# ---- design 1 ----
`config.mk`:
```
export PLATFORM = sky130hd
export DESIGN_NAME = shift_seq_ctrl
export DESIGN_NICKNAME = d
export VERILOG_FILES = /design/src/rtl/shift_seq_ctrl.sv
export SDC_FILE = /design/constraint.sdc
export NUM_CORES = 1
export LEC_CHECK = 0
export CORE_MARGIN = 2
export CORE_UTILIZATION = 47
export DETAILED_ROUTE_END_ITERATION = 12
export GPL_TIMING_DRIVEN = 0
export PLACE_DENSITY_LB_ADDON = 0.1
export SYNTH_ARGS = -nofsm -noshare
export SYNTH_HDL_FRONTEND = slang
export SYNTH_SLANG_ARGS = --single-unit
```
`constraint.sdc`:
```
create_clock -name clk -period 1.9 [get_ports clk]
set_input_delay 0.57 -clock clk [delete_from_list [all_inputs] [get_ports clk]]
set_output_delay 0.57 -clock clk [all_outputs]
set_load 0.01 [all_outputs]
```
`src/rtl/shift_seq_ctrl.sv`:
```
// shift_seq_ctrl
//   Sequencer for a serial-in shift register. It accepts a parallel word over
//   a valid/ready handshake and sends it MSB-first on serial_out. Each bit is
//   held for div+1 clocks. shift_en tells the downstream register which cycle
//   to sample on. done pulses for one cycle when the whole word has gone out.
//
// Ports
//   clk        : system clock, rising edge
//   rst        : asynchronous reset, active low (0 = reset)
//   in_valid   : requester has a word to send
//   in_ready   : controller can accept a word (IDLE only)
//   in_data    : word to serialise, MSB first
//   div        : bit period minus one, in clocks; captured at accept
//   abort      : synchronous cancel of a transfer in progress
//   serial_out : serial data to the shift register input
//   shift_en   : one-cycle strobe; downstream register shifts on this cycle
//   busy       : high in SHIFT and DONE
//   done       : one-cycle completion pulse
//   bit_cnt    : bits already shifted in the current transfer
module shift_seq_ctrl #(
    parameter  int WIDTH = 4,
    parameter  int DIV_W = 8,
    localparam int CNT_W = $clog2(WIDTH) + 1
) (
    input  logic             clk,
    input  logic             rst,
    input  logic             in_valid,
    output logic             in_ready,
    input  logic [WIDTH-1:0] in_data,
    input  logic [DIV_W-1:0] div,
    input  logic             abort,
    output logic             serial_out,
    output logic             shift_en,
    output logic             busy,
    output logic             done,
    output logic [CNT_W-1:0] bit_cnt
);

    typedef enum logic [1:0] {
        S_IDLE  = 2'd0,
        S_SHIFT = 2'd1,
        S_DONE  = 2'd2
    } state_t;

    state_t             state_q, state_d;
    logic [WIDTH-1:0]   shift_buf_q, shift_buf_d;
    logic [DIV_W-1:0]   div_q, div_d;
    logic [DIV_W-1:0]   tick_q, tick_d;
    logic [CNT_W-1:0]   bit_cnt_q, bit_cnt_d;
    logic               serial_out_q, serial_out_d;
    logic               busy_q, busy_d;
    logic               done_q, done_d;
    logic               in_ready_q, in_ready_d;
    logic               tick_zero;

    assign tick_zero = (tick_q == '0);

    always_comb begin
        state_d     = state_q;
        shift_buf_d = shift_buf_q;
        div_d       = div_q;
        tick_d      = tick_q;
        bit_cnt_d   = bit_cnt_q;

        case (state_q)
            S_IDLE: begin
                // in_ready is always high in IDLE, so valid alone accepts.
                if (in_valid) begin
                    shift_buf_d = in_data;
                    div_d       = div;
                    tick_d      = div;
                    bit_cnt_d   = '0;
                    state_d     = S_SHIFT;
                end
            end
            S_SHIFT: begin
                // abort outranks both the shift and the completion.
                if (abort) begin
                    state_d   = S_IDLE;
                    bit_cnt_d = '0;
                end else if (tick_zero) begin
                    shift_buf_d = {shift_buf_q[WIDTH-2:0], 1'b0};
                    bit_cnt_d   = bit_cnt_q + CNT_W'(1);
                    tick_d      = div_q;
                    if (bit_cnt_q == CNT_W'(WIDTH - 1)) begin
                        state_d = S_DONE;
                    end
                end else begin
                    // tick reloads from div_q before it would wrap.
                    tick_d = tick_q - DIV_W'(1);
                end
            end
            S_DONE: begin
                state_d   = S_IDLE;
                bit_cnt_d = '0;
            end
            default: begin
                state_d   = S_IDLE;
                bit_cnt_d = '0;
            end
        endcase

        // Outputs are registered from the next state so they line up with it.
        busy_d       = (state_d != S_IDLE);
        done_d       = (state_d == S_DONE);
        in_ready_d   = (state_d == S_IDLE);
        serial_out_d = (state_d == S_SHIFT) ? shift_buf_d[WIDTH-1] : 1'b0;
    end

    always_ff @(posedge clk or negedge rst) begin
        if (!rst) begin
            state_q      <= S_IDLE;
            shift_buf_q  <= '0;
            div_q        <= '0;
            tick_q       <= '0;
            bit_cnt_q    <= '0;
            serial_out_q <= 1'b0;
            busy_q       <= 1'b0;
            done_q       <= 1'b0;
            in_ready_q   <= 1'b1;
        end else begin
            state_q      <= state_d;
            shift_buf_q  <= shift_buf_d;
            div_q        <= div_d;
            tick_q       <= tick_d;
            bit_cnt_q    <= bit_cnt_d;
            serial_out_q <= serial_out_d;
            busy_q       <= busy_d;
            done_q       <= done_d;
            in_ready_q   <= in_ready_d;
        end
    end

    // The strobe has to drop in the same cycle abort is raised, so it is
    // decoded from state rather than registered.
    assign shift_en   = (state_q == S_SHIFT) && tick_zero && !abort;
    assign serial_out = serial_out_q;
    assign busy       = busy_q;
    assign done       = done_q;
    assign in_ready   = in_ready_q;
    assign bit_cnt    = bit_cnt_q;

endmodule

```
Figure 1. Nets reached from selected ports (design 1).
(4 px per um)
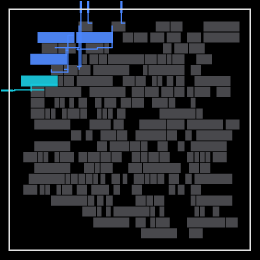
| port | colour | bits | direction | edge | end cells | buffers | wire |
|---|---|---|---|---|---|---|---|
| busy | cyan | 1 | output | left | 1 | 1 | 16.4 um |
| bit_cnt | blue | 3 | output | top | 3 | 3 | 72.6 um |

Figure 2. Track usage over the die (design 1).
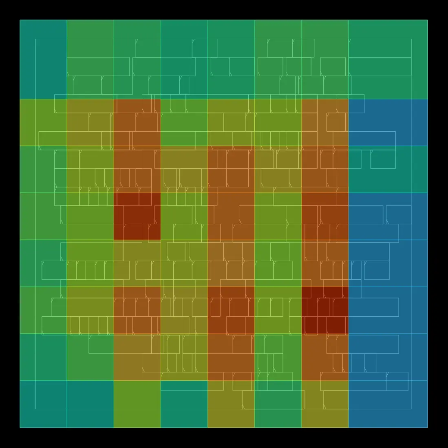
M2 GR Usage: 0.300
drt wl/cell: 14.9 um

==> run_results.csv <==
group,metric,value,unit
critical_path,crit_required,1330,ps
yosys,synthCells,148,
clocking,ctsHtreeMaxLevel,2,
run_status,status,"complete, but fails checks",
clocking,root_buffer,"clkbuf_4",
final_timing,relSlewSlack,0.584,
power,p_clk,360,uW
floorplanning,fp_util,0.489,
clocking,cts_tree,"built",
placement,post-dp-hpwl,2.33,mm
detailed_routing,dr_total_vias,1224,
yosys,synthTopLogicFamily,"simple AND/OR/NAND/NOR gates",
final_timing,slew_violations,0,
final_timing,setup_viol,1,
power,p_total,2.00,mW
yosys,ys_cells,148,
critical_path,max_stage_delay,470,ps
yosys,adder_share,0.0256,
critical_path,cp_top_family,"simple AND/OR/NAND/NOR gates",
run_status,violations,"negative setup slack",
yosys,top_area_cell,"dfrtp_1",
critical_path,critical_path_buf_inv_count,1,
clocking,clk_path_buf_depth,2,
clocking,cts_resized,18,
final_timing,setup_slack,-341,ps
yosys,synth_top_area_share,0.477,
floorplanning,die-width,59.9,um
flow_run,cap_viol_max_count,0,
critical_path,reg2reg_setup_slack,40,ps
detailed_routing,detail-route-antenna-nets,0,
cells_and_area,post-route-cell-area,1870,sq um
critical_path,arrival,1670,ps
power,power_leakage,0.862,nW
power,switching_share,0.367,
## layout make-up
type | instances | area, sq um
tap | 33 | 41.3
clock inverter | 3 | 17.5
inverter | 9 | 33.8
buffer | 4 | 28.8
clock buffer | 5 | 37.5
sequential | 29 | 729
fill | 253 | 1130
timing repair buffer | 30 | 278
multi-input combinational | 105 | 704
## per-layer routing
| metal | vias to the layer above | share of wire |
|---|---|---|
| met5 | - | 0 |
| met4 | 0 | 0.010 |
| met3 | 4 | 0.036 |
| met2 | 22 | 0.47 |
| met1 | 592 | 0.48 |
| li1 | 606 | - |
## stage by stage
stage / setup WS [ps] / TNS (ps) / hold WS, ps
2_1_floorplan: 3.37 / 0 / 274
3_3_place_gp: -1210 / -16000 / 457
3_5_place_dp: -1270 / -19010 / 457
4_1_cts: -348 / -348 / 480
5_1_grt: -407 / -585 / 298
6_report: -341 / -341 / 248
## final timing paths
check | endpoint | cells after the start
max | shift_en | 4
min | div_q[5] | 1
max reg2reg | bit_cnt[0] | 6
min reg2reg | div_q[4] | 2
max in group asynchronous | tick_q[2] | 1
min in group clk | div_q[4] | 2

# ---- design 2 ----
Figure 3. Cell density map (design 2).
(2 px per um) The die is cut into 16 by 16 equal tiles; dark blue is low, red is high, 0 to 100% covered.
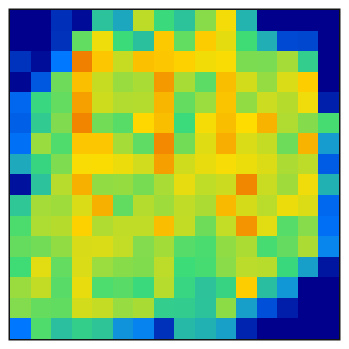
[src/rtl/post_spike_aer_encoder_pkg.sv]
// Shared definitions for the post-synaptic spike AER encoder: word-type tags,
// default widths and the EOS word builder.
package post_spike_aer_encoder_pkg;

  typedef enum logic {
    AER_T_SPIKE = 1'b0,
    AER_T_EOS   = 1'b1
  } aer_type_e;

  localparam int AER_WIDTH_DEF      = 12;
  localparam int FIFO_DEPTH_DEF     = 16;
  localparam int STEP_CNT_WIDTH_DEF = 8;
  localparam int DROP_CNT_WIDTH_DEF = 8;

  // The EOS flag sits directly above the address field.
  localparam int AER_EOS_BIT = AER_WIDTH_DEF;

endpackage

[src/rtl/post_spike_aer_encoder_aer_sync_fifo.sv]
// Show-ahead synchronous FIFO with up to two writes and one read per cycle.
// Pointers carry a wrap bit so full and empty fall out of a plain subtraction.
module post_spike_aer_encoder_aer_sync_fifo #(
  parameter int WIDTH = 13,
  parameter int DEPTH = 16
) (
  input  logic                     clk,
  input  logic                     rst,
  input  logic                     push_a,
  input  logic [WIDTH-1:0]         data_a,
  input  logic                     push_b,
  input  logic [WIDTH-1:0]         data_b,
  input  logic                     pop,
  output logic [WIDTH-1:0]         rd_data,
  output logic                     rd_valid,
  output logic [$clog2(DEPTH):0]   level,
  output logic [$clog2(DEPTH):0]   free
);
  localparam int PW = $clog2(DEPTH);

  logic [WIDTH-1:0] mem [DEPTH];
  logic [PW:0]      wr_ptr;
  logic [PW:0]      rd_ptr;
  logic [PW:0]      wr_ptr_b;

  assign level    = wr_ptr - rd_ptr;
  assign free     = (PW+1)'(DEPTH) - level;
  assign rd_valid = (wr_ptr != rd_ptr);
  // Empty reads return zero so stale or uninitialised storage never leaks out.
  assign rd_data  = rd_valid ? mem[rd_ptr[PW-1:0]] : '0;
  assign wr_ptr_b = wr_ptr + (PW+1)'(push_a);

  always_ff @(posedge clk) begin
    if (push_a) mem[wr_ptr[PW-1:0]] <= data_a;
    if (push_b) mem[wr_ptr_b[PW-1:0]] <= data_b;
  end

  always_ff @(posedge clk or posedge rst) begin
    if (rst) begin
      wr_ptr <= '0;
      rd_ptr <= '0;
    end else begin
      wr_ptr <= wr_ptr + (PW+1)'(push_a) + (PW+1)'(push_b);
      rd_ptr <= rd_ptr + (PW+1)'(pop && rd_valid);
    end
  end

endmodule

[src/rtl/post_spike_aer_encoder.sv]
// Captures IF-neuron output spikes, queues them as AER words with an end-of-step
// marker per time step, and keeps per-step spike/drop/overflow status.
module post_spike_aer_encoder
  import post_spike_aer_encoder_pkg::*;
#(
  parameter int AER_WIDTH      = AER_WIDTH_DEF,
  parameter int FIFO_DEPTH     = FIFO_DEPTH_DEF,
  parameter int STEP_CNT_WIDTH = STEP_CNT_WIDTH_DEF,
  parameter int DROP_CNT_WIDTH = DROP_CNT_WIDTH_DEF
) (
  input  logic                        CLK,
  input  logic                        RST,
  input  logic                        spike_in,
  input  logic [AER_WIDTH-1:0]        spike_addr,
  input  logic                        time_step_done,
  input  logic                        time_ref_event,
  output logic [AER_WIDTH:0]          aer_out_data,
  output logic                        aer_out_valid,
  input  logic                        aer_out_ready,
  output logic [AER_WIDTH:0]          step_spike_cnt,
  output logic [DROP_CNT_WIDTH-1:0]   drop_cnt,
  output logic                        overflow,
  output logic [$clog2(FIFO_DEPTH):0] fifo_level
);
  localparam int LW = $clog2(FIFO_DEPTH) + 1;

  logic [LW-1:0]             free;
  logic [STEP_CNT_WIDTH-1:0] step_idx;
  logic                      spike_ok;
  logic                      eos_ok;
  logic [AER_WIDTH:0]        spike_word;
  logic [AER_WIDTH:0]        eos_word;
  logic                      push_a;
  logic                      push_b;
  logic [AER_WIDTH:0]        data_a;

  // A spike needs two free slots so the last one always stays open for EOS.
  assign spike_ok   = spike_in && (free >= LW'(2));
  assign eos_ok     = time_step_done && (free > LW'(spike_ok));
  assign spike_word = {1'(AER_T_SPIKE), spike_addr};
  assign eos_word   = {1'(AER_T_EOS), AER_WIDTH'(step_idx)};

  // Spike goes first when both are written in the same cycle.
  assign push_a = spike_ok || eos_ok;
  assign push_b = spike_ok && eos_ok;
  assign data_a = spike_ok ? spike_word : eos_word;

  post_spike_aer_encoder_aer_sync_fifo #(
    .WIDTH (AER_WIDTH + 1),
    .DEPTH (FIFO_DEPTH)
  ) u_fifo (
    .clk      (CLK),
    .rst      (RST),
    .push_a   (push_a),
    .data_a   (data_a),
    .push_b   (push_b),
    .data_b   (eos_word),
    .pop      (aer_out_ready),
    .rd_data  (aer_out_data),
    .rd_valid (aer_out_valid),
    .level    (fifo_level),
    .free     (free)
  );

  always_ff @(posedge CLK or posedge RST) begin
    if (RST) begin
      step_idx       <= '0;
      step_spike_cnt <= '0;
      drop_cnt       <= '0;
      overflow       <= 1'b0;
    end else if (time_ref_event) begin
      step_idx       <= '0;
      step_spike_cnt <= '0;
      drop_cnt       <= '0;
      overflow       <= 1'b0;
    end else begin
      if (time_step_done) begin
        step_idx       <= step_idx + STEP_CNT_WIDTH'(1);
        step_spike_cnt <= '0;
      end else if (spike_ok) begin
        step_spike_cnt <= step_spike_cnt + (AER_WIDTH+1)'(1);
      end
      if (spike_in && !spike_ok && (drop_cnt != '1))
        drop_cnt <= drop_cnt + DROP_CNT_WIDTH'(1);
      if ((spike_in && !spike_ok) || (time_step_done && !eos_ok))
        overflow <= 1'b1;
    end
  end

endmodule

[config.mk]
export PLATFORM = sky130hd
export DESIGN_NAME = post_spike_aer_encoder
export DESIGN_NICKNAME = d
export VERILOG_FILES = /design/src/rtl/post_spike_aer_encoder_pkg.sv /design/src/rtl/post_spike_aer_encoder_aer_sync_fifo.sv /design/src/rtl/post_spike_aer_encoder.sv
export SDC_FILE = /design/constraint.sdc
export NUM_CORES = 1
export LEC_CHECK = 0
export ABC_AREA = 0
export CELL_PAD_IN_SITES_DETAIL_PLACEMENT = 1
export CELL_PAD_IN_SITES_GLOBAL_PLACEMENT = 1
export CORE_MARGIN = 1
export CORE_UTILIZATION = 50
export DETAILED_ROUTE_END_ITERATION = 10
export HOLD_SLACK_MARGIN = 0.05
export PLACE_DENSITY = 0.9
export RECOVER_POWER = 50
export SYNTH_ARGS = -nofsm -noshare
export SYNTH_HDL_FRONTEND = slang
export SYNTH_SLANG_ARGS = --single-unit
[constraint.sdc]
create_clock -name CLK -period 7.6 [get_ports CLK]
set_input_delay 1.9 -clock CLK [delete_from_list [all_inputs] [get_ports CLK]]
set_output_delay 1.9 -clock CLK [all_outputs]
set_load 0.05 [all_outputs]
==> run_results.csv <==
group,metric,value,unit
final_timing,slew_violations,95,
run_status,status,"complete, but fails checks",
power,switching_share,0.456,
floorplanning,die-width,164,um
clocking,ctsHtreeMaxLevel,1,
cells_and_area,lay_top_cells,"129 x a22o_1, 128 x edfxtp_1, 95 x nand2_1",
final_timing,skew,19.6,ps
floorplanning,dieHeight,164,um
flow_run,cap_viol_max_count,2,
final_timing,whs,484,ps
grt,grt.total_usage,0.295,
run_status,violations,"max-capacitance violations, max-slew violations",
yosys,synthCells,1073,
final_timing,tns,0,ps
yosys,netlist_area,13200,sq um
worst_hold_path,hold_start,"u_fifo.mem[7][12]",
critical_path,cp-startpoint,"u_fifo.wr_ptr[1]",
detailed_routing,viasPerCell,6.84,
placement,place_area,13900,sq um
power,power_density,492,nW/um^2
yosys,synth_dominant_cell_count,"a22o_1",
power,clkPwrFrac,0.174,
yosys,ys_sh_simple,0.118,
Notes on Figure 3 above:
mean over tiles: 53%
tiles over 75% full: 13%
fullest tile: 86%

[final cells by class]
class	instances	area [sq um]
Timing Repair Buffer	79	714
Tap cell	335	419
Inverter	17	65.1
Clock inverter	14	91.3
Sequential cell	248	6450
Antenna cell	1	2.50
Clock buffer	35	737
Fill cell	2618	11300
Multi-Input combinational cell	717	6200
[layer usage]
layer	vias up	share of wire	GRT usage
li1	4289	-	-
met1	5052	0.40	0.379
met2	445	0.50	0.500
met3	105	0.067	0.0537
met4	2	0.030	0.102
met5	-	0.00044	0
[power groups by stage]
stage          clock network, mW  registers (mW)  logic, mW
5_1_grt                     1.31            2.13       4.12
2_1_floorplan                  0            1.99       2.88
3_5_place_dp                   0            2.11       3.87
3_3_place_gp                   0            2.07       3.70
6_report                    1.26            2.10       3.86
4_1_cts                     1.26            2.09       3.90
[worst max-delay path: stages (launching register included)]
cell and delay (ps):
dfrtp_1 620, inv_1 170, fa_1 600, ha_1 210, xor3_1 280, nor2_1 230
nand3_1 160, nor4_1 280, buf_4 250, or2_1 160, clkinv_2 70, ha_1 300
o21ai_0 100, or4b_1 520, and2_1 310, nor2_2 160, inv_1 60, ha_1 210
ha_1 360, or3_1 510, nand2b_1 280, nor4_4 420, nor2_1 290, a22o_1 340

# ---- design 3 ----
Figure 4. Clock wires, drivers and flops (design 3).
(6 px per um)
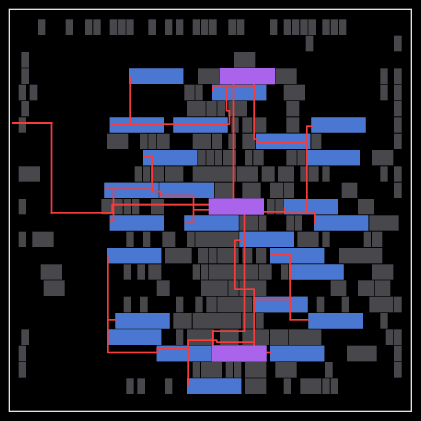
Figure 5. Track usage over the die (design 3).
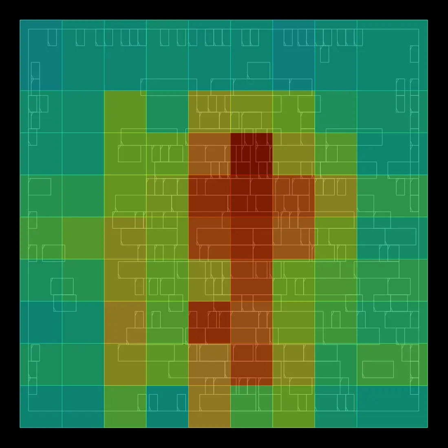
File: config.mk
export PLATFORM = sky130hd
export DESIGN_NAME = cover_toggle_collector
export DESIGN_NICKNAME = d
export VERILOG_FILES = /design/src/rtl/cover_toggle_collector.sv
export SDC_FILE = /design/constraint.sdc
export NUM_CORES = 1
export LEC_CHECK = 0
export CAP_MARGIN = 20
export CORE_UTILIZATION = 41
export CTS_BUF_LIST = sky130_fd_sc_hd__clkbuf_16
export DETAILED_ROUTE_END_ITERATION = 10
export PLACE_DENSITY = 0.83
export SLEW_MARGIN = 10
export SYNTH_ARGS = -nofsm -noshare
export SYNTH_HDL_FRONTEND = slang
export SYNTH_SLANG_ARGS = --single-unit
File: constraint.sdc
create_clock -name clock -period 4 [get_ports clock]
set_input_delay 1.2 -clock clock [delete_from_list [all_inputs] [get_ports clock]]
set_output_delay 1.2 -clock clock [all_outputs]
set_load 0.005 [all_outputs]
File: src/rtl/cover_toggle_collector.sv
// Sticky toggle-cover hit collector: records first-time hits per point and streams each
// newly hit point once as an absolute cover index over a valid/ready handshake.
module cover_toggle_collector #(
    parameter int unsigned COVER_POINTS = 8,
    parameter int unsigned COVER_INDEX  = 0,
    parameter int unsigned COVER_TOTAL  = 38253,
    localparam int unsigned CW = $clog2(COVER_POINTS + 1),
    localparam int unsigned IW = (COVER_POINTS > 1) ? $clog2(COVER_POINTS) : 1
) (
    input  logic                    clock,
    input  logic                    reset,
    input  logic [COVER_POINTS-1:0] valid,
    input  logic                    clear,
    output logic                    out_valid,
    input  logic                    out_ready,
    output logic [63:0]             out_index,
    output logic [CW-1:0]           hit_count,
    output logic                    all_hit
);

    if (COVER_POINTS < 1 || COVER_POINTS > 1024 ||
        COVER_INDEX + COVER_POINTS > COVER_TOTAL) begin : g_bad_cfg
        $error("cover_toggle_collector: invalid cover-point configuration");
    end

    typedef enum logic {StEmpty, StHold} state_e;

    state_e                  state_q, state_d;
    logic [COVER_POINTS-1:0] hit_q, hit_d;
    logic [COVER_POINTS-1:0] pending_q, pending_d;
    logic [63:0]             index_q, index_d;
    logic [CW-1:0]           count_q, count_d;
    logic                    all_hit_q, all_hit_d;

    logic [COVER_POINTS-1:0] new_bits;
    logic [CW-1:0]           new_cnt;
    logic [IW-1:0]           low_idx;
    logic                    low_found;
    logic                    load;

    always_comb begin
        new_bits = valid & ~hit_q;
        new_cnt  = '0;
        for (int i = 0; i < int'(COVER_POINTS); i++) begin
            new_cnt = new_cnt + CW'(new_bits[i]);
        end

        // Priority pick of the lowest registered pending bit.
        low_found = 1'b0;
        low_idx   = '0;
        for (int i = int'(COVER_POINTS) - 1; i >= 0; i--) begin
            if (pending_q[i]) begin
                low_found = 1'b1;
                low_idx   = IW'(i);
            end
        end
    end

    always_comb begin
        state_d   = state_q;
        index_d   = index_q;
        hit_d     = hit_q | new_bits;
        pending_d = pending_q | new_bits;
        count_d   = count_q + new_cnt;
        load      = low_found && ((state_q == StEmpty) || out_ready);

        if (load) begin
            pending_d[low_idx] = 1'b0;
            index_d            = 64'(COVER_INDEX) + 64'(low_idx);
            state_d            = StHold;
        end else if (state_q == StHold && out_ready) begin
            state_d = StEmpty;
        end

        // Clear wins over capture and load; any held index is dropped.
        if (clear) begin
            hit_d     = '0;
            pending_d = '0;
            count_d   = '0;
            state_d   = StEmpty;
        end

        all_hit_d = (count_d == CW'(COVER_POINTS));
    end

    always_ff @(posedge clock or posedge reset) begin
        if (reset) begin
            state_q   <= StEmpty;
            hit_q     <= '0;
            pending_q <= '0;
            index_q   <= '0;
            count_q   <= '0;
            all_hit_q <= 1'b0;
        end else begin
            state_q   <= state_d;
            hit_q     <= hit_d;
            pending_q <= pending_d;
            index_q   <= index_d;
            count_q   <= count_d;
            all_hit_q <= all_hit_d;
        end
    end

    assign out_valid = (state_q == StHold);
    assign out_index = index_q;
    assign hit_count = count_q;
    assign all_hit   = all_hit_q;

endmodule

==> run_results.csv <==
group,metric,value,unit
placement,post-dp-hpwl,2.00,mm
critical_path,arrival,4230,ps
floorplanning,chip_area,4460,sq um
worst_hold_path,hold_start,"hit_q[3]",
yosys,ys.flops,25,
run_status,violations,"negative setup slack",
clocking,clk_latency,260,ps
detailed_routing,drc,0,
power,p_int,613,uW
final_timing,setup_slack,-69.7,ps
final_timing,setup_viol,1,
cells_and_area,regArea,626,sq um
run_status,status,"complete, but fails checks",
placement,io_buffer_count,20,
cells_and_area,fin_util,0.472,
yosys,top_area_cell,"dfrtp_1",
yosys,mux_share,0.00582,
final_timing,rsz0062_at_grt,"yes",
clocking,cts_resized,14,
yosys,top_cells_by_area,"dfrtp_1 36%, buf_4 27%, nor2_1 6.5%, fa_1 5.8%, ha_1 3.6%",
cells_and_area,mostFrequentLayoutCell,"conb_1",
final_timing,whs,484,ps
floorplanning,fp_util,0.430,
clocking,cts_buffers,3,
grt,overflow,0,
detailed_routing,drt-total-wl,2.76,mm
clocking,cts_sinks,25,
worst_hold_path,hp-class,"reg2reg",
Notes on Figure 4 above:
[flip-flops] blue | count: 25
[clock wires] red | length: 342 um
[clock drivers] purple | count: 3
routed clock nets: 4

Notes on Figure 5 above:
drt wl/cell: 10.5 um
GR peak layer: met2
GRT Total Usage: 0.138

## tightest hold or removal path, delay by kind of cell (launching register included)
| family | cells | cell delay, ps |
|---|---|---|
| simple gates | 2 | 110 |
| flops | 1 | 330 |
## state kept, by name (all words and copies together), names as in the netlist
signal / count
out_valid: 1
hit_count: 4
out_index: 3
all_hit: 1
pending_q: 8
hit_q: 8
## cell type report
class                   count  area share
clock buffers               3      0.0397
clock inverters             1     0.00265
flip-flops and latches     25       0.331
inverters                  11      0.0219
repair buffers             26       0.132
well taps                  50      0.0331
multi-input cells         147       0.440
## stage by stage
stage	setup slack (ps)	instances
6_report	-69.7	263
5_1_grt	-145	263
3_5_place_dp	-751	255
3_3_place_gp	-650	255
4_1_cts	-95.6	262
2_1_floorplan	-49.1	247
## layer usage
layer  GRT usage  vias up  share of wire
met5           0        -              0
met1       0.170      532           0.43
met4      0.0718        0          0.021
li1            -      533              -
met2       0.222       51           0.49
met3      0.0325        6          0.065

# ---- design 4 ----
Figure 6. Cell density map (design 4).
(2 px per um) The die is cut into 16 by 16 equal tiles; dark blue is low, red is high, 0 to 100% covered.
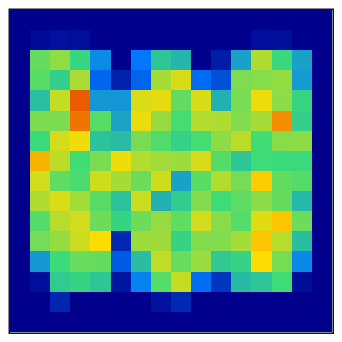
Figure 7. Signal wires on met4 (design 4).
(2 px per um) Supply wires on this layer in grey.
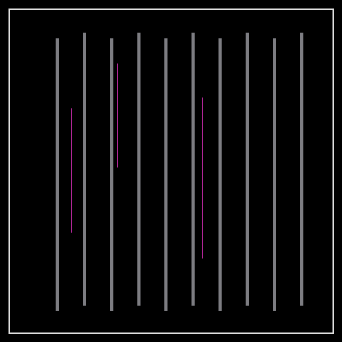
Figure 8. Clock wires, drivers and flops (design 4).
(2 px per um)
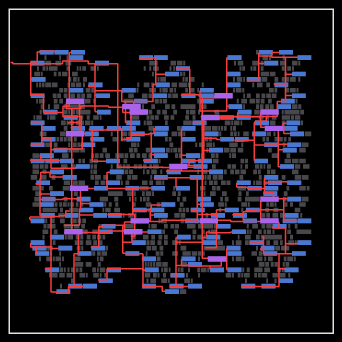
File: src/rtl/sw_debounce_if.sv
// Switch conditioning bus: raw switches in, debounced levels, edge strobes and any-key flag out.
interface sw_debounce_if #(
    parameter int N_SW = 8
);
    logic [N_SW-1:0] sw_raw;
    logic [N_SW-1:0] sw_clean;
    logic [N_SW-1:0] sw_rise;
    logic [N_SW-1:0] sw_fall;
    logic            any_on;

    modport master (
        output sw_raw,
        input  sw_clean, sw_rise, sw_fall, any_on
    );

    modport slave (
        input  sw_raw,
        output sw_clean, sw_rise, sw_fall, any_on
    );
endinterface

File: src/rtl/sw_debounce.sv
// Per-key debouncer: two-flop synchronizer, saturating stability counter, press/release strobes.
module sw_debounce_ch #(
    parameter int DEBOUNCE_CYCLES = 250000,
    parameter int CNT_W           = $clog2(DEBOUNCE_CYCLES)
) (
    input  logic clk,
    input  logic reset,
    input  logic raw_i,
    output logic clean_o,
    output logic rise_o,
    output logic fall_o
);
    localparam logic [CNT_W-1:0] CNT_LAST = CNT_W'(DEBOUNCE_CYCLES - 1);

    logic             sync1_q, sync2_q;
    logic [CNT_W-1:0] cnt_q, cnt_d;
    logic             clean_q, clean_d;
    logic             rise_q, rise_d;
    logic             fall_q, fall_d;

    // A bounce back to the accepted level restarts the count, so only an
    // uninterrupted run of DEBOUNCE_CYCLES mismatches is accepted.
    always_comb begin
        cnt_d   = cnt_q;
        clean_d = clean_q;
        rise_d  = 1'b0;
        fall_d  = 1'b0;
        if (sync2_q == clean_q) begin
            cnt_d = '0;
        end else if (cnt_q == CNT_LAST) begin
            cnt_d   = '0;
            clean_d = sync2_q;
            rise_d  = sync2_q;
            fall_d  = !sync2_q;
        end else begin
            cnt_d = cnt_q + 1'b1;
        end
    end

    always_ff @(posedge clk) begin
        if (reset) begin
            sync1_q <= 1'b0;
            sync2_q <= 1'b0;
            cnt_q   <= '0;
            clean_q <= 1'b0;
            rise_q  <= 1'b0;
            fall_q  <= 1'b0;
        end else begin
            sync1_q <= raw_i;
            sync2_q <= sync1_q;
            cnt_q   <= cnt_d;
            clean_q <= clean_d;
            rise_q  <= rise_d;
            fall_q  <= fall_d;
        end
    end

    assign clean_o = clean_q;
    assign rise_o  = rise_q;
    assign fall_o  = fall_q;
endmodule

module sw_debounce #(
    parameter int N_SW            = 8,
    parameter int DEBOUNCE_CYCLES = 250000,
    parameter int CNT_W           = $clog2(DEBOUNCE_CYCLES)
) (
    input  logic         clk,
    input  logic         reset,
    sw_debounce_if.slave bus
);
    logic [N_SW-1:0] clean_w, rise_w, fall_w;

    for (genvar i = 0; i < N_SW; i++) begin : g_ch
        sw_debounce_ch #(
            .DEBOUNCE_CYCLES(DEBOUNCE_CYCLES),
            .CNT_W          (CNT_W)
        ) u_ch (
            .clk    (clk),
            .reset  (reset),
            .raw_i  (bus.sw_raw[i]),
            .clean_o(clean_w[i]),
            .rise_o (rise_w[i]),
            .fall_o (fall_w[i])
        );
    end

    assign bus.sw_clean = clean_w;
    assign bus.sw_rise  = rise_w;
    assign bus.sw_fall  = fall_w;
    assign bus.any_on   = |clean_w;
endmodule

File: src/flat_wrapper.sv
// flat-port wrapper written by rule: the top's interface ports become plain ports
module sw_debounce_flat 
#(
    parameter int N_SW            = 8,
    parameter int DEBOUNCE_CYCLES = 250000,
    parameter int CNT_W           = $clog2(DEBOUNCE_CYCLES)
)
  (clk, reset, bus_sw_raw, bus_sw_clean, bus_sw_rise, bus_sw_fall, bus_any_on);
  sw_debounce_if #(.N_SW(N_SW)) bus_i ();
  input  logic clk;
  input  logic reset;
  input wire logic [$bits(bus_i.sw_raw)-1:0] bus_sw_raw;
  output wire logic [$bits(bus_i.sw_clean)-1:0] bus_sw_clean;
  output wire logic [$bits(bus_i.sw_rise)-1:0] bus_sw_rise;
  output wire logic [$bits(bus_i.sw_fall)-1:0] bus_sw_fall;
  output wire logic [$bits(bus_i.any_on)-1:0] bus_any_on;
  assign bus_i.sw_raw = bus_sw_raw;
  assign bus_sw_clean = bus_i.sw_clean;
  assign bus_sw_rise = bus_i.sw_rise;
  assign bus_sw_fall = bus_i.sw_fall;
  assign bus_any_on = bus_i.any_on;
  sw_debounce #(.N_SW(N_SW), .DEBOUNCE_CYCLES(DEBOUNCE_CYCLES), .CNT_W(CNT_W)) u_core (.clk(clk), .reset(reset), .bus(bus_i));
endmodule
File: config.mk
export PLATFORM = sky130hd
export DESIGN_NAME = sw_debounce_flat
export DESIGN_NICKNAME = d
export VERILOG_FILES = /design/src/rtl/sw_debounce_if.sv /design/src/rtl/sw_debounce.sv /design/src/flat_wrapper.sv
export SDC_FILE = /design/constraint.sdc
export NUM_CORES = 1
export LEC_CHECK = 0
export CORE_MARGIN = 10
export CORE_UTILIZATION = 40
export CTS_CLUSTER_SIZE = 40
export DETAILED_ROUTE_END_ITERATION = 10
export SYNTH_ARGS = -nofsm -noshare
export SYNTH_HDL_FRONTEND = slang
export SYNTH_HIERARCHICAL = 1
export SYNTH_SLANG_ARGS = --single-unit
export TNS_END_PERCENT = 10
File: constraint.sdc
create_clock -name clk -period 2.1 [get_ports clk]
set_input_delay 0.42 -clock clk [delete_from_list [all_inputs] [get_ports clk]]
set_output_delay 0.42 -clock clk [all_outputs]
set_load 0.01 [all_outputs]
==> run_results.csv <==
group,metric,value,unit
run_status,status,"complete, no violations",
final_timing,min_period,2010,ps
cells_and_area,fin_nets,946,
critical_path,reg2reg_depth,5,
cells_and_area,fin_cells,1206,
detailed_routing,firstDrtPassIters,4,
detailed_routing,wl_met2,6.60,mm
yosys,edf_count,0,
yosys,yosys-top-cells-count,"184 x dfxtp_1, 144 x nor2_1, 112 x xnor2_1",
final_timing,rsz0062_at_grt,"no",
critical_path,worstSetupEndpointType,"primary output",
final_timing,setup_slack,90.5,ps
critical_path,crit_chain,"nor4_1 > buf_4 > nand2_1 > dlygate4sd2_1",
critical_path,start_kind,"flop",
cells_and_area,post-route-cell-area,9300,sq um
detailed_routing,viasPerCell,5.02,
grt,grt_pass1_vias,5681,
detailed_routing,drc,0,
power,switching_power,1.37,mW
placement,gp_congestion,0.839,
final_timing,tightest_slew,565,ps
critical_path,arrival,1590,ps
critical_path,reg2reg_setup_slack,360,ps
grt,antenna_found_initial,0,
yosys,synth_top_area_share,0.462,
detailed_routing,maxUsedRoutingLayer,"met4",
grt,grt_pass1_wl,27.4,mm
flow_run,tool_warnings,26,
yosys,yosysChipArea,7970,sq um
yosys,synth_dominant_cell_count,"dfxtp_1",
power,p_total,6.98,mW
detailed_routing,wl_per_cell,13.0,um
cells_and_area,multiInputGateArea,4080,sq um
worst_hold_path,min_to,"u_core/g_ch[4].u_ch/sync2_q",
floorplanning,chip_area,26000,sq um
grt,met1_usage,0.169,
placement,post-dp-hpwl,10.7,mm
placement,pre_cts_slack,348,ps
critical_path,crit_required,1680,ps
flow_run,cap_viol_max_count,0,
clocking,cts_resized,1,
yosys,yosysWarnings,6,
## Picture notes: Figure 6
tiles over 75% full: 2.7%
fullest tile: 90%
nearly empty tiles: 32%
mean over tiles: 35%
densest ninth of the die: middle

## Picture notes: Figure 7
main direction: vertical
longest straight run: 80.2 um
wire length on this layer: 194 um
via count: 6055
drt total wl: 15.6 mm

## Picture notes: Figure 8
[clock wires] red | length: 2240 um
[flip-flops] blue | count: 184
[clock drivers] purple | count: 17
routed clock nets: 18
Clk power: 3.37 mW
Clk network pwr share: 0.483
Fin Clk Skew: 7.95 ps
Latency at later pin: 420 ps

cell type report:
type                    instances  area share
well taps                     265      0.0357
inverters                      32      0.0129
clock buffers                  26      0.0558
multi-input cells             643       0.439
repair buffers                 50      0.0488
clock inverters                 6      0.0118
flip-flops and latches        184       0.396
state kept, by name, summed over array words and instances, names as in the netlist:
| register | count |
|---|---|
| u_core/g_ch.u_ch/cnt_q | 144 |
| u_core/g_ch.u_ch/clean_o | 8 |
| u_core/g_ch.u_ch/fall_o | 8 |
| u_core/g_ch.u_ch/rise_o | 8 |
| u_core/g_ch.u_ch/sync1_q | 8 |
| u_core/g_ch.u_ch/sync2_q | 8 |
power by group through the flow:
stage / logic [mW] / clock network, mW / registers, mW
after floorplan: 0.0433 / 0 / 3.60
after global placement: 0.0908 / 0 / 3.60
after detailed placement: 0.0913 / 0 / 3.60
after CTS: 0.0915 / 3.46 / 3.52
after global routing: 0.102 / 3.61 / 3.52
final: 0.0903 / 3.37 / 3.52
kinds of logic after synthesis:
logic type / share of synthesized area
XOR/XNOR: 0.132
AND-OR/OR-AND: 0.0364
buffers and inverters: 0.0264
flip-flops: 0.462
adder cells (fa/ha/maj): 0.0126
AND/OR/NAND/NOR: 0.331

# ---- design 5 ----
`config.mk`:
```
export PLATFORM = sky130hd
export DESIGN_NAME = led_blink_ctrl
export DESIGN_NICKNAME = d
export VERILOG_FILES = /design/src/rtl/led_blink_ctrl.sv
export SDC_FILE = /design/constraint.sdc
export NUM_CORES = 1
export LEC_CHECK = 0
export CAP_MARGIN = 5
export CORE_ASPECT_RATIO = 1.1
export CORE_MARGIN = 4
export CORE_UTILIZATION = 52
export CTS_CLUSTER_SIZE = 30
export DETAILED_ROUTE_END_ITERATION = 12
export MAX_ROUTING_LAYER = met4
export PLACE_DENSITY_LB_ADDON = 0.3
export SKIP_LAST_GASP = 1
export SLEW_MARGIN = 10
export SYNTH_ARGS = -nofsm -noshare
export SYNTH_HDL_FRONTEND = slang
export SYNTH_SLANG_ARGS = --single-unit
```
`constraint.sdc`:
```
create_clock -name clk -period 2 [get_ports clk]
set_input_delay 0.4 -clock clk [delete_from_list [all_inputs] [get_ports clk]]
set_output_delay 0.4 -clock clk [all_outputs]
set_load 0.01 [all_outputs]
```
`src/rtl/led_blink_ctrl.sv`:
```
// Command-driven status LED sequencer: accepts on/off/repeat patterns over valid/ready
// and plays them in prescaled ticks, reporting busy and a one-cycle done pulse.
module led_blink_ctrl #(
  parameter int unsigned CLK_FREQ  = 50_000_000,
  parameter int unsigned TICK_FREQ = 10,
  parameter int unsigned CNT_W     = 8
) (
  input  logic             clk,
  input  logic             rst,
  input  logic             cmd_valid,
  output logic             cmd_ready,
  input  logic [CNT_W-1:0] cmd_on_ticks,
  input  logic [CNT_W-1:0] cmd_off_ticks,
  input  logic [CNT_W-1:0] cmd_repeat,
  input  logic             abort,
  output logic             led,
  output logic             busy,
  output logic             done
);

  localparam int unsigned TICK_DIV = CLK_FREQ / TICK_FREQ;
  localparam int unsigned PRE_W    = (TICK_DIV > 1) ? $clog2(TICK_DIV) : 1;

  localparam logic [PRE_W-1:0] PRE_ZERO = {PRE_W{1'b0}};
  localparam logic [PRE_W-1:0] PRE_ONE  = PRE_W'(1'b1);
  localparam logic [PRE_W-1:0] PRE_LAST = PRE_W'(TICK_DIV - 1);
  localparam logic [CNT_W-1:0] CNT_ZERO = {CNT_W{1'b0}};
  localparam logic [CNT_W-1:0] CNT_ONE  = CNT_W'(1'b1);

  localparam logic [1:0] ST_IDLE = 2'd0;
  localparam logic [1:0] ST_ON   = 2'd1;
  localparam logic [1:0] ST_OFF  = 2'd2;

  logic [1:0]       state_q, state_d;
  logic [PRE_W-1:0] pre_q, pre_d;
  logic [CNT_W-1:0] phase_q, phase_d;
  logic [CNT_W-1:0] rep_q, rep_d;
  logic [CNT_W-1:0] on_q, on_d;
  logic [CNT_W-1:0] off_q, off_d;
  logic             inf_q, inf_d;
  logic             led_q, led_d;
  logic             done_q, done_d;
  logic             tick_s;
  logic             accept_s;

  function automatic logic [CNT_W-1:0] clamp_one(input logic [CNT_W-1:0] v);
    if (v == CNT_ZERO) begin
      return CNT_ONE;
    end else begin
      return v;
    end
  endfunction

  assign cmd_ready = (state_q == ST_IDLE) && !abort;
  assign accept_s  = cmd_valid && cmd_ready;
  assign tick_s    = (pre_q == PRE_LAST);
  assign led       = led_q;
  assign busy      = (state_q != ST_IDLE);
  assign done      = done_q;

  // Next-state logic: abort outranks every tick-driven transition, including completion.
  always_comb begin
    state_d = state_q;
    pre_d   = pre_q;
    phase_d = phase_q;
    rep_d   = rep_q;
    on_d    = on_q;
    off_d   = off_q;
    inf_d   = inf_q;
    led_d   = led_q;
    done_d  = 1'b0;

    case (state_q)
      ST_IDLE: begin
        led_d = 1'b0;
        pre_d = PRE_ZERO;
        if (accept_s) begin
          state_d = ST_ON;
          led_d   = 1'b1;
          on_d    = clamp_one(cmd_on_ticks);
          off_d   = clamp_one(cmd_off_ticks);
          phase_d = clamp_one(cmd_on_ticks);
          rep_d   = cmd_repeat;
          inf_d   = (cmd_repeat == CNT_ZERO);
        end else begin
          state_d = ST_IDLE;
        end
      end

      ST_ON: begin
        if (abort) begin
          state_d = ST_IDLE;
          led_d   = 1'b0;
          pre_d   = PRE_ZERO;
        end else if (tick_s) begin
          pre_d = PRE_ZERO;
          if (phase_q == CNT_ONE) begin
            state_d = ST_OFF;
            led_d   = 1'b0;
            phase_d = off_q;
          end else if (phase_q > CNT_ONE) begin
            phase_d = phase_q - CNT_ONE;
          end else begin
            phase_d = phase_q;
          end
        end else begin
          pre_d = pre_q + PRE_ONE;
        end
      end

      ST_OFF: begin
        if (abort) begin
          state_d = ST_IDLE;
          led_d   = 1'b0;
          pre_d   = PRE_ZERO;
        end else if (tick_s) begin
          pre_d = PRE_ZERO;
          if (phase_q == CNT_ONE) begin
            if (inf_q || (rep_q > CNT_ONE)) begin
              if (!inf_q) begin
                rep_d = rep_q - CNT_ONE;
              end else begin
                rep_d = rep_q;
              end
              state_d = ST_ON;
              led_d   = 1'b1;
              phase_d = on_q;
            end else begin
              state_d = ST_IDLE;
              led_d   = 1'b0;
              done_d  = 1'b1;
            end
          end else if (phase_q > CNT_ONE) begin
            phase_d = phase_q - CNT_ONE;
          end else begin
            phase_d = phase_q;
          end
        end else begin
          pre_d = pre_q + PRE_ONE;
        end
      end

      default: begin
        state_d = ST_IDLE;
        led_d   = 1'b0;
        pre_d   = PRE_ZERO;
      end
    endcase
  end

  // State registers with asynchronous clear.
  always_ff @(posedge clk or posedge rst) begin
    if (rst) begin
      state_q <= ST_IDLE;
      pre_q   <= PRE_ZERO;
      phase_q <= CNT_ZERO;
      rep_q   <= CNT_ZERO;
      on_q    <= CNT_ZERO;
      off_q   <= CNT_ZERO;
      inf_q   <= 1'b0;
      led_q   <= 1'b0;
      done_q  <= 1'b0;
    end else begin
      state_q <= state_d;
      pre_q   <= pre_d;
      phase_q <= phase_d;
      rep_q   <= rep_d;
      on_q    <= on_d;
      off_q   <= off_d;
      inf_q   <= inf_d;
      led_q   <= led_d;
      done_q  <= done_d;
    end
  end

endmodule

```
Figure 9. Signal wires on met4 (design 5).
(4 px per um) Supply wires on this layer in grey.
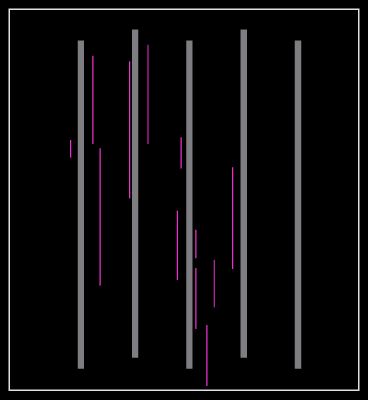
share of all routed wire: 2.0%
wire length on this layer: 216 um
drt total wl: 10.7 mm
via count: 3578

Figure 10. Nets reached from selected ports (design 5).
(3 px per um)
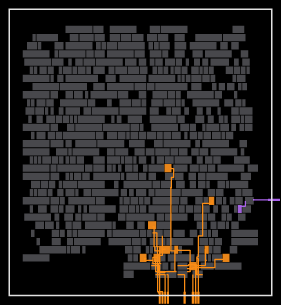
| port | colour | bits | direction | edge | end cells | buffers | wire |
|---|---|---|---|---|---|---|---|
| cmd_repeat | orange | 8 | input | bottom | 10 | 8 | 253 um |
| cmd_ready | purple | 1 | output | right | 1 | 1 | 9.60 um |

==> run_results.csv <==
group,metric,value,unit
run_status,status,"complete, but fails checks",
run_status,violations,"negative setup slack",
yosys,top_area_cell,"dfrtp_1",
floorplanning,chip_area,8250,sq um
cells_and_area,comb_area_share,0.424,
clocking,cts_buffers,9,
clocking,ctsHtreeMaxLevel,3,
clocking,root_buffer,"clkbuf_8",
placement,io_buffer_count,31,
clocking,cts_tree,"built",
final_timing,slew_violations,0,
clocking,cts_hold_buf,0,
cells_and_area,syn_to_final_growth,41.0,%
cells_and_area,antenna_cells,0,
final_timing,setup_viol,31,
final_timing,relSlewSlack,0.628,
grt,grt_pass1_wl,16.6,mm
power,power_leakage,2.08,nW
placement,pre_cts_slack,-203,ps
clocking,clk_latency,340,ps
critical_path,cp-endpoint,"rep_q[6]",
yosys,yosysWarnings,0,
cells_and_area,final-clk-cell-share,0.0490,
final_timing,fmax,481,MHz
cells_and_area,drive_gt1_frac,0.295,
critical_path,rr_startpoint,"pre_q[0]",
critical_path,worst_path_max_delay_cell,"or4_4",
placement,dp_cells,555,
detailed_routing,viasPerCell,6.16,
yosys,async_reset_ff_frac,1.00,
final_timing,setup_slack,-77.8,ps
cells_and_area,sh_seq_area,0.298,
floorplanning,tap_cells,82,
yosys,yosysChipArea,3570,sq um
yosys,edf_count,0,
flow_run,cap_viol_max_count,0,
yosys,syn_area_per_cell,9.17,sq um
floorplanning,rows,31,
critical_path,cp.depth,6,
grt,antenna_found_initial,0,
placement,post-dp-hpwl,6.94,mm
final_timing,whs,436,ps
power,power_frac_comb,0.252,
clocking,cts_sinks,60,
critical_path,crit_required,2220,ps
floorplanning,fp_util,0.538,
final_timing,fin_crit_sh,1.04,
power,p_int,2.68,mW
critical_path,worstSetupEndpointType,"flop",
critical_path,reg2reg_to,"rep_q[6]",
critical_path,reg2reg_setup_slack,-80,ps
critical_path,max_stage_delay,630,ps
Figure 11. Track usage over the die (design 5).
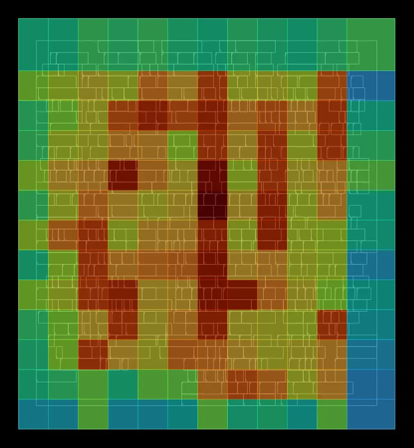
GR met3 Demand/Resource: 0.0375
GRT Total Usage: 0.265
GR peak layer: met2
final core area utilization: 0.759

## power groups by stage
stage	clock (mW)	sequential, mW	combinational [mW]
floorplan	0	1.50	0.483
global placement	0	1.50	0.866
detailed placement	0	1.51	0.884
CTS	1.38	1.49	0.893
global route	1.43	1.52	1.05
finish	1.37	1.50	0.967
## routing by layer
metal  track usage  wire, um
met5             -         0
met4        0.0909       216
met3        0.0375       663
met2         0.434      5480
met1         0.335      4320
## cell families after synthesis
logic type / count (synthesis) / share of synthesized area
AOI/OAI and AO/OA: 79 / 0.152
muxes: 18 / 0.0558
and+or+nand+nor: 167 / 0.250
DFF: 60 / 0.421
adders and majority gates: 9 / 0.0316
buffers and inverters: 35 / 0.0386
xor gates and xnor gates: 21 / 0.0515
## state kept, by name (all words and copies together), names as in the netlist
register,cells
rep_q,8
state_q,2
inf_q,1
on_q,8
phase_q,8
off_q,8
led,1
done,1
pre_q,23
## timing repair
action                     in CTS  in global routing
gates resized                  16                 21
pin swaps                      10                  9
hold endpoints to repair        0                  0
cloned                          0                  1
setup buffers                   3                  7
setup endpoints to repair      42                 43

# ---- design 6 ----
Figure 12. Clock wires, drivers and flops (design 6).
(4 px per um)
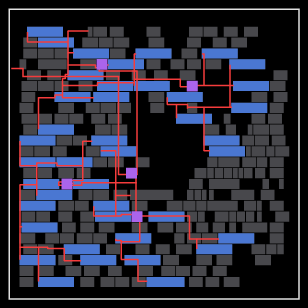
===== src/rtl/alu_flag_stage.sv =====
// alu_flag_stage: CPSR flag register, ARM condition evaluation and EX/MEM result slot.
// The S-update overrides an MSR in the same cycle, but only for the fields that the S-update writes.
module alu_flag_stage #(
  parameter int         DATA_W    = 32,
  parameter int         RD_W      = 4,
  parameter logic [3:0] FLAGS_RST = 4'b0000
) (
  input  logic              clk,
  input  logic              rst_n,
  input  logic              ex_valid,
  input  logic [3:0]        ex_cond,
  input  logic              ex_s,
  input  logic              ex_logic,
  input  logic [RD_W-1:0]   ex_rd,
  input  logic [DATA_W-1:0] alu_o,
  input  logic              alu_n,
  input  logic              alu_z,
  input  logic              alu_c,
  input  logic              alu_v,
  input  logic              msr_we,
  input  logic [3:0]        msr_flags,
  input  logic              stall,
  input  logic              flush,
  output logic              cond_pass,
  output logic              alu_cin,
  output logic              flag_n,
  output logic              flag_z,
  output logic              flag_c,
  output logic              flag_v,
  output logic              mem_valid,
  output logic [DATA_W-1:0] mem_result,
  output logic [RD_W-1:0]   mem_rd
);
  logic [3:0]        r_flags;
  logic              r_mem_valid;
  logic [DATA_W-1:0] r_mem_result;
  logic [RD_W-1:0]   r_mem_rd;
  logic              w_n, w_z, w_c, w_v;
  logic              w_commit, w_s_upd, w_cc_upd;
  logic [3:0]        w_base, w_next;
  assign {w_n, w_z, w_c, w_v} = r_flags;
  always_comb begin
    cond_pass = 1'b0;
    case (ex_cond)
      4'd0:    cond_pass = w_z;
      4'd1:    cond_pass = ~w_z;
      4'd2:    cond_pass = w_c;
      4'd3:    cond_pass = ~w_c;
      4'd4:    cond_pass = w_n;
      4'd5:    cond_pass = ~w_n;
      4'd6:    cond_pass = w_v;
      4'd7:    cond_pass = ~w_v;
      4'd8:    cond_pass = w_c & ~w_z;
      4'd9:    cond_pass = ~w_c | w_z;
      4'd10:   cond_pass = w_n == w_v;
      4'd11:   cond_pass = w_n != w_v;
      4'd12:   cond_pass = ~w_z & (w_n == w_v);
      4'd13:   cond_pass = w_z | (w_n != w_v);
      4'd14:   cond_pass = 1'b1;
      default: cond_pass = 1'b0;
    endcase
  end
  assign w_commit = ex_valid & cond_pass & ~stall & ~flush;
  assign w_s_upd  = w_commit & ex_s;
  assign w_cc_upd = w_s_upd & ~ex_logic;
  assign w_base   = (msr_we & ~stall) ? msr_flags : r_flags;
  assign w_next   = {w_s_upd  ? alu_n : w_base[3],
                     w_s_upd  ? alu_z : w_base[2],
                     w_cc_upd ? alu_c : w_base[1],
                     w_cc_upd ? alu_v : w_base[0]};
  always_ff @(posedge clk or negedge rst_n) begin
    if (!rst_n) begin
      r_flags      <= FLAGS_RST;
      r_mem_valid  <= 1'b0;
      r_mem_result <= '0;
      r_mem_rd     <= '0;
    end else begin
      r_flags <= w_next;
      if (flush | ~stall) r_mem_valid <= w_commit;
      if (w_commit) begin
        r_mem_result <= alu_o;
        r_mem_rd     <= ex_rd;
      end
    end
  end
  assign {flag_n, flag_z, flag_c, flag_v} = r_flags;
  assign alu_cin    = r_flags[1];
  assign mem_valid  = r_mem_valid;
  assign mem_result = r_mem_result;
  assign mem_rd     = r_mem_rd;
endmodule


===== config.mk =====
export PLATFORM = sky130hd
export DESIGN_NAME = alu_flag_stage
export DESIGN_NICKNAME = d
export VERILOG_FILES = /design/src/rtl/alu_flag_stage.sv
export SDC_FILE = /design/constraint.sdc
export NUM_CORES = 1
export LEC_CHECK = 0
export CORE_MARGIN = 2
export CORE_UTILIZATION = 40
export CTS_BUF_LIST = sky130_fd_sc_hd__clkbuf_4
export DETAILED_ROUTE_END_ITERATION = 12
export GPL_ROUTABILITY_DRIVEN = 0
export GPL_TIMING_DRIVEN = 0
export PLACE_DENSITY = 0.82
export SETUP_SLACK_MARGIN = 0.2
export SLEW_MARGIN = 0
export SYNTH_ARGS = -nofsm -noshare
export SYNTH_HDL_FRONTEND = slang
export SYNTH_SLANG_ARGS = --single-unit

===== constraint.sdc =====
create_clock -name clk -period 2.94 [get_ports clk]
set_input_delay 0.588 -clock clk [delete_from_list [all_inputs] [get_ports clk]]
set_output_delay 0.588 -clock clk [all_outputs]
set_load 0.005 [all_outputs]

==> run_results.csv <==
group,metric,value,unit
detailed_routing,drt-initial-drc-count,75,
grt,grt_pass1_wl,7.34,mm
clocking,clk_latency,340,ps
run_status,status,"complete, no violations",
yosys,ys_cells,131,
yosys,synth_nets,187,
yosys,top_area_cell,"dfrtp_1",
critical_path,crit_chain,"clkdlybuf4s50_1 > nand2_1 > or4_4 > a31o_4 > nand3_1 > clkbuf_2",
yosys,async_reset_ff_frac,1.00,
cells_and_area,lay_top_cells,"93 x clkdlybuf4s50_1, 44 x mux2_2, 40 x dfrtp_1",
grt,met1_usage,0.208,
power,switching_share,0.256,
cells_and_area,fin_cells,290,
clocking,cts_hold_buf,0,
cells_and_area,syn_to_final_growth,62.9,%
floorplanning,fp_util,0.420,
floorplanning,rows,24,
final_timing,relSlewSlack,0.706,
grt,met3_usage,0.115,
power,p_clk,357,uW
critical_path,crit_fanout,4,
Notes on Figure 12 above:
[clock drivers] purple | count: 5
[clock wires] red | length: 492 um
[flip-flops] blue | count: 41
routed clock nets: 6

-- state kept, by name, indices dropped and copies added (netlist names) --
name	count
mem_valid	1
mem_result	32
mem_rd	4
r_flags	4
-- worst max-delay path by stage --
stage	endpoint	cells past startpoint
detailed placement	cond_pass	6
global route	cond_pass	6
global placement	cond_pass	6
floorplan	mem_rd[1]	6
finish	cond_pass	6
CTS	cond_pass	7
-- stage by stage --
stage,utilization,hold slack [ps]
3_3_place_gp,0.650,470
2_1_floorplan,-,292
6_report,0.684,150
5_1_grt,0.684,150
4_1_cts,0.684,144
3_5_place_dp,0.653,477
-- cell type report --
cell class	instances	area (sq um)	area share
clock buffer	5	37.5	0.0124
inverter	2	7.51	0.00249
timing repair buffer	99	983	0.326
sequential	41	1030	0.340
clock inverter	3	41.3	0.0137
buffer	8	62.6	0.0207
multi-input combinational	80	795	0.263
tap	52	65.1	0.0215
-- cell families after synthesis --
family,after synthesis,synth area share
buffers and inverters,10,0.0358
xor gates and xnor gates,2,0.00945
muxes,45,0.273
DFF,41,0.554
and+or+nand+nor,19,0.0628
AOI/OAI and AO/OA,14,0.0648

# ---- design 7 ----
Figure 13. Nets reached from selected ports (design 7).
(4 px per um)
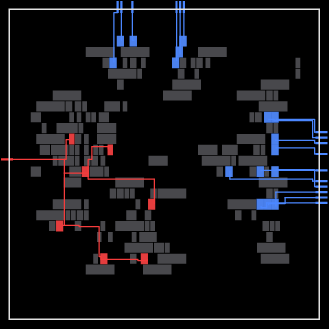
<file path="src/rtl/shift_frame_sequencer_if.sv">
// Word handshake between a producer (grouper/packer) and the shift-frame sequencer.
interface shift_frame_sequencer_if #(
  parameter int unsigned WORD_WIDTH = 16
);
  logic                  start;
  logic [WORD_WIDTH-1:0] wordIn;
  logic                  abort;
  logic                  ready;
  logic                  busy;

  modport master (
    output start,
    output wordIn,
    output abort,
    input  ready,
    input  busy
  );

  modport slave (
    input  start,
    input  wordIn,
    input  abort,
    output ready,
    output busy
  );
endinterface

</file>
<file path="src/rtl/shift_frame_sequencer.sv">
// Serializes one word through an external right-shifting register: one parallel load,
// then WORD_WIDTH bitTick-paced shift strobes, qualifying each bit the register emits.
module shift_frame_sequencer #(
  parameter int unsigned WORD_WIDTH  = 16,
  parameter int unsigned COUNT_WIDTH = 4,
  parameter bit          MSB_FIRST   = 1'b0,
  parameter bit          FILL_BIT    = 1'b0
) (
  input  logic                   clock,
  input  logic                   resetN,
  shift_frame_sequencer_if.slave word_if,
  input  logic                   bitTick,
  output logic                   srEnable,
  output logic                   srLoadParallelly,
  output logic [WORD_WIDTH-1:0]  srParallelLoad,
  output logic                   srShiftRight,
  output logic                   srSerialLoad,
  input  logic                   srSerialOutput,
  output logic                   bitOut,
  output logic                   bitValid,
  output logic [COUNT_WIDTH-1:0] bitIndex,
  output logic                   frameDone
);

  typedef enum logic [1:0] {StIdle, StLoad, StShift, StDone} state_e;

  localparam logic [COUNT_WIDTH-1:0] LastCount = COUNT_WIDTH'(WORD_WIDTH - 1);

  state_e                 state_q, state_d;
  logic [COUNT_WIDTH-1:0] count_q, count_d;
  logic [WORD_WIDTH-1:0]  word_q, word_d;
  logic                   bit_valid_q, bit_valid_d;
  logic [COUNT_WIDTH-1:0] bit_index_q, bit_index_d;
  logic                   frame_done_q, frame_done_d;
  logic [WORD_WIDTH-1:0]  word_ordered;
  logic                   shift_strobe;

  // Reversing on capture lets a right-shifting register emit the MSB first.
  for (genvar i = 0; i < WORD_WIDTH; i++) begin : g_order
    assign word_ordered[i] = MSB_FIRST ? word_if.wordIn[WORD_WIDTH-1-i] : word_if.wordIn[i];
  end

  assign shift_strobe = (state_q == StShift) && bitTick && !word_if.abort;

  always_comb begin
    srEnable         = 1'b0;
    srLoadParallelly = 1'b0;
    case (state_q)
      StLoad: begin
        srEnable         = 1'b1;
        srLoadParallelly = 1'b1;
      end
      StShift: srEnable = shift_strobe;
      default: ;
    endcase
  end

  always_comb begin
    state_d     = state_q;
    count_d     = count_q;
    word_d      = word_q;
    // The register captures the pre-shift bit 0 on the strobe edge, so the bit is
    // qualified from the following cycle with the count it was shifted at.
    bit_valid_d = shift_strobe;
    bit_index_d = shift_strobe ? count_q : bit_index_q;
    case (state_q)
      StIdle: begin
        if (word_if.start && !word_if.abort) begin
          word_d  = word_ordered;
          state_d = StLoad;
        end
      end
      StLoad: begin
        count_d = '0;
        state_d = word_if.abort ? StIdle : StShift;
      end
      StShift: begin
        if (word_if.abort) begin
          state_d = StIdle;
        end else if (bitTick) begin
          count_d = count_q + 1'b1;
          if (count_q == LastCount) state_d = StDone;
        end
      end
      StDone:  state_d = StIdle;
      default: state_d = StIdle;
    endcase
    frame_done_d = (state_d == StDone);
  end

  always_ff @(posedge clock) begin
    if (!resetN) begin
      state_q      <= StIdle;
      count_q      <= '0;
      word_q       <= '0;
      bit_valid_q  <= 1'b0;
      bit_index_q  <= '0;
      frame_done_q <= 1'b0;
    end else begin
      state_q      <= state_d;
      count_q      <= count_d;
      word_q       <= word_d;
      bit_valid_q  <= bit_valid_d;
      bit_index_q  <= bit_index_d;
      frame_done_q <= frame_done_d;
    end
  end

  assign word_if.ready  = (state_q == StIdle);
  assign word_if.busy   = (state_q != StIdle);
  assign srParallelLoad = word_q;
  assign srShiftRight   = 1'b1;
  assign srSerialLoad   = FILL_BIT;
  assign bitOut         = srSerialOutput;
  assign bitValid       = bit_valid_q;
  assign bitIndex       = bit_index_q;
  assign frameDone      = frame_done_q;

endmodule

</file>
<file path="src/flat_wrapper.sv">
// flat-port wrapper written by rule: the top's interface ports become plain ports
module shift_frame_sequencer_flat 
#(
  parameter int unsigned WORD_WIDTH  = 16,
  parameter int unsigned COUNT_WIDTH = 4,
  parameter bit          MSB_FIRST   = 1'b0,
  parameter bit          FILL_BIT    = 1'b0
)
  (clock, resetN, bitTick, srEnable, srLoadParallelly, srParallelLoad, srShiftRight, srSerialLoad, srSerialOutput, bitOut, bitValid, bitIndex, frameDone, word_if_start, word_if_wordIn, word_if_abort, word_if_ready, word_if_busy);
  shift_frame_sequencer_if #(.WORD_WIDTH(WORD_WIDTH)) word_if_i ();
  input  logic clock;
  input  logic resetN;
  input  logic bitTick;
  output logic srEnable;
  output logic srLoadParallelly;
  output logic [WORD_WIDTH-1:0] srParallelLoad;
  output logic srShiftRight;
  output logic srSerialLoad;
  input  logic srSerialOutput;
  output logic bitOut;
  output logic bitValid;
  output logic [COUNT_WIDTH-1:0] bitIndex;
  output logic frameDone;
  input wire logic [$bits(word_if_i.start)-1:0] word_if_start;
  input wire logic [$bits(word_if_i.wordIn)-1:0] word_if_wordIn;
  input wire logic [$bits(word_if_i.abort)-1:0] word_if_abort;
  output wire logic [$bits(word_if_i.ready)-1:0] word_if_ready;
  output wire logic [$bits(word_if_i.busy)-1:0] word_if_busy;
  assign word_if_i.start = word_if_start;
  assign word_if_i.wordIn = word_if_wordIn;
  assign word_if_i.abort = word_if_abort;
  assign word_if_ready = word_if_i.ready;
  assign word_if_busy = word_if_i.busy;
  shift_frame_sequencer #(.WORD_WIDTH(WORD_WIDTH), .COUNT_WIDTH(COUNT_WIDTH), .MSB_FIRST(MSB_FIRST), .FILL_BIT(FILL_BIT)) u_core (.clock(clock), .resetN(resetN), .word_if(word_if_i), .bitTick(bitTick), .srEnable(srEnable), .srLoadParallelly(srLoadParallelly), .srParallelLoad(srParallelLoad), .srShiftRight(srShiftRight), .srSerialLoad(srSerialLoad), .srSerialOutput(srSerialOutput), .bitOut(bitOut), .bitValid(bitValid), .bitIndex(bitIndex), .frameDone(frameDone));
endmodule
</file>
<file path="config.mk">
export PLATFORM = sky130hd
export DESIGN_NAME = shift_frame_sequencer_flat
export DESIGN_NICKNAME = d
export VERILOG_FILES = /design/src/rtl/shift_frame_sequencer_if.sv /design/src/rtl/shift_frame_sequencer.sv /design/src/flat_wrapper.sv
export SDC_FILE = /design/constraint.sdc
export NUM_CORES = 1
export LEC_CHECK = 0
export ABC_AREA = 1
export CORE_MARGIN = 4
export CORE_UTILIZATION = 25
export CTS_CLUSTER_DIAMETER = 200
export DETAILED_ROUTE_END_ITERATION = 7
export DONT_BUFFER_PORTS = 1
export PLACE_DENSITY_LB_ADDON = 0.12
export SLEW_MARGIN = 15
export SYNTH_ARGS = -nofsm -noshare
export SYNTH_HDL_FRONTEND = slang
export SYNTH_SLANG_ARGS = --single-unit
</file>
<file path="constraint.sdc">
create_clock -name clock -period 3.23 [get_ports clock]
set_input_delay 0.323 -clock clock [delete_from_list [all_inputs] [get_ports clock]]
set_output_delay 0.323 -clock clock [all_outputs]
set_load 0.1 [all_outputs]
</file>
==> run_results.csv <==
group,metric,value,unit
final_timing,setup_viol,0,
yosys,top_area_cell,"dfxtp_1",
final_timing,rsz0062_at_grt,"no",
critical_path,worst_path_max_delay_cell,"dfxtp_1",
cells_and_area,buffer_area_frac,0.0235,
final_timing,fin_crit_sh,0.653,
yosys,synth_nets,176,
worst_hold_path,min_to,"u_core.state_q[0]",
clocking,root_buffer,"clkbuf_8",
placement,post-dp-hpwl,2.12,mm
detailed_routing,drt-total-wl,2.82,mm
clocking,cts_resized,0,
critical_path,critical_path_buf_inv_count,4,
critical_path,arrival,1780,ps
yosys,synthTopLogicFamily,"simple AND/OR/NAND/NOR gates",
grt,met3_usage,0.0515,
cells_and_area,clockBufferCount,4,
detailed_routing,met1Wirelength,1.22,mm
floorplanning,rows,24,
run_status,status,"complete, no violations",
flow_run,tool_warnings,28,
yosys,ys_seq_frac,0.469,
placement,gp_congestion,0.757,
cells_and_area,multiInputGateArea,520,sq um
clocking,cts_tree,"built",
detailed_routing,wl_per_cell,14.0,um
detailed_routing,dr_total_vias,952,
clocking,cts_buffers,3,
critical_path,start_kind,"flop",
final_timing,relSlewSlack,0.341,
cells_and_area,antenna_cells,0,
yosys,synthCells,150,
Notes on Figure 13 above:
| port | colour | bits | direction | edge | end cells | buffers | wire |
|---|---|---|---|---|---|---|---|
| resetN | red | 1 | input | left | 7 | 0 | 109 um |
| word_if_wordIn | blue | 16 | input | 10 right, 6 top | 16 | 0 | 209 um |

registers in the layout, summed over array words and instances (netlist names):
| register | count |
|---|---|
| u_core.bitIndex | 4 |
| u_core.bitValid | 1 |
| u_core.count_q | 4 |
| u_core.frameDone | 1 |
| u_core.srParallelLoad | 16 |
| u_core.state_q | 2 |
worst reg2reg max path, cell delays in order, from the launching register on:
cell	delay (ps)
dfxtp_1	340
inv_1	110
ha_1	150
buf_4	290
inv_1	150
o21ai_0	380
nor3_1	120
synth_stat cells:
cell / n
a211oi_1: 1
a21boi_0: 1
a21oi_1: 23
buf_4: 3
buf_6: 4
clkbuf_1: 1
conb_1: 2
dfxtp_1: 28
ha_1: 4
inv_1: 9
inv_2: 4
nand2_1: 31
nand2_4: 1
nand3_1: 17
nand3_2: 1
nor2_1: 7
nor2_4: 1
nor3_1: 3
o21ai_0: 7
o21ai_2: 1
o31ai_1: 1
where the power goes:
part	internal (mW)	switching (mW)	leakage [nW]
combinational	0.0188	0.0681	0.219
clock	0.109	0.111	0.0288
sequential	0.356	0.0778	0.227
total	0.484	0.256	0.475

# ---- design 8 ----
## src/rtl/mac_acc_stage_if.sv

```systemverilog
// Handshake bundle between the product combiner, the accumulate stage and
// the frame-result consumer. The master side feeds product beats and takes
// frame results; the slave side is the accumulate stage itself.
interface mac_acc_stage_if #(
    parameter int PROD_W = 32,
    parameter int ACC_W  = 40,
    parameter int CNT_W  = 16
);
    logic              in_valid;
    logic              in_ready;
    logic [PROD_W-1:0] in_prod;
    logic              in_first;
    logic              in_last;
    logic              out_valid;
    logic              out_ready;
    logic [ACC_W-1:0]  out_acc;
    logic              out_ovf;
    logic [CNT_W-1:0]  out_count;

    modport master (
        output in_valid, in_prod, in_first, in_last, out_ready,
        input  in_ready, out_valid, out_acc, out_ovf, out_count
    );

    modport slave (
        input  in_valid, in_prod, in_first, in_last, out_ready,
        output in_ready, out_valid, out_acc, out_ovf, out_count
    );
endinterface

```

## src/rtl/mac_acc_stage.sv

```systemverilog
// Frame accumulator closing the multiply -> combine -> accumulate path.
// Sums unsigned products per frame and holds the result until taken.
//
// state  | meaning
// -------+---------------------------------------------------------------
// IDLE   | no frame open; next accepted beat starts a frame
// ACC    | frame open; beats add into the running sum, bubbles allowed
// HOLD   | frame closed; result presented until the consumer takes it
module mac_acc_stage #(
    parameter int PROD_W = 32,
    parameter int ACC_W  = 40,
    parameter bit SAT_EN = 1'b1,
    parameter int CNT_W  = 16
) (
    input  logic                clk,
    input  logic                rst,
    mac_acc_stage_if.slave      bus
);

    typedef enum logic [1:0] {
        S_IDLE = 2'd0,
        S_ACC  = 2'd1,
        S_HOLD = 2'd2
    } state_t;

    localparam logic [ACC_W-1:0] ACC_MAX = '1;
    localparam logic [CNT_W-1:0] CNT_MAX = '1;

    state_t           state_q;
    state_t           state_d;
    logic [ACC_W-1:0] acc_q;
    logic [CNT_W-1:0] cnt_q;
    logic             ovf_q;
    logic             in_ready_w;
    logic             out_valid_w;
    logic             beat_acc;
    logic             restart;
    logic [ACC_W:0]   sum_w;

    assign beat_acc = bus.in_valid & in_ready_w;
    // An idle beat always opens a frame; in_first mid-frame drops the partial sum.
    assign restart  = beat_acc & ((state_q == S_IDLE) | bus.in_first);
    assign sum_w    = (ACC_W+1)'(acc_q) + (ACC_W+1)'(bus.in_prod);

    // State register.
    always_ff @(posedge clk) begin
        if (rst) begin
            state_q <= S_IDLE;
        end else begin
            state_q <= state_d;
        end
    end

    // Next-state and handshake outputs.
    always_comb begin
        state_d     = state_q;
        in_ready_w  = 1'b0;
        out_valid_w = 1'b0;
        case (state_q)
            S_IDLE: begin
                in_ready_w = 1'b1;
                if (bus.in_valid) begin
                    state_d = bus.in_last ? S_HOLD : S_ACC;
                end
            end
            S_ACC: begin
                in_ready_w = 1'b1;
                if (bus.in_valid && bus.in_last) begin
                    state_d = S_HOLD;
                end
            end
            S_HOLD: begin
                out_valid_w = 1'b1;
                if (bus.out_ready) begin
                    state_d = S_IDLE;
                end
            end
            default: begin
                state_d = S_IDLE;
            end
        endcase
    end

    // Running sum, beat count and sticky overflow; untouched outside accepted beats.
    always_ff @(posedge clk) begin
        if (rst) begin
            acc_q <= '0;
            cnt_q <= '0;
            ovf_q <= 1'b0;
        end else if (restart) begin
            acc_q <= ACC_W'(bus.in_prod);
            cnt_q <= CNT_W'(1);
            ovf_q <= 1'b0;
        end else if (beat_acc) begin
            if (sum_w[ACC_W]) begin
                ovf_q <= 1'b1;
                acc_q <= SAT_EN ? ACC_MAX : sum_w[ACC_W-1:0];
            end else begin
                acc_q <= sum_w[ACC_W-1:0];
            end
            if (cnt_q != CNT_MAX) begin
                cnt_q <= cnt_q + CNT_W'(1);
            end
        end
    end

    assign bus.in_ready  = in_ready_w;
    assign bus.out_valid = out_valid_w;
    assign bus.out_acc   = acc_q;
    assign bus.out_count = cnt_q;
    assign bus.out_ovf   = ovf_q;

endmodule

```

## src/flat_wrapper.sv

```systemverilog
// flat-port wrapper written by rule: the top's interface ports become plain ports
module mac_acc_stage_flat 
#(
    parameter int PROD_W = 32,
    parameter int ACC_W  = 40,
    parameter bit SAT_EN = 1'b1,
    parameter int CNT_W  = 16
)
  (clk, rst, bus_in_valid, bus_in_prod, bus_in_first, bus_in_last, bus_out_ready, bus_in_ready, bus_out_valid, bus_out_acc, bus_out_ovf, bus_out_count);
  mac_acc_stage_if #(.PROD_W(PROD_W), .ACC_W(ACC_W), .CNT_W(CNT_W)) bus_i ();
  input  logic clk;
  input  logic rst;
  input wire logic [$bits(bus_i.in_valid)-1:0] bus_in_valid;
  input wire logic [$bits(bus_i.in_prod)-1:0] bus_in_prod;
  input wire logic [$bits(bus_i.in_first)-1:0] bus_in_first;
  input wire logic [$bits(bus_i.in_last)-1:0] bus_in_last;
  input wire logic [$bits(bus_i.out_ready)-1:0] bus_out_ready;
  output wire logic [$bits(bus_i.in_ready)-1:0] bus_in_ready;
  output wire logic [$bits(bus_i.out_valid)-1:0] bus_out_valid;
  output wire logic [$bits(bus_i.out_acc)-1:0] bus_out_acc;
  output wire logic [$bits(bus_i.out_ovf)-1:0] bus_out_ovf;
  output wire logic [$bits(bus_i.out_count)-1:0] bus_out_count;
  assign bus_i.in_valid = bus_in_valid;
  assign bus_i.in_prod = bus_in_prod;
  assign bus_i.in_first = bus_in_first;
  assign bus_i.in_last = bus_in_last;
  assign bus_i.out_ready = bus_out_ready;
  assign bus_in_ready = bus_i.in_ready;
  assign bus_out_valid = bus_i.out_valid;
  assign bus_out_acc = bus_i.out_acc;
  assign bus_out_ovf = bus_i.out_ovf;
  assign bus_out_count = bus_i.out_count;
  mac_acc_stage #(.PROD_W(PROD_W), .ACC_W(ACC_W), .SAT_EN(SAT_EN), .CNT_W(CNT_W)) u_core (.clk(clk), .rst(rst), .bus(bus_i));
endmodule
```

## config.mk

```make
export PLATFORM = sky130hd
export DESIGN_NAME = mac_acc_stage_flat
export DESIGN_NICKNAME = d
export VERILOG_FILES = /design/src/rtl/mac_acc_stage_if.sv /design/src/rtl/mac_acc_stage.sv /design/src/flat_wrapper.sv
export SDC_FILE = /design/constraint.sdc
export NUM_CORES = 1
export LEC_CHECK = 0
export ABC_CLOCK_PERIOD_IN_PS = 8300
export CAP_MARGIN = 30
export CORE_UTILIZATION = 30
export CTS_CLUSTER_SIZE = 10
export DETAILED_ROUTE_END_ITERATION = 8
export RECOVER_POWER = 50
export SYNTH_ARGS = -nofsm -noshare
export SYNTH_HDL_FRONTEND = slang
export SYNTH_SLANG_ARGS = --single-unit
export TNS_END_PERCENT = 30
```

## constraint.sdc

```tcl
create_clock -name clk -period 8.3 [get_ports clk]
set_input_delay 1.66 -clock clk [delete_from_list [all_inputs] [get_ports clk]]
set_output_delay 1.66 -clock clk [all_outputs]
set_load 0.03 [all_outputs]
```

Figure 14. Clock wires, drivers and flops (design 8).
(3 px per um)
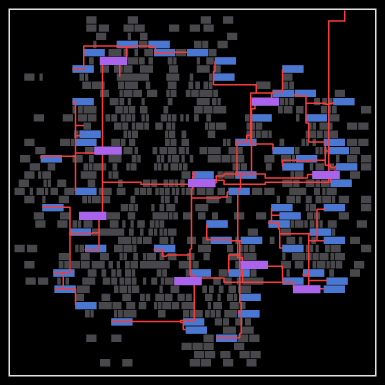
[flip-flops] blue | count: 59
[clock wires] red | length: 1000 um
[clock drivers] purple | count: 9
flops lie: widely spread
Latency at later pin: 340 ps
Clk power: 413 uW

Figure 15. Track usage over the die (design 8).
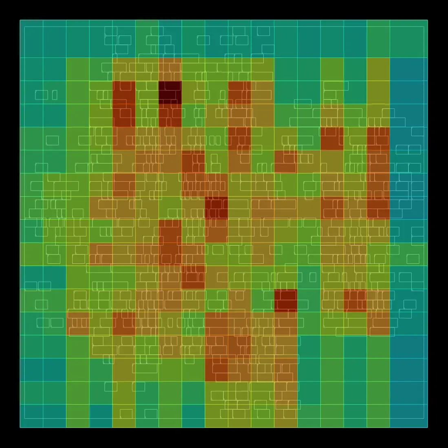
drt wl/cell: 15.8 um
final core area utilization: 0.405
GR peak layer: met2
grt met1 use: 0.235

Figure 16. Cell density map (design 8).
(3 px per um) The die is cut into 12 by 12 equal tiles; dark blue is low, red is high, 0 to 100% covered.
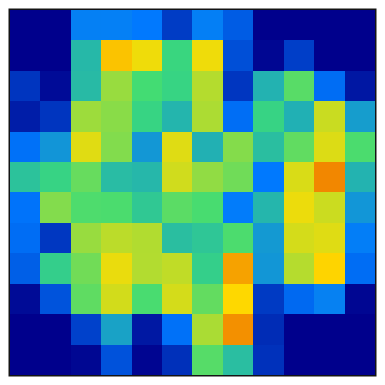
mean over tiles: 37%
tiles over 75% full: 4.2%
fullest tile: 85%
Pre-Place Util: 0.308
Core Footprint: 13900 sq um

==> run_results.csv <==
group,metric,value,unit
run_status,status,"complete, but fails checks",
run_status,violations,"max-capacitance violations, max-slew violations",
detailed_routing,viasPerCell,5.38,
cells_and_area,mostFrequentLayoutCell,"nand2_1",
cells_and_area,sh_seq_area,0.210,
cells_and_area,drive_gt1_frac,0.0495,
clocking,ctsHtreeMaxLevel,3,
yosys,edf_count,0,
critical_path,max_stage_delay,900,ps
yosys,synth_top_area_share,0.275,
critical_path,crit_fanout,20,
placement,place_area,5310,sq um
yosys,ys.flops,59,
critical_path,reg2reg_to,"u_core.bus.out_acc[6]",
clocking,cts_resized,0,
clocking,clk_pin_slew,60,ps
cells_and_area,regArea,1180,sq um
cells_and_area,clockBufferCount,12,
clocking,cts_tree,"built",
critical_path,reg2reg_setup_slack,4480,ps
critical_path,arrival,5380,ps
yosys,top_area_cell,"dfxtp_1",
worst_hold_path,hp-class,"reg2reg",
final_timing,skew,8.20,ps
placement,dp_cells,790,
cells_and_area,lay_top_cells,"65 x nand2_1, 59 x a21oi_1, 59 x dfxtp_1",
final_timing,slew_violations,38,
cells_and_area,comb_area_share,0.511,
yosys,synthTopLogicFamily,"AND-OR/OR-AND gates",
cells_and_area,multiInputGateArea,2880,sq um
flow_run,cap_viol_max_count,1,
final_timing,tightest_slew,1830,ps
final_timing,fin_crit_sh,0.632,
power,ir_drop,0.106,mV
clocking,clk_path_buf_depth,2,
final_timing,whs,473,ps
grt,grt_pass1_wl,20.5,mm
floorplanning,rows,43,
final_timing,finalHoldViolCount,0,
final_timing,setup_viol,0,
yosys,ys_seq_frac,0.275,
critical_path,start_kind,"primary input",
final_timing,relSlewSlack,-0.219,
yosys,yosysChipArea,4300,sq um
final_timing,min_period,5240,ps
cells_and_area,buffer_area_frac,0.174,
yosys,xor_share,0.0795,
detailed_routing,firstDrtPassIters,5,
grt,grt_max_degree,38,
grt,overflow,0,
critical_path,crit_required,8430,ps
yosys,syn_area_per_cell,8.00,sq um
floorplanning,tap_cells,180,
floorplanning,die-width,122,um
cells_and_area,fin_cells,806,
detailed_routing,drt-total-wl,12.7,mm
power,power_leakage,2.28,nW
grt,antenna_found_initial,0,
critical_path,cp-endpoint,"u_core.bus.out_acc[6]",
yosys,synth_top_flop_cell,"dfxtp_1",
placement,pre_cts_slack,2790,ps
critical_path,worst_path_max_delay_cell,"nor2_1",
yosys,ys_sh_simple,0.190,
yosys,synth_nets,609,
worst_hold_path,hold_start,"u_core.bus.out_acc[28]",
-- power by group --
part	total, mW	internal [mW]	switching, mW
Clock	0.413	0.278	0.134
Sequential	0.313	0.299	0.0139
Combinational	0.291	0.118	0.173
Total	1.02	0.695	0.321
-- cells in the mapped netlist (5+ instances only) --
cell type	number
nand2_1	65
a21oi_1	59
dfxtp_1	59
nor2_1	51
ha_1	33
o21ai_0	24
xnor2_1	20
xor2_1	19
o221ai_1	16
a211oi_1	15
o22ai_1	13
a21o_1	12
inv_1	11
nand3_1	11
and3_1	10
clkbuf_1	10
nor3_1	8
nand4_1	6
o211ai_1	6
or3_1	6
a31oi_1	5
and2_1	5
buf_6	5
nand2b_1	5
nor2b_1	5
-- state kept, by name, summed over array words and instances, names as in the netlist --
signal	count
u_core.state_q	2
u_core.bus.out_count	16
u_core.bus.out_ovf	1
u_core.bus.out_acc	40
-- per-layer routing --
metal	track usage	wire length (um)	share of wire	vias to the layer above
met5	0	0	0	-
met4	0.0648	200	0.016	0
met3	0.0435	686	0.054	14
met2	0.276	5710	0.45	124
met1	0.235	6150	0.48	2035
li1	-	-	-	2162

# ---- design 9 ----
Figure 17. Nets reached from selected ports (design 9).
(1 px per um)
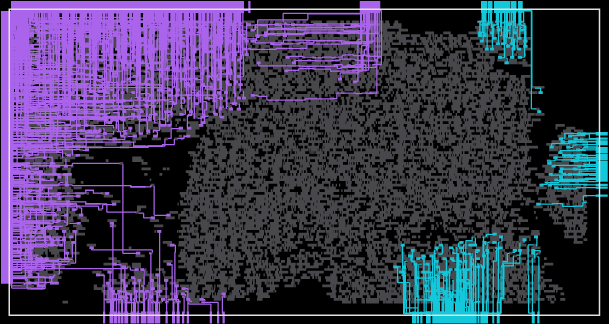
Figure 18. Clock wires, drivers and flops (design 9).
(1 px per um)
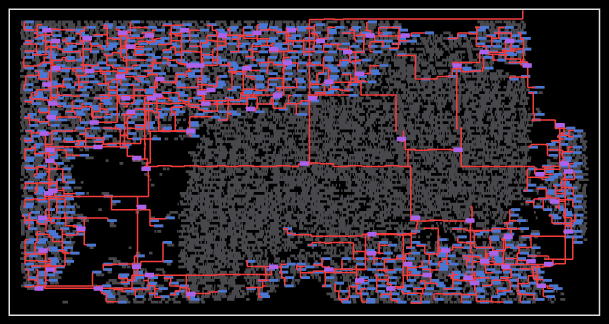
==> config.mk <==
export PLATFORM = sky130hd
export DESIGN_NAME = linear_mac_flat
export DESIGN_NICKNAME = d
export VERILOG_FILES = /design/src/rtl/linear_pkg.sv /design/src/rtl/linear_mac_if.sv /design/src/rtl/mac_lane.sv /design/src/rtl/linear_mac.sv /design/src/flat_wrapper.sv
export SDC_FILE = /design/constraint.sdc
export NUM_CORES = 2
export LEC_CHECK = 0
export CORE_ASPECT_RATIO = 0.5
export CORE_MARGIN = 10
export CORE_UTILIZATION = 51
export DETAILED_ROUTE_END_ITERATION = 7
export PLACE_DENSITY = 0.73
export SETUP_SLACK_MARGIN = 0.4
export SYNTH_ARGS = -nofsm -noshare
export SYNTH_HDL_FRONTEND = slang
export SYNTH_SLANG_ARGS = --single-unit
==> constraint.sdc <==
create_clock -name clk -period 27.6 [get_ports clk]
set_input_delay 5.52 -clock clk [delete_from_list [all_inputs] [get_ports clk]]
set_output_delay 5.52 -clock clk [all_outputs]
set_load 0.01 [all_outputs]
==> src/rtl/linear_pkg.sv <==
// Shared types and helpers for the linear_mac block: FSM state, default widths,
// and the shift-and-saturate used when a lane's accumulator is written out.
package linear_pkg;
  localparam int IN_SIZE_DEF  = 4;
  localparam int OUT_SIZE_DEF = 4;
  localparam int COUNT_DEF    = 1;
  localparam int DATA_W_DEF   = 32;
  localparam int FRAC_W_DEF   = 16;
  localparam int LANES_DEF    = 1;

  // Wide enough for any accumulator with DATA_W <= 64 and a modest IN_SIZE.
  localparam int SAT_W = 160;

  typedef enum logic [1:0] {IDLE, MAC, WRITE, DONE} state_t;

  // Arithmetic right shift (floor), then clamp to a signed data_w-bit range.
  function automatic logic signed [SAT_W-1:0] shift_sat(
    input logic signed [SAT_W-1:0] acc,
    input int                      frac_w,
    input int                      data_w
  );
    logic signed [SAT_W-1:0] sh, hi, lo;
    sh = acc >>> frac_w;
    hi = (SAT_W'(1) <<< (data_w - 1)) - SAT_W'(1);
    lo = ~hi;
    if (sh > hi) return hi;
    if (sh < lo) return lo;
    return sh;
  endfunction
endpackage

==> src/rtl/linear_mac_if.sv <==
// Operand/result handshake bundle for linear_mac.
interface linear_mac_if
  import linear_pkg::*;
#(
  parameter int IN_SIZE  = IN_SIZE_DEF,
  parameter int OUT_SIZE = OUT_SIZE_DEF,
  parameter int COUNT    = COUNT_DEF,
  parameter int DATA_W   = DATA_W_DEF
);
  logic                               in_valid;
  logic                               in_ready;
  logic [COUNT*IN_SIZE*DATA_W-1:0]    data_in;
  logic [IN_SIZE*OUT_SIZE*DATA_W-1:0] weights;
  logic [OUT_SIZE*DATA_W-1:0]         biases;
  logic                               out_valid;
  logic                               out_ready;
  logic [COUNT*OUT_SIZE*DATA_W-1:0]   data_out;
  logic                               busy;

  modport master (
    output in_valid, data_in, weights, biases, out_ready,
    input  in_ready, out_valid, data_out, busy
  );
  modport slave (
    input  in_valid, data_in, weights, biases, out_ready,
    output in_ready, out_valid, data_out, busy
  );
endinterface

==> src/rtl/mac_lane.sv <==
// One MAC lane: bias-preloaded accumulate, then floor-shift and saturate to DATA_W.
// Optional ReLU on the stored value when LINEAR_MAC_RELU_EN is defined.
module mac_lane
  import linear_pkg::*;
#(
  parameter int IN_SIZE = IN_SIZE_DEF,
  parameter int DATA_W  = DATA_W_DEF,
  parameter int FRAC_W  = FRAC_W_DEF
) (
  input  logic                     clk,
  input  logic                     rst,
  input  logic                     acc_en,
  input  logic                     first,
  input  logic signed [DATA_W-1:0] x,
  input  logic signed [DATA_W-1:0] w,
  input  logic signed [DATA_W-1:0] b,
  output logic        [DATA_W-1:0] y
);
  localparam int AW = 2*DATA_W + $clog2(IN_SIZE) + 1;

  if (AW > SAT_W) begin : g_chk
    $error("mac_lane accumulator wider than SAT_W");
  end

  logic signed [2*DATA_W-1:0] prod;
  logic signed [AW-1:0]       acc, pre, prod_x;
  logic signed [SAT_W-1:0]    sat;
  logic                       sat_unused;

  assign prod   = x * w;
  assign prod_x = AW'(prod);
  assign pre    = AW'(b) <<< FRAC_W;

  // First term of each dot product folds in the bias, so no separate preload cycle.
  always_ff @(posedge clk or negedge rst) begin
    if (!rst)        acc <= '0;
    else if (acc_en) acc <= (first ? pre : acc) + prod_x;
  end

  assign sat        = shift_sat(SAT_W'(acc), FRAC_W, DATA_W);
  assign sat_unused = ^sat;

`ifdef LINEAR_MAC_RELU_EN
  assign y = sat[DATA_W-1] ? '0 : sat[DATA_W-1:0];
`else
  assign y = sat[DATA_W-1:0];
`endif
endmodule

==> src/rtl/linear_mac.sv <==
// Fixed-point y = x*W + b over COUNT rows, LANES outputs computed in parallel.
// Optional feature macro: LINEAR_MAC_RELU_EN (clamps negative results to 0).
module linear_mac
  import linear_pkg::*;
#(
  parameter int IN_SIZE  = IN_SIZE_DEF,
  parameter int OUT_SIZE = OUT_SIZE_DEF,
  parameter int COUNT    = COUNT_DEF,
  parameter int DATA_W   = DATA_W_DEF,
  parameter int FRAC_W   = FRAC_W_DEF,
  parameter int LANES    = LANES_DEF
) (
  input logic         clk,
  input logic         rst,
  linear_mac_if.slave bus
);
  localparam int GROUPS = OUT_SIZE / LANES;
  localparam int KW = (IN_SIZE > 1) ? $clog2(IN_SIZE) : 1;
  localparam int GW = (GROUPS  > 1) ? $clog2(GROUPS)  : 1;
  localparam int RW = (COUNT   > 1) ? $clog2(COUNT)   : 1;

  if (OUT_SIZE % LANES != 0) begin : g_chk
    $error("OUT_SIZE must be a multiple of LANES");
  end

  state_t state, state_nxt;
  logic [KW-1:0] k;
  logic [GW-1:0] g;
  logic [RW-1:0] r;
  logic          accept, last_k, last_g, last_r;

  logic [COUNT*IN_SIZE*DATA_W-1:0]    x_q;
  logic [IN_SIZE*OUT_SIZE*DATA_W-1:0] w_q;
  logic [OUT_SIZE*DATA_W-1:0]         b_q;
  logic [COUNT*OUT_SIZE*DATA_W-1:0]   y_q;

  logic [DATA_W-1:0]             x_cur;
  logic [LANES-1:0][DATA_W-1:0]  w_lane, b_lane, y_lane;

  assign accept = bus.in_valid && (state == IDLE);
  assign last_k = (k == KW'(IN_SIZE - 1));
  assign last_g = (g == GW'(GROUPS - 1));
  assign last_r = (r == RW'(COUNT - 1));

  always_ff @(posedge clk or negedge rst) begin
    if (!rst) state <= IDLE;
    else      state <= state_nxt;
  end

  always_comb begin
    state_nxt = state;
    case (state)
      IDLE:    if (bus.in_valid) state_nxt = MAC;
      MAC:     if (last_k) state_nxt = WRITE;
      WRITE:   state_nxt = (last_g && last_r) ? DONE : MAC;
      DONE:    if (bus.out_ready) state_nxt = IDLE;
      default: state_nxt = IDLE;
    endcase
  end

  always_comb begin
    bus.in_ready  = (state == IDLE);
    bus.out_valid = (state == DONE);
    bus.busy      = (state == MAC) || (state == WRITE);
  end

  assign bus.data_out = y_q;

  // Operand capture, k/g/r sequencing and element-wise result writeback.
  always_ff @(posedge clk or negedge rst) begin
    if (!rst) begin
      k   <= '0;
      g   <= '0;
      r   <= '0;
      x_q <= '0;
      w_q <= '0;
      b_q <= '0;
      y_q <= '0;
    end else begin
      case (state)
        IDLE: if (accept) begin
          x_q <= bus.data_in;
          w_q <= bus.weights;
          b_q <= bus.biases;
          k   <= '0;
          g   <= '0;
          r   <= '0;
        end
        MAC: k <= last_k ? '0 : k + 1'b1;
        WRITE: begin
          for (int l = 0; l < LANES; l++)
            y_q[(int'(r)*OUT_SIZE + int'(g)*LANES + l)*DATA_W +: DATA_W] <= y_lane[l];
          if (last_g) begin
            g <= '0;
            r <= last_r ? '0 : r + 1'b1;
          end else begin
            g <= g + 1'b1;
          end
        end
        default: ;
      endcase
    end
  end

  always_comb begin
    x_cur = x_q[(int'(r)*IN_SIZE + int'(k))*DATA_W +: DATA_W];
    for (int l = 0; l < LANES; l++) begin
      w_lane[l] = w_q[(int'(k)*OUT_SIZE + int'(g)*LANES + l)*DATA_W +: DATA_W];
      b_lane[l] = b_q[(int'(g)*LANES + l)*DATA_W +: DATA_W];
    end
  end

  for (genvar l = 0; l < LANES; l++) begin : g_lane
    mac_lane #(
      .IN_SIZE(IN_SIZE),
      .DATA_W (DATA_W),
      .FRAC_W (FRAC_W)
    ) u_lane (
      .clk   (clk),
      .rst   (rst),
      .acc_en(state == MAC),
      .first (k == '0),
      .x     (x_cur),
      .w     (w_lane[l]),
      .b     (b_lane[l]),
      .y     (y_lane[l])
    );
  end
endmodule

==> src/flat_wrapper.sv <==
// flat-port wrapper written by rule: the top's interface ports become plain ports
module linear_mac_flat import linear_pkg::*;
#(
  parameter int IN_SIZE  = IN_SIZE_DEF,
  parameter int OUT_SIZE = OUT_SIZE_DEF,
  parameter int COUNT    = COUNT_DEF,
  parameter int DATA_W   = DATA_W_DEF,
  parameter int FRAC_W   = FRAC_W_DEF,
  parameter int LANES    = LANES_DEF
)
  (clk, rst, bus_in_valid, bus_data_in, bus_weights, bus_biases, bus_out_ready, bus_in_ready, bus_out_valid, bus_data_out, bus_busy);
  linear_mac_if #(.IN_SIZE(IN_SIZE), .OUT_SIZE(OUT_SIZE), .COUNT(COUNT), .DATA_W(DATA_W)) bus_i ();
  input logic clk;
  input logic rst;
  input wire logic [$bits(bus_i.in_valid)-1:0] bus_in_valid;
  input wire logic [$bits(bus_i.data_in)-1:0] bus_data_in;
  input wire logic [$bits(bus_i.weights)-1:0] bus_weights;
  input wire logic [$bits(bus_i.biases)-1:0] bus_biases;
  input wire logic [$bits(bus_i.out_ready)-1:0] bus_out_ready;
  output wire logic [$bits(bus_i.in_ready)-1:0] bus_in_ready;
  output wire logic [$bits(bus_i.out_valid)-1:0] bus_out_valid;
  output wire logic [$bits(bus_i.data_out)-1:0] bus_data_out;
  output wire logic [$bits(bus_i.busy)-1:0] bus_busy;
  assign bus_i.in_valid = bus_in_valid;
  assign bus_i.data_in = bus_data_in;
  assign bus_i.weights = bus_weights;
  assign bus_i.biases = bus_biases;
  assign bus_i.out_ready = bus_out_ready;
  assign bus_in_ready = bus_i.in_ready;
  assign bus_out_valid = bus_i.out_valid;
  assign bus_data_out = bus_i.data_out;
  assign bus_busy = bus_i.busy;
  linear_mac #(.IN_SIZE(IN_SIZE), .OUT_SIZE(OUT_SIZE), .COUNT(COUNT), .DATA_W(DATA_W), .FRAC_W(FRAC_W), .LANES(LANES)) u_core (.clk(clk), .rst(rst), .bus(bus_i));
endmodule
==> run_results.csv <==
group,metric,value,unit
detailed_routing,drc,0,
grt,grt.total_usage,0.302,
critical_path,worst_path_max_delay_cell,"dfrtp_4",
cells_and_area,fin_nets,10256,
critical_path,reg2reg_to,"u_core.g_lane[0].u_lane.acc[62]",
floorplanning,tap_cells,2173,
critical_path,cp_top_family,"adder cells",
clocking,root_buffer,"clkbuf_16",
cells_and_area,dominant_cells,"combinational gates",
final_timing,min_period,11710,ps
cells_and_area,sh_seq_area,0.250,
critical_path,max_stage_delay,910,ps
critical_path,cp-endpoint,"u_core.g_lane[0].u_lane.acc[62]",
critical_path,arrival,12410,ps
final_timing,fin_crit_sh,0.424,
critical_path,rr_startpoint,"u_core.g[0]",
yosys,yosysWarnings,0,
critical_path,reg2reg_depth,30,
clocking,post_cts_buffers,0,
yosys,edf_count,0,
critical_path,crit_required,28290,ps
final_timing,fmax,85.4,MHz
floorplanning,core_area,161000,sq um
grt,grt_pass1_wl,407,mm
floorplanning,rows,104,
yosys,async_reset_ff_frac,1.00,
cells_and_area,comb_area_share,0.537,
final_timing,setup_viol,0,
yosys,synthCells,7282,
cells_and_area,antenna_cells,74,
clocking,ctsHtreeMaxLevel,3,
cells_and_area,syn_to_final_growth,17.8,%
detailed_routing,drt-initial-drc-count,5319,
cells_and_area,buffer_area_frac,0.104,
yosys,synth_top_area_share,0.302,
cells_and_area,inv_count,1253,
cells_and_area,num-multi-input-gates,4650,
grt,overflow,0,
cells_and_area,flop-count,969,
critical_path,critical_path_buf_inv_count,9,
yosys,synth_top_flop_cell,"dfrtp_1",
cells_and_area,clockBufferCount,133,
yosys,xor_share,0.00722,
clocking,cts_buffers,91,
yosys,top_area_cell,"fa_1",
run_status,status,"complete, no violations",
worst_hold_path,worstHoldPathCells,2,
critical_path,cp-startpoint,"u_core.g[0]",
cells_and_area,multiInputGateArea,52100,sq um
yosys,mux_share,0.172,
critical_path,crit_fanout,37,
critical_path,start_kind,"flop",
detailed_routing,detail-route-antenna-nets,0,
cells_and_area,fill_cells,13002,
final_timing,whs,475,ps
placement,post-dp-hpwl,216,mm
yosys,synth_nets,9532,
placement,place_area,93900,sq um
yosys,synthTopLogicFamily,"adder cells",
detailed_routing,viasPerCell,5.67,
detailed_routing,drt-total-wl,274,mm
critical_path,cp.depth,30,
yosys,synthAoiAreaFrac,0.0388,
final_timing,finalHoldViolCount,0,
final_timing,skew,89.4,ps
Notes on Figure 17 above:
| port | colour | bits | direction | edge | end cells | buffers | wire |
|---|---|---|---|---|---|---|---|
| bus_biases | cyan | 128 | input | 66 bottom, 32 right, 30 top | 128 | 128 | 6690 um |
| bus_weights | purple | 512 | input | 273 top, 200 left, 39 bottom | 512 | 512 | 39.2 mm |
IO Count: 903
Port Buf Inserts: 902

Notes on Figure 18 above:
[clock wires] red | length: 13600 um
[clock drivers] purple | count: 91
[flip-flops] blue | count: 969
routed clock nets: 92
Latency at later pin: 750 ps

## Yosys cell counts, drive strengths merged, types with 49 or more instances
master and number:
xnor2 49, clkbuf 346, mux2i 63, nor2 500
mux2 851, dfrtp 969, mux4 175, buf 64
fa 1243, and2 93, a21oi 140, o21ai 214
nand2 760, inv 1252, ha 235
## through the flow
step / setup WS (ps) / cells / util
6_report: 15890 / 10326 / 0.604
5_1_grt: 15320 / 10310 / 0.604
3_5_place_dp: 15920 / 10086 / 0.584
3_3_place_gp: 16100 / 10086 / 0.584
2_1_floorplan: 17270 / 7282 / -
4_1_cts: 15860 / 10252 / 0.603
## metal layers
metal  routed length [um]  up-vias  global-route usage
met1               106000    30590               0.399
met5                  303        -                   0
met2               127000     2784               0.472
met4                12600       48               0.118
met3                27900      709              0.0890
li1                     -    24380                   -

# ---- design 10 ----
Figure 19. Clock wires, drivers and flops (design 10).
(4 px per um)
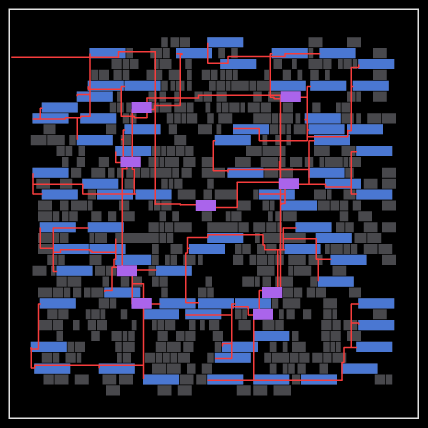
## src/rtl/fb_pkg.sv

```systemverilog
// Shared types and constants for the framebuffer test-stream generator.
package fb_pkg;

    // Test pattern selected at each frame start
    typedef enum logic [1:0] {
        SOLID   = 2'd0,
        HGRAD   = 2'd1,
        CHECKER = 2'd2,
        HITMASK = 2'd3
    } mode_t;

    // Sequencer states
    typedef enum logic [1:0] {
        IDLE  = 2'd0,
        PACE  = 2'd1,
        OFFER = 2'd2
    } state_t;

    // Solid brightness alternates between frames so a stuck swap is visible
    localparam logic [7:0] SOLID_A = 8'h44;
    localparam logic [7:0] SOLID_B = 8'h33;

    // Counter width for 0..n-1, never narrower than one bit
    function automatic int clog2_min1(input int n);
        return (n > 1) ? $clog2(n) : 1;
    endfunction

endpackage

```

## src/rtl/fb_pattern_gen.sv

```systemverilog
// Combinational pixel pattern: (x, y, mode, parity) -> (hit, bri).
module fb_pattern_gen
    import fb_pkg::*;
#(
    parameter int X_W         = 10,
    parameter int Y_W         = 10,
    parameter int BRI_W       = 8,
    parameter int CHECK_SHIFT = 4
) (
    input  logic [X_W-1:0]   i_x,
    input  logic [Y_W-1:0]   i_y,
    input  mode_t            i_mode,
    input  logic             i_parity,
    output logic             o_hit,
    output logic [BRI_W-1:0] o_bri
);

    logic             w_x_cell;
    logic             w_y_cell;
    logic             w_check;
    logic [BRI_W-1:0] w_solid;
    logic [BRI_W-1:0] w_grad;

    // Lowest bit of the cell index in each axis decides the checker colour
    assign w_x_cell = |((i_x >> CHECK_SHIFT) & X_W'(1));
    assign w_y_cell = |((i_y >> CHECK_SHIFT) & Y_W'(1));
    assign w_check  = w_x_cell ^ w_y_cell;
    assign w_solid  = BRI_W'(i_parity ? SOLID_B : SOLID_A);
    assign w_grad   = BRI_W'(i_x);

    // Pattern select
    always_comb begin
        o_hit = 1'b1;
        o_bri = w_solid;
        case (i_mode)
            SOLID:   o_bri = w_solid;
            HGRAD:   o_bri = w_grad;
            CHECKER: o_bri = w_check ? '1 : '0;
            HITMASK: begin
                o_hit = w_check;
                o_bri = w_solid;
            end
            default: o_bri = w_solid;
        endcase
    end

endmodule

```

## src/rtl/fb_pattern_writer.sv

```systemverilog
// Framebuffer test-stream generator: one beat per pixel, row-major, paced.
// Handshake: a beat is transferred on a rising clk edge where valid && ready;
// while valid is high and ready is low, fb_addr/hit/bri/swap are held stable
// and valid stays high until the transfer happens.
module fb_pattern_writer
    import fb_pkg::*;
#(
    parameter int H_RES       = 600,
    parameter int V_RES       = 600,
    parameter int ADDR_W      = 20,
    parameter int BRI_W       = 8,
    parameter int DIV         = 64,
    parameter int CHECK_SHIFT = 4
) (
    input  logic              clk,
    input  logic              rst_n,
    input  logic              go,
    input  logic [1:0]        mode,
    input  logic              continuous,
    input  logic              stop,
    input  logic              ready,
    output logic [ADDR_W-1:0] fb_addr,
    output logic              hit,
    output logic [BRI_W-1:0]  bri,
    output logic              swap,
    output logic              valid,
    output logic              busy,
    output logic [7:0]        frame_cnt,
    output logic [1:0]        o_dbg_state
);

    localparam int X_W   = clog2_min1(H_RES);
    localparam int Y_W   = clog2_min1(V_RES);
    localparam int DIV_W = clog2_min1(DIV + 1);
    localparam logic [X_W-1:0]    X_MAX      = X_W'(H_RES - 1);
    localparam logic [Y_W-1:0]    Y_MAX      = Y_W'(V_RES - 1);
    localparam logic [ADDR_W-1:0] LAST_ADDR  = ADDR_W'(H_RES * V_RES - 1);
    // From go, PACE alone spans DIV cycles; after a transfer the OFFER cycle
    // itself counts, so the reload is one lower to keep a DIV-cycle beat period.
    localparam logic [DIV_W-1:0]  DIV_LOAD   = DIV_W'(DIV - 1);
    localparam logic [DIV_W-1:0]  DIV_RELOAD = DIV_W'((DIV >= 2) ? DIV - 2 : 0);

    state_t             r_state;
    state_t             w_next_state;
    logic [X_W-1:0]     r_x;
    logic [Y_W-1:0]     r_y;
    logic [ADDR_W-1:0]  r_addr;
    logic [DIV_W-1:0]   r_div;
    mode_t              r_mode;
    logic               r_parity;
    logic               r_stop_pending;
    logic [7:0]         r_frame_cnt;
    logic               r_valid;
    logic               r_hit;
    logic [BRI_W-1:0]   r_bri;
    logic               r_swap;

    logic               w_fire;
    logic               w_last;
    logic               w_restart;
    logic [X_W-1:0]     w_nx;
    logic [Y_W-1:0]     w_ny;
    logic [ADDR_W-1:0]  w_naddr;
    logic [X_W-1:0]     w_gen_x;
    logic [Y_W-1:0]     w_gen_y;
    logic               w_gen_hit;
    logic [BRI_W-1:0]   w_gen_bri;

    assign w_fire    = (r_state == OFFER) && r_valid && ready;
    assign w_last    = (r_x == X_MAX) && (r_y == Y_MAX);
    assign w_restart = continuous && !r_stop_pending && !stop;
    assign w_nx      = (r_x == X_MAX) ? '0 : r_x + X_W'(1);
    assign w_ny      = (r_x == X_MAX) ? r_y + Y_W'(1) : r_y;
    assign w_naddr   = r_addr + ADDR_W'(1);
    // In OFFER the generator looks one pixel ahead for back-to-back beats
    assign w_gen_x   = (r_state == OFFER) ? w_nx : r_x;
    assign w_gen_y   = (r_state == OFFER) ? w_ny : r_y;

    fb_pattern_gen #(
        .X_W         (X_W),
        .Y_W         (Y_W),
        .BRI_W       (BRI_W),
        .CHECK_SHIFT (CHECK_SHIFT)
    ) u_gen (
        .i_x      (w_gen_x),
        .i_y      (w_gen_y),
        .i_mode   (r_mode),
        .i_parity (r_parity),
        .o_hit    (w_gen_hit),
        .o_bri    (w_gen_bri)
    );

    // State register
    always_ff @(posedge clk or negedge rst_n) begin
        if (!rst_n) r_state <= IDLE;
        else        r_state <= w_next_state;
    end

    // Next-state logic
    always_comb begin
        w_next_state = r_state;
        case (r_state)
            IDLE:  if (go) w_next_state = PACE;
            PACE:  if (r_div == '0) w_next_state = OFFER;
            OFFER: begin
                if (w_fire) begin
                    if (w_last)        w_next_state = w_restart ? PACE : IDLE;
                    else if (DIV == 1) w_next_state = OFFER;
                    else               w_next_state = PACE;
                end
            end
            default: w_next_state = IDLE;
        endcase
    end

    // Output decode
    always_comb begin
        busy        = (r_state != IDLE);
        o_dbg_state = r_state;
        fb_addr     = r_addr;
        hit         = r_hit;
        bri         = r_bri;
        swap        = r_swap;
        valid       = r_valid;
        frame_cnt   = r_frame_cnt;
    end

    // Pixel counters, pacing divider, frame bookkeeping and beat registers
    always_ff @(posedge clk or negedge rst_n) begin
        if (!rst_n) begin
            r_x            <= '0;
            r_y            <= '0;
            r_addr         <= '0;
            r_div          <= '0;
            r_mode         <= SOLID;
            r_parity       <= 1'b0;
            r_stop_pending <= 1'b0;
            r_frame_cnt    <= '0;
            r_valid        <= 1'b0;
            r_hit          <= 1'b0;
            r_bri          <= '0;
            r_swap         <= 1'b0;
        end else begin
            case (r_state)
                IDLE: begin
                    if (go) begin
                        r_mode <= mode_t'(mode);
                        r_x    <= '0;
                        r_y    <= '0;
                        r_addr <= '0;
                        r_div  <= DIV_LOAD;
                    end
                end
                PACE: begin
                    if (stop) r_stop_pending <= 1'b1;
                    if (r_div == '0) begin
                        r_valid <= 1'b1;
                        r_hit   <= w_gen_hit;
                        r_bri   <= w_gen_bri;
                        r_swap  <= (r_addr == LAST_ADDR);
                    end else begin
                        r_div <= r_div - DIV_W'(1);
                    end
                end
                OFFER: begin
                    if (stop) r_stop_pending <= 1'b1;
                    if (w_fire) begin
                        if (w_last) begin
                            r_parity    <= ~r_parity;
                            r_frame_cnt <= r_frame_cnt + 8'd1;
                            r_valid     <= 1'b0;
                            r_swap      <= 1'b0;
                            if (w_restart) begin
                                r_mode <= mode_t'(mode);
                                r_x    <= '0;
                                r_y    <= '0;
                                r_addr <= '0;
                                r_div  <= DIV_RELOAD;
                            end else begin
                                r_stop_pending <= 1'b0;
                            end
                        end else begin
                            r_x    <= w_nx;
                            r_y    <= w_ny;
                            r_addr <= w_naddr;
                            if (DIV == 1) begin
                                r_hit  <= w_gen_hit;
                                r_bri  <= w_gen_bri;
                                r_swap <= (w_naddr == LAST_ADDR);
                            end else begin
                                r_valid <= 1'b0;
                                r_swap  <= 1'b0;
                                r_div   <= DIV_RELOAD;
                            end
                        end
                    end
                end
                default: ;
            endcase
        end
    end

endmodule

```

## config.mk

```make
export PLATFORM = sky130hd
export DESIGN_NAME = fb_pattern_writer
export DESIGN_NICKNAME = d
export VERILOG_FILES = /design/src/rtl/fb_pkg.sv /design/src/rtl/fb_pattern_gen.sv /design/src/rtl/fb_pattern_writer.sv
export SDC_FILE = /design/constraint.sdc
export NUM_CORES = 1
export LEC_CHECK = 0
export CORE_MARGIN = 5
export CORE_UTILIZATION = 50
export CTS_BUF_LIST = sky130_fd_sc_hd__clkbuf_4 sky130_fd_sc_hd__clkbuf_8
export DETAILED_ROUTE_END_ITERATION = 8
export PLACE_DENSITY_LB_ADDON = 0.05
export SLEW_MARGIN = 20
export SYNTH_ARGS = -nofsm -noshare
export SYNTH_HDL_FRONTEND = slang
export SYNTH_SLANG_ARGS = --single-unit
```

## constraint.sdc

```tcl
create_clock -name clk -period 5.3 [get_ports clk]
set_input_delay 0.795 -clock clk [delete_from_list [all_inputs] [get_ports clk]]
set_output_delay 0.795 -clock clk [all_outputs]
set_load 0.005 [all_outputs]
```

==> run_results.csv <==
group,metric,value,unit
run_status,status,"complete, no violations",
detailed_routing,maxUsedRoutingLayer,"met4",
yosys,top_area_cell,"dfrtp_1",
clocking,root_buffer,"clkbuf_8",
cells_and_area,fin_nets,509,
yosys,netlist_area,4220,sq um
grt,grt.total_usage,0.200,
grt,met1_usage,0.290,
cells_and_area,fin_cells,597,
clocking,post_cts_buffers,0,
final_timing,whs,490,ps
placement,place_area,4720,sq um
grt,antenna_found_initial,0,
yosys,ys_seq_frac,0.427,
grt,met3_usage,0.0307,
clocking,clk_path_buf_depth,2,
placement,gp_congestion,0.811,
detailed_routing,met1Wirelength,5.01,mm
power,power_density,325,nW/um^2
yosys,ys_cells,450,
critical_path,crit_chain,"or3b_1 > or4b_1 > o21ai_4 > and3_1 > mux2_2",
final_timing,slew_violations,0,
yosys,synthCells,450,
critical_path,reg2reg_setup_slack,1780,ps
grt,overflow,0,
final_timing,setup_viol,0,
power,combinationalPower,471,uW
power,p_total,1.60,mW
placement,dp_cells,582,
floorplanning,fp_util,0.514,
yosys,syn_area_per_cell,9.38,sq um
power,p_clk,472,uW
grt,grt_pass1_wl,16.7,mm
critical_path,crit_required,5540,ps
final_timing,fmax,284,MHz
floorplanning,core_area,8220,sq um
floorplanning,rows,33,
detailed_routing,drc,0,
critical_path,cp-endpoint,"r_mode[0]",
grt,grtUsageMet2,0.308,
clocking,clk_pin_slew,70,ps
final_timing,relSlewSlack,0.294,
power,seq_power,660,uW
yosys,async_reset_ff_frac,1.00,
detailed_routing,drt-total-wl,10.1,mm
yosys,top_cells_by_area,"dfrtp_1 43%, o31ai_1 4.4%, ha_1 3.9%, a21oi_1 3.6%, o21ai_0 3.1%",
critical_path,worst_path_max_delay_cell,"and3_1",
power,p_int,1.07,mW
power,power.group.top,"sequential cells",
clocking,cts_buffers,9,
placement,io_buffer_count,49,
grt,grt_max_degree,73,
clocking,cts_tree,"built",
cells_and_area,fin_util,0.600,
floorplanning,num_io_pins,50,
cells_and_area,antenna_cells,0,
yosys,synth_dominant_cell_count,"dfrtp_1",
final_timing,tightest_slew,1060,ps
power,ir_drop,0.195,mV
critical_path,rr_startpoint,"r_x[4]",
cells_and_area,syn_to_final_growth,16.8,%
yosys,synth_top_flop_cell,"dfrtp_1",
floorplanning,chip_area,10400,sq um
yosys,yosysChipArea,4220,sq um
power,clkPwrFrac,0.294,
critical_path,arrival,3760,ps
cells_and_area,post-route-cell-area,4930,sq um
## Picture notes: Figure 19
[clock wires] red | length: 1010 um
[clock drivers] purple | count: 9
[flip-flops] blue | count: 72
flops lie: widely spread
routed clock nets: 10
Latency at later pin: 350 ps
Fin Clk Skew: 11.6 ps

## final cells by class
| cell class | count | area (sq um) |
|---|---|---|
| clock buffer | 9 | 124 |
| inverter | 15 | 56.3 |
| fill | 740 | 3280 |
| timing repair buffer | 53 | 515 |
| clock inverter | 6 | 85.1 |
| multi-input combinational | 337 | 2220 |
| tap | 105 | 131 |
| sequential | 72 | 1800 |
## logic make-up after synthesis
group / share of synthesized area
muxes: 0.0154
buffers and inverters: 0.0489
AOI/OAI and AO/OA: 0.202
DFF: 0.427
xor gates and xnor gates: 0.0290
adders and majority gates: 0.0385
and+or+nand+nor: 0.239
## cell usage in the layout, fill, tap and decap left out, types with 3 or more instances in the layout
cell,count
dfrtp_1,72
clkdlybuf4s50_1,48
nand2_1,32
a21oi_1,30
o21ai_0,26
o31ai_1,24
nor2_1,23
nand3_1,21
or4_1,16
or3_1,16
inv_1,15
ha_1,13
a31oi_1,12
and3_1,11
nor3_1,10
nand4_1,9
clkbuf_8,9
xnor2_1,8
nor4_1,7
xor2_1,6
nand2b_1,6
nor2b_1,5
mux2_2,4
a221o_1,4
buf_4,4
o21bai_1,3
a21o_1,3
or2_2,3
o41ai_1,3

# ---- design 11 ----
<file path="src/rtl/lcd_cmd_arbiter.sv">
// Round-robin arbiter that shares one LCD controller command port between N_REQ requesters.
// Issues one latched command per grant, waits out controller busy, and times out missing acks.
module lcd_cmd_arbiter #(
  parameter int unsigned N_REQ  = 2,
  parameter int unsigned BUS_W  = 10,
  parameter int unsigned TO_CYC = 16
) (
  input  logic                   clk_i,
  input  logic                   rst_i,
  input  logic [N_REQ-1:0]       req_i,
  input  logic [N_REQ*BUS_W-1:0] cmd_i,
  output logic [N_REQ-1:0]       grant_o,
  output logic [N_REQ-1:0]       done_o,
  output logic                   err_o,
  input  logic                   lcd_busy_i,
  output logic                   lcd_enable_o,
  output logic [BUS_W-1:0]       lcd_bus_o
);

  localparam int unsigned PtrW = (N_REQ > 1) ? $clog2(N_REQ) : 1;
  localparam int unsigned CntW = $clog2(TO_CYC + 1);
  localparam logic [CntW-1:0] CntLast = CntW'(TO_CYC - 1);
  localparam logic [CntW-1:0] CntMax  = '1;
  localparam logic [PtrW-1:0] PtrLast = PtrW'(N_REQ - 1);

  typedef enum logic [1:0] {StIdle, StIssue, StWaitDone} state_e;

  state_e            state_q;
  logic [N_REQ-1:0]  grant_q;
  logic [N_REQ-1:0]  done_q;
  logic              err_q;
  logic              lcd_enable_q;
  logic [BUS_W-1:0]  lcd_bus_q;
  logic [PtrW-1:0]   ptr_q;
  logic [PtrW-1:0]   owner_q;
  logic [CntW-1:0]   cnt_q;

  logic              pick_valid;
  logic [PtrW-1:0]   pick_idx;
  logic [PtrW-1:0]   scan_idx;
  logic [N_REQ-1:0]  pick_onehot;
  logic [BUS_W-1:0]  pick_cmd;
  logic [PtrW-1:0]   ptr_next;

  // Scan requesters starting at ptr_q, wrapping, and take the first one pending.
  always_comb begin
    pick_valid = 1'b0;
    pick_idx   = '0;
    scan_idx   = '0;
    for (int unsigned k = 0; k < N_REQ; k++) begin
      scan_idx = PtrW'((32'(ptr_q) + k) % N_REQ);
      if (!pick_valid && req_i[scan_idx]) begin
        pick_valid = 1'b1;
        pick_idx   = scan_idx;
      end
    end
  end

  always_comb begin
    pick_onehot = '0;
    pick_cmd    = '0;
    for (int unsigned k = 0; k < N_REQ; k++) begin
      if (pick_idx == PtrW'(k)) begin
        pick_onehot[k] = 1'b1;
        pick_cmd       = cmd_i[k*BUS_W +: BUS_W];
      end
    end
  end

  assign ptr_next = (owner_q == PtrLast) ? '0 : owner_q + PtrW'(1);

  always_ff @(posedge clk_i) begin
    if (rst_i) begin
      state_q      <= StIdle;
      grant_q      <= '0;
      done_q       <= '0;
      err_q        <= 1'b0;
      lcd_enable_q <= 1'b0;
      lcd_bus_q    <= '0;
      ptr_q        <= '0;
      owner_q      <= '0;
      cnt_q        <= '0;
    end else begin
      done_q <= '0;
      err_q  <= 1'b0;
      case (state_q)
        StIdle: begin
          // Controller busy also covers its power-up initialisation.
          if (!lcd_busy_i && pick_valid) begin
            grant_q      <= pick_onehot;
            owner_q      <= pick_idx;
            lcd_bus_q    <= pick_cmd;
            lcd_enable_q <= 1'b1;
            cnt_q        <= '0;
            state_q      <= StIssue;
          end
        end
        StIssue: begin
          if (lcd_busy_i) begin
            lcd_enable_q <= 1'b0;
            lcd_bus_q    <= '0;
            state_q      <= StWaitDone;
          end else if (cnt_q == CntLast) begin
            lcd_enable_q <= 1'b0;
            lcd_bus_q    <= '0;
            done_q       <= grant_q;
            err_q        <= 1'b1;
            grant_q      <= '0;
            ptr_q        <= ptr_next;
            state_q      <= StIdle;
          end else if (cnt_q != CntMax) begin
            cnt_q <= cnt_q + CntW'(1);
          end
        end
        StWaitDone: begin
          if (!lcd_busy_i) begin
            done_q  <= grant_q;
            grant_q <= '0;
            ptr_q   <= ptr_next;
            state_q <= StIdle;
          end
        end
        default: begin
          state_q <= StIdle;
        end
      endcase
    end
  end

  assign grant_o      = grant_q;
  assign done_o       = done_q;
  assign err_o        = err_q;
  assign lcd_enable_o = lcd_enable_q;
  assign lcd_bus_o    = lcd_bus_q;

endmodule

</file>
<file path="config.mk">
export PLATFORM = sky130hd
export DESIGN_NAME = lcd_cmd_arbiter
export DESIGN_NICKNAME = d
export VERILOG_FILES = /design/src/rtl/lcd_cmd_arbiter.sv
export SDC_FILE = /design/constraint.sdc
export NUM_CORES = 1
export LEC_CHECK = 0
export ABC_AREA = 1
export CORE_AREA = 2 2 53 74
export CTS_CLUSTER_SIZE = 25
export DETAILED_ROUTE_END_ITERATION = 16
export DIE_AREA = 0 0 55 76
export GPL_ROUTABILITY_DRIVEN = 0
export PLACE_DENSITY = 0.85
export SYNTH_ARGS = -nofsm -noshare
export SYNTH_HDL_FRONTEND = slang
export SYNTH_SLANG_ARGS = --single-unit
</file>
<file path="constraint.sdc">
create_clock -name clk_i -period 1.5 [get_ports clk_i]
set_input_delay 0.15 -clock clk_i [delete_from_list [all_inputs] [get_ports clk_i]]
set_output_delay 0.15 -clock clk_i [all_outputs]
set_load 0.01 [all_outputs]
</file>
Figure 20. Cell density map (design 11).
(4 px per um) The die is cut into 6 by 8 equal tiles; dark blue is low, red is high, 0 to 100% covered.
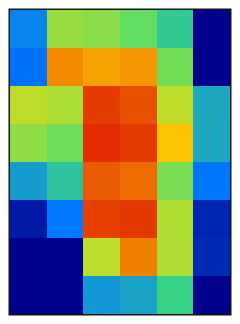
tiles over 75% full: 27%
fullest tile: 95%
densest ninth of the die: middle
emptiest ninth of the die: bottom left
nearly empty tiles: 15%
mean over tiles: 50%
Pre-Place Util: 0.399
final core area utilization: 0.595

Figure 21. Nets reached from selected ports (design 11).
(4 px per um)
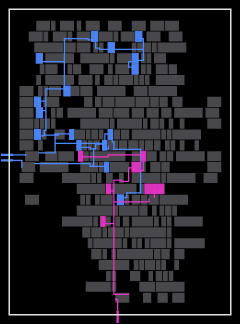
| port | colour | bits | direction | edge | end cells | buffers | wire |
|---|---|---|---|---|---|---|---|
| req_i | blue | 2 | input | left | 16 | 4 | 185 um |
| lcd_busy_i | magenta | 1 | input | bottom | 7 | 2 | 85.7 um |
Port Buf Inserts: 40
IO Count: 41

==> run_results.csv <==
group,metric,value,unit
run_status,status,"complete, but fails checks",
run_status,violations,"negative setup slack",
placement,dp_cells,295,
critical_path,cp-endpoint,"lcd_enable_o",
final_timing,relSlewSlack,0.709,
clocking,root_buffer,"clkbuf_8",
final_timing,whs,461,ps
yosys,syn_area_per_cell,6.93,sq um
yosys,ys_seq_frac,0.351,
detailed_routing,drc,0,
final_timing,setup_slack,-36.0,ps
floorplanning,dieHeight,76,um
yosys,top_cells_by_area,"dfxtp_1 35%, nand2_1 18%, a21oi_2 6.1%, nand3_1 6.0%, ha_1 5.3%",
critical_path,arrival,1710,ps
detailed_routing,detail-route-antenna-nets,0,
critical_path,worstSetupEndpointType,"flop",
final_timing,skew,2.67,ps
yosys,synth_top_flop_cell,"dfxtp_1",
yosys,yosys-top-cells-count,"69 x nand2_1, 25 x dfxtp_1, 19 x nor2_1",
yosys,adder_share,0.0526,
final_timing,finalHoldViolCount,0,
power,p_seq_frac,0.364,
power,power.group.top,"combinational cells",
grt,grt.total_usage,0.201,
worst_hold_path,worstHoldPathCells,2,
clocking,clk_pin_slew,90,ps
detailed_routing,dr_total_vias,1586,
critical_path,crit_required,1680,ps
clocking,ctsHtreeMaxLevel,1,
clocking,cts_hold_buf,0,
yosys,xor_share,0,
yosys,synthTopLogicFamily,"simple AND/OR/NAND/NOR gates",
final_timing,setup_viol,12,
grt,grt_max_degree,15,
power,combinationalPower,987,uW
sequential cells by signal, indices dropped and copies added (netlist names):
signal        cells
done_o            2
ptr_q             1
cnt_q             5
lcd_enable_o      1
err_o             1
state_q           2
owner_q           1
lcd_bus_o        10
grant_o           2
routing by layer:
metal	up-vias	wire length, um	global-route usage
li1	768	-	-
met1	730	1570	0.237
met2	67	2300	0.339
met3	21	200	0.0235
met4	0	180	0.0976
met5	-	0	0
worst min-delay path: stages (launching register included):
cell	delay, ps
dfxtp_1	330
nand2_2	60
a21oi_2	40
area by class of cell:
| class | instances | area [sq um] | area share |
|---|---|---|---|
| multi-input combinational | 156 | 935 | 0.439 |
| sequential | 25 | 504 | 0.237 |
| timing repair buffer | 54 | 518 | 0.243 |
| clock inverter | 1 | 5.00 | 0.00235 |
| clock buffer | 3 | 41.3 | 0.0194 |
| tap | 42 | 52.6 | 0.0247 |
| inverter | 20 | 75.1 | 0.0352 |
timing repair:
action | 4_1_cts | 5_1_grt
cloned | 1 | 0
buffers inserted | 1 | 0
pin swaps | 12 | 6
resized | 6 | 19
setup endpoints to repair | 20 | 23

# ---- design 12 ----
`src/rtl/sevenseg_scan.sv`:
```
// sevenseg_scan: time-multiplexed driver for NUM_DIGITS common-anode
// 7-segment digits.
// - New values are held in a shadow buffer and are committed only at a
//   frame wrap, so a digit never tears.
// - Each digit slot starts with an optional anode-off interval.
// - Digits decode as hex, or as decimal with values above 9 clamped to 9.
// - Optional leading-zero blanking: define SEVENSEG_LZ_BLANK_EN.
module sevenseg_scan #(
    parameter int unsigned NUM_DIGITS   = 4,
    parameter int unsigned REFRESH_DIV  = 100000,
    parameter int unsigned BLANK_CYCLES = 0,
    parameter int unsigned HEX_MODE     = 1
) (
    input  logic                    clk,
    input  logic                    rst_n,
    input  logic                    disp_en,
    input  logic                    load,
    input  logic [4*NUM_DIGITS-1:0] value,
    input  logic [NUM_DIGITS-1:0]   dp_n,
    output logic [NUM_DIGITS-1:0]   an,
    output logic [6:0]              seg,
    output logic                    dp,
    output logic                    frame_done
);

    localparam int unsigned PW = (REFRESH_DIV > 1) ? $clog2(REFRESH_DIV) : 1;
    localparam int unsigned IW = (NUM_DIGITS > 1) ? $clog2(NUM_DIGITS) : 1;
    localparam logic [PW-1:0] LAST_P = PW'(REFRESH_DIV - 1);
    localparam logic [IW-1:0] LAST_I = IW'(NUM_DIGITS - 1);

    logic [PW-1:0]           r_p;
    logic [IW-1:0]           r_i;
    logic [4*NUM_DIGITS-1:0] r_sh_val;
    logic [NUM_DIGITS-1:0]   r_sh_dp;
    logic [4*NUM_DIGITS-1:0] r_act_val;
    logic [NUM_DIGITS-1:0]   r_act_dp;
    logic                    r_pend;
    logic [NUM_DIGITS-1:0]   r_an;
    logic [6:0]              r_seg;
    logic                    r_dp;
    logic                    r_frame_done;

    logic                    w_slot_end;
    logic                    w_wrap;
    logic                    w_slot_on;
    logic [NUM_DIGITS-1:0]   w_lz_mask;
    logic [3:0]              w_nib;
    logic                    w_dpn;
    logic                    w_lzb;
    logic                    w_on;
    logic [NUM_DIGITS-1:0]   w_an_nxt;

    assign w_slot_end = (r_p == LAST_P);
    assign w_wrap     = w_slot_end && (r_i == LAST_I);

    // Anodes stay off during the first BLANK_CYCLES cycles of each slot.
    generate
        if (BLANK_CYCLES == 0) begin : g_noblank
            assign w_slot_on = 1'b1;
        end else begin : g_blank
            localparam logic [PW-1:0] BLANK_P = PW'(BLANK_CYCLES);
            assign w_slot_on = (r_p >= BLANK_P);
        end
    endgenerate

    // Segment pattern (active low, A..G) for one nibble.
    function automatic logic [6:0] f_decode(input logic [3:0] n);
        logic [3:0] v;
        v = n;
        if (HEX_MODE == 0 && n > 4'd9)
            v = 4'd9;
        case (v)
            4'h0: f_decode = 7'h01;
            4'h1: f_decode = 7'h4F;
            4'h2: f_decode = 7'h12;
            4'h3: f_decode = 7'h06;
            4'h4: f_decode = 7'h4C;
            4'h5: f_decode = 7'h24;
            4'h6: f_decode = 7'h20;
            4'h7: f_decode = 7'h0F;
            4'h8: f_decode = 7'h00;
            4'h9: f_decode = 7'h04;
            4'hA: f_decode = 7'h08;
            4'hB: f_decode = 7'h60;
            4'hC: f_decode = 7'h31;
            4'hD: f_decode = 7'h42;
            4'hE: f_decode = 7'h30;
            default: f_decode = 7'h38;
        endcase
    endfunction

    // Prescaler and digit index; both free-run regardless of disp_en.
    always_ff @(posedge clk or negedge rst_n) begin
        if (!rst_n) begin
            r_p <= '0;
            r_i <= '0;
        end else if (w_slot_end) begin
            r_p <= '0;
            r_i <= (r_i == LAST_I) ? '0 : r_i + IW'(1);
        end else begin
            r_p <= r_p + PW'(1);
        end
    end

    // Shadow/active buffers: a load on the wrap cycle bypasses the shadow
    // and is committed directly, otherwise it waits for the next wrap.
    always_ff @(posedge clk or negedge rst_n) begin
        if (!rst_n) begin
            r_sh_val  <= '0;
            r_sh_dp   <= '0;
            r_act_val <= '0;
            r_act_dp  <= '0;
            r_pend    <= 1'b0;
        end else begin
            if (load) begin
                r_sh_val <= value;
                r_sh_dp  <= dp_n;
            end
            if (w_wrap) begin
                if (load) begin
                    r_act_val <= value;
                    r_act_dp  <= dp_n;
                end else if (r_pend) begin
                    r_act_val <= r_sh_val;
                    r_act_dp  <= r_sh_dp;
                end
                r_pend <= 1'b0;
            end else if (load) begin
                r_pend <= 1'b1;
            end
        end
    end

`ifdef SEVENSEG_LZ_BLANK_EN
    logic w_zrun;

    // Leading-zero mask: digit k (k>=1) is blanked when it and all higher
    // nibbles are zero and its decimal point is off.
    always_comb begin
        w_lz_mask = '0;
        w_zrun    = 1'b1;
        for (int unsigned k = NUM_DIGITS - 1; k >= 1; k--) begin
            w_zrun       = w_zrun & (r_act_val[4*k +: 4] == 4'h0);
            w_lz_mask[k] = w_zrun & r_act_dp[k];
        end
    end
`else
    assign w_lz_mask = '0;
`endif

    // Select nibble, decimal point and blanking flag of the current digit.
    always_comb begin
        w_nib = '0;
        w_dpn = 1'b1;
        w_lzb = 1'b0;
        for (int unsigned k = 0; k < NUM_DIGITS; k++) begin
            if (r_i == IW'(k)) begin
                w_nib = r_act_val[4*k +: 4];
                w_dpn = r_act_dp[k];
                w_lzb = w_lz_mask[k];
            end
        end
    end

    assign w_on = disp_en && w_slot_on && !w_lzb;

    // Anode pattern for the next cycle: at most one bit low.
    always_comb begin
        w_an_nxt = '1;
        for (int unsigned k = 0; k < NUM_DIGITS; k++) begin
            if (w_on && r_i == IW'(k))
                w_an_nxt[k] = 1'b0;
        end
    end

    // Registered pin drivers; segments and dp are forced off whenever no
    // anode is lit.
    always_ff @(posedge clk or negedge rst_n) begin
        if (!rst_n) begin
            r_an         <= '1;
            r_seg        <= 7'h7F;
            r_dp         <= 1'b1;
            r_frame_done <= 1'b0;
        end else begin
            r_an         <= w_an_nxt;
            r_seg        <= w_on ? f_decode(w_nib) : 7'h7F;
            r_dp         <= w_on ? w_dpn : 1'b1;
            r_frame_done <= w_wrap;
        end
    end

    assign an         = r_an;
    assign seg        = r_seg;
    assign dp         = r_dp;
    assign frame_done = r_frame_done;

endmodule
```
`config.mk`:
```
export PLATFORM = sky130hd
export DESIGN_NAME = sevenseg_scan
export DESIGN_NICKNAME = d
export VERILOG_FILES = /design/src/rtl/sevenseg_scan.sv
export SDC_FILE = /design/constraint.sdc
export NUM_CORES = 1
export LEC_CHECK = 0
export CAP_MARGIN = 20
export CORE_UTILIZATION = 51
export CTS_CLUSTER_DIAMETER = 80
export CTS_CLUSTER_SIZE = 25
export DETAILED_ROUTE_END_ITERATION = 6
export GPL_TIMING_DRIVEN = 1
export PLACE_DENSITY = 0.81
export SLEW_MARGIN = 5
export SYNTH_ARGS = -nofsm -noshare
export SYNTH_HDL_FRONTEND = slang
export SYNTH_SLANG_ARGS = --single-unit
```
`constraint.sdc`:
```
create_clock -name clk -period 2.2 [get_ports clk]
set_input_delay 0.33 -clock clk [delete_from_list [all_inputs] [get_ports clk]]
set_output_delay 0.33 -clock clk [all_outputs]
set_load 0.02 [all_outputs]
```
Figure 22. Clock wires, drivers and flops (design 12).
(4 px per um)
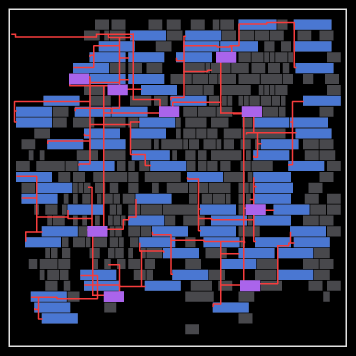
[flip-flops] blue | count: 73
[clock wires] red | length: 822 um
[clock drivers] purple | count: 9
routed clock nets: 10
flops lie: widely spread

Figure 23. Cell density map (design 12).
(4 px per um) The die is cut into 8 by 8 equal tiles; dark blue is low, red is high, 0 to 100% covered.
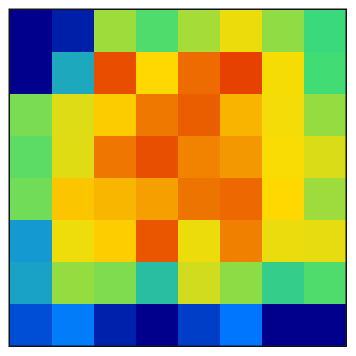
densest ninth of the die: middle
nearly empty tiles: 7.8%
tiles over 75% full: 33%
fullest tile: 93%
final core area utilization: 0.663
Core Footprint: 6420 sq um
Pre-Place Util: 0.533

Figure 24. Track usage over the die (design 12).
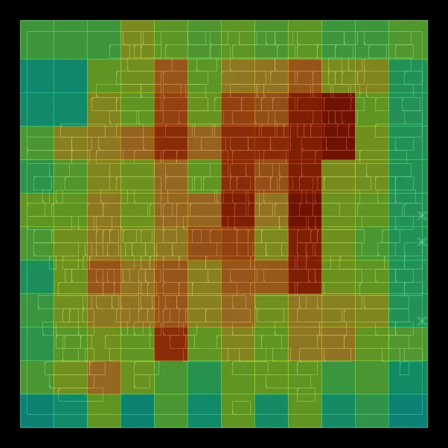
drt wl/cell: 16.9 um
grt met1 use: 0.266
GRT Total Usage: 0.211
M2 GR Usage: 0.341
GR peak layer: met2

==> run_results.csv <==
group,metric,value,unit
yosys,xor_share,0.0358,
power,switching_power,550,uW
yosys,yosysWarnings,0,
yosys,synthAoiAreaFrac,0.0534,
clocking,cts_sinks,73,
yosys,ys_sh_simple,0.132,
final_timing,fin_crit_sh,0.993,
clocking,cts_buffers,9,
placement,io_buffer_count,36,
critical_path,rr_startpoint,"r_i[0]",
run_status,status,"complete, but fails checks",
cells_and_area,lay_top_cells,"60 x dfrtp_1, 35 x clkdlybuf4s50_1, 22 x nand2_1, 22 x mux2_2, 20 x mux2_4",
yosys,synth_top_flop_cell,"dfrtp_1",
final_timing,fmax,458,MHz
final_timing,setup_viol,0,
power,power_leakage,1.92,nW
final_timing,setup_slack,14.5,ps
critical_path,path_class,"reg2reg",
detailed_routing,met1Wirelength,3.05,mm
detailed_routing,maxUsedRoutingLayer,"met4",
power,clkPwrFrac,0.391,
final_timing,min_period,2190,ps
final_timing,tns,0,ps
grt,overflow,0,
detailed_routing,drc,6,
detailed_routing,wl_met2,3.41,mm
detailed_routing,dr_total_vias,2292,
critical_path,start_kind,"flop",
critical_path,crit_chain,"inv_2 > ha_4 > or3b_2 > o21ai_2 > a31oi_4 > ha_2 > mux2_2 > nand2_1 > o311ai_0",
cells_and_area,fin_nets,362,
detailed_routing,drt-total-wl,6.90,mm
critical_path,arrival,2440,ps
run_status,violations,"design-rule violations",
yosys,top_cells_by_area,"dfrtp_1 45%, dfstp_2 9.2%, mux2_4 8.8%, mux2_2 7.2%, ha_1 4.0%",
power,ir_drop,0.394,mV
clocking,clk_pin_slew,70,ps
floorplanning,dieHeight,83.9,um
flow_run,cap_viol_max_count,0,
yosys,synth_nets,305,
detailed_routing,wl_met3,262,um
worst_hold_path,min_to,"r_p[0]",
floorplanning,rows,29,
yosys,top_area_cell,"dfrtp_1",
power,power_frac_comb,0.068,
cells_and_area,antenna_cells,0,
final_timing,whs,498,ps
yosys,netlist-cell-type-count,45,
placement,dp_cells,392,
[flip-flops by register name, summed over array words and instances, names as in the netlist]
register,cells
r_pend,1
r_act_val,16
seg,7
an,4
dp,1
r_p,17
frame_done,1
r_sh_val,16
r_sh_dp,4
r_i,2
r_act_dp,4
[power groups by stage]
stage                     Clock (mW)  Sequential (mW)  Combinational (mW)
after floorplan                    0             1.43              0.0638
after global placement             0             1.42               0.173
after detailed placement           0             1.43               0.177
after CTS                       1.04             1.40               0.180
after global routing            1.09             1.40               0.191
final                           1.01             1.40               0.176
[what timing repair did]
| action | CTS | global route |
|---|---|---|
| setup endpoints to repair | 4 | 6 |
| hold buffers | 1 | 0 |
| pin swaps | 0 | 1 |
| endpoints found under the hold margin | 12 | 0 |
| gates resized | 6 | 16 |
[cell type report]
class / instances / area, sq um
repair buffers: 57 / 541
clock inverters: 3 / 40.0
flip-flops and latches: 73 / 1840
fillers: 479 / 2160
inverters: 10 / 37.5
well taps: 77 / 96.3
clock buffers: 13 / 149
multi-input cells: 176 / 1550
[cell families after synthesis]
group,count (synthesis)
AND/OR/NAND/NOR,81
multiplexers,44
adder cells (fa/ha/maj),11
XOR/XNOR,14
buffers and inverters,21
flip-flops,73
AND-OR/OR-AND,26

# ---- design 13 ----
**config.mk**
```make
export PLATFORM = sky130hd
export DESIGN_NAME = uart_rx_deframer
export DESIGN_NICKNAME = d
export VERILOG_FILES = /design/src/rtl/uart_pkg.sv /design/src/rtl/uart_rx_deframer.sv
export SDC_FILE = /design/constraint.sdc
export NUM_CORES = 1
export LEC_CHECK = 0
export ABC_CLOCK_PERIOD_IN_PS = 1800
export CAP_MARGIN = 15
export CORE_UTILIZATION = 52
export CTS_BUF_LIST = sky130_fd_sc_hd__clkbuf_2 sky130_fd_sc_hd__clkbuf_4 sky130_fd_sc_hd__clkbuf_8
export DETAILED_ROUTE_END_ITERATION = 7
export GPL_TIMING_DRIVEN = 0
export PLACE_DENSITY = 0.77
export SLEW_MARGIN = 0
export SYNTH_ARGS = -nofsm -noshare
export SYNTH_HDL_FRONTEND = slang
export SYNTH_SLANG_ARGS = --single-unit
export TNS_END_PERCENT = 5
```
**constraint.sdc**
```tcl
create_clock -name CLK -period 1.8 [get_ports CLK]
set_input_delay 0.36 -clock CLK [delete_from_list [all_inputs] [get_ports CLK]]
set_output_delay 0.36 -clock CLK [all_outputs]
set_load 0.01 [all_outputs]
```
**src/rtl/uart_pkg.sv**
```systemverilog
// Shared UART framing definitions used by the RX deframer, the TX side and the RX FIFO.
package uart_pkg;

   localparam int DEF_DATA_BITS  = 8;
   localparam int DEF_OVERSAMPLE = 16;

   localparam logic PARITY_MODE_EVEN = 1'b0;
   localparam logic PARITY_MODE_ODD  = 1'b1;

   typedef enum logic [2:0] {
      RX_IDLE,
      RX_START,
      RX_DATA,
      RX_PARITY,
      RX_STOP
   } rx_state_t;

endpackage

```
**src/rtl/uart_rx_deframer.sv**
```systemverilog
// Oversampled UART receiver: samples each bit at its centre, checks parity and stop
// bits, and holds one received word with its error flags on a valid/ready output.
module uart_rx_deframer
   import uart_pkg::*;
#(
   parameter int DATA_BITS  = DEF_DATA_BITS,
   parameter int OVERSAMPLE = DEF_OVERSAMPLE,
   parameter int PARITY_EN  = 0,
   parameter int PARITY_ODD = 0,
   parameter int STOP_BITS  = 1
) (
   input  logic                 CLK,
   input  logic                 RST,
   input  logic                 RXC,
   input  logic                 RXD,
   output logic [DATA_BITS-1:0] DATA_OUT,
   output logic                 DATA_VALID,
   input  logic                 DATA_READY,
   output logic                 PARITY_ERR,
   output logic                 FRAME_ERR,
   output logic                 OVERRUN_ERR,
   output logic                 BUSY
);

   // Handshake: a word is transferred on any posedge where DATA_VALID && DATA_READY;
   // DATA_VALID, DATA_OUT and both flags stay stable until that transfer.

   localparam int TW = $clog2(OVERSAMPLE);
   localparam int BW = $clog2(DATA_BITS + 1);

   localparam logic [TW-1:0] TICK_LAST  = TW'(OVERSAMPLE - 1);
   // START is entered on the first low tick, so the centre is OVERSAMPLE/2-1 ticks
   // later; the compare sees the value before this tick's increment.
   localparam logic [TW-1:0] TICK_START = TW'(OVERSAMPLE / 2 - 2);
   localparam logic [BW-1:0] BIT_LAST   = BW'(DATA_BITS - 1);
   localparam logic [BW-1:0] STOP_LAST  = BW'(STOP_BITS - 1);
   localparam logic          ODD        = (PARITY_ODD != 0) ? PARITY_MODE_ODD : PARITY_MODE_EVEN;

   rx_state_t               state;
   logic [TW-1:0]           tick_cnt;
   logic [BW-1:0]           bit_cnt;
   logic                    armed;
   logic [DATA_BITS-1:0]    shreg;
   logic                    par_flag;
   logic                    frm_flag;

   logic                    done;
   logic                    frm_final;
   logic                    accept;

   assign done      = RXC && (state == RX_STOP) && (tick_cnt == TICK_LAST) && (bit_cnt == STOP_LAST);
   assign frm_final = frm_flag | ~RXD;
   assign accept    = DATA_VALID && DATA_READY;
   assign BUSY      = (state != RX_IDLE);

   always_ff @(posedge CLK) begin
      if (RST) begin
         state       <= RX_IDLE;
         tick_cnt    <= '0;
         bit_cnt     <= '0;
         armed       <= 1'b0;
         shreg       <= '0;
         par_flag    <= 1'b0;
         frm_flag    <= 1'b0;
         DATA_OUT    <= '0;
         DATA_VALID  <= 1'b0;
         PARITY_ERR  <= 1'b0;
         FRAME_ERR   <= 1'b0;
         OVERRUN_ERR <= 1'b0;
      end else begin
         OVERRUN_ERR <= 1'b0;

         if (RXC) begin
            case (state)
               RX_IDLE: begin
                  if (RXD) begin
                     armed <= 1'b1;
                  end else if (armed) begin
                     state    <= RX_START;
                     tick_cnt <= '0;
                  end
               end
               RX_START: begin
                  if (tick_cnt == TICK_START) begin
                     tick_cnt <= '0;
                     if (RXD) begin
                        state <= RX_IDLE;
                        armed <= 1'b1;
                     end else begin
                        state    <= RX_DATA;
                        bit_cnt  <= '0;
                        par_flag <= 1'b0;
                        frm_flag <= 1'b0;
                     end
                  end else begin
                     tick_cnt <= tick_cnt + 1'b1;
                  end
               end
               RX_DATA: begin
                  if (tick_cnt == TICK_LAST) begin
                     tick_cnt <= '0;
                     shreg    <= {RXD, shreg[DATA_BITS-1:1]};
                     if (bit_cnt == BIT_LAST) begin
                        bit_cnt <= '0;
                        state   <= (PARITY_EN != 0) ? RX_PARITY : RX_STOP;
                     end else begin
                        bit_cnt <= bit_cnt + 1'b1;
                     end
                  end else begin
                     tick_cnt <= tick_cnt + 1'b1;
                  end
               end
               RX_PARITY: begin
                  if (tick_cnt == TICK_LAST) begin
                     tick_cnt <= '0;
                     par_flag <= RXD ^ (^shreg) ^ ODD;
                     bit_cnt  <= '0;
                     state    <= RX_STOP;
                  end else begin
                     tick_cnt <= tick_cnt + 1'b1;
                  end
               end
               RX_STOP: begin
                  if (tick_cnt == TICK_LAST) begin
                     tick_cnt <= '0;
                     if (!RXD) frm_flag <= 1'b1;
                     // Leaving at mid stop bit lets a back-to-back start edge be seen;
                     // a low stop bit leaves the receiver disarmed until the line idles.
                     if (bit_cnt == STOP_LAST) begin
                        state   <= RX_IDLE;
                        armed   <= RXD;
                        bit_cnt <= '0;
                     end else begin
                        bit_cnt <= bit_cnt + 1'b1;
                     end
                  end else begin
                     tick_cnt <= tick_cnt + 1'b1;
                  end
               end
               default: begin
                  state    <= RX_IDLE;
                  tick_cnt <= '0;
                  bit_cnt  <= '0;
               end
            endcase
         end

         if (done) begin
            if (!DATA_VALID || DATA_READY) begin
               DATA_OUT   <= shreg;
               PARITY_ERR <= par_flag;
               FRAME_ERR  <= frm_final;
               DATA_VALID <= 1'b1;
            end else begin
               OVERRUN_ERR <= 1'b1;
            end
         end else if (accept) begin
            DATA_VALID <= 1'b0;
            PARITY_ERR <= 1'b0;
            FRAME_ERR  <= 1'b0;
         end
      end
   end

endmodule

```
Figure 25. The metal 3 layer (design 13).
(8 px per um) Cells faint in the background.
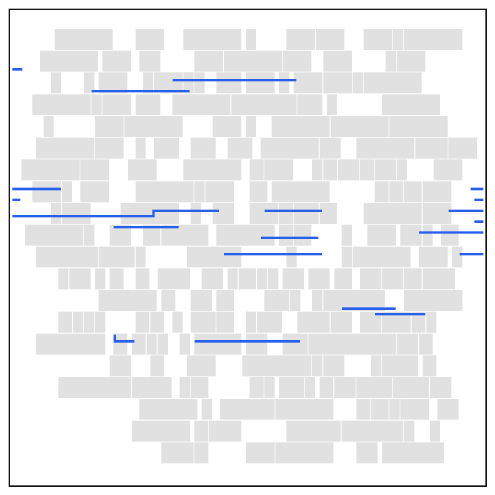
longest straight run: 17.5 um
share of all routed wire: 3.9%
nets with wire on the layer: 17
GR met3 Demand/Resource: 0.0677
via count: 1437
drt total wl: 3.56 mm

Figure 26. Clock wires, drivers and flops (design 13).
(6 px per um)
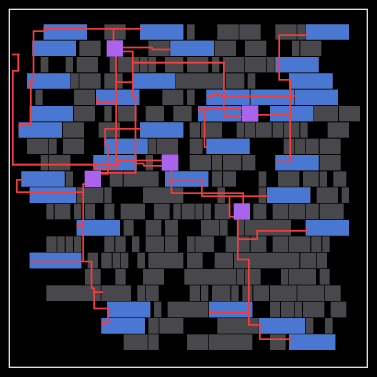
[flip-flops] blue | count: 34
[clock drivers] purple | count: 5
[clock wires] red | length: 431 um
routed clock nets: 6

Figure 27. Cell density map (design 13).
(6 px per um) The die is cut into 12 by 12 equal tiles; dark blue is low, red is high, 0 to 100% covered.
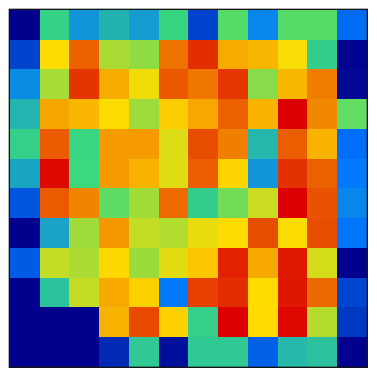
tiles over 75% full: 41%
nearly empty tiles: 9.0%
mean over tiles: 59%
fullest tile: 100%
emptiest ninth of the die: bottom left
final core area utilization: 0.694
Core Footprint: 3100 sq um
Pre-Place Util: 0.553

==> run_results.csv <==
group,metric,value,unit
detailed_routing,firstDrtPassIters,4,
final_timing,min_period,1930,ps
yosys,netlist_area,1720,sq um
worst_hold_path,hp-class,"in2reg",
clocking,cts_hold_buf,0,
placement,gp_congestion,0.917,
clocking,cts_buffers,5,
final_timing,fmax,519,MHz
clocking,clk_pin_slew,110,ps
yosys,synth_nets,198,
clocking,post_cts_buffers,6,
clocking,cts_tree,"built",
cells_and_area,fill_cells,261,
floorplanning,dieHeight,59.4,um
placement,pre_cts_slack,-254,ps
final_timing,skew,5.85,ps
floorplanning,rows,20,
cells_and_area,inv_count,4,
cells_and_area,drive_gt1_frac,0.188,
cells_and_area,fin_nets,227,
yosys,top_cells_by_area,"dfxtp_1 40%, mux2i_1 11%, nor2_1 5.7%, nand2_1 3.9%, a21oi_1 3.5%",
grt,grt_max_degree,11,
yosys,synthAoiAreaFrac,0.144,
grt,met1_usage,0.280,
cells_and_area,multiInputGateArea,1040,sq um
detailed_routing,wl_met3,140,um
cells_and_area,syn_to_final_growth,25.5,%
final_timing,slew_violations,0,
cells_and_area,regArea,688,sq um
clocking,clk_path_buf_depth,2,
run_status,status,"complete, but fails checks",
yosys,synth_top_area_share,0.397,
critical_path,reg2reg_setup_slack,-130,ps
grt,antenna_found_initial,0,
yosys,synthTopLogicFamily,"simple AND/OR/NAND/NOR gates",
floorplanning,die-width,59.4,um
worst_hold_path,hold_start,"RXD",
final_timing,rsz0062_at_grt,"yes",
final_timing,finalHoldViolCount,0,
final_timing,setup_slack,-126,ps
cells_and_area,signal_buffers,33,
critical_path,rr_startpoint,"bit_cnt[1]",
yosys,ys_sh_simple,0.244,
placement,post-dp-hpwl,2.43,mm
yosys,synthCells,189,
yosys,xor_share,0.0438,
yosys,synth_top_flop_cell,"dfxtp_1",
cells_and_area,fin_cells,262,
power,ir_drop,0.537,mV
final_timing,setup_viol,2,
detailed_routing,wl_met2,1.73,mm
grt,grtUsageMet2,0.366,
yosys,adder_share,0.0292,
run_status,violations,"negative setup slack",
flow_run,tool_warnings,31,
cells_and_area,num-multi-input-gates,140,
cells_and_area,clockBufferCount,6,
final_timing,relSlewSlack,0.620,
placement,dp_cells,248,
yosys,yosysWarnings,0,
cells_and_area,sh_seq_area,0.320,
yosys,syn_area_per_cell,9.08,sq um
detailed_routing,drc,0,
critical_path,arrival,2200,ps
yosys,synth_dominant_cell_count,"dfxtp_1",
yosys,edf_count,0,
cells_and_area,buffer_area_frac,0.128,
final_timing,tightest_slew,570,ps
yosys,yosysChipArea,1720,sq um
power,switching_share,0.224,
worst max-delay path, cell delays in order (launching register included):
cell and delay, ps:
dfxtp_2 350, inv_1 50, ha_1 150, or3b_4 400, a22oi_4 210, nand4b_4 140, or4_4 440, a21oi_2 120
final timing paths:
| path | endpoint | cells past startpoint |
|---|---|---|
| setup / recovery | state[1] | 7 |
| hold / removal | armed | 3 |
| setup reg to reg | state[1] | 7 |
| hold reg to reg | FRAME_ERR | 2 |
per-stage QoR:
stage | utilization | cell area (sq um) | setup TNS [ps] | power (mW)
4_1_cts | 0.675 | 2090 | -255 | 1.45
3_3_place_gp | 0.619 | 1920 | -2100 | 0.873
5_1_grt | 0.694 | 2150 | -1040 | 1.51
2_1_floorplan | - | 1720 | -43.4 | 0.848
3_5_place_dp | 0.619 | 1920 | -2620 | 0.876
6_report | 0.694 | 2150 | -169 | 1.46
power groups by stage:
stage	Clock (mW)	Sequential (mW)	Combinational (mW)
final	0.580	0.759	0.118
after global routing	0.621	0.760	0.128
after CTS	0.582	0.760	0.111
after detailed placement	0	0.777	0.0986
after global placement	0	0.777	0.0963
after floorplan	0	0.776	0.0715

# ---- design 14 ----
Figure 28. Track usage over the die (design 14).
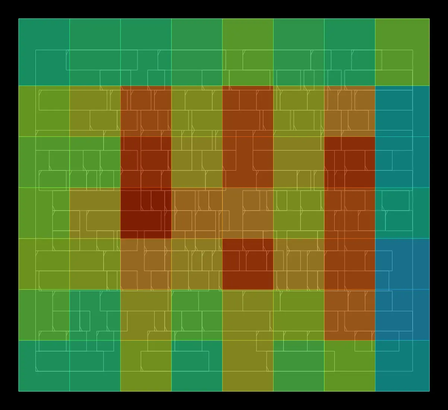
Figure 29. Clock wires, drivers and flops (design 14).
(6 px per um)
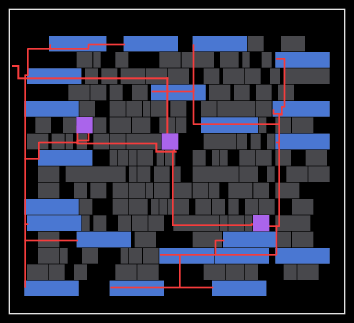
Figure 30. The metal 3 layer (design 14).
(8 px per um) Cells faint in the background.
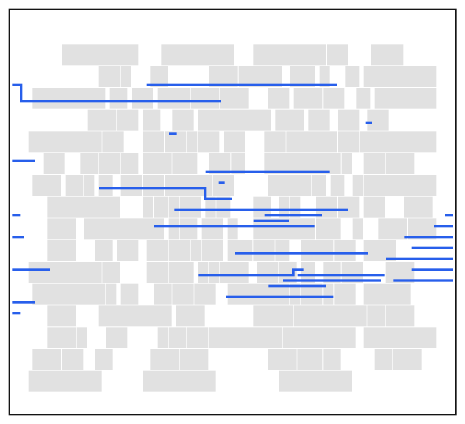
`config.mk`:
```
export PLATFORM = sky130hd
export DESIGN_NAME = edge_event_encoder_8to3
export DESIGN_NICKNAME = d
export VERILOG_FILES = /design/src/rtl/edge_event_encoder_8to3.sv
export SDC_FILE = /design/constraint.sdc
export NUM_CORES = 1
export LEC_CHECK = 0
export CAP_MARGIN = 25
export CORE_ASPECT_RATIO = 0.9
export CORE_MARGIN = 2
export CORE_UTILIZATION = 43
export DETAILED_ROUTE_END_ITERATION = 10
export PLACE_DENSITY = 0.72
export SLEW_MARGIN = 30
export SYNTH_ARGS = -nofsm -noshare
export SYNTH_HDL_FRONTEND = slang
export SYNTH_SLANG_ARGS = --single-unit
export TNS_END_PERCENT = 20
```
`constraint.sdc`:
```
create_clock -name clk -period 1.74 [get_ports clk]
set_input_delay 0.261 -clock clk [delete_from_list [all_inputs] [get_ports clk]]
set_output_delay 0.261 -clock clk [all_outputs]
set_load 0.01 [all_outputs]
```
`src/rtl/edge_event_encoder_8to3.sv`:
```
// Rising-edge capture on eight event lines, presented as a 3-bit code
// with valid/ready; highest pending index goes first.
module edge_event_encoder_8to3 (
  input  logic       clk,
  input  logic       rst,
  input  logic [7:0] D,
  input  logic       ready,
  output logic [2:0] Y,
  output logic       valid,
  output logic [7:0] pending,
  output logic       overflow
);

  typedef enum logic {IDLE, PRESENT} state_t;

  state_t     state;
  state_t     state_nx;
  logic [7:0] d_q;
  logic [7:0] edge_v;
  logic [7:0] acc_mask;
  logic [7:0] rem;
  logic [2:0] y_nx;
  logic       xfer;

  function automatic logic [2:0] sel(input logic [7:0] v);
    sel = 3'd0;
    for (int i = 0; i < 8; i++)
      if (v[i]) sel = 3'(i);
  endfunction

  assign edge_v   = D & ~d_q;
  assign valid    = (state == PRESENT);
  assign xfer     = valid & ready;
  assign acc_mask = xfer ? (8'd1 << Y) : 8'd0;
  // A fresh edge on the accepted line re-arms it.
  assign rem      = (pending & ~acc_mask) | edge_v;

  always_comb begin
    state_nx = state;
    y_nx     = Y;
    unique case (state)
      IDLE: begin
        if (|pending) begin
          y_nx     = sel(pending);
          state_nx = PRESENT;
        end
      end
      PRESENT: begin
        if (xfer) begin
          if (|rem) y_nx = sel(rem);
          else      state_nx = IDLE;
        end
      end
      default: state_nx = IDLE;
    endcase
  end

  always_ff @(posedge clk or posedge rst) begin
    if (rst) begin
      d_q      <= 8'd0;
      pending  <= 8'd0;
      overflow <= 1'b0;
      Y        <= 3'd0;
      state    <= IDLE;
    end else begin
      d_q      <= D;
      pending  <= rem;
      overflow <= overflow | (|(edge_v & pending & ~acc_mask));
      Y        <= y_nx;
      state    <= state_nx;
    end
  end

endmodule

```
==> run_results.csv <==
group,metric,value,unit
detailed_routing,viasPerCell,5.47,
yosys,synth_nets,111,
critical_path,reg2reg_to,"Y[0]",
power,clkPwrFrac,0.151,
floorplanning,chip_area,2810,sq um
placement,place_area,1520,sq um
critical_path,cp_top_family,"AND-OR/OR-AND gates",
clocking,clk_pin_slew,130,ps
grt,antenna_found_initial,0,
yosys,top_cells_by_area,"dfrtp_1 51%, nand2b_1 4.8%, nand2_1 4.0%, o21ai_0 2.9%, a2111oi_4 2.7%",
detailed_routing,drc,0,
run_status,status,"complete, but fails checks",
power,seq_power,631,uW
cells_and_area,reg.largest.list,"d_q x8, pending x8, Y x3",
final_timing,fmax,498,MHz
critical_path,cp-startpoint,"Y[1]",
power,switching_share,0.350,
clocking,ctsHtreeMaxLevel,1,
final_timing,slew_violations,0,
run_status,violations,"negative setup slack",
floorplanning,rows,16,
final_timing,whs,250,ps
detailed_routing,drt-total-wl,3.19,mm
final_timing,relSlewSlack,0.722,
cells_and_area,syn_to_final_growth,63.3,%
final_timing,setup_viol,5,
cells_and_area,antenna_cells,0,
grt,grt_pass1_vias,1049,
grt,grt_pass1_wl,5.15,mm
yosys,netlist_area,1030,sq um
power,power_frac_comb,0.460,
placement,gp_congestion,0.905,
final_timing,setup_slack,-268,ps
critical_path,reg2reg_setup_slack,-270,ps
placement,pre_cts_slack,-620,ps
Notes on Figure 28 above:
final core area utilization: 0.758
drt wl/cell: 16.9 um

Notes on Figure 29 above:
[clock drivers] purple | count: 3
[clock wires] red | length: 290 um
[flip-flops] blue | count: 21
routed clock nets: 4
flops lie: widely spread

Notes on Figure 30 above:
longest straight run: 24.8 um
nets with wire on the layer: 26
share of all routed wire: 8.0%
main direction: horizontal
wire length on this layer: 255 um

## routing by layer
layer	vias to the layer above	global-route usage	wire length, um
li1	489	-	-
met2	41	0.397	1480
met1	496	0.324	1400
met5	-	0	0
met4	0	0.0447	48
met3	8	0.0696	255
## worst min-delay path, cell delays in order
cell	delay [ps]
clkdlybuf4s50_1	390
inv_1	50
buf_4	270
## cells by family (layout without fill, tap and decap cells)
| family | count (synthesis) | count (layout) | synth area share |
|---|---|---|---|
| AND/OR/NAND/NOR | 42 | 42 | 0.225 |
| multiplexers | 2 | 2 | 0.0218 |
| AND-OR/OR-AND | 28 | 28 | 0.218 |
| buffers and inverters | 7 | 69 | 0.0255 |
| flip-flops | 21 | 21 | 0.509 |
## area by class of cell
class,count,area [sq um],area share
well taps,27,33.8,0.0200
clock buffers,3,22.5,0.0134
multi-input cells,72,566,0.336
inverters,7,26.3,0.0156
repair buffers,58,503,0.298
clock inverters,1,5.00,0.00297
flip-flops and latches,21,529,0.314
## timing repair
action / 4_1_cts / 5_1_grt
buffers inserted: 3 / 3
resized: 12 / 12
endpoints found under the setup margin: 5 / 5
pin swaps: 10 / 7

# ---- design 15 ----
### src/rtl/ab_conditioner.sv
// Two-channel synchronizer and debouncer for a/b level inputs.
// Optional macro EDGE_PULSE_EN adds registered rising-edge pulses a_rise/b_rise.
module ab_conditioner #(
   parameter int SYNC_STAGES = 2,
   parameter int DB_CYCLES   = 4
) (
   input  logic clk,
   input  logic rst,
   input  logic a_raw,
   input  logic b_raw,
   output logic a_out,
   output logic b_out
`ifdef EDGE_PULSE_EN
   ,
   output logic a_rise,
   output logic b_rise
`endif
);

   localparam int CW = (DB_CYCLES > 1) ? $clog2(DB_CYCLES) : 1;
   localparam logic [CW-1:0] CNT_MAX = CW'(DB_CYCLES - 1);

   logic [1:0] raw_w;
   logic [1:0] out_w;
`ifdef EDGE_PULSE_EN
   logic [1:0] rise_w;
`endif

   assign raw_w = {b_raw, a_raw};

   for (genvar c = 0; c < 2; c++) begin : g_ch
      logic [SYNC_STAGES-1:0] sync_q;
      logic                   sync_w;
      logic [CW-1:0]          cnt_q;
      logic [CW-1:0]          cnt_d;
      logic                   out_q;
      logic                   out_d;
      logic                   ld_w;

      assign sync_w = sync_q[SYNC_STAGES-1];

      // Debounce: count stable mismatching cycles, load out when count is full.
      always_comb begin
         cnt_d = cnt_q;
         out_d = out_q;
         ld_w  = 1'b0;
         if (sync_w == out_q) begin
            cnt_d = '0;
         end else if (cnt_q == CNT_MAX) begin
            ld_w  = 1'b1;
            out_d = sync_w;
            cnt_d = '0;
         end else begin
            cnt_d = cnt_q + 1'b1;
         end
      end

      // Synchronizer chain, debounce counter and output level register.
      always_ff @(posedge clk) begin
         if (rst) begin
            sync_q <= '0;
            cnt_q  <= '0;
            out_q  <= 1'b0;
         end else begin
            sync_q <= {sync_q[SYNC_STAGES-2:0], raw_w[c]};
            cnt_q  <= cnt_d;
            out_q  <= out_d;
         end
      end

      assign out_w[c] = out_q;

`ifdef EDGE_PULSE_EN
      logic rise_q;

      // Pulse in the first cycle out reads 1 after a 0->1 load.
      always_ff @(posedge clk) begin
         if (rst) begin
            rise_q <= 1'b0;
         end else begin
            rise_q <= ld_w & sync_w;
         end
      end

      assign rise_w[c] = rise_q;
`endif
   end

   assign a_out = out_w[0];
   assign b_out = out_w[1];
`ifdef EDGE_PULSE_EN
   assign a_rise = rise_w[0];
   assign b_rise = rise_w[1];
`endif

endmodule

### config.mk
export PLATFORM = sky130hd
export DESIGN_NAME = ab_conditioner
export DESIGN_NICKNAME = d
export VERILOG_FILES = /design/src/rtl/ab_conditioner.sv
export SDC_FILE = /design/constraint.sdc
export NUM_CORES = 1
export LEC_CHECK = 0
export CORE_AREA = 2 2 39 41
export CTS_CLUSTER_SIZE = 8
export DETAILED_ROUTE_END_ITERATION = 7
export DIE_AREA = 0 0 41 43
export GPL_TIMING_DRIVEN = 1
export HOLD_SLACK_MARGIN = 0.06
export SYNTH_ARGS = -nofsm -noshare
export SYNTH_HDL_FRONTEND = slang
export SYNTH_SLANG_ARGS = --single-unit
### constraint.sdc
create_clock -name clk -period 0.9 [get_ports clk]
set_input_delay 0.09 -clock clk [delete_from_list [all_inputs] [get_ports clk]]
set_output_delay 0.09 -clock clk [all_outputs]
set_load 0.1 [all_outputs]
Figure 31. Cell density map (design 15).
(8 px per um) The die is cut into 8 by 9 equal tiles; dark blue is low, red is high, 0 to 100% covered.
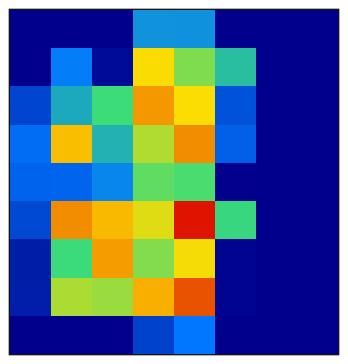
emptiest ninth of the die: bottom right
nearly empty tiles: 42%
fullest tile: 98%
densest ninth of the die: middle
mean over tiles: 28%

==> run_results.csv <==
group,metric,value,unit
floorplanning,num_io_pins,6,
grt,grt.total_usage,0.0890,
cells_and_area,final-clk-cell-share,0.0434,
yosys,mux_share,0.0584,
yosys,synth_top_flop_cell,"dfxtp_1",
floorplanning,chip_area,1760,sq um
critical_path,crit_chain,"buf_12",
clocking,clk_latency,250,ps
yosys,netlist_area,343,sq um
floorplanning,core_area,1380,sq um
floorplanning,rows,14,
cells_and_area,fill_cells,134,
power,p_total,777,uW
final_timing,tightest_slew,430,ps
yosys,ys_sh_simple,0.219,
grt,grt_pass1_vias,231,
detailed_routing,wl_per_cell,11.3,um
cells_and_area,multiInputGateArea,184,sq um
cells_and_area,num-multi-input-gates,16,
critical_path,cp_top_family,"flip-flops",
final_timing,setup_viol,0,
clocking,post_cts_buffers,0,
detailed_routing,drt-total-wl,576,um
run_status,status,"complete, no violations",
grt,grt_max_degree,11,
cells_and_area,buffer_area_frac,0.154,
power,ir_drop,0.726,mV
Figure 32. Cell sizes after repair (design 15).
(6 px per um)
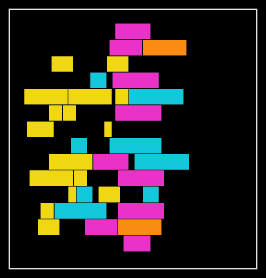
| size | colour | cells |
|---|---|---|
| _6 and larger | orange | 2 |
| _2 cells | magenta | 9 |
| _0 and _1 cells | yellow | 16 |
| _3 and _4 cells | cyan | 8 |
Buffers excl. clock: 6
final setup margin: 8.49 ps
synth-to-layout area growth: 51.5%

final timing paths:
path                      end  depth (start not counted)  slack [ps]             start
min                     a_out                          2         260               rst
min reg2reg  g_ch[1].cnt_q[0]                          1         430  g_ch[1].cnt_q[0]
max                     a_out                          1           8             a_out
max reg2reg             b_out                          3          40  g_ch[1].cnt_q[0]
metrics by stage:
step / setup TNS, ps / area, sq um / setup WS [ps] / hold slack [ps]
after CTS: -4.53 / 507 / -4.53 / 398
final: 0 / 519 / 8.49 / 262
after global routing: -49.3 / 519 / -24.9 / 278
after detailed placement: -1580 / 458 / -225 / 418
after floorplan: -7.19 / 365 / -3.59 / 218
after global placement: -961 / 458 / -137 / 415
flip-flops by register name, indices dropped and copies added (netlist names):
signal	flops
b_out	1
a_out	1
g_ch.sync_q	4
g_ch.cnt_q	4
kinds of logic (layout without fill, tap and decap cells):
logic type	after synthesis	in the layout
flops	10	10
buf+inv	1	9
mux	2	2
xor+xnor	2	2
simple gates	10	10
fa+ha+maj	2	2
routing by layer:
metal  GRT usage  vias to the layer above  wire (um)
li1            -                      109          -
met1      0.0954                      104        248
met2       0.119                        3        306
met3      0.0314                        2          8
met4       0.100                        0         12
met5           0                        -          0

# ---- design 16 ----
Figure 33. Cell density map (design 16).
(2 px per um) The die is cut into 18 by 18 equal tiles; dark blue is low, red is high, 0 to 100% covered.
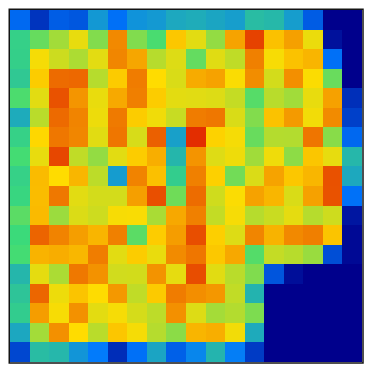
$ cat config.mk
export PLATFORM = sky130hd
export DESIGN_NAME = sram_playback_engine
export DESIGN_NICKNAME = d
export VERILOG_FILES = /design/src/rtl/sram_playback_engine.sv
export SDC_FILE = /design/constraint.sdc
export NUM_CORES = 1
export LEC_CHECK = 0
export CAP_MARGIN = 20
export CORE_MARGIN = 4
export CORE_UTILIZATION = 59
export CTS_BUF_LIST = sky130_fd_sc_hd__clkbuf_16
export DETAILED_ROUTE_END_ITERATION = 16
export GPL_ROUTABILITY_DRIVEN = 0
export PLACE_DENSITY_LB_ADDON = 0.25
export SETUP_SLACK_MARGIN = 0.5
export SKIP_LAST_GASP = 1
export SLEW_MARGIN = 20
export SYNTH_ARGS = -nofsm -noshare
export SYNTH_HDL_FRONTEND = slang
export SYNTH_SLANG_ARGS = --single-unit
$ cat constraint.sdc
create_clock -name clk -period 20.5 [get_ports clk]
set_input_delay 3.075 -clock clk [delete_from_list [all_inputs] [get_ports clk]]
set_output_delay 3.075 -clock clk [all_outputs]
set_load 0.02 [all_outputs]
$ cat src/rtl/sram_playback_engine.sv
// Record/playback sequencer between the codec sample stream and an SRAM port.
// Define LOOP_PLAYBACK_EN to wrap playback to address 0 instead of stopping at end of data.
module sram_playback_engine #(
  parameter int ADDR_W  = 18,
  parameter int DATA_W  = 16,
  parameter int RATIO_W = 3
) (
  input  logic                clk,
  input  logic                reset_n,
  input  logic                sample_tick,
  input  logic                record,
  input  logic                play,
  input  logic                pause,
  input  logic                stop,
  input  logic                slow,
  input  logic                normal,
  input  logic                interp,
  input  logic [RATIO_W-1:0]  ratio_m1,
  input  logic [DATA_W-1:0]   adc_sample,
  output logic                mem_req,
  output logic                mem_we,
  output logic [ADDR_W-1:0]   mem_addr,
  output logic [DATA_W-1:0]   mem_wdata,
  input  logic [DATA_W-1:0]   mem_rdata,
  input  logic                mem_ack,
  output logic [DATA_W-1:0]   dac_sample,
  output logic                dac_valid,
  output logic [ADDR_W-1:0]   cur_addr,
  output logic [ADDR_W:0]     rec_len,
  output logic                overrun,
  output logic [1:0]          state
);

  localparam logic [1:0] S_IDLE   = 2'd0;
  localparam logic [1:0] S_REC    = 2'd1;
  localparam logic [1:0] S_PLAY   = 2'd2;
  localparam logic [1:0] S_PAUSED = 2'd3;
  localparam int AW1 = ADDR_W + 1;
  localparam int PW  = DATA_W + RATIO_W + 12;
  localparam logic [ADDR_W:0] FULL = {1'b1, {ADDR_W{1'b0}}};

  logic [DATA_W-1:0]  prev, curr, slow_out;
  logic [RATIO_W-1:0] k, n_m1_q;
  logic               slow_q, interp_q, stop_pend, play_arm, clr_dac;
  logic [1:0]         pause_ret;
  logic [8:0]         r_val;
  logic [ADDR_W:0]    next_addr;

  function automatic logic [DATA_W-1:0] lerp(input logic [DATA_W-1:0] p, c,
                                             input logic [RATIO_W-1:0] kk,
                                             input logic [8:0] r);
    logic signed [DATA_W:0] diff;
    logic signed [PW-1:0]   prod;
    diff = $signed({c[DATA_W-1], c}) - $signed({p[DATA_W-1], p});
    prod = PW'(diff) * PW'($signed({1'b0, kk})) * PW'($signed({1'b0, r}));
    return p + DATA_W'(prod >>> 8);
  endfunction

  // round(256/N) table, unrolled into constants
  always_comb begin
    r_val = '0;
    for (int unsigned i = 0; i < (1 << RATIO_W); i++)
      if (n_m1_q == RATIO_W'(i)) r_val = 9'((512 + i + 1) / (2 * i + 2));
  end

  always_comb begin
    next_addr = {1'b0, cur_addr} + (slow_q ? AW1'(1) : AW1'(n_m1_q) + AW1'(1));
    slow_out  = interp_q ? lerp(prev, curr, k, r_val) : curr;
  end

  always_ff @(posedge clk or negedge reset_n) begin
    if (!reset_n) begin
      state <= S_IDLE;      pause_ret <= S_IDLE;
      mem_req <= 1'b0;      mem_we <= 1'b0;
      mem_addr <= '0;       mem_wdata <= '0;
      dac_sample <= '0;     dac_valid <= 1'b0;
      cur_addr <= '0;       rec_len <= '0;
      overrun <= 1'b0;      prev <= '0;
      curr <= '0;           k <= '0;
      n_m1_q <= '0;         slow_q <= 1'b0;
      interp_q <= 1'b0;     stop_pend <= 1'b0;
      play_arm <= 1'b0;     clr_dac <= 1'b0;
    end else begin
      dac_valid <= 1'b0;
      overrun   <= 1'b0;
      clr_dac   <= 1'b0;
      if (clr_dac) dac_sample <= '0;
      if (!play) play_arm <= 1'b1;

      if (mem_req) begin
        if (sample_tick) overrun <= 1'b1;
        if (stop) stop_pend <= 1'b1;
        if (mem_ack) begin
          mem_req <= 1'b0;
          mem_we  <= 1'b0;
          if (stop_pend || stop) begin
            stop_pend  <= 1'b0;
            state      <= S_IDLE;
            cur_addr   <= '0;
            dac_sample <= '0;
            if (mem_we) rec_len <= rec_len + 1'b1;
          end else if (mem_we) begin
            rec_len <= rec_len + 1'b1;
            if (cur_addr != '1) cur_addr <= cur_addr + 1'b1;
          end else begin
            dac_valid <= 1'b1;
            if (slow_q) begin
              prev       <= curr;
              curr       <= mem_rdata;
              dac_sample <= interp_q ? curr : mem_rdata;
              k          <= (n_m1_q == '0) ? '0 : RATIO_W'(1);
            end else begin
              dac_sample <= mem_rdata;
            end
            // the final sample is still presented; the clear lands one cycle later
            if (next_addr >= rec_len) begin
              cur_addr <= '0;
`ifdef LOOP_PLAYBACK_EN
              prev <= '0;
              curr <= '0;
              k    <= '0;
`else
              state   <= S_IDLE;
              clr_dac <= 1'b1;
              k       <= '0;
`endif
            end else begin
              cur_addr <= next_addr[ADDR_W-1:0];
            end
          end
        end
      end else begin
        case (state)
          S_IDLE: begin
            if (stop) begin
              cur_addr <= '0;
            end else if (record) begin
              state    <= S_REC;
              cur_addr <= '0;
              rec_len  <= '0;
            end else if (play && play_arm && rec_len != '0) begin
              state    <= S_PLAY;
              play_arm <= 1'b0;
              cur_addr <= '0;
              prev     <= '0;
              curr     <= '0;
              k        <= '0;
            end
          end
          S_REC, S_PLAY: begin
            if (stop) begin
              state      <= S_IDLE;
              cur_addr   <= '0;
              dac_sample <= '0;
            end else if (pause) begin
              pause_ret <= state;
              state     <= S_PAUSED;
              if (sample_tick) begin
                dac_valid  <= 1'b1;
                dac_sample <= '0;
              end
            end else if (state == S_REC) begin
              if (!record) begin
                state <= S_IDLE;
              end else if (sample_tick && rec_len != FULL) begin
                mem_req   <= 1'b1;
                mem_we    <= 1'b1;
                mem_addr  <= cur_addr;
                mem_wdata <= adc_sample;
              end
            end else if (!play) begin
              state      <= S_IDLE;
              cur_addr   <= '0;
              dac_sample <= '0;
            end else if (sample_tick) begin
              // mode and ratio are only re-sampled when a new source sample is fetched
              if (k != '0) begin
                dac_valid  <= 1'b1;
                dac_sample <= slow_out;
                k          <= (k == n_m1_q) ? '0 : k + 1'b1;
              end else begin
                mem_req  <= 1'b1;
                mem_we   <= 1'b0;
                mem_addr <= cur_addr;
                slow_q   <= slow & ~normal;
                n_m1_q   <= normal ? '0 : ratio_m1;
                interp_q <= interp;
              end
            end
          end
          default: begin
            if (stop) begin
              state      <= S_IDLE;
              cur_addr   <= '0;
              dac_sample <= '0;
            end else if (!pause) begin
              state <= pause_ret;
            end else if (sample_tick) begin
              dac_valid  <= 1'b1;
              dac_sample <= '0;
            end
          end
        endcase
      end
    end
  end

endmodule

==> run_results.csv <==
group,metric,value,unit
yosys,synth_nets,2300,
yosys,async_reset_ff_frac,1.00,
yosys,top_area_cell,"dfrtp_1",
floorplanning,dieHeight,176,um
clocking,cts_resized,0,
yosys,synth_dominant_cell_count,"inv_1",
grt,antenna_found_initial,0,
critical_path,max_stage_delay,610,ps
cells_and_area,multiInputGateArea,11900,sq um
floorplanning,die-width,176,um
cells_and_area,mostFrequentLayoutCell,"inv_1",
flow_run,cap_viol_max_count,0,
yosys,ys_cells,1956,
final_timing,setup_viol,0,
yosys,adder_share,0.286,
run_status,status,"complete, no violations",
final_timing,fin_crit_sh,0.583,
clocking,ctsHtreeMaxLevel,4,
grt,grt_max_degree,79,
yosys,ys_seq_frac,0.207,
final_timing,tightest_slew,1080,ps
cells_and_area,antenna_cells,0,
critical_path,cp_common_cell,"fa_1",
grt,grt_pass1_vias,14988,
yosys,netlist-cell-type-count,75,
floorplanning,num_io_pins,139,
critical_path,worstSetupEndpointType,"flop",
critical_path,reg2reg_to,"dac_sample[15]",
detailed_routing,dr_total_vias,14550,
yosys,ys.flops,138,
About Figure 33:
emptiest ninth of the die: bottom right
fullest tile: 95%
mean over tiles: 60%
tiles over 75% full: 35%
nearly empty tiles: 9.3%
final core area utilization: 0.681
Core Footprint: 27900 sq um
Pre-Place Util: 0.598

metal layers:
metal | share of wire | up-vias | track usage
met2 | 0.46 | 615 | 0.473
met1 | 0.44 | 7050 | 0.411
met5 | 0 | - | 0
li1 | - | 6792 | -
met4 | 0.025 | 0 | 0.0838
met3 | 0.075 | 93 | 0.0514
cell type report:
| class | count | area share |
|---|---|---|
| multi-input combinational | 1464 | 0.628 |
| clock inverter | 15 | 0.0101 |
| clock buffer | 17 | 0.0224 |
| inverter | 278 | 0.0550 |
| sequential | 138 | 0.182 |
| timing repair buffer | 149 | 0.0773 |
| tap | 378 | 0.0249 |
flip-flops by register name, summed over array words and instances, names as in the netlist:
name	flops
rec_len	19
cur_addr	18
mem_addr	18
curr	16
dac_sample	16
mem_wdata	16
prev	16
k	3
n_m1_q	3
pause_ret	2
state	2
clr_dac	1
dac_valid	1
interp_q	1
mem_req	1
mem_we	1
overrun	1
play_arm	1
slow_q	1
stop_pend	1

# ---- design 17 ----
### config.mk
export PLATFORM = sky130hd
export DESIGN_NAME = reflet_bus_initiator
export DESIGN_NICKNAME = d
export VERILOG_FILES = /design/src/rtl/reflet_bus_initiator.sv
export SDC_FILE = /design/constraint.sdc
export NUM_CORES = 1
export LEC_CHECK = 0
export ABC_AREA = 1
export CAP_MARGIN = 20
export CORE_MARGIN = 10
export CORE_UTILIZATION = 45
export DETAILED_ROUTE_END_ITERATION = 7
export PLACE_DENSITY = 0.71
export SLEW_MARGIN = 20
export SYNTH_ARGS = -nofsm -noshare
export SYNTH_HDL_FRONTEND = slang
export SYNTH_SLANG_ARGS = --single-unit
### constraint.sdc
create_clock -name clk -period 4.18 [get_ports clk]
set_input_delay 0.627 -clock clk [delete_from_list [all_inputs] [get_ports clk]]
set_output_delay 0.627 -clock clk [all_outputs]
set_load 0.05 [all_outputs]
### src/rtl/reflet_bus_initiator.sv
// Byte-wide register-bus initiator: executes one read, write, read-modify-write
// or poll-until-match command per handshake and returns a single response.
module reflet_bus_initiator #(
    parameter int addr_size    = 16,
    parameter int poll_timeout = 255,
    parameter int poll_gap     = 0
) (
    input  logic                 clk,
    input  logic                 reset,

    input  logic                 cmd_valid,
    output logic                 cmd_ready,
    input  logic [1:0]           cmd_op,
    input  logic [addr_size-1:0] cmd_addr,
    input  logic [7:0]           cmd_wdata,
    input  logic [7:0]           cmd_mask,

    output logic                 rsp_valid,
    input  logic                 rsp_ready,
    output logic [7:0]           rsp_data,
    output logic                 rsp_timeout,

    output logic                 bus_enable,
    output logic [addr_size-1:0] bus_addr,
    output logic                 bus_write_en,
    output logic [7:0]           bus_data_out,
    input  logic [7:0]           bus_data_in
);

    localparam logic [1:0] OP_READ  = 2'b00;
    localparam logic [1:0] OP_WRITE = 2'b01;
    localparam logic [1:0] OP_RMW   = 2'b10;
    localparam logic [1:0] OP_POLL  = 2'b11;

    localparam logic [16:0] POLL_LIMIT = 17'(poll_timeout);
    localparam logic [7:0]  GAP_LAST   = (poll_gap > 0) ? 8'(poll_gap - 1) : 8'd0;
    localparam bit          HAS_GAP    = (poll_gap > 0);

    typedef enum logic [2:0] {
        IDLE   = 3'd0,
        ACCESS = 3'd1,
        RMW_WR = 3'd2,
        GAP    = 3'd3,
        RESP   = 3'd4
    } state_t;

    state_t                state_q, state_d;
    logic [1:0]            op_q, op_d;
    logic [addr_size-1:0]  addr_q, addr_d;
    logic [7:0]            wdata_q, wdata_d;
    logic [7:0]            mask_q, mask_d;
    logic [7:0]            old_q, old_d;
    logic [15:0]           poll_cnt_q, poll_cnt_d;
    logic [7:0]            gap_cnt_q, gap_cnt_d;
    logic [7:0]            rsp_data_q, rsp_data_d;
    logic                  rsp_timeout_q, rsp_timeout_d;

    logic [7:0]            rmw_value;
    logic                  poll_hit;
    logic [16:0]           poll_cnt_inc;

    assign rmw_value    = (old_q & ~mask_q) | (wdata_q & mask_q);
    assign poll_hit     = ((bus_data_in ^ wdata_q) & mask_q) == 8'h00;
    // One bit wider than the counter so the limit compare can never wrap.
    assign poll_cnt_inc = {1'b0, poll_cnt_q} + 17'd1;

    always_ff @(posedge clk) begin
        if (reset) begin
            state_q       <= IDLE;
            op_q          <= 2'b00;
            addr_q        <= '0;
            wdata_q       <= 8'h00;
            mask_q        <= 8'h00;
            old_q         <= 8'h00;
            poll_cnt_q    <= 16'h0000;
            gap_cnt_q     <= 8'h00;
            rsp_data_q    <= 8'h00;
            rsp_timeout_q <= 1'b0;
        end else begin
            state_q       <= state_d;
            op_q          <= op_d;
            addr_q        <= addr_d;
            wdata_q       <= wdata_d;
            mask_q        <= mask_d;
            old_q         <= old_d;
            poll_cnt_q    <= poll_cnt_d;
            gap_cnt_q     <= gap_cnt_d;
            rsp_data_q    <= rsp_data_d;
            rsp_timeout_q <= rsp_timeout_d;
        end
    end

    always_comb begin
        state_d       = state_q;
        op_d          = op_q;
        addr_d        = addr_q;
        wdata_d       = wdata_q;
        mask_d        = mask_q;
        old_d         = old_q;
        poll_cnt_d    = poll_cnt_q;
        gap_cnt_d     = gap_cnt_q;
        rsp_data_d    = rsp_data_q;
        rsp_timeout_d = rsp_timeout_q;

        cmd_ready     = 1'b0;
        rsp_valid     = 1'b0;
        bus_enable    = 1'b0;
        bus_addr      = '0;
        bus_write_en  = 1'b0;
        bus_data_out  = 8'h00;

        case (state_q)
            IDLE: begin
                cmd_ready = 1'b1;
                if (cmd_valid) begin
                    op_d          = cmd_op;
                    addr_d        = cmd_addr;
                    wdata_d       = cmd_wdata;
                    mask_d        = cmd_mask;
                    poll_cnt_d    = 16'h0000;
                    gap_cnt_d     = 8'h00;
                    rsp_timeout_d = 1'b0;
                    state_d       = ACCESS;
                end
            end

            ACCESS: begin
                bus_enable = 1'b1;
                bus_addr   = addr_q;
                case (op_q)
                    OP_READ: begin
                        rsp_data_d = bus_data_in;
                        state_d    = RESP;
                    end
                    OP_WRITE: begin
                        bus_write_en = 1'b1;
                        bus_data_out = wdata_q;
                        rsp_data_d   = wdata_q;
                        state_d      = RESP;
                    end
                    OP_RMW: begin
                        old_d   = bus_data_in;
                        state_d = RMW_WR;
                    end
                    OP_POLL: begin
                        rsp_data_d = bus_data_in;
                        // A match wins even on the read that exhausts the budget.
                        if (poll_hit) begin
                            rsp_timeout_d = 1'b0;
                            state_d       = RESP;
                        end else begin
                            poll_cnt_d = poll_cnt_inc[15:0];
                            if (poll_cnt_inc == POLL_LIMIT) begin
                                rsp_timeout_d = 1'b1;
                                state_d       = RESP;
                            end else if (HAS_GAP) begin
                                gap_cnt_d = 8'h00;
                                state_d   = GAP;
                            end
                        end
                    end
                    default: state_d = RESP;
                endcase
            end

            RMW_WR: begin
                bus_enable   = 1'b1;
                bus_addr     = addr_q;
                bus_write_en = 1'b1;
                bus_data_out = rmw_value;
                rsp_data_d   = rmw_value;
                state_d      = RESP;
            end

            GAP: begin
                if (gap_cnt_q == GAP_LAST) begin
                    gap_cnt_d = 8'h00;
                    state_d   = ACCESS;
                end else begin
                    gap_cnt_d = gap_cnt_q + 8'd1;
                end
            end

            RESP: begin
                rsp_valid = 1'b1;
                if (rsp_ready) begin
                    state_d = IDLE;
                end
            end

            default: state_d = IDLE;
        endcase
    end

    assign rsp_data    = rsp_data_q;
    assign rsp_timeout = rsp_timeout_q;

endmodule

Figure 34. Nets reached from selected ports (design 17).
(2 px per um)
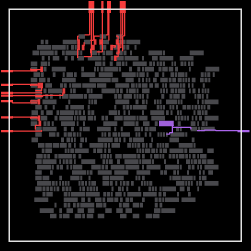
| port | colour | bits | direction | edge | end cells | buffers | wire |
|---|---|---|---|---|---|---|---|
| bus_addr | red | 16 | output | 9 top, 7 left | 16 | 16 | 347 um |
| rsp_timeout | purple | 1 | output | right | 1 | 1 | 39.8 um |

==> run_results.csv <==
group,metric,value,unit
run_status,status,"complete, no violations",
grt,antenna_found_initial,0,
final_timing,tns,0,ps
critical_path,reg2reg_depth,8,
critical_path,cp_top_family,"buffers and inverters",
cells_and_area,drive_gt1_frac,0.0847,
final_timing,fmax,289,MHz
critical_path,reg2reg_setup_slack,2210,ps
clocking,clk_pin_slew,90,ps
final_timing,tightest_slew,720,ps
detailed_routing,maxUsedRoutingLayer,"met4",
power,seq_power,983,uW
detailed_routing,drt-initial-drc-count,256,
power,ir_drop,0.295,mV
flow_run,cap_viol_max_count,0,
cells_and_area,final-clk-cell-share,0.0399,
power,switching_share,0.443,
power,p_total,2.89,mW
final_timing,finalHoldViolCount,0,
floorplanning,fp_util,0.466,
final_timing,rsz0062_at_grt,"no",
placement,gp_congestion,0.879,
cells_and_area,regArea,1560,sq um
clocking,cts_sinks,78,
power,power_density,559,nW/um^2
power,p_clk,587,uW
floorplanning,num_io_pins,83,
clocking,cts_resized,0,
cells_and_area,sh_seq_area,0.302,
critical_path,arrival,2840,ps
worst_hold_path,hp-class,"reg2reg",
critical_path,crit_chain,"inv_1 > nor3_4 > inv_2 > nand2_2 > inv_1 > nor2_1 > clkdlybuf4s50_1",
placement,post-dp-hpwl,7.90,mm
yosys,top_cells_by_area,"dfxtp_1 38%, nand2_1 11%, o21ai_0 10%, a21oi_1 8.3%, inv_1 6.5%",
grt,overflow,0,
floorplanning,rows,34,
grt,grt-busiest-layer,"met2",
cells_and_area,fin_nets,721,
yosys,top_area_cell,"dfxtp_1",
worst_hold_path,worstHoldPathCells,2,
power,clkPwrFrac,0.203,
clocking,root_buffer,"clkbuf_8",
yosys,ys_seq_frac,0.382,
critical_path,rr_startpoint,"state_q[0]",
critical_path,reg2reg_to,"state_q[1]",
detailed_routing,dr_total_vias,4059,
yosys,ys_cells,593,
## synth_stat cells
cell	count
a211oi_1	3
a21oi_1	68
a31oi_1	8
a41oi_2	1
buf_4	1
buf_6	2
bufinv_8	1
clkbuf_1	18
dfxtp_1	78
ha_1	7
inv_1	71
inv_2	6
nand2_1	116
nand2_2	8
nand3_1	19
nand3_2	5
nand4_1	7
nand4_2	1
nand4_4	1
nor2_1	56
nor2_2	7
nor2_4	3
nor3_1	2
nor3_2	1
nor3_4	1
nor3b_1	1
nor4_1	1
o21ai_0	83
o21ai_1	4
o21ai_2	1
o21ai_4	1
o21bai_1	1
o31ai_1	2
or2_0	1
or2_1	1
xnor2_1	1
xnor2_2	1
xor2_1	4
## per-stage QoR
stage	hold slack (ps)	util	cell area [sq um]	setup slack, ps	cells
finish	460	0.590	5170	717	781
global route	485	0.590	5170	554	781
CTS	460	0.590	5170	716	781
detailed placement	446	0.567	4960	1130	765
global placement	443	0.567	4960	1240	765
floorplan	430	-	4080	1420	593
## worst register-to-register path, stage by stage (launching register included)
cell and delay, ps:
dfxtp_1 420, inv_1 60, nor2_1 150, nand2_2 150
nor2_1 580, inv_2 260, nand3_1 150, nand2_1 60
nor2_1 90

# ---- design 18 ----
Figure 35. Cell density map (design 18).
(1 px per um) The die is cut into 20 by 20 equal tiles; dark blue is low, red is high, 0 to 100% covered.
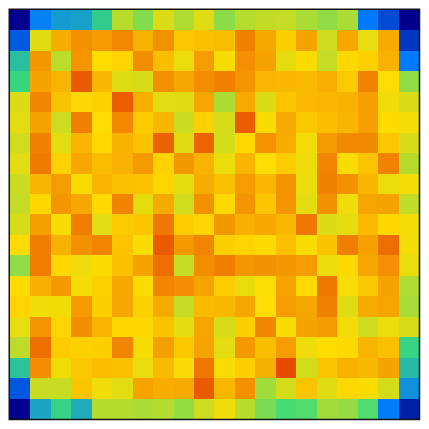
Figure 36. Track usage over the die (design 18).
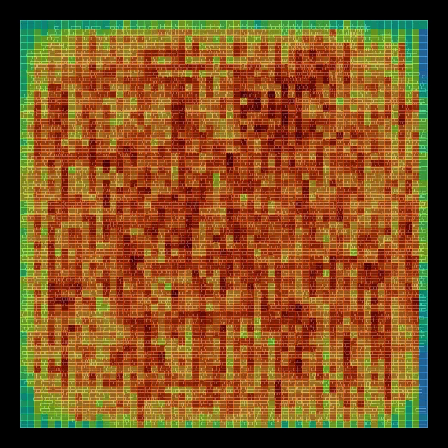
Figure 37. Nets reached from selected ports (design 18).
(1 px per um)
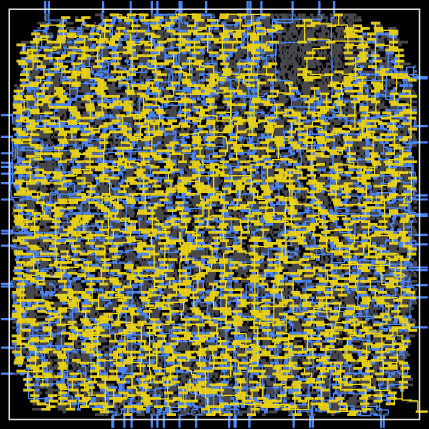
[config.mk]
export PLATFORM = sky130hd
export DESIGN_NAME = register_file_flat
export DESIGN_NICKNAME = d
export VERILOG_FILES = /design/src/rtl/types_pkg.sv /design/src/rtl/register_file_if.sv /design/src/rtl/reg_scoreboard.sv /design/src/rtl/register_file.sv /design/src/flat_wrapper.sv
export SDC_FILE = /design/constraint.sdc
export NUM_CORES = 2
export LEC_CHECK = 0
export CAP_MARGIN = 20
export CORE_MARGIN = 1.5
export CORE_UTILIZATION = 68
export CTS_CLUSTER_DIAMETER = 40
export DETAILED_ROUTE_END_ITERATION = 10
export PLACE_DENSITY_LB_ADDON = 0.08
export SYNTH_ARGS = -nofsm -noshare
export SYNTH_HDL_FRONTEND = slang
export SYNTH_SLANG_ARGS = --single-unit
[constraint.sdc]
create_clock -name CLK -period 8.8 [get_ports CLK]
set_input_delay 1.32 -clock CLK [delete_from_list [all_inputs] [get_ports CLK]]
set_output_delay 1.32 -clock CLK [all_outputs]
set_load 0.01 [all_outputs]
[src/rtl/types_pkg.sv]
// Shared RV64 integer-core types plus register-file / scoreboard constants.
package types_pkg;

    typedef logic [4:0]  reg_t;
    typedef logic [63:0] dword_t;

    localparam int   NUM_REGS = 32;
    localparam reg_t REG_ZERO = 5'd0;

    typedef logic [NUM_REGS-1:0] scoreboard_t;

endpackage

[src/rtl/register_file_if.sv]
// Register-file access bus: decode/ID (tb side) drives addresses and write data,
// the register file (regs side) returns the two read operands.
interface registers_if;
    import types_pkg::*;

    reg_t   rs1;
    reg_t   rs2;
    reg_t   rd;
    dword_t wdata;
    logic   RegWrite;
    dword_t rdata1;
    dword_t rdata2;

    modport regs (
        input  rs1, rs2, rd, wdata, RegWrite,
        output rdata1, rdata2
    );

    modport tb (
        output rs1, rs2, rd, wdata, RegWrite,
        input  rdata1, rdata2
    );

endinterface

[src/rtl/reg_scoreboard.sv]
// Pending-write scoreboard: one busy bit per architectural register, a running
// count of busy registers and the rs1/rs2 hazard lookup for issue logic.
module reg_scoreboard
    import types_pkg::*;
#(
    parameter int NUM_REGS = 32
) (
    input  logic       CLK,
    input  logic       nRST,
    input  logic       wb_en,
    input  reg_t       wb_rd,
    input  logic       issue_valid,
    input  reg_t       issue_rd,
    input  logic       flush,
    input  reg_t       rs1,
    input  reg_t       rs2,
    output logic       busy1,
    output logic       busy2,
    output logic [5:0] pending_cnt
);

    logic [NUM_REGS-1:0] busy;
    logic                wb_ok;
    logic                issue_ok;
    logic                cnt_inc;
    logic                cnt_dec;

    // Count deltas: a clear that is immediately re-set by a new producer is net zero.
    always_comb begin
        wb_ok    = wb_en && (wb_rd != REG_ZERO);
        issue_ok = issue_valid && (issue_rd != REG_ZERO);
        cnt_inc  = issue_ok && !busy[issue_rd];
        cnt_dec  = wb_ok && busy[wb_rd] && !(issue_ok && (issue_rd == wb_rd));
    end

    // Busy vector and count: flush beats everything, then clear, then set.
    always_ff @(posedge CLK or negedge nRST) begin
        if (!nRST) begin
            busy        <= '0;
            pending_cnt <= '0;
        end else if (flush) begin
            busy        <= '0;
            pending_cnt <= '0;
        end else begin
            if (wb_ok)
                busy[wb_rd] <= 1'b0;
            if (issue_ok)
                busy[issue_rd] <= 1'b1;
            pending_cnt <= pending_cnt + 6'(cnt_inc) - 6'(cnt_dec);
        end
    end

    // Hazard lookup from registered state only; x0 is never busy.
    always_comb begin
        busy1 = busy[rs1] && (rs1 != REG_ZERO);
        busy2 = busy[rs2] && (rs2 != REG_ZERO);
    end

endmodule

[src/rtl/register_file.sv]
// 32 x 64-bit RV64 integer register file: two combinational read ports with
// optional write-to-read bypass, one synchronous write port, x0 tied to zero,
// and an integrated pending-write scoreboard.
module register_file
    import types_pkg::*;
#(
    parameter int NUM_REGS  = 32,
    parameter int DATA_W    = 64,
    parameter bit BYPASS_EN = 1'b1
) (
    input  logic       CLK,
    input  logic       nRST,
    registers_if.regs  rf,
    input  logic       issue_valid,
    input  reg_t       issue_rd,
    input  logic       flush,
    output logic       busy1,
    output logic       busy2,
    output logic [5:0] pending_cnt
);

    logic [DATA_W-1:0] regs [NUM_REGS];
    logic              wr_ok;

    assign wr_ok = rf.RegWrite && (rf.rd != REG_ZERO);

    // Storage write; x0 is never written and reset clears every entry.
    always_ff @(posedge CLK or negedge nRST) begin
        if (!nRST) begin
            for (int unsigned i = 0; i < NUM_REGS; i++)
                regs[i] <= '0;
        end else if (wr_ok) begin
            regs[rf.rd] <= rf.wdata;
        end
    end

    // Read muxing: x0 reads zero, otherwise array value or same-cycle write data.
    always_comb begin
        rf.rdata1 = '0;
        rf.rdata2 = '0;
        if (rf.rs1 != REG_ZERO)
            rf.rdata1 = (BYPASS_EN && wr_ok && (rf.rd == rf.rs1)) ? rf.wdata : regs[rf.rs1];
        if (rf.rs2 != REG_ZERO)
            rf.rdata2 = (BYPASS_EN && wr_ok && (rf.rd == rf.rs2)) ? rf.wdata : regs[rf.rs2];
    end

    reg_scoreboard #(
        .NUM_REGS (NUM_REGS)
    ) u_scoreboard (
        .CLK         (CLK),
        .nRST        (nRST),
        .wb_en       (rf.RegWrite),
        .wb_rd       (rf.rd),
        .issue_valid (issue_valid),
        .issue_rd    (issue_rd),
        .flush       (flush),
        .rs1         (rf.rs1),
        .rs2         (rf.rs2),
        .busy1       (busy1),
        .busy2       (busy2),
        .pending_cnt (pending_cnt)
    );

endmodule

[src/flat_wrapper.sv]
// flat-port wrapper written by rule: the top's interface ports become plain ports
module register_file_flat import types_pkg::*;
#(
    parameter int NUM_REGS  = 32,
    parameter int DATA_W    = 64,
    parameter bit BYPASS_EN = 1'b1
)
  (CLK, nRST, issue_valid, issue_rd, flush, busy1, busy2, pending_cnt, rf_rs1, rf_rs2, rf_rd, rf_wdata, rf_RegWrite, rf_rdata1, rf_rdata2);
  registers_if rf_i ();
  input  logic CLK;
  input  logic nRST;
  input  logic issue_valid;
  input  reg_t issue_rd;
  input  logic flush;
  output logic busy1;
  output logic busy2;
  output logic [5:0] pending_cnt;
  input wire logic [$bits(rf_i.rs1)-1:0] rf_rs1;
  input wire logic [$bits(rf_i.rs2)-1:0] rf_rs2;
  input wire logic [$bits(rf_i.rd)-1:0] rf_rd;
  input wire logic [$bits(rf_i.wdata)-1:0] rf_wdata;
  input wire logic [$bits(rf_i.RegWrite)-1:0] rf_RegWrite;
  output wire logic [$bits(rf_i.rdata1)-1:0] rf_rdata1;
  output wire logic [$bits(rf_i.rdata2)-1:0] rf_rdata2;
  assign rf_i.rs1 = rf_rs1;
  assign rf_i.rs2 = rf_rs2;
  assign rf_i.rd = rf_rd;
  assign rf_i.wdata = rf_wdata;
  assign rf_i.RegWrite = rf_RegWrite;
  assign rf_rdata1 = rf_i.rdata1;
  assign rf_rdata2 = rf_i.rdata2;
  register_file #(.NUM_REGS(NUM_REGS), .DATA_W(DATA_W), .BYPASS_EN(BYPASS_EN)) u_core (.CLK(CLK), .nRST(nRST), .rf(rf_i), .issue_valid(issue_valid), .issue_rd(issue_rd), .flush(flush), .busy1(busy1), .busy2(busy2), .pending_cnt(pending_cnt));
endmodule
==> run_results.csv <==
group,metric,value,unit
final_timing,setup_viol,0,
critical_path,start_kind,"primary input",
cells_and_area,fill_cells,9417,
detailed_routing,wl_met2,172,mm
run_status,status,"complete, no violations",
critical_path,reg2reg_setup_slack,5300,ps
final_timing,relSlewSlack,0.132,
power,clkPwrFrac,0.401,
floorplanning,die-width,409,um
flow_run,tool_warnings,92,
yosys,adder_share,0.000849,
critical_path,crit_fanout,58,
yosys,synth_dominant_cell_count,"dfrtp_1",
floorplanning,rows,148,
cells_and_area,largest-register,"u_core.regs",
yosys,synthAoiAreaFrac,0.0481,
final_timing,tightest_slew,1300,ps
power,power_frac_comb,0.191,
yosys,top_area_cell,"dfrtp_1",
cells_and_area,drive_gt1_frac,0.505,
floorplanning,core_area,163000,sq um
detailed_routing,firstDrtPassIters,7,
clocking,cts_resized,0,
power,switching_power,8.60,mW
cells_and_area,lay_top_cells,"2086 x dfrtp_1, 2077 x mux2_2, 949 x mux4_2",
power,p_int,22.8,mW
yosys,yosys-top-cells-count,"2086 x dfrtp_1, 2077 x mux2_2, 949 x mux4_2",
critical_path,rr_startpoint,"u_core.u_scoreboard.busy[11]",
flow_run,cap_viol_max_count,0,
final_timing,whs,315,ps
yosys,top_cells_by_area,"dfrtp_1 47%, mux2_2 21%, mux4_2 19%, mux2i_1 2.3%, clkbuf_1 1.4%",
clocking,ctsHtreeMaxLevel,5,
cells_and_area,mostFrequentLayoutCell,"dfrtp_1",
floorplanning,chip_area,167000,sq um
critical_path,cp-startpoint,"rf_rd[4]",
final_timing,fin_crit_sh,0.803,
yosys,synthCells,7553,
yosys,synthTopLogicFamily,"multiplexers",
clocking,cts_hold_buf,0,
critical_path,reg2reg_to,"u_core.u_scoreboard.pending_cnt[5]",
Notes on Figure 35 above:
mean over tiles: 74%
nearly empty tiles: 0.70%
tiles over 75% full: 61%

Notes on Figure 36 above:
final core area utilization: 0.774
GR peak layer: met2
drt wl/cell: 39.2 um
M2 GR Usage: 0.670

Notes on Figure 37 above:
| port | colour | bits | direction | edge | end cells | buffers | wire |
|---|---|---|---|---|---|---|---|
| rf_wdata | blue | 64 | input | 18 bottom, 16 left, 15 top, 15 right | 2112 | 110 | 22.2 mm |
| nRST | yellow | 1 | input | right | 2086 | 22 | 15200 um |

[layout make-up]
class / count / area, sq um / area share
repair buffers: 481 / 5030 / 0.0399
clock inverters: 156 / 1970 / 0.0156
diodes: 30 / 75.1 / 0.000595
multi-input cells: 4566 / 55700 / 0.441
well taps: 2175 / 2720 / 0.0216
inverters: 15 / 61.3 / 0.000486
flip-flops and latches: 2086 / 52200 / 0.413
clock buffers: 378 / 8480 / 0.0672
[per-stage QoR]
step / cells / cell area, sq um / util / power (mW)
floorplan: 7553 / 112000 / - / 16.7
global placement: 9300 / 115000 / 0.706 / 18.4
detailed placement: 9306 / 115000 / 0.707 / 18.7
CTS: 9840 / 126000 / 0.771 / 31.2
global route: 9864 / 126000 / 0.773 / 32.3
finish: 9887 / 126000 / 0.774 / 31.4
[power groups by stage]
stage / Combinational (mW) / Clock, mW / Sequential (mW)
after floorplan: 4.35 / 0 / 12.4
after global placement: 5.71 / 0 / 12.7
after detailed placement: 5.87 / 0 / 12.8
after CTS: 5.92 / 12.6 / 12.7
after global routing: 6.31 / 13.0 / 13.0
final: 6.01 / 12.6 / 12.8

# ---- design 19 ----
**src/rtl/ppu_pkg.sv**
```systemverilog
// ppu_pkg: shared PPU mode/owner types and VRAM window constants
package ppu_pkg;
  typedef enum logic [1:0] {HBlank = 2'd0, VBlank = 2'd1, OamScan = 2'd2, Drawing = 2'd3} PpuMode;
  typedef enum logic [1:0] {OwnBg, OwnSpr, OwnCpu} VramOwner;
  typedef struct packed {
    logic     v;
    VramOwner own;
  } vram_tag_t;
  localparam logic [15:0] VRAM_BASE = 16'h8000;
  localparam logic [15:0] VRAM_END = 16'h9FFF;
  function automatic logic in_vram(input logic [15:0] a);
    return a >= VRAM_BASE && a <= VRAM_END;
  endfunction
endpackage

```
**src/rtl/ReqLatch.sv**
```systemverilog
// ReqLatch: one-shot request latch with sticky returned byte and valid flag
module ReqLatch (
  input  logic       clk_in,
  input  logic       rst_in,
  input  logic       req_in,
  input  logic       issue_in,
  input  logic       reject_in,
  input  logic       deliver_in,
  input  logic [7:0] rdata_in,
  output logic       pending_out,
  output logic [7:0] data_out,
  output logic       valid_out
);
  logic served_q, served_d, valid_q, valid_d;
  logic [7:0] data_q, data_d;
  assign pending_out = req_in & ~served_q;
  assign data_out = data_q;
  assign valid_out = valid_q;
  always_comb begin
    served_d = req_in & (served_q | issue_in | reject_in);
    valid_d = deliver_in | (req_in & valid_q);
    data_d = deliver_in ? rdata_in : data_q;
  end
  always_ff @(posedge clk_in or posedge rst_in) begin
    if (rst_in) begin
      served_q <= 1'b0;
      valid_q <= 1'b0;
      data_q <= 8'h00;
    end else begin
      served_q <= served_d;
      valid_q <= valid_d;
      data_q <= data_d;
    end
  end
endmodule

```
**src/rtl/vram_arbiter.sv**
```systemverilog
// vram_arbiter: mode-aware VRAM sharing between bg/sprite fetchers and CPU with pipelined read return
module vram_arbiter
  import ppu_pkg::*;
#(
  parameter int READ_LATENCY = 2
) (
  input  logic        clk_in,
  input  logic        rst_in,
  input  logic [1:0]  mode_in,
  input  logic        bg_req_in,
  input  logic [15:0] bg_addr_in,
  output logic [7:0]  bg_data_out,
  output logic        bg_valid_out,
  input  logic        spr_req_in,
  input  logic [15:0] spr_addr_in,
  output logic [7:0]  spr_data_out,
  output logic        spr_valid_out,
  input  logic        cpu_rd_in,
  input  logic        cpu_wr_in,
  input  logic [15:0] cpu_addr_in,
  input  logic [7:0]  cpu_wdata_in,
  output logic [7:0]  cpu_data_out,
  output logic        cpu_valid_out,
  output logic [12:0] vram_addr_out,
  output logic        vram_we_out,
  output logic [7:0]  vram_wdata_out,
  input  logic [7:0]  vram_rdata_in
);
  vram_tag_t tag_q [READ_LATENCY];
  vram_tag_t tag_d, tag_out;
  logic drawing, bg_pend, spr_pend, spr_issue, bg_issue, spr_rej, bg_rej;
  logic cpu_wr_issue, cpu_rd_issue, cpu_ff_q, cpu_ff_d;
  logic bg_dlv, spr_dlv, cpu_dlv;
  logic [12:0] vram_addr_q, vram_addr_d;
  logic vram_we_q, vram_we_d, cpu_valid_q, cpu_valid_d;
  logic [7:0] vram_wdata_q, vram_wdata_d, cpu_data_q, cpu_data_d;
  assign tag_out = tag_q[READ_LATENCY-1];
  always_comb begin
    drawing = PpuMode'(mode_in) == Drawing;
    spr_issue = drawing & spr_pend & in_vram(spr_addr_in);
    spr_rej = spr_pend & ~spr_issue;
    bg_issue = drawing & bg_pend & in_vram(bg_addr_in) & ~spr_issue;
    bg_rej = bg_pend & (~drawing | ~in_vram(bg_addr_in));
    cpu_wr_issue = ~drawing & cpu_wr_in & in_vram(cpu_addr_in);
    // a simultaneous write takes the port, so the read falls back to 0xFF
    cpu_rd_issue = ~drawing & cpu_rd_in & ~cpu_wr_in & in_vram(cpu_addr_in);
    cpu_ff_d = cpu_rd_in & ~cpu_rd_issue;
    tag_d.v = spr_issue | bg_issue | cpu_rd_issue;
    tag_d.own = spr_issue ? OwnSpr : bg_issue ? OwnBg : OwnCpu;
    vram_addr_d = spr_issue ? spr_addr_in[12:0] :
                  bg_issue ? bg_addr_in[12:0] :
                  (cpu_rd_issue | cpu_wr_issue) ? cpu_addr_in[12:0] : vram_addr_q;
    vram_we_d = cpu_wr_issue;
    vram_wdata_d = cpu_wr_issue ? cpu_wdata_in : vram_wdata_q;
    bg_dlv = tag_out.v & (tag_out.own == OwnBg);
    spr_dlv = tag_out.v & (tag_out.own == OwnSpr);
    cpu_dlv = tag_out.v & (tag_out.own == OwnCpu);
    cpu_valid_d = cpu_dlv | cpu_ff_q;
    cpu_data_d = cpu_dlv ? vram_rdata_in : cpu_ff_q ? 8'hFF : cpu_data_q;
  end
  ReqLatch u_bg (
    .clk_in(clk_in), .rst_in(rst_in), .req_in(bg_req_in), .issue_in(bg_issue),
    .reject_in(bg_rej), .deliver_in(bg_dlv), .rdata_in(vram_rdata_in),
    .pending_out(bg_pend), .data_out(bg_data_out), .valid_out(bg_valid_out)
  );
  ReqLatch u_spr (
    .clk_in(clk_in), .rst_in(rst_in), .req_in(spr_req_in), .issue_in(spr_issue),
    .reject_in(spr_rej), .deliver_in(spr_dlv), .rdata_in(vram_rdata_in),
    .pending_out(spr_pend), .data_out(spr_data_out), .valid_out(spr_valid_out)
  );
  always_ff @(posedge clk_in or posedge rst_in) begin
    if (rst_in) begin
      for (int i = 0; i < READ_LATENCY; i++) tag_q[i] <= '0;
      vram_addr_q <= '0;
      vram_we_q <= 1'b0;
      vram_wdata_q <= '0;
      cpu_ff_q <= 1'b0;
      cpu_valid_q <= 1'b0;
      cpu_data_q <= '0;
    end else begin
      tag_q[0] <= tag_d;
      for (int i = 1; i < READ_LATENCY; i++) tag_q[i] <= tag_q[i-1];
      vram_addr_q <= vram_addr_d;
      vram_we_q <= vram_we_d;
      vram_wdata_q <= vram_wdata_d;
      cpu_ff_q <= cpu_ff_d;
      cpu_valid_q <= cpu_valid_d;
      cpu_data_q <= cpu_data_d;
    end
  end
  assign vram_addr_out = vram_addr_q;
  assign vram_we_out = vram_we_q;
  assign vram_wdata_out = vram_wdata_q;
  assign cpu_data_out = cpu_data_q;
  assign cpu_valid_out = cpu_valid_q;
endmodule

```
**config.mk**
```make
export PLATFORM = sky130hd
export DESIGN_NAME = vram_arbiter
export DESIGN_NICKNAME = d
export VERILOG_FILES = /design/src/rtl/ppu_pkg.sv /design/src/rtl/ReqLatch.sv /design/src/rtl/vram_arbiter.sv
export SDC_FILE = /design/constraint.sdc
export NUM_CORES = 1
export LEC_CHECK = 0
export CAP_MARGIN = 5
export CORE_UTILIZATION = 30
export CTS_CLUSTER_SIZE = 16
export DETAILED_ROUTE_END_ITERATION = 16
export PLACE_DENSITY = 0.63
export SLEW_MARGIN = 20
export SYNTH_ARGS = -nofsm -noshare
export SYNTH_HDL_FRONTEND = slang
export SYNTH_SLANG_ARGS = --single-unit
```
**constraint.sdc**
```tcl
create_clock -name clk_in -period 1.7 [get_ports clk_in]
set_input_delay 0.34 -clock clk_in [delete_from_list [all_inputs] [get_ports clk_in]]
set_output_delay 0.34 -clock clk_in [all_outputs]
set_load 0.005 [all_outputs]
```
==> run_results.csv <==
group,metric,value,unit
run_status,status,"complete, no violations",
critical_path,worst_path_max_delay_cell,"or4b_4",
placement,gp_congestion,0.816,
floorplanning,die-width,94.7,um
floorplanning,chip_area,8970,sq um
detailed_routing,maxUsedRoutingLayer,"met4",
detailed_routing,drt-total-wl,7.19,mm
detailed_routing,firstDrtPassIters,4,
detailed_routing,met1Wirelength,3.13,mm
grt,grt_pass1_vias,2375,
critical_path,rr_startpoint,"u_bg.served_q",
grt,overflow,0,
yosys,netlist_area,2580,sq um
detailed_routing,viasPerCell,4.90,
critical_path,cp.depth,4,
final_timing,finalHoldViolCount,0,
floorplanning,rows,33,
placement,pre_cts_slack,-400,ps
placement,place_area,4040,sq um
floorplanning,fp_util,0.312,
flow_run,cap_viol_max_count,0,
clocking,root_buffer,"clkbuf_8",
detailed_routing,wl_met3,446,um
final_timing,tightest_slew,303,ps
power,seq_power,1.63,mW
power,p_seq_frac,0.423,
power,p_total,3.86,mW
grt,grtUsageMet2,0.281,
cells_and_area,fin_nets,424,
yosys,syn_area_per_cell,12.0,sq um
critical_path,cp-endpoint,"vram_addr_out[0]",
grt,grt-busiest-layer,"met2",
power,switching_share,0.226,
yosys,synthTopLogicFamily,"multiplexers",
grt,grt_max_degree,31,
yosys,ys_seq_frac,0.563,
cells_and_area,fin_cells,462,
power,switching_power,873,uW
grt,met1_usage,0.218,
cells_and_area,regArea,1450,sq um
final_timing,slew_violations,0,
critical_path,worstSetupEndpointType,"flop",
cells_and_area,signal_buffers,139,
final_timing,fmax,600,MHz
yosys,yosysChipArea,2580,sq um
final_timing,skew,12.4,ps
cells_and_area,inv_count,4,
cells_and_area,dominant_cells,"sequential cells",
cells_and_area,final-clk-cell-share,0.0508,
power,power_leakage,1.77,nW
cells_and_area,lay_top_cells,"115 x clkdlybuf4s50_1, 57 x dfrtp_1, 26 x mux2_2",
cells_and_area,fill_cells,767,
yosys,ys_sh_simple,0.137,
critical_path,critical_path_buf_inv_count,0,
critical_path,reg2reg_depth,4,
yosys,xor_share,0,
placement,io_buffer_count,120,
power,ir_drop,0.459,mV
grt,antenna_found_initial,0,
placement,post-dp-hpwl,5.22,mm
final_timing,setup_viol,0,
yosys,synthAoiAreaFrac,0.0864,
floorplanning,tap_cells,105,
yosys,yosysWarnings,0,
final_timing,whs,292,ps
final_timing,tns,0,ps
==> worst min path at each step <==
stage	to	depth (start not counted)
global route	vram_addr_out[4]	2
finish	vram_addr_out[4]	2
global placement	tag_out[0]	0
CTS	vram_addr_out[4]	2
detailed placement	tag_out[0]	0
floorplan	tag_out[0]	0
==> cells in the mapped netlist <==
cell type,number,area share
nor3_1,13,0.025
clkbuf_1,6,0.0087
mux2_4,9,0.052
nor4b_2,1,0.0058
o211ai_2,1,0.0049
buf_6,3,0.013
o31ai_1,1,0.0029
dfrtp_1,58,0.56
nand4bb_1,1,0.0044
inv_1,3,0.0044
nor2_1,20,0.029
clkbuf_4,1,0.0029
nand3_1,3,0.0058
nand3b_1,3,0.0087
nand2_1,3,0.0044
mux2_2,27,0.12
buf_1,1,0.0015
buf_2,2,0.0039
or4b_4,1,0.0053
mux2_1,1,0.0044
inv_2,1,0.0015
a21oi_1,8,0.016
a31oi_1,13,0.032
buf_4,1,0.0029
nand2b_1,1,0.0024
and2_1,2,0.0049
o31a_1,1,0.0034
o21ai_1,13,0.025
a21o_1,1,0.0029
nor3b_2,1,0.0049
nand4_1,14,0.034
or2_1,1,0.0024
Figure 38. Nets reached from selected ports (design 19).
(3 px per um)
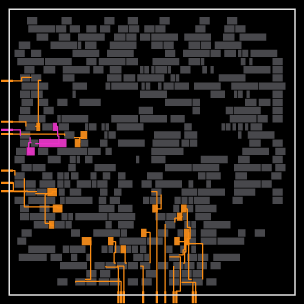
| port | colour | bits | direction | edge | end cells | buffers | wire |
|---|---|---|---|---|---|---|---|
| cpu_addr_in | orange | 16 | input | 10 bottom, 6 left | 16 | 16 | 384 um |
| spr_req_in | magenta | 1 | input | left | 3 | 2 | 25.9 um |

Figure 39. Clock wires, drivers and flops (design 19).
(4 px per um)
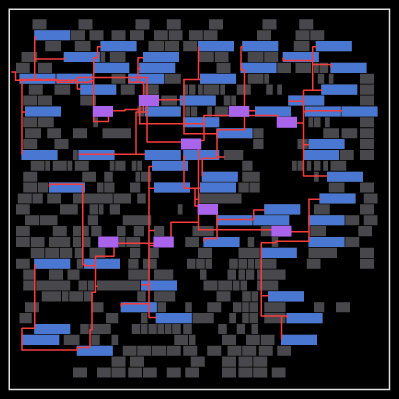
[clock wires] red | length: 778 um
[clock drivers] purple | count: 9
[flip-flops] blue | count: 58
flops lie: widely spread
Clk network pwr share: 0.361
Clk power: 1.39 mW

Figure 40. Cell density map (design 19).
(4 px per um) The die is cut into 9 by 9 equal tiles; dark blue is low, red is high, 0 to 100% covered.
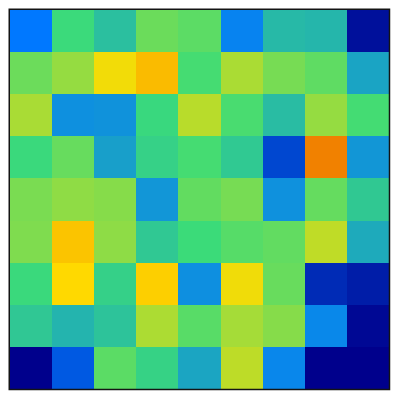
emptiest ninth of the die: bottom right
mean over tiles: 47%
tiles over 75% full: 6.2%
nearly empty tiles: 4.9%
fullest tile: 85%


# ---- design 20 ----
`config.mk`:
```
export PLATFORM = sky130hd
export DESIGN_NAME = pipelined_carry_adder
export DESIGN_NICKNAME = d
export VERILOG_FILES = /design/src/rtl/pipelined_carry_adder.sv
export SDC_FILE = /design/constraint.sdc
export NUM_CORES = 1
export LEC_CHECK = 0
export ABC_AREA = 1
export CAP_MARGIN = 10
export CORE_UTILIZATION = 56
export DETAILED_ROUTE_END_ITERATION = 12
export PLACE_DENSITY = 0.89
export SKIP_CTS_REPAIR_TIMING = 1
export SYNTH_ARGS = -nofsm -noshare
export SYNTH_HDL_FRONTEND = slang
export SYNTH_SLANG_ARGS = --single-unit
```
`constraint.sdc`:
```
create_clock -name clk -period 2.3 [get_ports clk]
set_input_delay 0.69 -clock clk [delete_from_list [all_inputs] [get_ports clk]]
set_output_delay 0.69 -clock clk [all_outputs]
set_load 0.1 [all_outputs]
```
`src/rtl/pipelined_carry_adder.sv`:
```
// pipelined_carry_adder: add/sub split into STAGES ripple slices with registered carries and valid/ready flow
module pipelined_carry_adder #(
  parameter int WIDTH = 32,
  parameter int STAGES = 4
) (
  input  logic             clk,
  input  logic             rst_n,
  input  logic             in_valid,
  output logic             in_ready,
  input  logic [WIDTH-1:0] a,
  input  logic [WIDTH-1:0] b,
  input  logic             cin,
  input  logic             sub,
  output logic             out_valid,
  input  logic             out_ready,
  output logic [WIDTH-1:0] sum,
  output logic             cout,
  output logic             ovf
);
  localparam int CHUNK = WIDTH / STAGES;
  localparam int L = STAGES - 1;
  logic              en;
  logic [STAGES-1:0] v, v_in, c, c_in, c_nx;
  logic [WIDTH-1:0]  ra [STAGES];
  logic [WIDTH-1:0]  rb [STAGES];
  logic [WIDTH-1:0]  s [STAGES];
  logic [WIDTH-1:0]  a_in [STAGES];
  logic [WIDTH-1:0]  b_in [STAGES];
  logic [WIDTH-1:0]  s_in [STAGES];
  logic [WIDTH-1:0]  s_nx [STAGES];
  logic [CHUNK:0]    t;
  assign en = out_ready || !out_valid;
  assign in_ready = en;
  // each slice adds its own chunk using the carry registered by the slice below; no path crosses slices
  always_comb begin
    t = '0;
    a_in[0] = a;
    b_in[0] = sub ? ~b : b;
    c_in[0] = cin ^ sub;
    s_in[0] = '0;
    v_in[0] = in_valid;
    for (int i = 1; i < STAGES; i++) begin
      a_in[i] = ra[i-1];
      b_in[i] = rb[i-1];
      c_in[i] = c[i-1];
      s_in[i] = s[i-1];
      v_in[i] = v[i-1];
    end
    for (int i = 0; i < STAGES; i++) begin
      t = {1'b0, a_in[i][i*CHUNK +: CHUNK]} + {1'b0, b_in[i][i*CHUNK +: CHUNK]} + {{CHUNK{1'b0}}, c_in[i]};
      s_nx[i] = s_in[i];
      s_nx[i][i*CHUNK +: CHUNK] = t[CHUNK-1:0];
      c_nx[i] = t[CHUNK];
    end
  end
  // whole pipeline advances together on en, bubbles included, so a stall freezes every stage
  always_ff @(posedge clk or negedge rst_n)
    if (!rst_n) begin
      v <= '0;
      c <= '0;
      for (int i = 0; i < STAGES; i++) begin
        ra[i] <= '0;
        rb[i] <= '0;
        s[i] <= '0;
      end
    end else if (en) begin
      v <= v_in;
      c <= c_nx;
      for (int i = 0; i < STAGES; i++) begin
        ra[i] <= a_in[i];
        rb[i] <= b_in[i];
        s[i] <= s_nx[i];
      end
    end
  assign out_valid = v[L];
  assign sum = s[L];
  assign cout = c[L];
  assign ovf = (ra[L][WIDTH-1] == rb[L][WIDTH-1]) && (s[L][WIDTH-1] != ra[L][WIDTH-1]);
endmodule

```
Figure 41. Nets reached from selected ports (design 20).
(2 px per um)
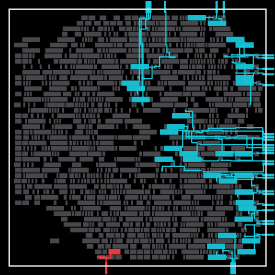
| port | colour | bits | direction | edge | end cells | buffers | wire |
|---|---|---|---|---|---|---|---|
| cin | red | 1 | input | bottom | 1 | 1 | 17.8 um |
| sum | cyan | 32 | output | 23 right, 6 top, 3 bottom | 32 | 32 | 963 um |
IO Count: 106
Port Buf Inserts: 105

==> run_results.csv <==
group,metric,value,unit
run_status,status,"complete, no violations",
grt,overflow,0,
power,ir_drop,0.936,mV
worst_hold_path,hp-class,"in2async",
critical_path,cp-endpoint,"in_ready",
cells_and_area,mostFrequentLayoutCell,"nand2_1",
grt,antenna_found_initial,0,
yosys,mux_share,0,
yosys,xor_share,0.0366,
clocking,cts_sinks,186,
grt,grt_max_degree,92,
critical_path,cp.depth,4,
cells_and_area,fin_util,0.688,
cells_and_area,lay_top_cells,"408 x nand2_1, 185 x dfrtp_1, 93 x o21ai_0",
clocking,ctsHtreeMaxLevel,4,
detailed_routing,viasPerCell,4.98,
detailed_routing,drt-initial-drc-count,545,
yosys,async_reset_ff_frac,1.00,
yosys,syn_area_per_cell,8.70,sq um
final_timing,relSlewSlack,0.697,
final_timing,setup_viol,0,
grt,grt_pass1_wl,29.9,mm
yosys,synthCells,1017,
placement,place_area,9910,sq um
clocking,clk_latency,430,ps
yosys,ys.flops,186,
yosys,synthTopLogicFamily,"simple AND/OR/NAND/NOR gates",
detailed_routing,firstDrtPassIters,7,
critical_path,cp-startpoint,"out_ready",
final_timing,whs,217,ps
cells_and_area,fill_cells,1163,
final_timing,tightest_slew,455,ps
cells_and_area,syn_to_final_growth,19.1,%
power,combinationalPower,7.69,mW
critical_path,crit_fanout,2,
final_timing,fin_crit_sh,0.976,
final_timing,fmax,446,MHz
yosys,synthAoiAreaFrac,0.0703,
## through the flow
step	setup WS, ps	power, mW
floorplan	5.25	11.7
global placement	-330	12.8
detailed placement	-465	13.2
CTS	-18.1	16.3
global route	26.4	17.4
finish	55.8	16.2
## final cells by class
cell class / count / area, sq um / area share
inverters: 75 / 284 / 0.0270
repair buffers: 130 / 1300 / 0.124
multi-input cells: 680 / 3420 / 0.325
clock buffers: 21 / 470 / 0.0447
flip-flops and latches: 186 / 4660 / 0.442
well taps: 211 / 264 / 0.0251
clock inverters: 9 / 138 / 0.0131
## metal layers
| layer | GRT usage | part of all wire | vias up | wire [um] |
|---|---|---|---|---|
| met3 | 0.0447 | 0.038 | 25 | 659 |
| met2 | 0.379 | 0.47 | 157 | 8260 |
| met1 | 0.324 | 0.47 | 3063 | 8260 |
| li1 | - | - | 3290 | - |
| met4 | 0.0713 | 0.016 | 0 | 282 |
| met5 | 0 | 0 | - | 0 |
## registers in the layout, indices dropped and copies added (netlist names)
| name | count |
|---|---|
| s | 48 |
| v | 4 |
| sum | 32 |
| a_in | 48 |
| c | 4 |
| ra | 1 |
| rb | 1 |
| b_in | 48 |

# ---- design 21 ----
Figure 42. Nets reached from selected ports (design 21).
(3 px per um)
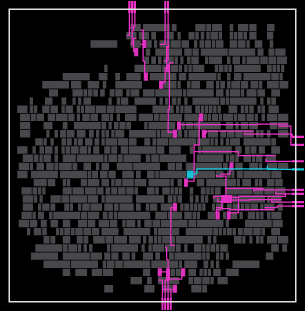
## config.mk

```make
export PLATFORM = sky130hd
export DESIGN_NAME = misr_compactor
export DESIGN_NICKNAME = d
export VERILOG_FILES = /design/src/rtl/misr_compactor.sv
export SDC_FILE = /design/constraint.sdc
export NUM_CORES = 1
export LEC_CHECK = 0
export ABC_AREA = 1
export CORE_AREA = 2 2 93 95
export CTS_CLUSTER_DIAMETER = 50
export DETAILED_ROUTE_END_ITERATION = 10
export DIE_AREA = 0 0 95 97
export PLACE_DENSITY = 0.7
export RECOVER_POWER = 50
export SLEW_MARGIN = 15
export SYNTH_ARGS = -nofsm -noshare
export SYNTH_HDL_FRONTEND = slang
export SYNTH_SLANG_ARGS = --single-unit
```

## constraint.sdc

```tcl
create_clock -name clk -period 1.25 [get_ports clk]
set_input_delay 0.25 -clock clk [delete_from_list [all_inputs] [get_ports clk]]
set_output_delay 0.25 -clock clk [all_outputs]
set_load 0.005 [all_outputs]
```

## src/rtl/misr_compactor.sv

```systemverilog
// Multiple-input signature register with run-control FSM.
// Compacts a programmed number of response words into a signature. It then compares the
// signature against a latched golden value and reports pass/fail.
module misr_compactor #(
  parameter int unsigned     WIDTH   = 16,
  parameter logic [WIDTH-1:0] POLY   = 16'h6801,
  parameter logic [WIDTH-1:0] SEED   = 16'hFFFF,
  parameter int unsigned     COUNT_W = 16
) (
  input  logic               clk,
  input  logic               rst_n,
  input  logic               start,
  input  logic [COUNT_W-1:0] patterns,
  input  logic [WIDTH-1:0]   golden,
  input  logic               data_valid,
  input  logic [0:WIDTH-1]   data_in,
  output logic [WIDTH-1:0]   signature,
  output logic               busy,
  output logic               done,
  output logic               pass
);

  typedef enum logic [1:0] {StIdle, StRun, StDone} state_e;

  state_e             state_q;
  logic [WIDTH-1:0]   sig_q;
  logic [WIDTH-1:0]   golden_q;
  logic [COUNT_W-1:0] cnt_q;
  logic               busy_q;
  logic               done_q;
  logic               pass_q;

  logic [WIDTH-1:0]   data_word;
  logic [WIDTH-1:0]   sig_step;
  logic               last_word;

  // Shift-left Galois step; data_in[0] lands on the signature MSB.
  always_comb begin
    data_word = data_in;
    sig_step  = {sig_q[WIDTH-2:0], 1'b0} ^ (sig_q[WIDTH-1] ? POLY : '0) ^ data_word;
    last_word = (cnt_q == COUNT_W'(1));
  end

  // Run-control FSM with registered status outputs.
  always_ff @(posedge clk or negedge rst_n) begin
    if (!rst_n) begin
      state_q  <= StIdle;
      sig_q    <= '0;
      golden_q <= '0;
      cnt_q    <= '0;
      busy_q   <= 1'b0;
      done_q   <= 1'b0;
      pass_q   <= 1'b0;
    end else begin
      case (state_q)
        StIdle, StDone: begin
          // A data word presented alongside start is deliberately dropped.
          if (start) begin
            sig_q    <= SEED;
            golden_q <= golden;
            cnt_q    <= patterns;
            if (patterns != '0) begin
              state_q <= StRun;
              busy_q  <= 1'b1;
              done_q  <= 1'b0;
              pass_q  <= 1'b0;
            end else begin
              state_q <= StDone;
              busy_q  <= 1'b0;
              done_q  <= 1'b1;
              pass_q  <= (SEED == golden);
            end
          end
        end
        StRun: begin
          // start is ignored here; only reset can abandon a run.
          if (data_valid) begin
            sig_q <= sig_step;
            cnt_q <= cnt_q - COUNT_W'(1);
            if (last_word) begin
              state_q <= StDone;
              busy_q  <= 1'b0;
              done_q  <= 1'b1;
              pass_q  <= (sig_step == golden_q);
            end
          end
        end
        default: begin
          state_q <= StIdle;
          busy_q  <= 1'b0;
          done_q  <= 1'b0;
          pass_q  <= 1'b0;
        end
      endcase
    end
  end

  assign signature = sig_q;
  assign busy      = busy_q;
  assign done      = done_q;
  assign pass      = pass_q;

endmodule

```

==> run_results.csv <==
group,metric,value,unit
cells_and_area,fin_nets,734,
yosys,ys_seq_frac,0.404,
final_timing,relSlewSlack,0.537,
critical_path,cp-endpoint,"state_q[1]",
detailed_routing,drt-total-wl,11.4,mm
cells_and_area,dominant_cells,"combinational gates",
critical_path,critical_path_buf_inv_count,2,
cells_and_area,signal_buffers,208,
yosys,ys.flops,52,
flow_run,tool_warnings,30,
run_status,violations,"negative setup slack",
floorplanning,die-width,95,um
run_status,status,"complete, but fails checks",
power,p_total,13.1,mW
floorplanning,core_area,8130,sq um
cells_and_area,sh_seq_area,0.233,
final_timing,setup_viol,39,
detailed_routing,dr_total_vias,3949,
grt,grt_pass1_wl,17.5,mm
final_timing,setup_slack,-292,ps
cells_and_area,fill_cells,639,
worst_hold_path,worstHoldPathCells,4,
detailed_routing,detail-route-antenna-nets,0,
yosys,synth_top_area_share,0.404,
clocking,cts_tree,"built",
yosys,top_area_cell,"dfrtp_1",
cells_and_area,drive_gt1_frac,0.373,
cells_and_area,multiInputGateArea,1890,sq um
floorplanning,dieHeight,97,um
cells_and_area,buffer_area_frac,0.328,
critical_path,cp-startpoint,"cnt_q[0]",
cells_and_area,final-clk-cell-share,0.0217,
final_timing,tns,-4590,ps
detailed_routing,drt-initial-drc-count,220,
critical_path,worst_path_max_delay_cell,"dfrtp_1",
clocking,clk_pin_slew,100,ps
yosys,edf_count,0,
power,power_density,2340,nW/um^2
About Figure 42:
| port | colour | bits | direction | edge | end cells | buffers | wire |
|---|---|---|---|---|---|---|---|
| golden | magenta | 16 | input | 7 right, 5 top, 4 bottom | 20 | 19 | 503 um |
| start | cyan | 1 | input | right | 1 | 1 | 41.2 um |
IO Count: 71
Port Buf Inserts: 70

kinds of logic (layout without fill, tap and decap cells):
| logic type | count (synthesis) | in the layout | synth area share |
|---|---|---|---|
| compound gates | 79 | 79 | 0.142 |
| simple gates | 251 | 251 | 0.331 |
| buf+inv | 89 | 295 | 0.110 |
| flops | 52 | 52 | 0.404 |
| fa+ha+maj | 2 | 2 | 0.00777 |
| xor+xnor | 2 | 2 | 0.00544 |
power groups by stage:
| stage | logic, mW | registers [mW] | clock network (mW) |
|---|---|---|---|
| 2_1_floorplan | 3.11 | 3.10 | 0 |
| 3_5_place_dp | 6.28 | 3.18 | 0 |
| 4_1_cts | 7.87 | 3.07 | 1.28 |
| 3_3_place_gp | 6.11 | 3.13 | 0 |
| 6_report | 8.71 | 3.12 | 1.28 |
| 5_1_grt | 9.39 | 3.21 | 1.35 |
state kept, by name, summed over array words and instances, names as in the netlist:
| signal | count |
|---|---|
| busy | 1 |
| cnt_q | 16 |
| state_q | 2 |
| pass | 1 |
| signature | 16 |
| golden_q | 16 |
metal layers:
layer / wire, um / vias to the layer above
met5: 0 / -
met3: 592 / 25
met1: 4400 / 1884
li1: - / 1906
met4: 255 / 0
met2: 6100 / 134

# ---- design 22 ----
Figure 43. Cell density map (design 22).
(2 px per um) The die is cut into 13 by 15 equal tiles; dark blue is low, red is high, 0 to 100% covered.
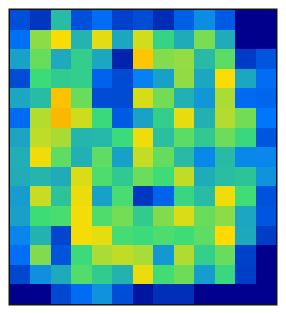
==> src/rtl/if_fetch_unit_if.sv <==
// -----------------------------------------------------------------------------
// if_fetch_unit_if
// Instruction-memory request/acknowledge bus between the fetch stage and a
// variable-latency instruction memory.
//
//   imem_req    master->slave  request; held until acknowledged
//   imem_addr   master->slave  word address; stable while imem_req=1
//   imem_ack    slave->master  completion; imem_rdata valid in the same cycle
//   imem_rdata  slave->master  fetched word
// -----------------------------------------------------------------------------
interface if_fetch_unit_if;
    logic        imem_req;
    logic [31:0] imem_addr;
    logic        imem_ack;
    logic [31:0] imem_rdata;

    modport master (
        output imem_req,
        output imem_addr,
        input  imem_ack,
        input  imem_rdata
    );

    modport slave (
        input  imem_req,
        input  imem_addr,
        output imem_ack,
        output imem_rdata
    );
endinterface

==> src/rtl/if_fetch_unit.sv <==
// -----------------------------------------------------------------------------
// if_fetch_unit
// Instruction-fetch stage. Owns the PC, issues one request at a time to the
// instruction memory, presents the pc/instruction pair to IF/ID and emits a
// NOP bubble whenever no valid instruction is available. Taken branches
// redirect the PC; data belonging to the wrong path is discarded.
//
// Ports:
//   clk_i            clock, rising edge
//   rst_i            synchronous active-high reset
//   stall_i          hazard stall; only honoured while an instruction is valid
//   branch_i         taken-branch redirect pulse
//   branch_target_i  redirect address (bits [1:0] forced to zero)
//   imem             instruction-memory bus (master side)
//   pc_o             address of instruction_o
//   instruction_o    fetched instruction, or NOP_WORD when valid_o=0
//   valid_o          instruction_o holds a real fetched instruction
//   flush_o          IF/ID flush, combinationally equal to branch_i
// -----------------------------------------------------------------------------
module if_fetch_unit #(
    parameter logic [31:0] RESET_PC = 32'h0000_0000,
    parameter logic [31:0] NOP_WORD = 32'h0000_0000
) (
    input  logic                   clk_i,
    input  logic                   rst_i,
    input  logic                   stall_i,
    input  logic                   branch_i,
    input  logic [31:0]            branch_target_i,
    if_fetch_unit_if.master        imem,
    output logic [31:0]            pc_o,
    output logic [31:0]            instruction_o,
    output logic                   valid_o,
    output logic                   flush_o
);

    localparam logic [1:0] S_REQ   = 2'd0;
    localparam logic [1:0] S_VALID = 2'd1;
    localparam logic [1:0] S_DRAIN = 2'd2;

    logic [31:0] r_pc;
    logic [31:0] r_req_addr;
    logic [31:0] r_instr_buf;
    logic [1:0]  r_state;

    logic [31:0] w_pc_nxt;
    logic [31:0] w_req_addr_nxt;
    logic [31:0] w_instr_buf_nxt;
    logic [1:0]  w_state_nxt;

    logic [31:0] w_target;
    logic [31:0] w_pc_inc;
    logic        w_req;
    logic        w_ack;
    logic        w_valid;

    assign w_target = {branch_target_i[31:2], 2'b00};
    assign w_pc_inc = r_req_addr + 32'd4;

    // A request is outstanding in S_REQ and S_DRAIN; ack only counts then.
    assign w_req   = (r_state == S_REQ) || (r_state == S_DRAIN);
    assign w_ack   = w_req && imem.imem_ack;
    assign w_valid = (r_state == S_VALID);

    always_comb begin
        w_pc_nxt        = r_pc;
        w_req_addr_nxt  = r_req_addr;
        w_instr_buf_nxt = r_instr_buf;
        w_state_nxt     = r_state;

        case (r_state)
            S_REQ: begin
                if (branch_i) begin
                    w_pc_nxt = w_target;
                    if (w_ack) begin
                        // Request completed this cycle: drop the data and
                        // start the target fetch right away.
                        w_req_addr_nxt = w_target;
                        w_state_nxt    = S_REQ;
                    end else begin
                        // Request still in flight: keep its address on the bus
                        // until the memory answers, then re-issue from r_pc.
                        w_state_nxt = S_DRAIN;
                    end
                end else if (w_ack) begin
                    w_instr_buf_nxt = imem.imem_rdata;
                    w_state_nxt     = S_VALID;
                end
            end

            S_VALID: begin
                if (branch_i) begin
                    w_pc_nxt       = w_target;
                    w_req_addr_nxt = w_target;
                    w_state_nxt    = S_REQ;
                end else if (!stall_i) begin
                    w_pc_nxt       = w_pc_inc;
                    w_req_addr_nxt = w_pc_inc;
                    w_state_nxt    = S_REQ;
                end
            end

            S_DRAIN: begin
                if (branch_i) begin
                    w_pc_nxt = w_target;
                end
                if (w_ack) begin
                    // A branch landing on the draining ack still wins.
                    w_req_addr_nxt = branch_i ? w_target : r_pc;
                    w_state_nxt    = S_REQ;
                end
            end

            default: begin
                w_state_nxt = S_REQ;
            end
        endcase
    end

    always_ff @(posedge clk_i) begin
        if (rst_i) begin
            r_pc        <= RESET_PC;
            r_req_addr  <= RESET_PC;
            r_instr_buf <= NOP_WORD;
            r_state     <= S_REQ;
        end else begin
            r_pc        <= w_pc_nxt;
            r_req_addr  <= w_req_addr_nxt;
            r_instr_buf <= w_instr_buf_nxt;
            r_state     <= w_state_nxt;
        end
    end

    // Reset forces the visible outputs immediately, abandoning any request.
    assign imem.imem_req  = w_req && !rst_i;
    assign imem.imem_addr = r_req_addr;

    assign valid_o       = w_valid && !rst_i;
    assign instruction_o = valid_o ? r_instr_buf : NOP_WORD;
    assign pc_o          = rst_i ? RESET_PC : r_req_addr;
    assign flush_o       = branch_i;

    // Bus protocol: address held while an unanswered request stays up.
    a_addr_stable: assert property (@(posedge clk_i) disable iff (rst_i)
        (imem.imem_req && !imem.imem_ack) |=>
            (imem.imem_req && (imem.imem_addr == $past(imem.imem_addr))));

    a_req_valid_excl: assert property (@(posedge clk_i)
        !(imem.imem_req && valid_o));

endmodule

==> src/flat_wrapper.sv <==
// flat-port wrapper written by rule: the top's interface ports become plain ports
module if_fetch_unit_flat 
#(
    parameter logic [31:0] RESET_PC = 32'h0000_0000,
    parameter logic [31:0] NOP_WORD = 32'h0000_0000
)
  (clk_i, rst_i, stall_i, branch_i, branch_target_i, pc_o, instruction_o, valid_o, flush_o, imem_imem_req, imem_imem_addr, imem_imem_ack, imem_imem_rdata);
  if_fetch_unit_if imem_i ();
  input  logic clk_i;
  input  logic rst_i;
  input  logic stall_i;
  input  logic branch_i;
  input  logic [31:0] branch_target_i;
  output logic [31:0] pc_o;
  output logic [31:0] instruction_o;
  output logic valid_o;
  output logic flush_o;
  output wire logic [$bits(imem_i.imem_req)-1:0] imem_imem_req;
  output wire logic [$bits(imem_i.imem_addr)-1:0] imem_imem_addr;
  input wire logic [$bits(imem_i.imem_ack)-1:0] imem_imem_ack;
  input wire logic [$bits(imem_i.imem_rdata)-1:0] imem_imem_rdata;
  assign imem_imem_req = imem_i.imem_req;
  assign imem_imem_addr = imem_i.imem_addr;
  assign imem_i.imem_ack = imem_imem_ack;
  assign imem_i.imem_rdata = imem_imem_rdata;
  if_fetch_unit #(.RESET_PC(RESET_PC), .NOP_WORD(NOP_WORD)) u_core (.clk_i(clk_i), .rst_i(rst_i), .stall_i(stall_i), .branch_i(branch_i), .branch_target_i(branch_target_i), .imem(imem_i), .pc_o(pc_o), .instruction_o(instruction_o), .valid_o(valid_o), .flush_o(flush_o));
endmodule
==> config.mk <==
export PLATFORM = sky130hd
export DESIGN_NAME = if_fetch_unit_flat
export DESIGN_NICKNAME = d
export VERILOG_FILES = /design/src/rtl/if_fetch_unit_if.sv /design/src/rtl/if_fetch_unit.sv /design/src/flat_wrapper.sv
export SDC_FILE = /design/constraint.sdc
export NUM_CORES = 1
export LEC_CHECK = 0
export CAP_MARGIN = 15
export CELL_PAD_IN_SITES_DETAIL_PLACEMENT = 0
export CELL_PAD_IN_SITES_GLOBAL_PLACEMENT = 1
export CORE_AREA = 5 5 128 142
export CTS_CLUSTER_DIAMETER = 30
export CTS_CLUSTER_SIZE = 16
export DETAILED_ROUTE_END_ITERATION = 16
export DIE_AREA = 0 0 133 147
export PLACE_DENSITY_LB_ADDON = 0.1
export SYNTH_ARGS = -nofsm -noshare
export SYNTH_HDL_FRONTEND = slang
export SYNTH_SLANG_ARGS = --single-unit
export TNS_END_PERCENT = 30
==> constraint.sdc <==
create_clock -name clk_i -period 2.6 [get_ports clk_i]
set_input_delay 0.65 -clock clk_i [delete_from_list [all_inputs] [get_ports clk_i]]
set_output_delay 0.65 -clock clk_i [all_outputs]
set_load 0.005 [all_outputs]
==> run_results.csv <==
group,metric,value,unit
floorplanning,die-width,133,um
detailed_routing,wl_met2,10.1,mm
yosys,synthAoiAreaFrac,0.284,
grt,grt.total_usage,0.204,
detailed_routing,drt-initial-drc-count,445,
run_status,status,"complete, no violations",
critical_path,crit_required,1950,ps
cells_and_area,fill_cells,1647,
detailed_routing,wl_per_cell,19.0,um
cells_and_area,signal_buffers,220,
yosys,synth_nets,787,
final_timing,fin_crit_sh,0.964,
detailed_routing,detail-route-antenna-nets,0,
yosys,adder_share,0.0114,
floorplanning,tap_cells,208,
grt,grt-busiest-layer,"met2",
power,power_density,525,nW/um^2
detailed_routing,met1Wirelength,8.87,mm
critical_path,critical_path_buf_inv_count,4,
detailed_routing,firstDrtPassIters,6,
clocking,cts_sinks,98,
placement,gp_congestion,0.828,
yosys,edf_count,0,
yosys,top_area_cell,"dfxtp_1",
detailed_routing,wl_met3,1.62,mm
worst_hold_path,hold_start,"u_core.r_instr_buf[3]",
yosys,synthTopLogicFamily,"AND-OR/OR-AND gates",
grt,grt_pass1_wl,32.2,mm
grt,met3_usage,0.0514,
cells_and_area,final-clk-cell-share,0.0393,
final_timing,min_period,2510,ps
yosys,netlist_area,5490,sq um
cells_and_area,fin_nets,960,
yosys,mux_share,0.00182,
placement,pre_cts_slack,-106,ps
placement,io_buffer_count,165,
critical_path,crit_fanout,10,
final_timing,rsz0062_at_grt,"no",
cells_and_area,regArea,1960,sq um
yosys,yosys-top-cells-count,"105 x nand2_1, 98 x dfxtp_1, 63 x o21ai_0",
yosys,ys_sh_simple,0.255,
power,power_leakage,3.36,nW
grt,antenna_found_initial,0,
About Figure 43:
fullest tile: 79%
mean over tiles: 40%
tiles over 75% full: 2.1%
densest ninth of the die: left middle
nearly empty tiles: 6.2%
final core area utilization: 0.486
Pre-Place Util: 0.329
Core Footprint: 16700 sq um

[power by group]
part / switching [mW] / internal, mW
Combinational: 0.481 / 0.542
Sequential: 0.146 / 1.62
Clock: 0.602 / 0.867
[how the worst max path moves through the flow]
stage                   endpoint  slack (ps)  depth (start not counted)
2_1_floorplan      imem_imem_req         360                          4
4_1_cts         instruction_o[2]         -40                          6
3_5_place_dp     u_core.r_pc[27]        -110                          6
6_report       instruction_o[15]          90                          7
3_3_place_gp     u_core.r_pc[30]        -120                          6
5_1_grt         instruction_o[5]           4                          7
[registers in the layout (all words and copies together), names as in the netlist]
register,count
u_core.imem.imem_addr,32
u_core.r_instr_buf,32
u_core.r_pc,32
u_core.r_state,2
[per-stage QoR]
step / instances / hold slack (ps) / TNS, ps
after CTS: 1093 / 453 / -442
after floorplan: 713 / 432 / 0
after global routing: 1098 / 472 / 0
after global placement: 1078 / 437 / -1110
final: 1098 / 452 / 0
after detailed placement: 1078 / 442 / -785
[kinds of logic (layout without fill, tap and decap cells)]
family,count (synthesis),in the layout
buf+inv,68,245
simple gates,284,284
compound gates,232,232
flops,98,98
fa+ha+maj,5,5
xor+xnor,25,25
mux,1,1

# ---- design 23 ----
Figure 44. Track usage over the die (design 23).
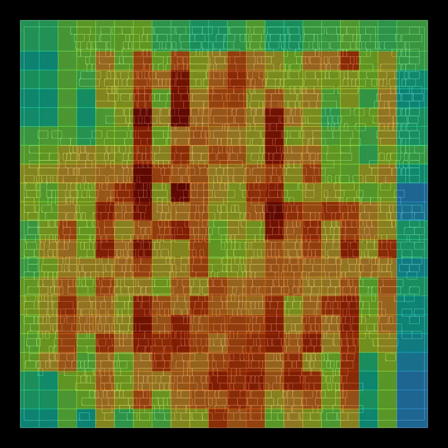
Figure 45. Nets reached from selected ports (design 23).
(2 px per um)
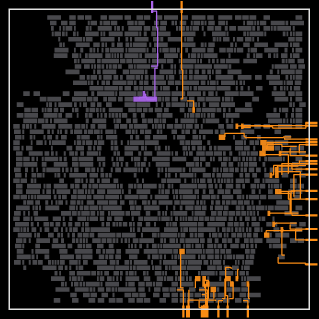
Figure 46. Cell density map (design 23).
(2 px per um) The die is cut into 15 by 15 equal tiles; dark blue is low, red is high, 0 to 100% covered.
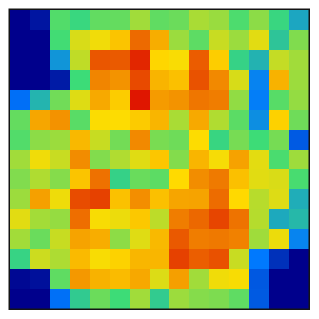
**config.mk**
```make
export PLATFORM = sky130hd
export DESIGN_NAME = mand_dispatcher
export DESIGN_NICKNAME = d
export VERILOG_FILES = /design/src/rtl/mand_dispatcher.sv
export SDC_FILE = /design/constraint.sdc
export NUM_CORES = 1
export LEC_CHECK = 0
export CORE_UTILIZATION = 46
export DETAILED_ROUTE_END_ITERATION = 7
export PLACE_DENSITY_LB_ADDON = 0.3
export SLEW_MARGIN = 20
export SYNTH_ARGS = -nofsm -noshare
export SYNTH_HDL_FRONTEND = slang
export SYNTH_SLANG_ARGS = --single-unit
```
**constraint.sdc**
```tcl
create_clock -name clock -period 2.6 [get_ports clock]
set_input_delay 0.39 -clock clock [delete_from_list [all_inputs] [get_ports clock]]
set_output_delay 0.39 -clock clock [all_outputs]
set_load 0.005 [all_outputs]
```
**src/rtl/mand_dispatcher.sv**
```systemverilog
// mand_dispatcher: walks every pixel of a WIDTH x HEIGHT frame, launches the
// Mandelbrot solver with the pixel's complex coordinate, waits for the
// iteration count and hands it to the frame buffer with a valid/ready write.
//
// Ports:
//   clock, reset          rising-edge clock, synchronous active-high reset
//   start                 one-cycle frame request, honoured only when idle
//   re_min, im_max, step  signed 4.23 frame origin (left column, top row) and pitch
//   solver_reset          restart strobe to the solver; solver samples c while high
//   c_re, c_im            signed 4.23 coordinate of the current pixel
//   solver_ready          solver result valid
//   solver_out            signed iteration count (-1 = converged)
//   wr_valid, wr_ready    frame-buffer write handshake
//   wr_x, wr_y, wr_data   pixel address and result being written
//   busy                  frame in progress (LAUNCH through DONE)
//   done                  one-cycle end-of-frame pulse
//
// Optional build macro MAND_DISP_TIMEOUT_EN: bounds each WAIT to
// TIMEOUT_CYCLES cycles and writes -2 for a pixel whose solver never answers.
module mand_dispatcher #(
    parameter int unsigned WIDTH          = 640,
    parameter int unsigned HEIGHT         = 480,
    parameter int unsigned TIMEOUT_CYCLES = 1024
) (
    input  logic               clock,
    input  logic               reset,
    input  logic               start,
    input  logic signed [26:0] re_min,
    input  logic signed [26:0] im_max,
    input  logic signed [26:0] step,
    output logic               solver_reset,
    output logic signed [26:0] c_re,
    output logic signed [26:0] c_im,
    input  logic               solver_ready,
    input  logic signed [31:0] solver_out,
    output logic               wr_valid,
    input  logic               wr_ready,
    output logic [9:0]         wr_x,
    output logic [9:0]         wr_y,
    output logic [31:0]        wr_data,
    output logic               busy,
    output logic               done
);

    localparam int unsigned XW = 10;
    localparam int unsigned DW = 32;

    // Elaboration-time guard on the supported frame geometry.
    if (WIDTH < 2 || WIDTH > 1023 || HEIGHT < 2 || HEIGHT > 1023 || TIMEOUT_CYCLES < 1) begin : g_param_check
        $error("mand_dispatcher: parameter out of range");
    end

    typedef enum logic [2:0] {
        S_IDLE   = 3'd0,
        S_LAUNCH = 3'd1,
        S_WAIT   = 3'd2,
        S_WRITE  = 3'd3,
        S_DONE   = 3'd4
    } state_t;

    state_t state;
    state_t state_next;

    logic [XW-1:0]      x;
    logic [XW-1:0]      y;
    logic signed [26:0] re_min_q;
    logic signed [26:0] step_q;

    logic solver_reset_d;
    logic wr_valid_d;
    logic busy_d;
    logic done_d;

    logic last_col_c;
    logic last_row_c;
    logic timeout_c;

    assign last_col_c = (x == XW'(WIDTH - 1));
    assign last_row_c = (y == XW'(HEIGHT - 1));

`ifdef MAND_DISP_TIMEOUT_EN
    localparam int unsigned CNT_W = $clog2(TIMEOUT_CYCLES + 1);

    logic [CNT_W-1:0] wait_cnt;

    // The cycle that would bring the count to TIMEOUT_CYCLES is the last WAIT cycle.
    assign timeout_c = (state == S_WAIT) && (wait_cnt == CNT_W'(TIMEOUT_CYCLES - 1));

    // Per-pixel WAIT cycle counter.
    always_ff @(posedge clock) begin
        if (reset) begin
            wait_cnt <= '0;
        end else if (state == S_LAUNCH) begin
            wait_cnt <= '0;
        end else if (state == S_WAIT) begin
            wait_cnt <= wait_cnt + CNT_W'(1);
        end
    end
`else
    assign timeout_c = 1'b0;
`endif

    // State register plus registered control outputs.
    always_ff @(posedge clock) begin
        if (reset) begin
            state        <= S_IDLE;
            solver_reset <= 1'b1;
            wr_valid     <= 1'b0;
            busy         <= 1'b0;
            done         <= 1'b0;
        end else begin
            state        <= state_next;
            solver_reset <= solver_reset_d;
            wr_valid     <= wr_valid_d;
            busy         <= busy_d;
            done         <= done_d;
        end
    end

    // Next-state logic.
    always_comb begin
        state_next = state;
        case (state)
            S_IDLE:   if (start) state_next = S_LAUNCH;
            S_LAUNCH: state_next = S_WAIT;
            S_WAIT:   if (solver_ready || timeout_c) state_next = S_WRITE;
            S_WRITE: begin
                if (wr_ready) begin
                    state_next = (last_col_c && last_row_c) ? S_DONE : S_LAUNCH;
                end
            end
            S_DONE:   state_next = S_IDLE;
            default:  state_next = S_IDLE;
        endcase
    end

    // Output decode from the upcoming state so the registered outputs track the state.
    always_comb begin
        solver_reset_d = 1'b1;
        wr_valid_d     = 1'b0;
        busy_d         = 1'b1;
        done_d         = 1'b0;
        case (state_next)
            S_IDLE:  busy_d         = 1'b0;
            S_WAIT:  solver_reset_d = 1'b0;
            S_WRITE: wr_valid_d     = 1'b1;
            S_DONE:  done_d         = 1'b1;
            default: ;
        endcase
    end

    // Pixel walker and write payload; coordinates advance by add/subtract with wrap.
    always_ff @(posedge clock) begin
        if (reset) begin
            x        <= '0;
            y        <= '0;
            re_min_q <= '0;
            step_q   <= '0;
            c_re     <= '0;
            c_im     <= '0;
            wr_x     <= '0;
            wr_y     <= '0;
            wr_data  <= '0;
        end else begin
            case (state)
                S_IDLE: begin
                    if (start) begin
                        re_min_q <= re_min;
                        step_q   <= step;
                        x        <= '0;
                        y        <= '0;
                        c_re     <= re_min;
                        c_im     <= im_max;
                    end
                end
                S_WAIT: begin
                    // A real answer wins over a timeout in the same cycle.
                    if (solver_ready) begin
                        wr_data <= DW'(solver_out);
                        wr_x    <= x;
                        wr_y    <= y;
                    end else if (timeout_c) begin
                        wr_data <= 32'hFFFF_FFFE;
                        wr_x    <= x;
                        wr_y    <= y;
                    end
                end
                S_WRITE: begin
                    if (wr_ready && !(last_col_c && last_row_c)) begin
                        if (!last_col_c) begin
                            x    <= x + XW'(1);
                            c_re <= c_re + step_q;
                        end else begin
                            x    <= '0;
                            c_re <= re_min_q;
                            y    <= y + XW'(1);
                            c_im <= c_im - step_q;
                        end
                    end
                end
                default: ;
            endcase
        end
    end

endmodule

```
==> run_results.csv <==
group,metric,value,unit
cells_and_area,drive_gt1_frac,0.129,
run_status,violations,"negative setup slack",
run_status,status,"complete, but fails checks",
grt,overflow,0,
detailed_routing,maxUsedRoutingLayer,"met4",
yosys,ys_cells,1317,
critical_path,crit_fanout,3,
placement,post-dp-hpwl,22.5,mm
grt,antenna_found_initial,0,
power,combinationalPower,2.55,mW
grt,grt_max_degree,72,
final_timing,setup_viol,7,
clocking,cts_buffers,17,
cells_and_area,comb_area_share,0.435,
cells_and_area,lay_top_cells,"313 x nand2_1, 226 x clkdlybuf4s50_1, 182 x dfxtp_1",
detailed_routing,firstDrtPassIters,5,
cells_and_area,fill_cells,1753,
final_timing,rsz0062_at_grt,"yes",
critical_path,cp-endpoint,"c_im[22]",
critical_path,reg2reg_setup_slack,-190,ps
final_timing,setup_slack,-192,ps
Notes on Figure 44 above:
GR met3 Demand/Resource: 0.0492
final core area utilization: 0.664
drt wl/cell: 16.8 um

Notes on Figure 45 above:
| port | colour | bits | direction | edge | end cells | buffers | wire |
|---|---|---|---|---|---|---|---|
| im_max | orange | 27 | input | 16 right, 10 bottom, 1 top | 27 | 27 | 755 um |
| wr_ready | purple | 1 | input | top | 4 | 1 | 63.5 um |

Notes on Figure 46 above:
mean over tiles: 62%
nearly empty tiles: 6.7%
tiles over 75% full: 34%

[metrics by stage]
| stage | std cells | worst slack (ps) | area, sq um |
|---|---|---|---|
| 2_1_floorplan | 1317 | 7.11 | 10000 |
| 3_3_place_gp | 1829 | -109 | 13000 |
| 3_5_place_dp | 1829 | -222 | 13000 |
| 4_1_cts | 1869 | -53.0 | 13700 |
| 5_1_grt | 1878 | -297 | 14000 |
| 6_report | 1878 | -192 | 14000 |
[Yosys cell counts, types with 12 or more instances]
cell type / instances / area [sq um]
clkbuf_1: 65 / 244
and3_1: 13 / 81.3
nor2_1: 91 / 342
nand2_1: 314 / 1180
nor3_1: 24 / 120
nand3_1: 24 / 120
o21ai_0: 34 / 170
a21oi_1: 183 / 916
a311oi_1: 12 / 105
xnor2_1: 24 / 210
ha_1: 54 / 676
nand4_1: 16 / 100
o211ai_1: 31 / 233
a211oi_1: 21 / 158
dfxtp_1: 187 / 3740
a21o_1: 28 / 210
xor2_1: 32 / 280
inv_1: 47 / 176
[flip-flops by register name (all words and copies together), names as in the netlist, 3 cells and up]
signal,flops
wr_x,10
c_im,27
re_min_q,27
step_q,27
y,10
x,10
state,3
wr_data,32
wr_y,10
c_re,27

# ---- design 24 ----
Figure 47. Track usage over the die (design 24).
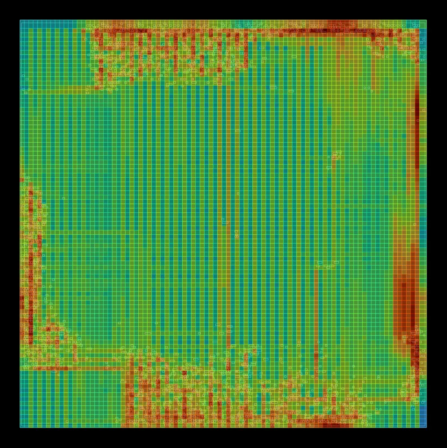
## src/rtl/mutative_dfp_arbiter.sv

```systemverilog
// mutative_dfp_arbiter
//   Shares one line-granular memory port (dfp) between two caches:
//   requester 0 (I-side) and requester 1 (D-side). One whole transaction is
//   granted at a time. Arbitration is round-robin, and the downstream outputs
//   are registered. A one-cycle turnaround follows every response so that a
//   requester never issues the same transaction twice.
//
// Ports
//   clk, rst                 clock; synchronous active-low reset
//   ufpN_addr/read/write     requester N line request (N = 0, 1)
//   ufpN_wdata               requester N writeback data
//   ufpN_rdata               read data to requester N (always dfp_rdata)
//   ufpN_resp                transaction-complete pulse to requester N
//   dfp_addr/read/write      registered memory request
//   dfp_wdata                registered memory write data
//   dfp_rdata, dfp_resp      memory read data and 1-cycle response
//   owner                    requester owning the current/last transaction
//   busy                     high whenever the arbiter is not idle
//   proto_err                sticky flag: read and write seen together in IDLE
module mutative_dfp_arbiter #(
  parameter int ADDR_W = 32,
  parameter int LINE_W = 256
) (
  input  logic              clk,
  input  logic              rst,
  input  logic [ADDR_W-1:0] ufp0_addr,
  input  logic              ufp0_read,
  input  logic              ufp0_write,
  input  logic [LINE_W-1:0] ufp0_wdata,
  output logic [LINE_W-1:0] ufp0_rdata,
  output logic              ufp0_resp,
  input  logic [ADDR_W-1:0] ufp1_addr,
  input  logic              ufp1_read,
  input  logic              ufp1_write,
  input  logic [LINE_W-1:0] ufp1_wdata,
  output logic [LINE_W-1:0] ufp1_rdata,
  output logic              ufp1_resp,
  output logic [ADDR_W-1:0] dfp_addr,
  output logic              dfp_read,
  output logic              dfp_write,
  output logic [LINE_W-1:0] dfp_wdata,
  input  logic [LINE_W-1:0] dfp_rdata,
  input  logic              dfp_resp,
  output logic              owner,
  output logic              busy,
  output logic              proto_err
);

  typedef enum logic [1:0] {IDLE, ISSUE, TURN} state_t;

  state_t state, state_next;
  logic   rr_last;
  logic   req0, req1;
  logic   grant_valid, grant_id;
  logic   sel_read, sel_write;
  logic [ADDR_W-1:0] sel_addr;
  logic [LINE_W-1:0] sel_wdata;

  assign ufp0_rdata = dfp_rdata;
  assign ufp1_rdata = dfp_rdata;
  assign busy       = (state != IDLE);

  always_comb begin
    state_next  = state;
    grant_valid = 1'b0;
    grant_id    = 1'b0;
    req0        = ufp0_read | ufp0_write;
    req1        = ufp1_read | ufp1_write;
    unique case (state)
      IDLE: begin
        if (req0 && req1) begin
          grant_valid = 1'b1;
          grant_id    = ~rr_last;
        end else if (req0) begin
          grant_valid = 1'b1;
          grant_id    = 1'b0;
        end else if (req1) begin
          grant_valid = 1'b1;
          grant_id    = 1'b1;
        end
        if (grant_valid) state_next = ISSUE;
      end
      ISSUE:   if (dfp_resp) state_next = TURN;
      TURN:    state_next = IDLE;
      default: state_next = IDLE;
    endcase
  end

  // Selected requester's fields, used only when a grant is taken.
  always_comb begin
    sel_read  = grant_id ? ufp1_read  : ufp0_read;
    sel_write = grant_id ? ufp1_write : ufp0_write;
    sel_addr  = grant_id ? ufp1_addr  : ufp0_addr;
    sel_wdata = grant_id ? ufp1_wdata : ufp0_wdata;
  end

  // Response is only routed while a transaction is outstanding; the rst term
  // keeps a response coinciding with reset from reaching a requester.
  always_comb begin
    ufp0_resp = 1'b0;
    ufp1_resp = 1'b0;
    if (state == ISSUE && dfp_resp && rst) begin
      ufp0_resp = ~owner;
      ufp1_resp = owner;
    end
  end

  always_ff @(posedge clk) begin
    if (!rst) begin
      state     <= IDLE;
      dfp_addr  <= '0;
      dfp_read  <= 1'b0;
      dfp_write <= 1'b0;
      dfp_wdata <= '0;
      owner     <= 1'b0;
      rr_last   <= 1'b1;
      proto_err <= 1'b0;
    end else begin
      state <= state_next;
      if (grant_valid) begin
        dfp_addr  <= sel_addr;
        dfp_wdata <= sel_wdata;
        // Read+write together is served as a writeback.
        dfp_write <= sel_write;
        dfp_read  <= sel_read & ~sel_write;
        owner     <= grant_id;
        rr_last   <= grant_id;
      end
      if (state == ISSUE && dfp_resp) begin
        dfp_addr  <= '0;
        dfp_read  <= 1'b0;
        dfp_write <= 1'b0;
        dfp_wdata <= '0;
      end
      if (state == IDLE && ((ufp0_read && ufp0_write) || (ufp1_read && ufp1_write)))
        proto_err <= 1'b1;
    end
  end

endmodule

```

## config.mk

```make
export PLATFORM = sky130hd
export DESIGN_NAME = mutative_dfp_arbiter
export DESIGN_NICKNAME = d
export VERILOG_FILES = /design/src/rtl/mutative_dfp_arbiter.sv
export SDC_FILE = /design/constraint.sdc
export NUM_CORES = 1
export LEC_CHECK = 0
export ABC_AREA = 0
export CAP_MARGIN = 20
export CORE_AREA = 2 2 637 639
export DETAILED_ROUTE_END_ITERATION = 8
export DIE_AREA = 0 0 639 641
export MAX_ROUTING_LAYER = met4
export PLACE_DENSITY = 0.3
export SLEW_MARGIN = 10
export SYNTH_ARGS = -nofsm -noshare
export SYNTH_HDL_FRONTEND = slang
export SYNTH_SLANG_ARGS = --single-unit
```

## constraint.sdc

```tcl
create_clock -name clk -period 2.8 [get_ports clk]
set_input_delay 0.42 -clock clk [delete_from_list [all_inputs] [get_ports clk]]
set_output_delay 0.42 -clock clk [all_outputs]
set_load 0.05 [all_outputs]
```

==> run_results.csv <==
group,metric,value,unit
grt,grt_pass1_vias,21323,
yosys,synth_dominant_cell_count,"nor4_1",
cells_and_area,reg.largest.list,"dfp_wdata x256, dfp_addr x32, state x2",
detailed_routing,viasPerCell,2.79,
cells_and_area,post-route-cell-area,32700,sq um
placement,pre_cts_slack,-37.4,ps
final_timing,relSlewSlack,0.373,
power,power_density,574,nW/um^2
detailed_routing,drt-total-wl,235,mm
critical_path,reg2reg_setup_slack,300,ps
grt,grt_pass1_wl,283,mm
final_timing,setup_viol,0,
yosys,synth_nets,3152,
yosys,yosysChipArea,18800,sq um
yosys,edf_count,0,
power,power_leakage,9.03,nW
clocking,ctsHtreeMaxLevel,2,
detailed_routing,maxUsedRoutingLayer,"met4",
placement,gp_congestion,0.803,
critical_path,arrival,2160,ps
detailed_routing,detail-route-antenna-nets,0,
critical_path,critical_path_buf_inv_count,1,
grt,antenna_found_initial,131,
detailed_routing,met1Wirelength,75.7,mm
power,seq_power,5.18,mW
grt,overflow,0,
yosys,syn_area_per_cell,8.15,sq um
run_status,status,"complete, no violations",
clocking,root_buffer,"clkbuf_16",
floorplanning,chip_area,410000,sq um
worst_hold_path,worstHoldPathCells,3,
critical_path,crit_chain,"clkdlybuf4s50_1",
final_timing,whs,448,ps
detailed_routing,firstDrtPassIters,6,
cells_and_area,syn_to_final_growth,73.7,%
critical_path,crit_fanout,2,
power,p_clk,5.97,mW
About Figure 47:
GRT Total Usage: 0.112
drt wl/cell: 29.6 um
M2 GR Usage: 0.182
grt met1 use: 0.103

cell usage in the layout, fill, tap and decap left out, drive strengths merged:
master / instances
diode: 37
o21a: 2
clkdlybuf4s50: 847
a21boi: 1
clkbuf: 71
nor2: 6
nor3b: 2
nor4: 577
nand3b: 1
or2: 1
nand2: 1
o221a: 1
and3b: 1
o31ai: 1
a2111oi: 288
clkinvlp: 2
inv: 5
a211oi: 1
or3: 1
a21oi: 290
o21ai: 1
o2111ai: 1
or4: 1
bufinv: 1
and2: 2
buf: 211
dfxtp: 295
nor3: 1
o211ai: 1
clkinv: 4
a22o: 1
repair_timing:
action	CTS	global route
endpoints found under the setup margin	1	0
resized	1	0
endpoints found under the hold margin	0	0
kinds of logic after synthesis:
group / after synthesis / share of synthesized area
flip-flops: 295 / 0.313
AND-OR/OR-AND: 588 / 0.215
buffers and inverters: 836 / 0.275
AND/OR/NAND/NOR: 594 / 0.197
layout make-up:
cell class,count,share of cell area
Clock inverter,8,0.00302
Tap cell,5287,0.202
Inverter,4,0.00107
Multi-Input combinational cell,1182,0.241
Timing Repair Buffer,1058,0.328
Sequential cell,295,0.180
Clock buffer,71,0.0411
Antenna cell,37,0.00283

# ---- design 25 ----
--- src/rtl/bram_lane_accumulator_pkg.sv ---
// bram_lane_accumulator_pkg: shared FSM encoding, mode constants and lane-slice helper
package bram_lane_accumulator_pkg;

  typedef enum logic [1:0] {
    ST_IDLE  = 2'd0,
    ST_RUN   = 2'd1,
    ST_DRAIN = 2'd2,
    ST_DONE  = 2'd3
  } state_e;

  localparam logic MODE_RUNNING = 1'b0;
  localparam logic MODE_FINAL   = 1'b1;

  function automatic int lane_lsb(input int k, input int w);
    return k * w;
  endfunction

endpackage

--- src/rtl/bram_lane_accumulator_lane.sv ---
// bram_acc_lane: single-lane accumulator with clear, valid, sum and carry/clamp flag.
// BRAM_ACC_SAT_EN selects saturation at the maximum value instead of modulo wrap.
module bram_acc_lane #(
  parameter int IN_WIDTH  = 8,
  parameter int ACC_WIDTH = 16
) (
  input  logic                 clk,
  input  logic                 reset,
  input  logic                 clr_i,
  input  logic                 vld_i,
  input  logic [IN_WIDTH-1:0]  in_i,
  output logic [ACC_WIDTH-1:0] sum_o,
  output logic                 ovf_o
);

  logic [ACC_WIDTH-1:0] acc_q, acc_d;
  logic [ACC_WIDTH:0]   sum;

  always_comb begin
    sum   = {1'b0, acc_q} + (ACC_WIDTH+1)'(in_i);
    ovf_o = vld_i && sum[ACC_WIDTH];
`ifdef BRAM_ACC_SAT_EN
    acc_d = clr_i ? '0 : vld_i ? (sum[ACC_WIDTH] ? '1 : sum[ACC_WIDTH-1:0]) : acc_q;
`else
    acc_d = clr_i ? '0 : vld_i ? sum[ACC_WIDTH-1:0] : acc_q;
`endif
  end

  always_ff @(posedge clk or posedge reset)
    if (reset) acc_q <= '0;
    else       acc_q <= acc_d;

  assign sum_o = acc_q;

endmodule

--- src/rtl/bram_lane_accumulator.sv ---
// bram_lane_accumulator: streams BRAM0 rows, accumulates N_LANES lanes, writes sums to BRAM1.
// Optional BRAM_ACC_SAT_EN makes every lane saturate instead of wrapping.
module bram_lane_accumulator
  import bram_lane_accumulator_pkg::*;
#(
  parameter int N_LANES    = 4,
  parameter int IN_WIDTH   = 8,
  parameter int ACC_WIDTH  = 16,
  parameter int AWIDTH     = 8,
  parameter int MEM_SIZE   = 256,
  parameter int RD_LATENCY = 1
) (
  input  logic                           clk,
  input  logic                           reset,
  input  logic                           start_i,
  input  logic [AWIDTH:0]                run_count_i,
  input  logic                           mode_i,
  input  logic [N_LANES*IN_WIDTH-1:0]    q_b0_i,
  output logic [AWIDTH-1:0]              addr_b0_o,
  output logic                           ce_b0_o,
  output logic                           we_b0_o,
  output logic [N_LANES*IN_WIDTH-1:0]    d_b0_o,
  output logic [AWIDTH-1:0]              addr_b1_o,
  output logic                           ce_b1_o,
  output logic                           we_b1_o,
  output logic [N_LANES*ACC_WIDTH-1:0]   d_b1_o,
  output logic                           idle_o,
  output logic                           read_o,
  output logic                           write_o,
  output logic                           done_o,
  output logic                           overflow_o
);

  localparam int CW = AWIDTH + 1;

  state_e                state_q, state_d;
  logic [CW-1:0]         count_q, count_d, rd_cnt_q, rd_cnt_d, acc_cnt_q, acc_cnt_d;
  logic                  mode_q, mode_d, wr_q, wr_d, ovf_q, ovf_d;
  logic [AWIDTH-1:0]     wr_addr_q, wr_addr_d;
  logic [RD_LATENCY-1:0] vld_q, vld_d;
  logic                  accept, vld;
  logic [N_LANES-1:0]    lane_ovf;

  always_comb begin
    accept    = state_q == ST_IDLE && start_i;
    vld       = vld_q[RD_LATENCY-1];
    count_d   = accept ? (run_count_i > CW'(MEM_SIZE) ? CW'(MEM_SIZE) : run_count_i) : count_q;
    mode_d    = accept ? mode_i : mode_q;
    rd_cnt_d  = accept ? '0 : state_q == ST_RUN ? rd_cnt_q + CW'(1) : rd_cnt_q;
    acc_cnt_d = accept ? '0 : vld ? acc_cnt_q + CW'(1) : acc_cnt_q;
    // in final mode only the last accumulated row produces a write
    wr_d      = vld && (mode_q == MODE_RUNNING || acc_cnt_q == count_q - CW'(1));
    wr_addr_d = vld ? (mode_q == MODE_FINAL ? '0 : acc_cnt_q[AWIDTH-1:0]) : wr_addr_q;
    ovf_d     = accept ? 1'b0 : ovf_q | (|lane_ovf);
    vld_d[0]  = state_q == ST_RUN;
    for (int i = 1; i < RD_LATENCY; i++) vld_d[i] = vld_q[i-1];
    state_d = state_q;
    unique case (state_q)
      ST_IDLE:  state_d = accept ? (count_d == '0 ? ST_DONE : ST_RUN) : ST_IDLE;
      ST_RUN:   state_d = rd_cnt_q == count_q - CW'(1) ? ST_DRAIN : ST_RUN;
      ST_DRAIN: state_d = (vld_q == '0 && !wr_q) ? ST_DONE : ST_DRAIN;
      ST_DONE:  state_d = ST_IDLE;
    endcase
  end

  always_ff @(posedge clk or posedge reset)
    if (reset) begin
      state_q   <= ST_IDLE;
      count_q   <= '0;
      rd_cnt_q  <= '0;
      acc_cnt_q <= '0;
      mode_q    <= MODE_RUNNING;
      wr_q      <= 1'b0;
      wr_addr_q <= '0;
      ovf_q     <= 1'b0;
      vld_q     <= '0;
    end else begin
      state_q   <= state_d;
      count_q   <= count_d;
      rd_cnt_q  <= rd_cnt_d;
      acc_cnt_q <= acc_cnt_d;
      mode_q    <= mode_d;
      wr_q      <= wr_d;
      wr_addr_q <= wr_addr_d;
      ovf_q     <= ovf_d;
      vld_q     <= vld_d;
    end

  for (genvar k = 0; k < N_LANES; k++) begin : g_lane
    bram_acc_lane #(
      .IN_WIDTH (IN_WIDTH),
      .ACC_WIDTH(ACC_WIDTH)
    ) u_lane (
      .clk  (clk),
      .reset(reset),
      .clr_i(accept),
      .vld_i(vld),
      .in_i (q_b0_i[lane_lsb(k, IN_WIDTH) +: IN_WIDTH]),
      .sum_o(d_b1_o[lane_lsb(k, ACC_WIDTH) +: ACC_WIDTH]),
      .ovf_o(lane_ovf[k])
    );
  end

  assign addr_b0_o  = rd_cnt_q[AWIDTH-1:0];
  assign ce_b0_o    = state_q == ST_RUN;
  assign we_b0_o    = 1'b0;
  assign d_b0_o     = '0;
  assign addr_b1_o  = wr_addr_q;
  assign ce_b1_o    = wr_q;
  assign we_b1_o    = wr_q;
  assign idle_o     = state_q == ST_IDLE;
  assign read_o     = ce_b0_o;
  assign write_o    = wr_q;
  assign done_o     = state_q == ST_DONE;
  assign overflow_o = ovf_q;

endmodule

--- config.mk ---
export PLATFORM = sky130hd
export DESIGN_NAME = bram_lane_accumulator
export DESIGN_NICKNAME = d
export VERILOG_FILES = /design/src/rtl/bram_lane_accumulator_pkg.sv /design/src/rtl/bram_lane_accumulator_lane.sv /design/src/rtl/bram_lane_accumulator.sv
export SDC_FILE = /design/constraint.sdc
export NUM_CORES = 1
export LEC_CHECK = 0
export CORE_MARGIN = 2
export CORE_UTILIZATION = 30
export DETAILED_ROUTE_END_ITERATION = 12
export HOLD_SLACK_MARGIN = 0.05
export MAX_ROUTING_LAYER = met4
export SYNTH_ARGS = -nofsm -noshare
export SYNTH_HDL_FRONTEND = slang
export SYNTH_SLANG_ARGS = --single-unit
--- constraint.sdc ---
create_clock -name clk -period 4.6 [get_ports clk]
set_input_delay 0.92 -clock clk [delete_from_list [all_inputs] [get_ports clk]]
set_output_delay 0.92 -clock clk [all_outputs]
set_load 0.02 [all_outputs]
Figure 48. Nets reached from selected ports (design 25).
(2 px per um)
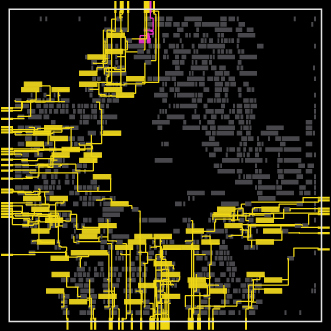
| port | colour | bits | direction | edge | end cells | buffers | wire |
|---|---|---|---|---|---|---|---|
| d_b1_o | yellow | 64 | output | 26 bottom, 22 left, 8 right, 8 top | 64 | 64 | 3150 um |
| start_i | magenta | 1 | input | top | 3 | 1 | 32.5 um |
IO Count: 166
Port Buf Inserts: 132

Figure 49. Clock wires, drivers and flops (design 25).
(2 px per um)
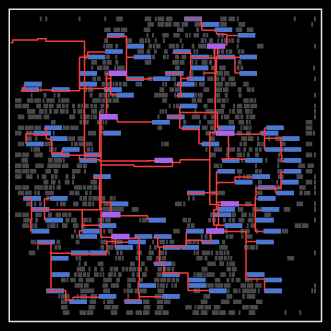
[clock wires] red | length: 1600 um
[clock drivers] purple | count: 9
[flip-flops] blue | count: 105
flops lie: widely spread
routed clock nets: 10
Clk power: 791 uW
Fin Clk Skew: 9.61 ps
Clk network pwr share: 0.126

Figure 50. Signal wires on met4 (design 25).
(2 px per um) Supply wires on this layer in grey.
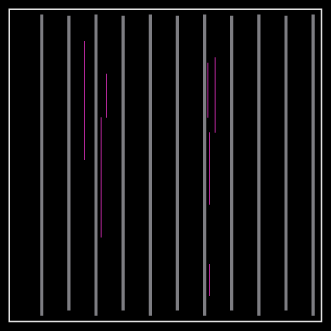
wire length on this layer: 257 um
main direction: vertical

==> run_results.csv <==
group,metric,value,unit
run_status,status,"complete, no violations",
floorplanning,dieHeight,155,um
detailed_routing,wl_met3,723,um
grt,grt_pass1_wl,28.2,mm
clocking,cts_hold_buf,0,
yosys,edf_count,0,
clocking,cts_tree,"built",
grt,grt_max_degree,88,
detailed_routing,viasPerCell,4.97,
critical_path,crit_fanout,12,
cells_and_area,mostFrequentLayoutCell,"clkdlybuf4s50_1",
yosys,synthCells,761,
clocking,root_buffer,"clkbuf_16",
clocking,cts_resized,0,
placement,pre_cts_slack,1280,ps
final_timing,tns,0,ps
critical_path,crit_chain,"inv_1 > nand2_1 > clkinv_1 > clkdlybuf4s50_1",
critical_path,reg2reg_depth,5,
worst_hold_path,worstHoldPathCells,1,
floorplanning,chip_area,24200,sq um
yosys,ys.flops,105,
clocking,ctsHtreeMaxLevel,3,
critical_path,cp-startpoint,"state_q[1]",
cells_and_area,inv_count,12,
power,power_density,729,nW/um^2
worst_hold_path,min_to,"addr_b1_o[5]",
critical_path,reg2reg_setup_slack,2100,ps
detailed_routing,maxUsedRoutingLayer,"met4",
grt,grt.total_usage,0.149,
placement,gp_congestion,0.830,
final_timing,slew_violations,0,
yosys,top_cells_by_area,"dfrtp_1 38%, ha_1 6.4%, buf_4 5.0%, xor2_1 5.0%, nor2_1 4.5%",
critical_path,start_kind,"flop",
clocking,clk_latency,360,ps
cells_and_area,fin_util,0.381,
floorplanning,rows,55,
clocking,post_cts_buffers,0,
yosys,syn_area_per_cell,9.04,sq um
cells_and_area,buffer_area_frac,0.163,
cells_and_area,fill_cells,2303,
critical_path,reg2reg_to,"g_lane[2].u_lane.sum_o[13]",
yosys,netlist_area,6880,sq um
critical_path,cp-endpoint,"ce_b0_o",
placement,post-dp-hpwl,12.7,mm
critical_path,arrival,2050,ps
yosys,synth_top_area_share,0.382,
yosys,yosysWarnings,0,
cells_and_area,fin_nets,955,
critical_path,cp.depth,4,
yosys,ys_cells,761,
floorplanning,tap_cells,285,
detailed_routing,drc,0,
detailed_routing,dr_total_vias,5771,
detailed_routing,detail-route-antenna-nets,0,
final_timing,whs,487,ps
==> metrics by stage <==
step	total power, mW	cell area [sq um]	cells
after floorplan	4.34	7000	793
after global placement	5.46	8310	1145
after detailed placement	5.50	8310	1145
after CTS	6.34	8600	1161
after global routing	6.81	8600	1161
final	6.27	8600	1161
==> metal layers <==
metal  vias up  track usage
met5         -            -
met4         0       0.0463
met3        17       0.0279
met2       125        0.243
met1      2737        0.189
li1       2892            -
==> where the power goes <==
group | internal, mW | switching [mW]
sequential | 1.34 | 0.540
combinational | 1.65 | 1.96
clock | 0.439 | 0.352
total | 3.42 | 2.85
==> flip-flops by register name, summed over array words and instances, names as in the netlist <==
register	cells
g_lane.u_lane.sum_o	64
acc_cnt_q	9
count_q	9
rd_cnt_q	9
addr_b1_o	8
state_q	2
ce_b1_o	1
mode_q	1
overflow_o	1
vld	1
==> logic make-up after synthesis <==
group	count (synthesis)	share of synthesized area
compound gates	186	0.175
xor+xnor	58	0.0739
fa+ha+maj	39	0.0753
buf+inv	84	0.0724
flops	105	0.382
mux	19	0.0277
other cells	1	0.000545
simple gates	269	0.193


==> gallery <==
Track usage over the die.
image #1
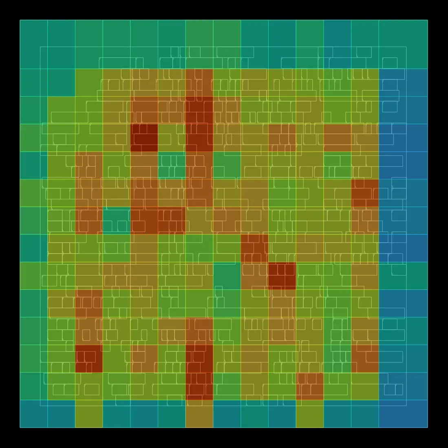
image #2
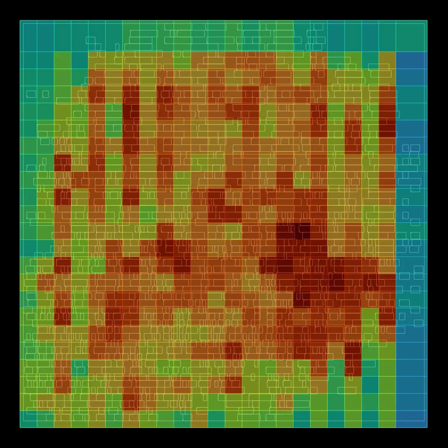
image #3
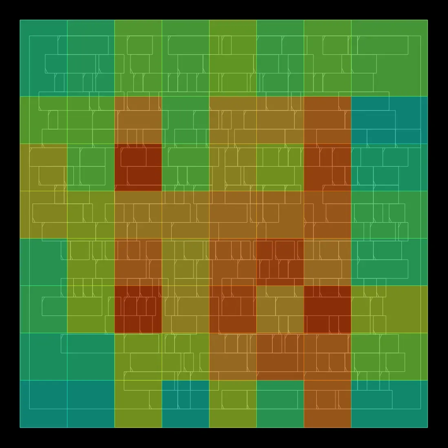
image #4
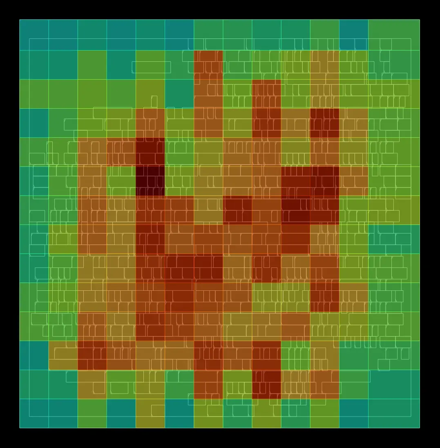
image #5
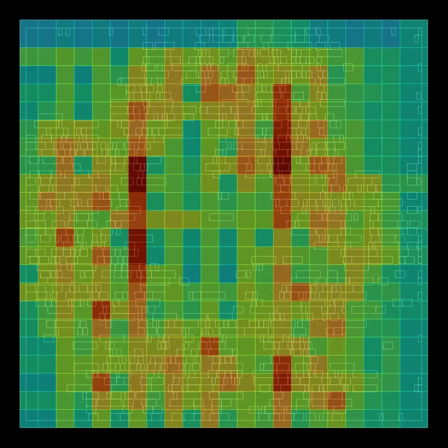
image #6
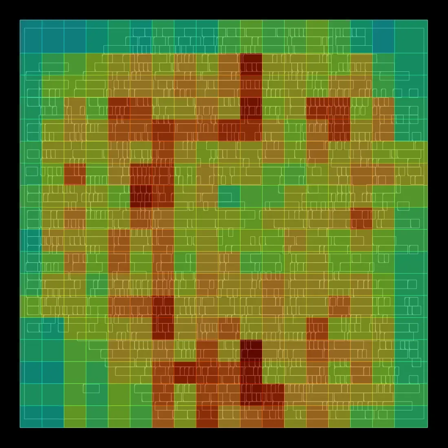
Design 2 is image #2.
Design 21 is image #4.
Design 25 is image #5.
Design 10 is image #1.
Design 13 is image #3.
Design 20 is image #6.


==> notes/layouts.md <==
Pictures saved along the way, in no particular order.

Nets reached from selected ports.
panel A
(1 px per um)
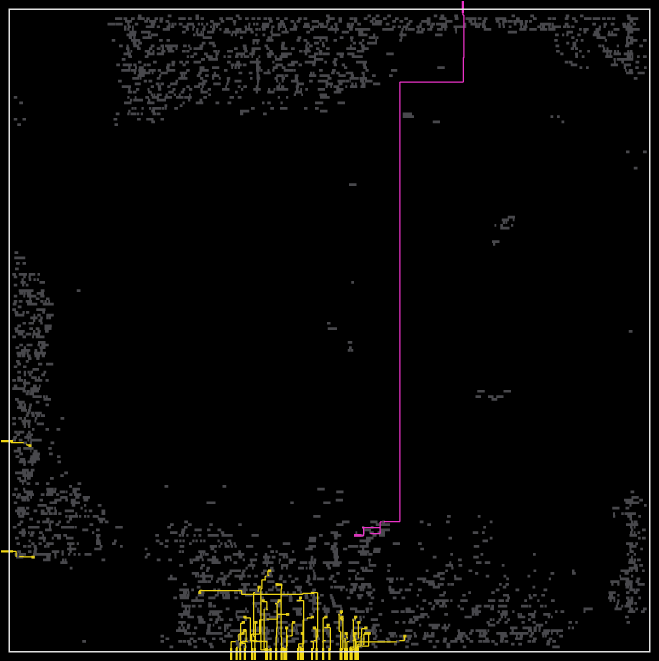
panel B
(4 px per um)
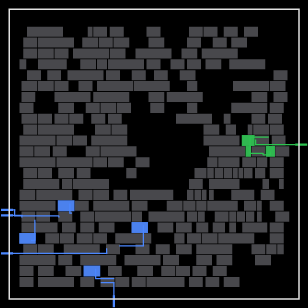
panel C
(3 px per um)
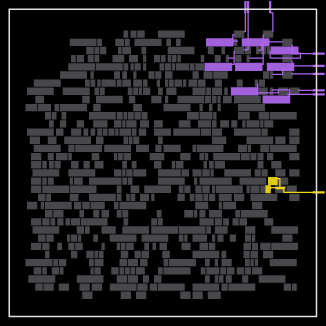
panel D
(2 px per um)
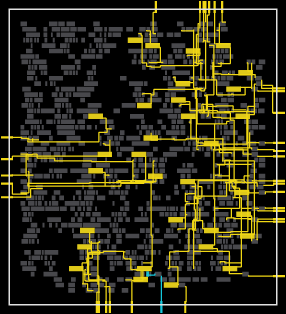
panel E
(6 px per um)
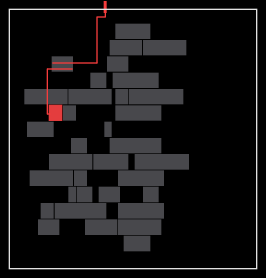
panel F
(1.5 px per um)
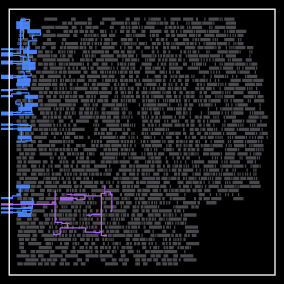
| from | picture |
|---|---|
| design 24 | panel A |
| design 16 | panel F |
| design 6 | panel B |
| design 10 | panel C |
| design 15 | panel E |
| design 22 | panel D |
- fewest cells: panel E
- most cells: panel A

Key to panel A:
| port | colour | bits | direction | edge | end cells | buffers | wire |
|---|---|---|---|---|---|---|---|
| owner | magenta | 1 | output | top | 1 | 1 | 644 um |
| ufp0_addr | yellow | 32 | input | 30 bottom, 2 left | 32 | 32 | 1420 um |

Power and IR drop assume default switching activity.
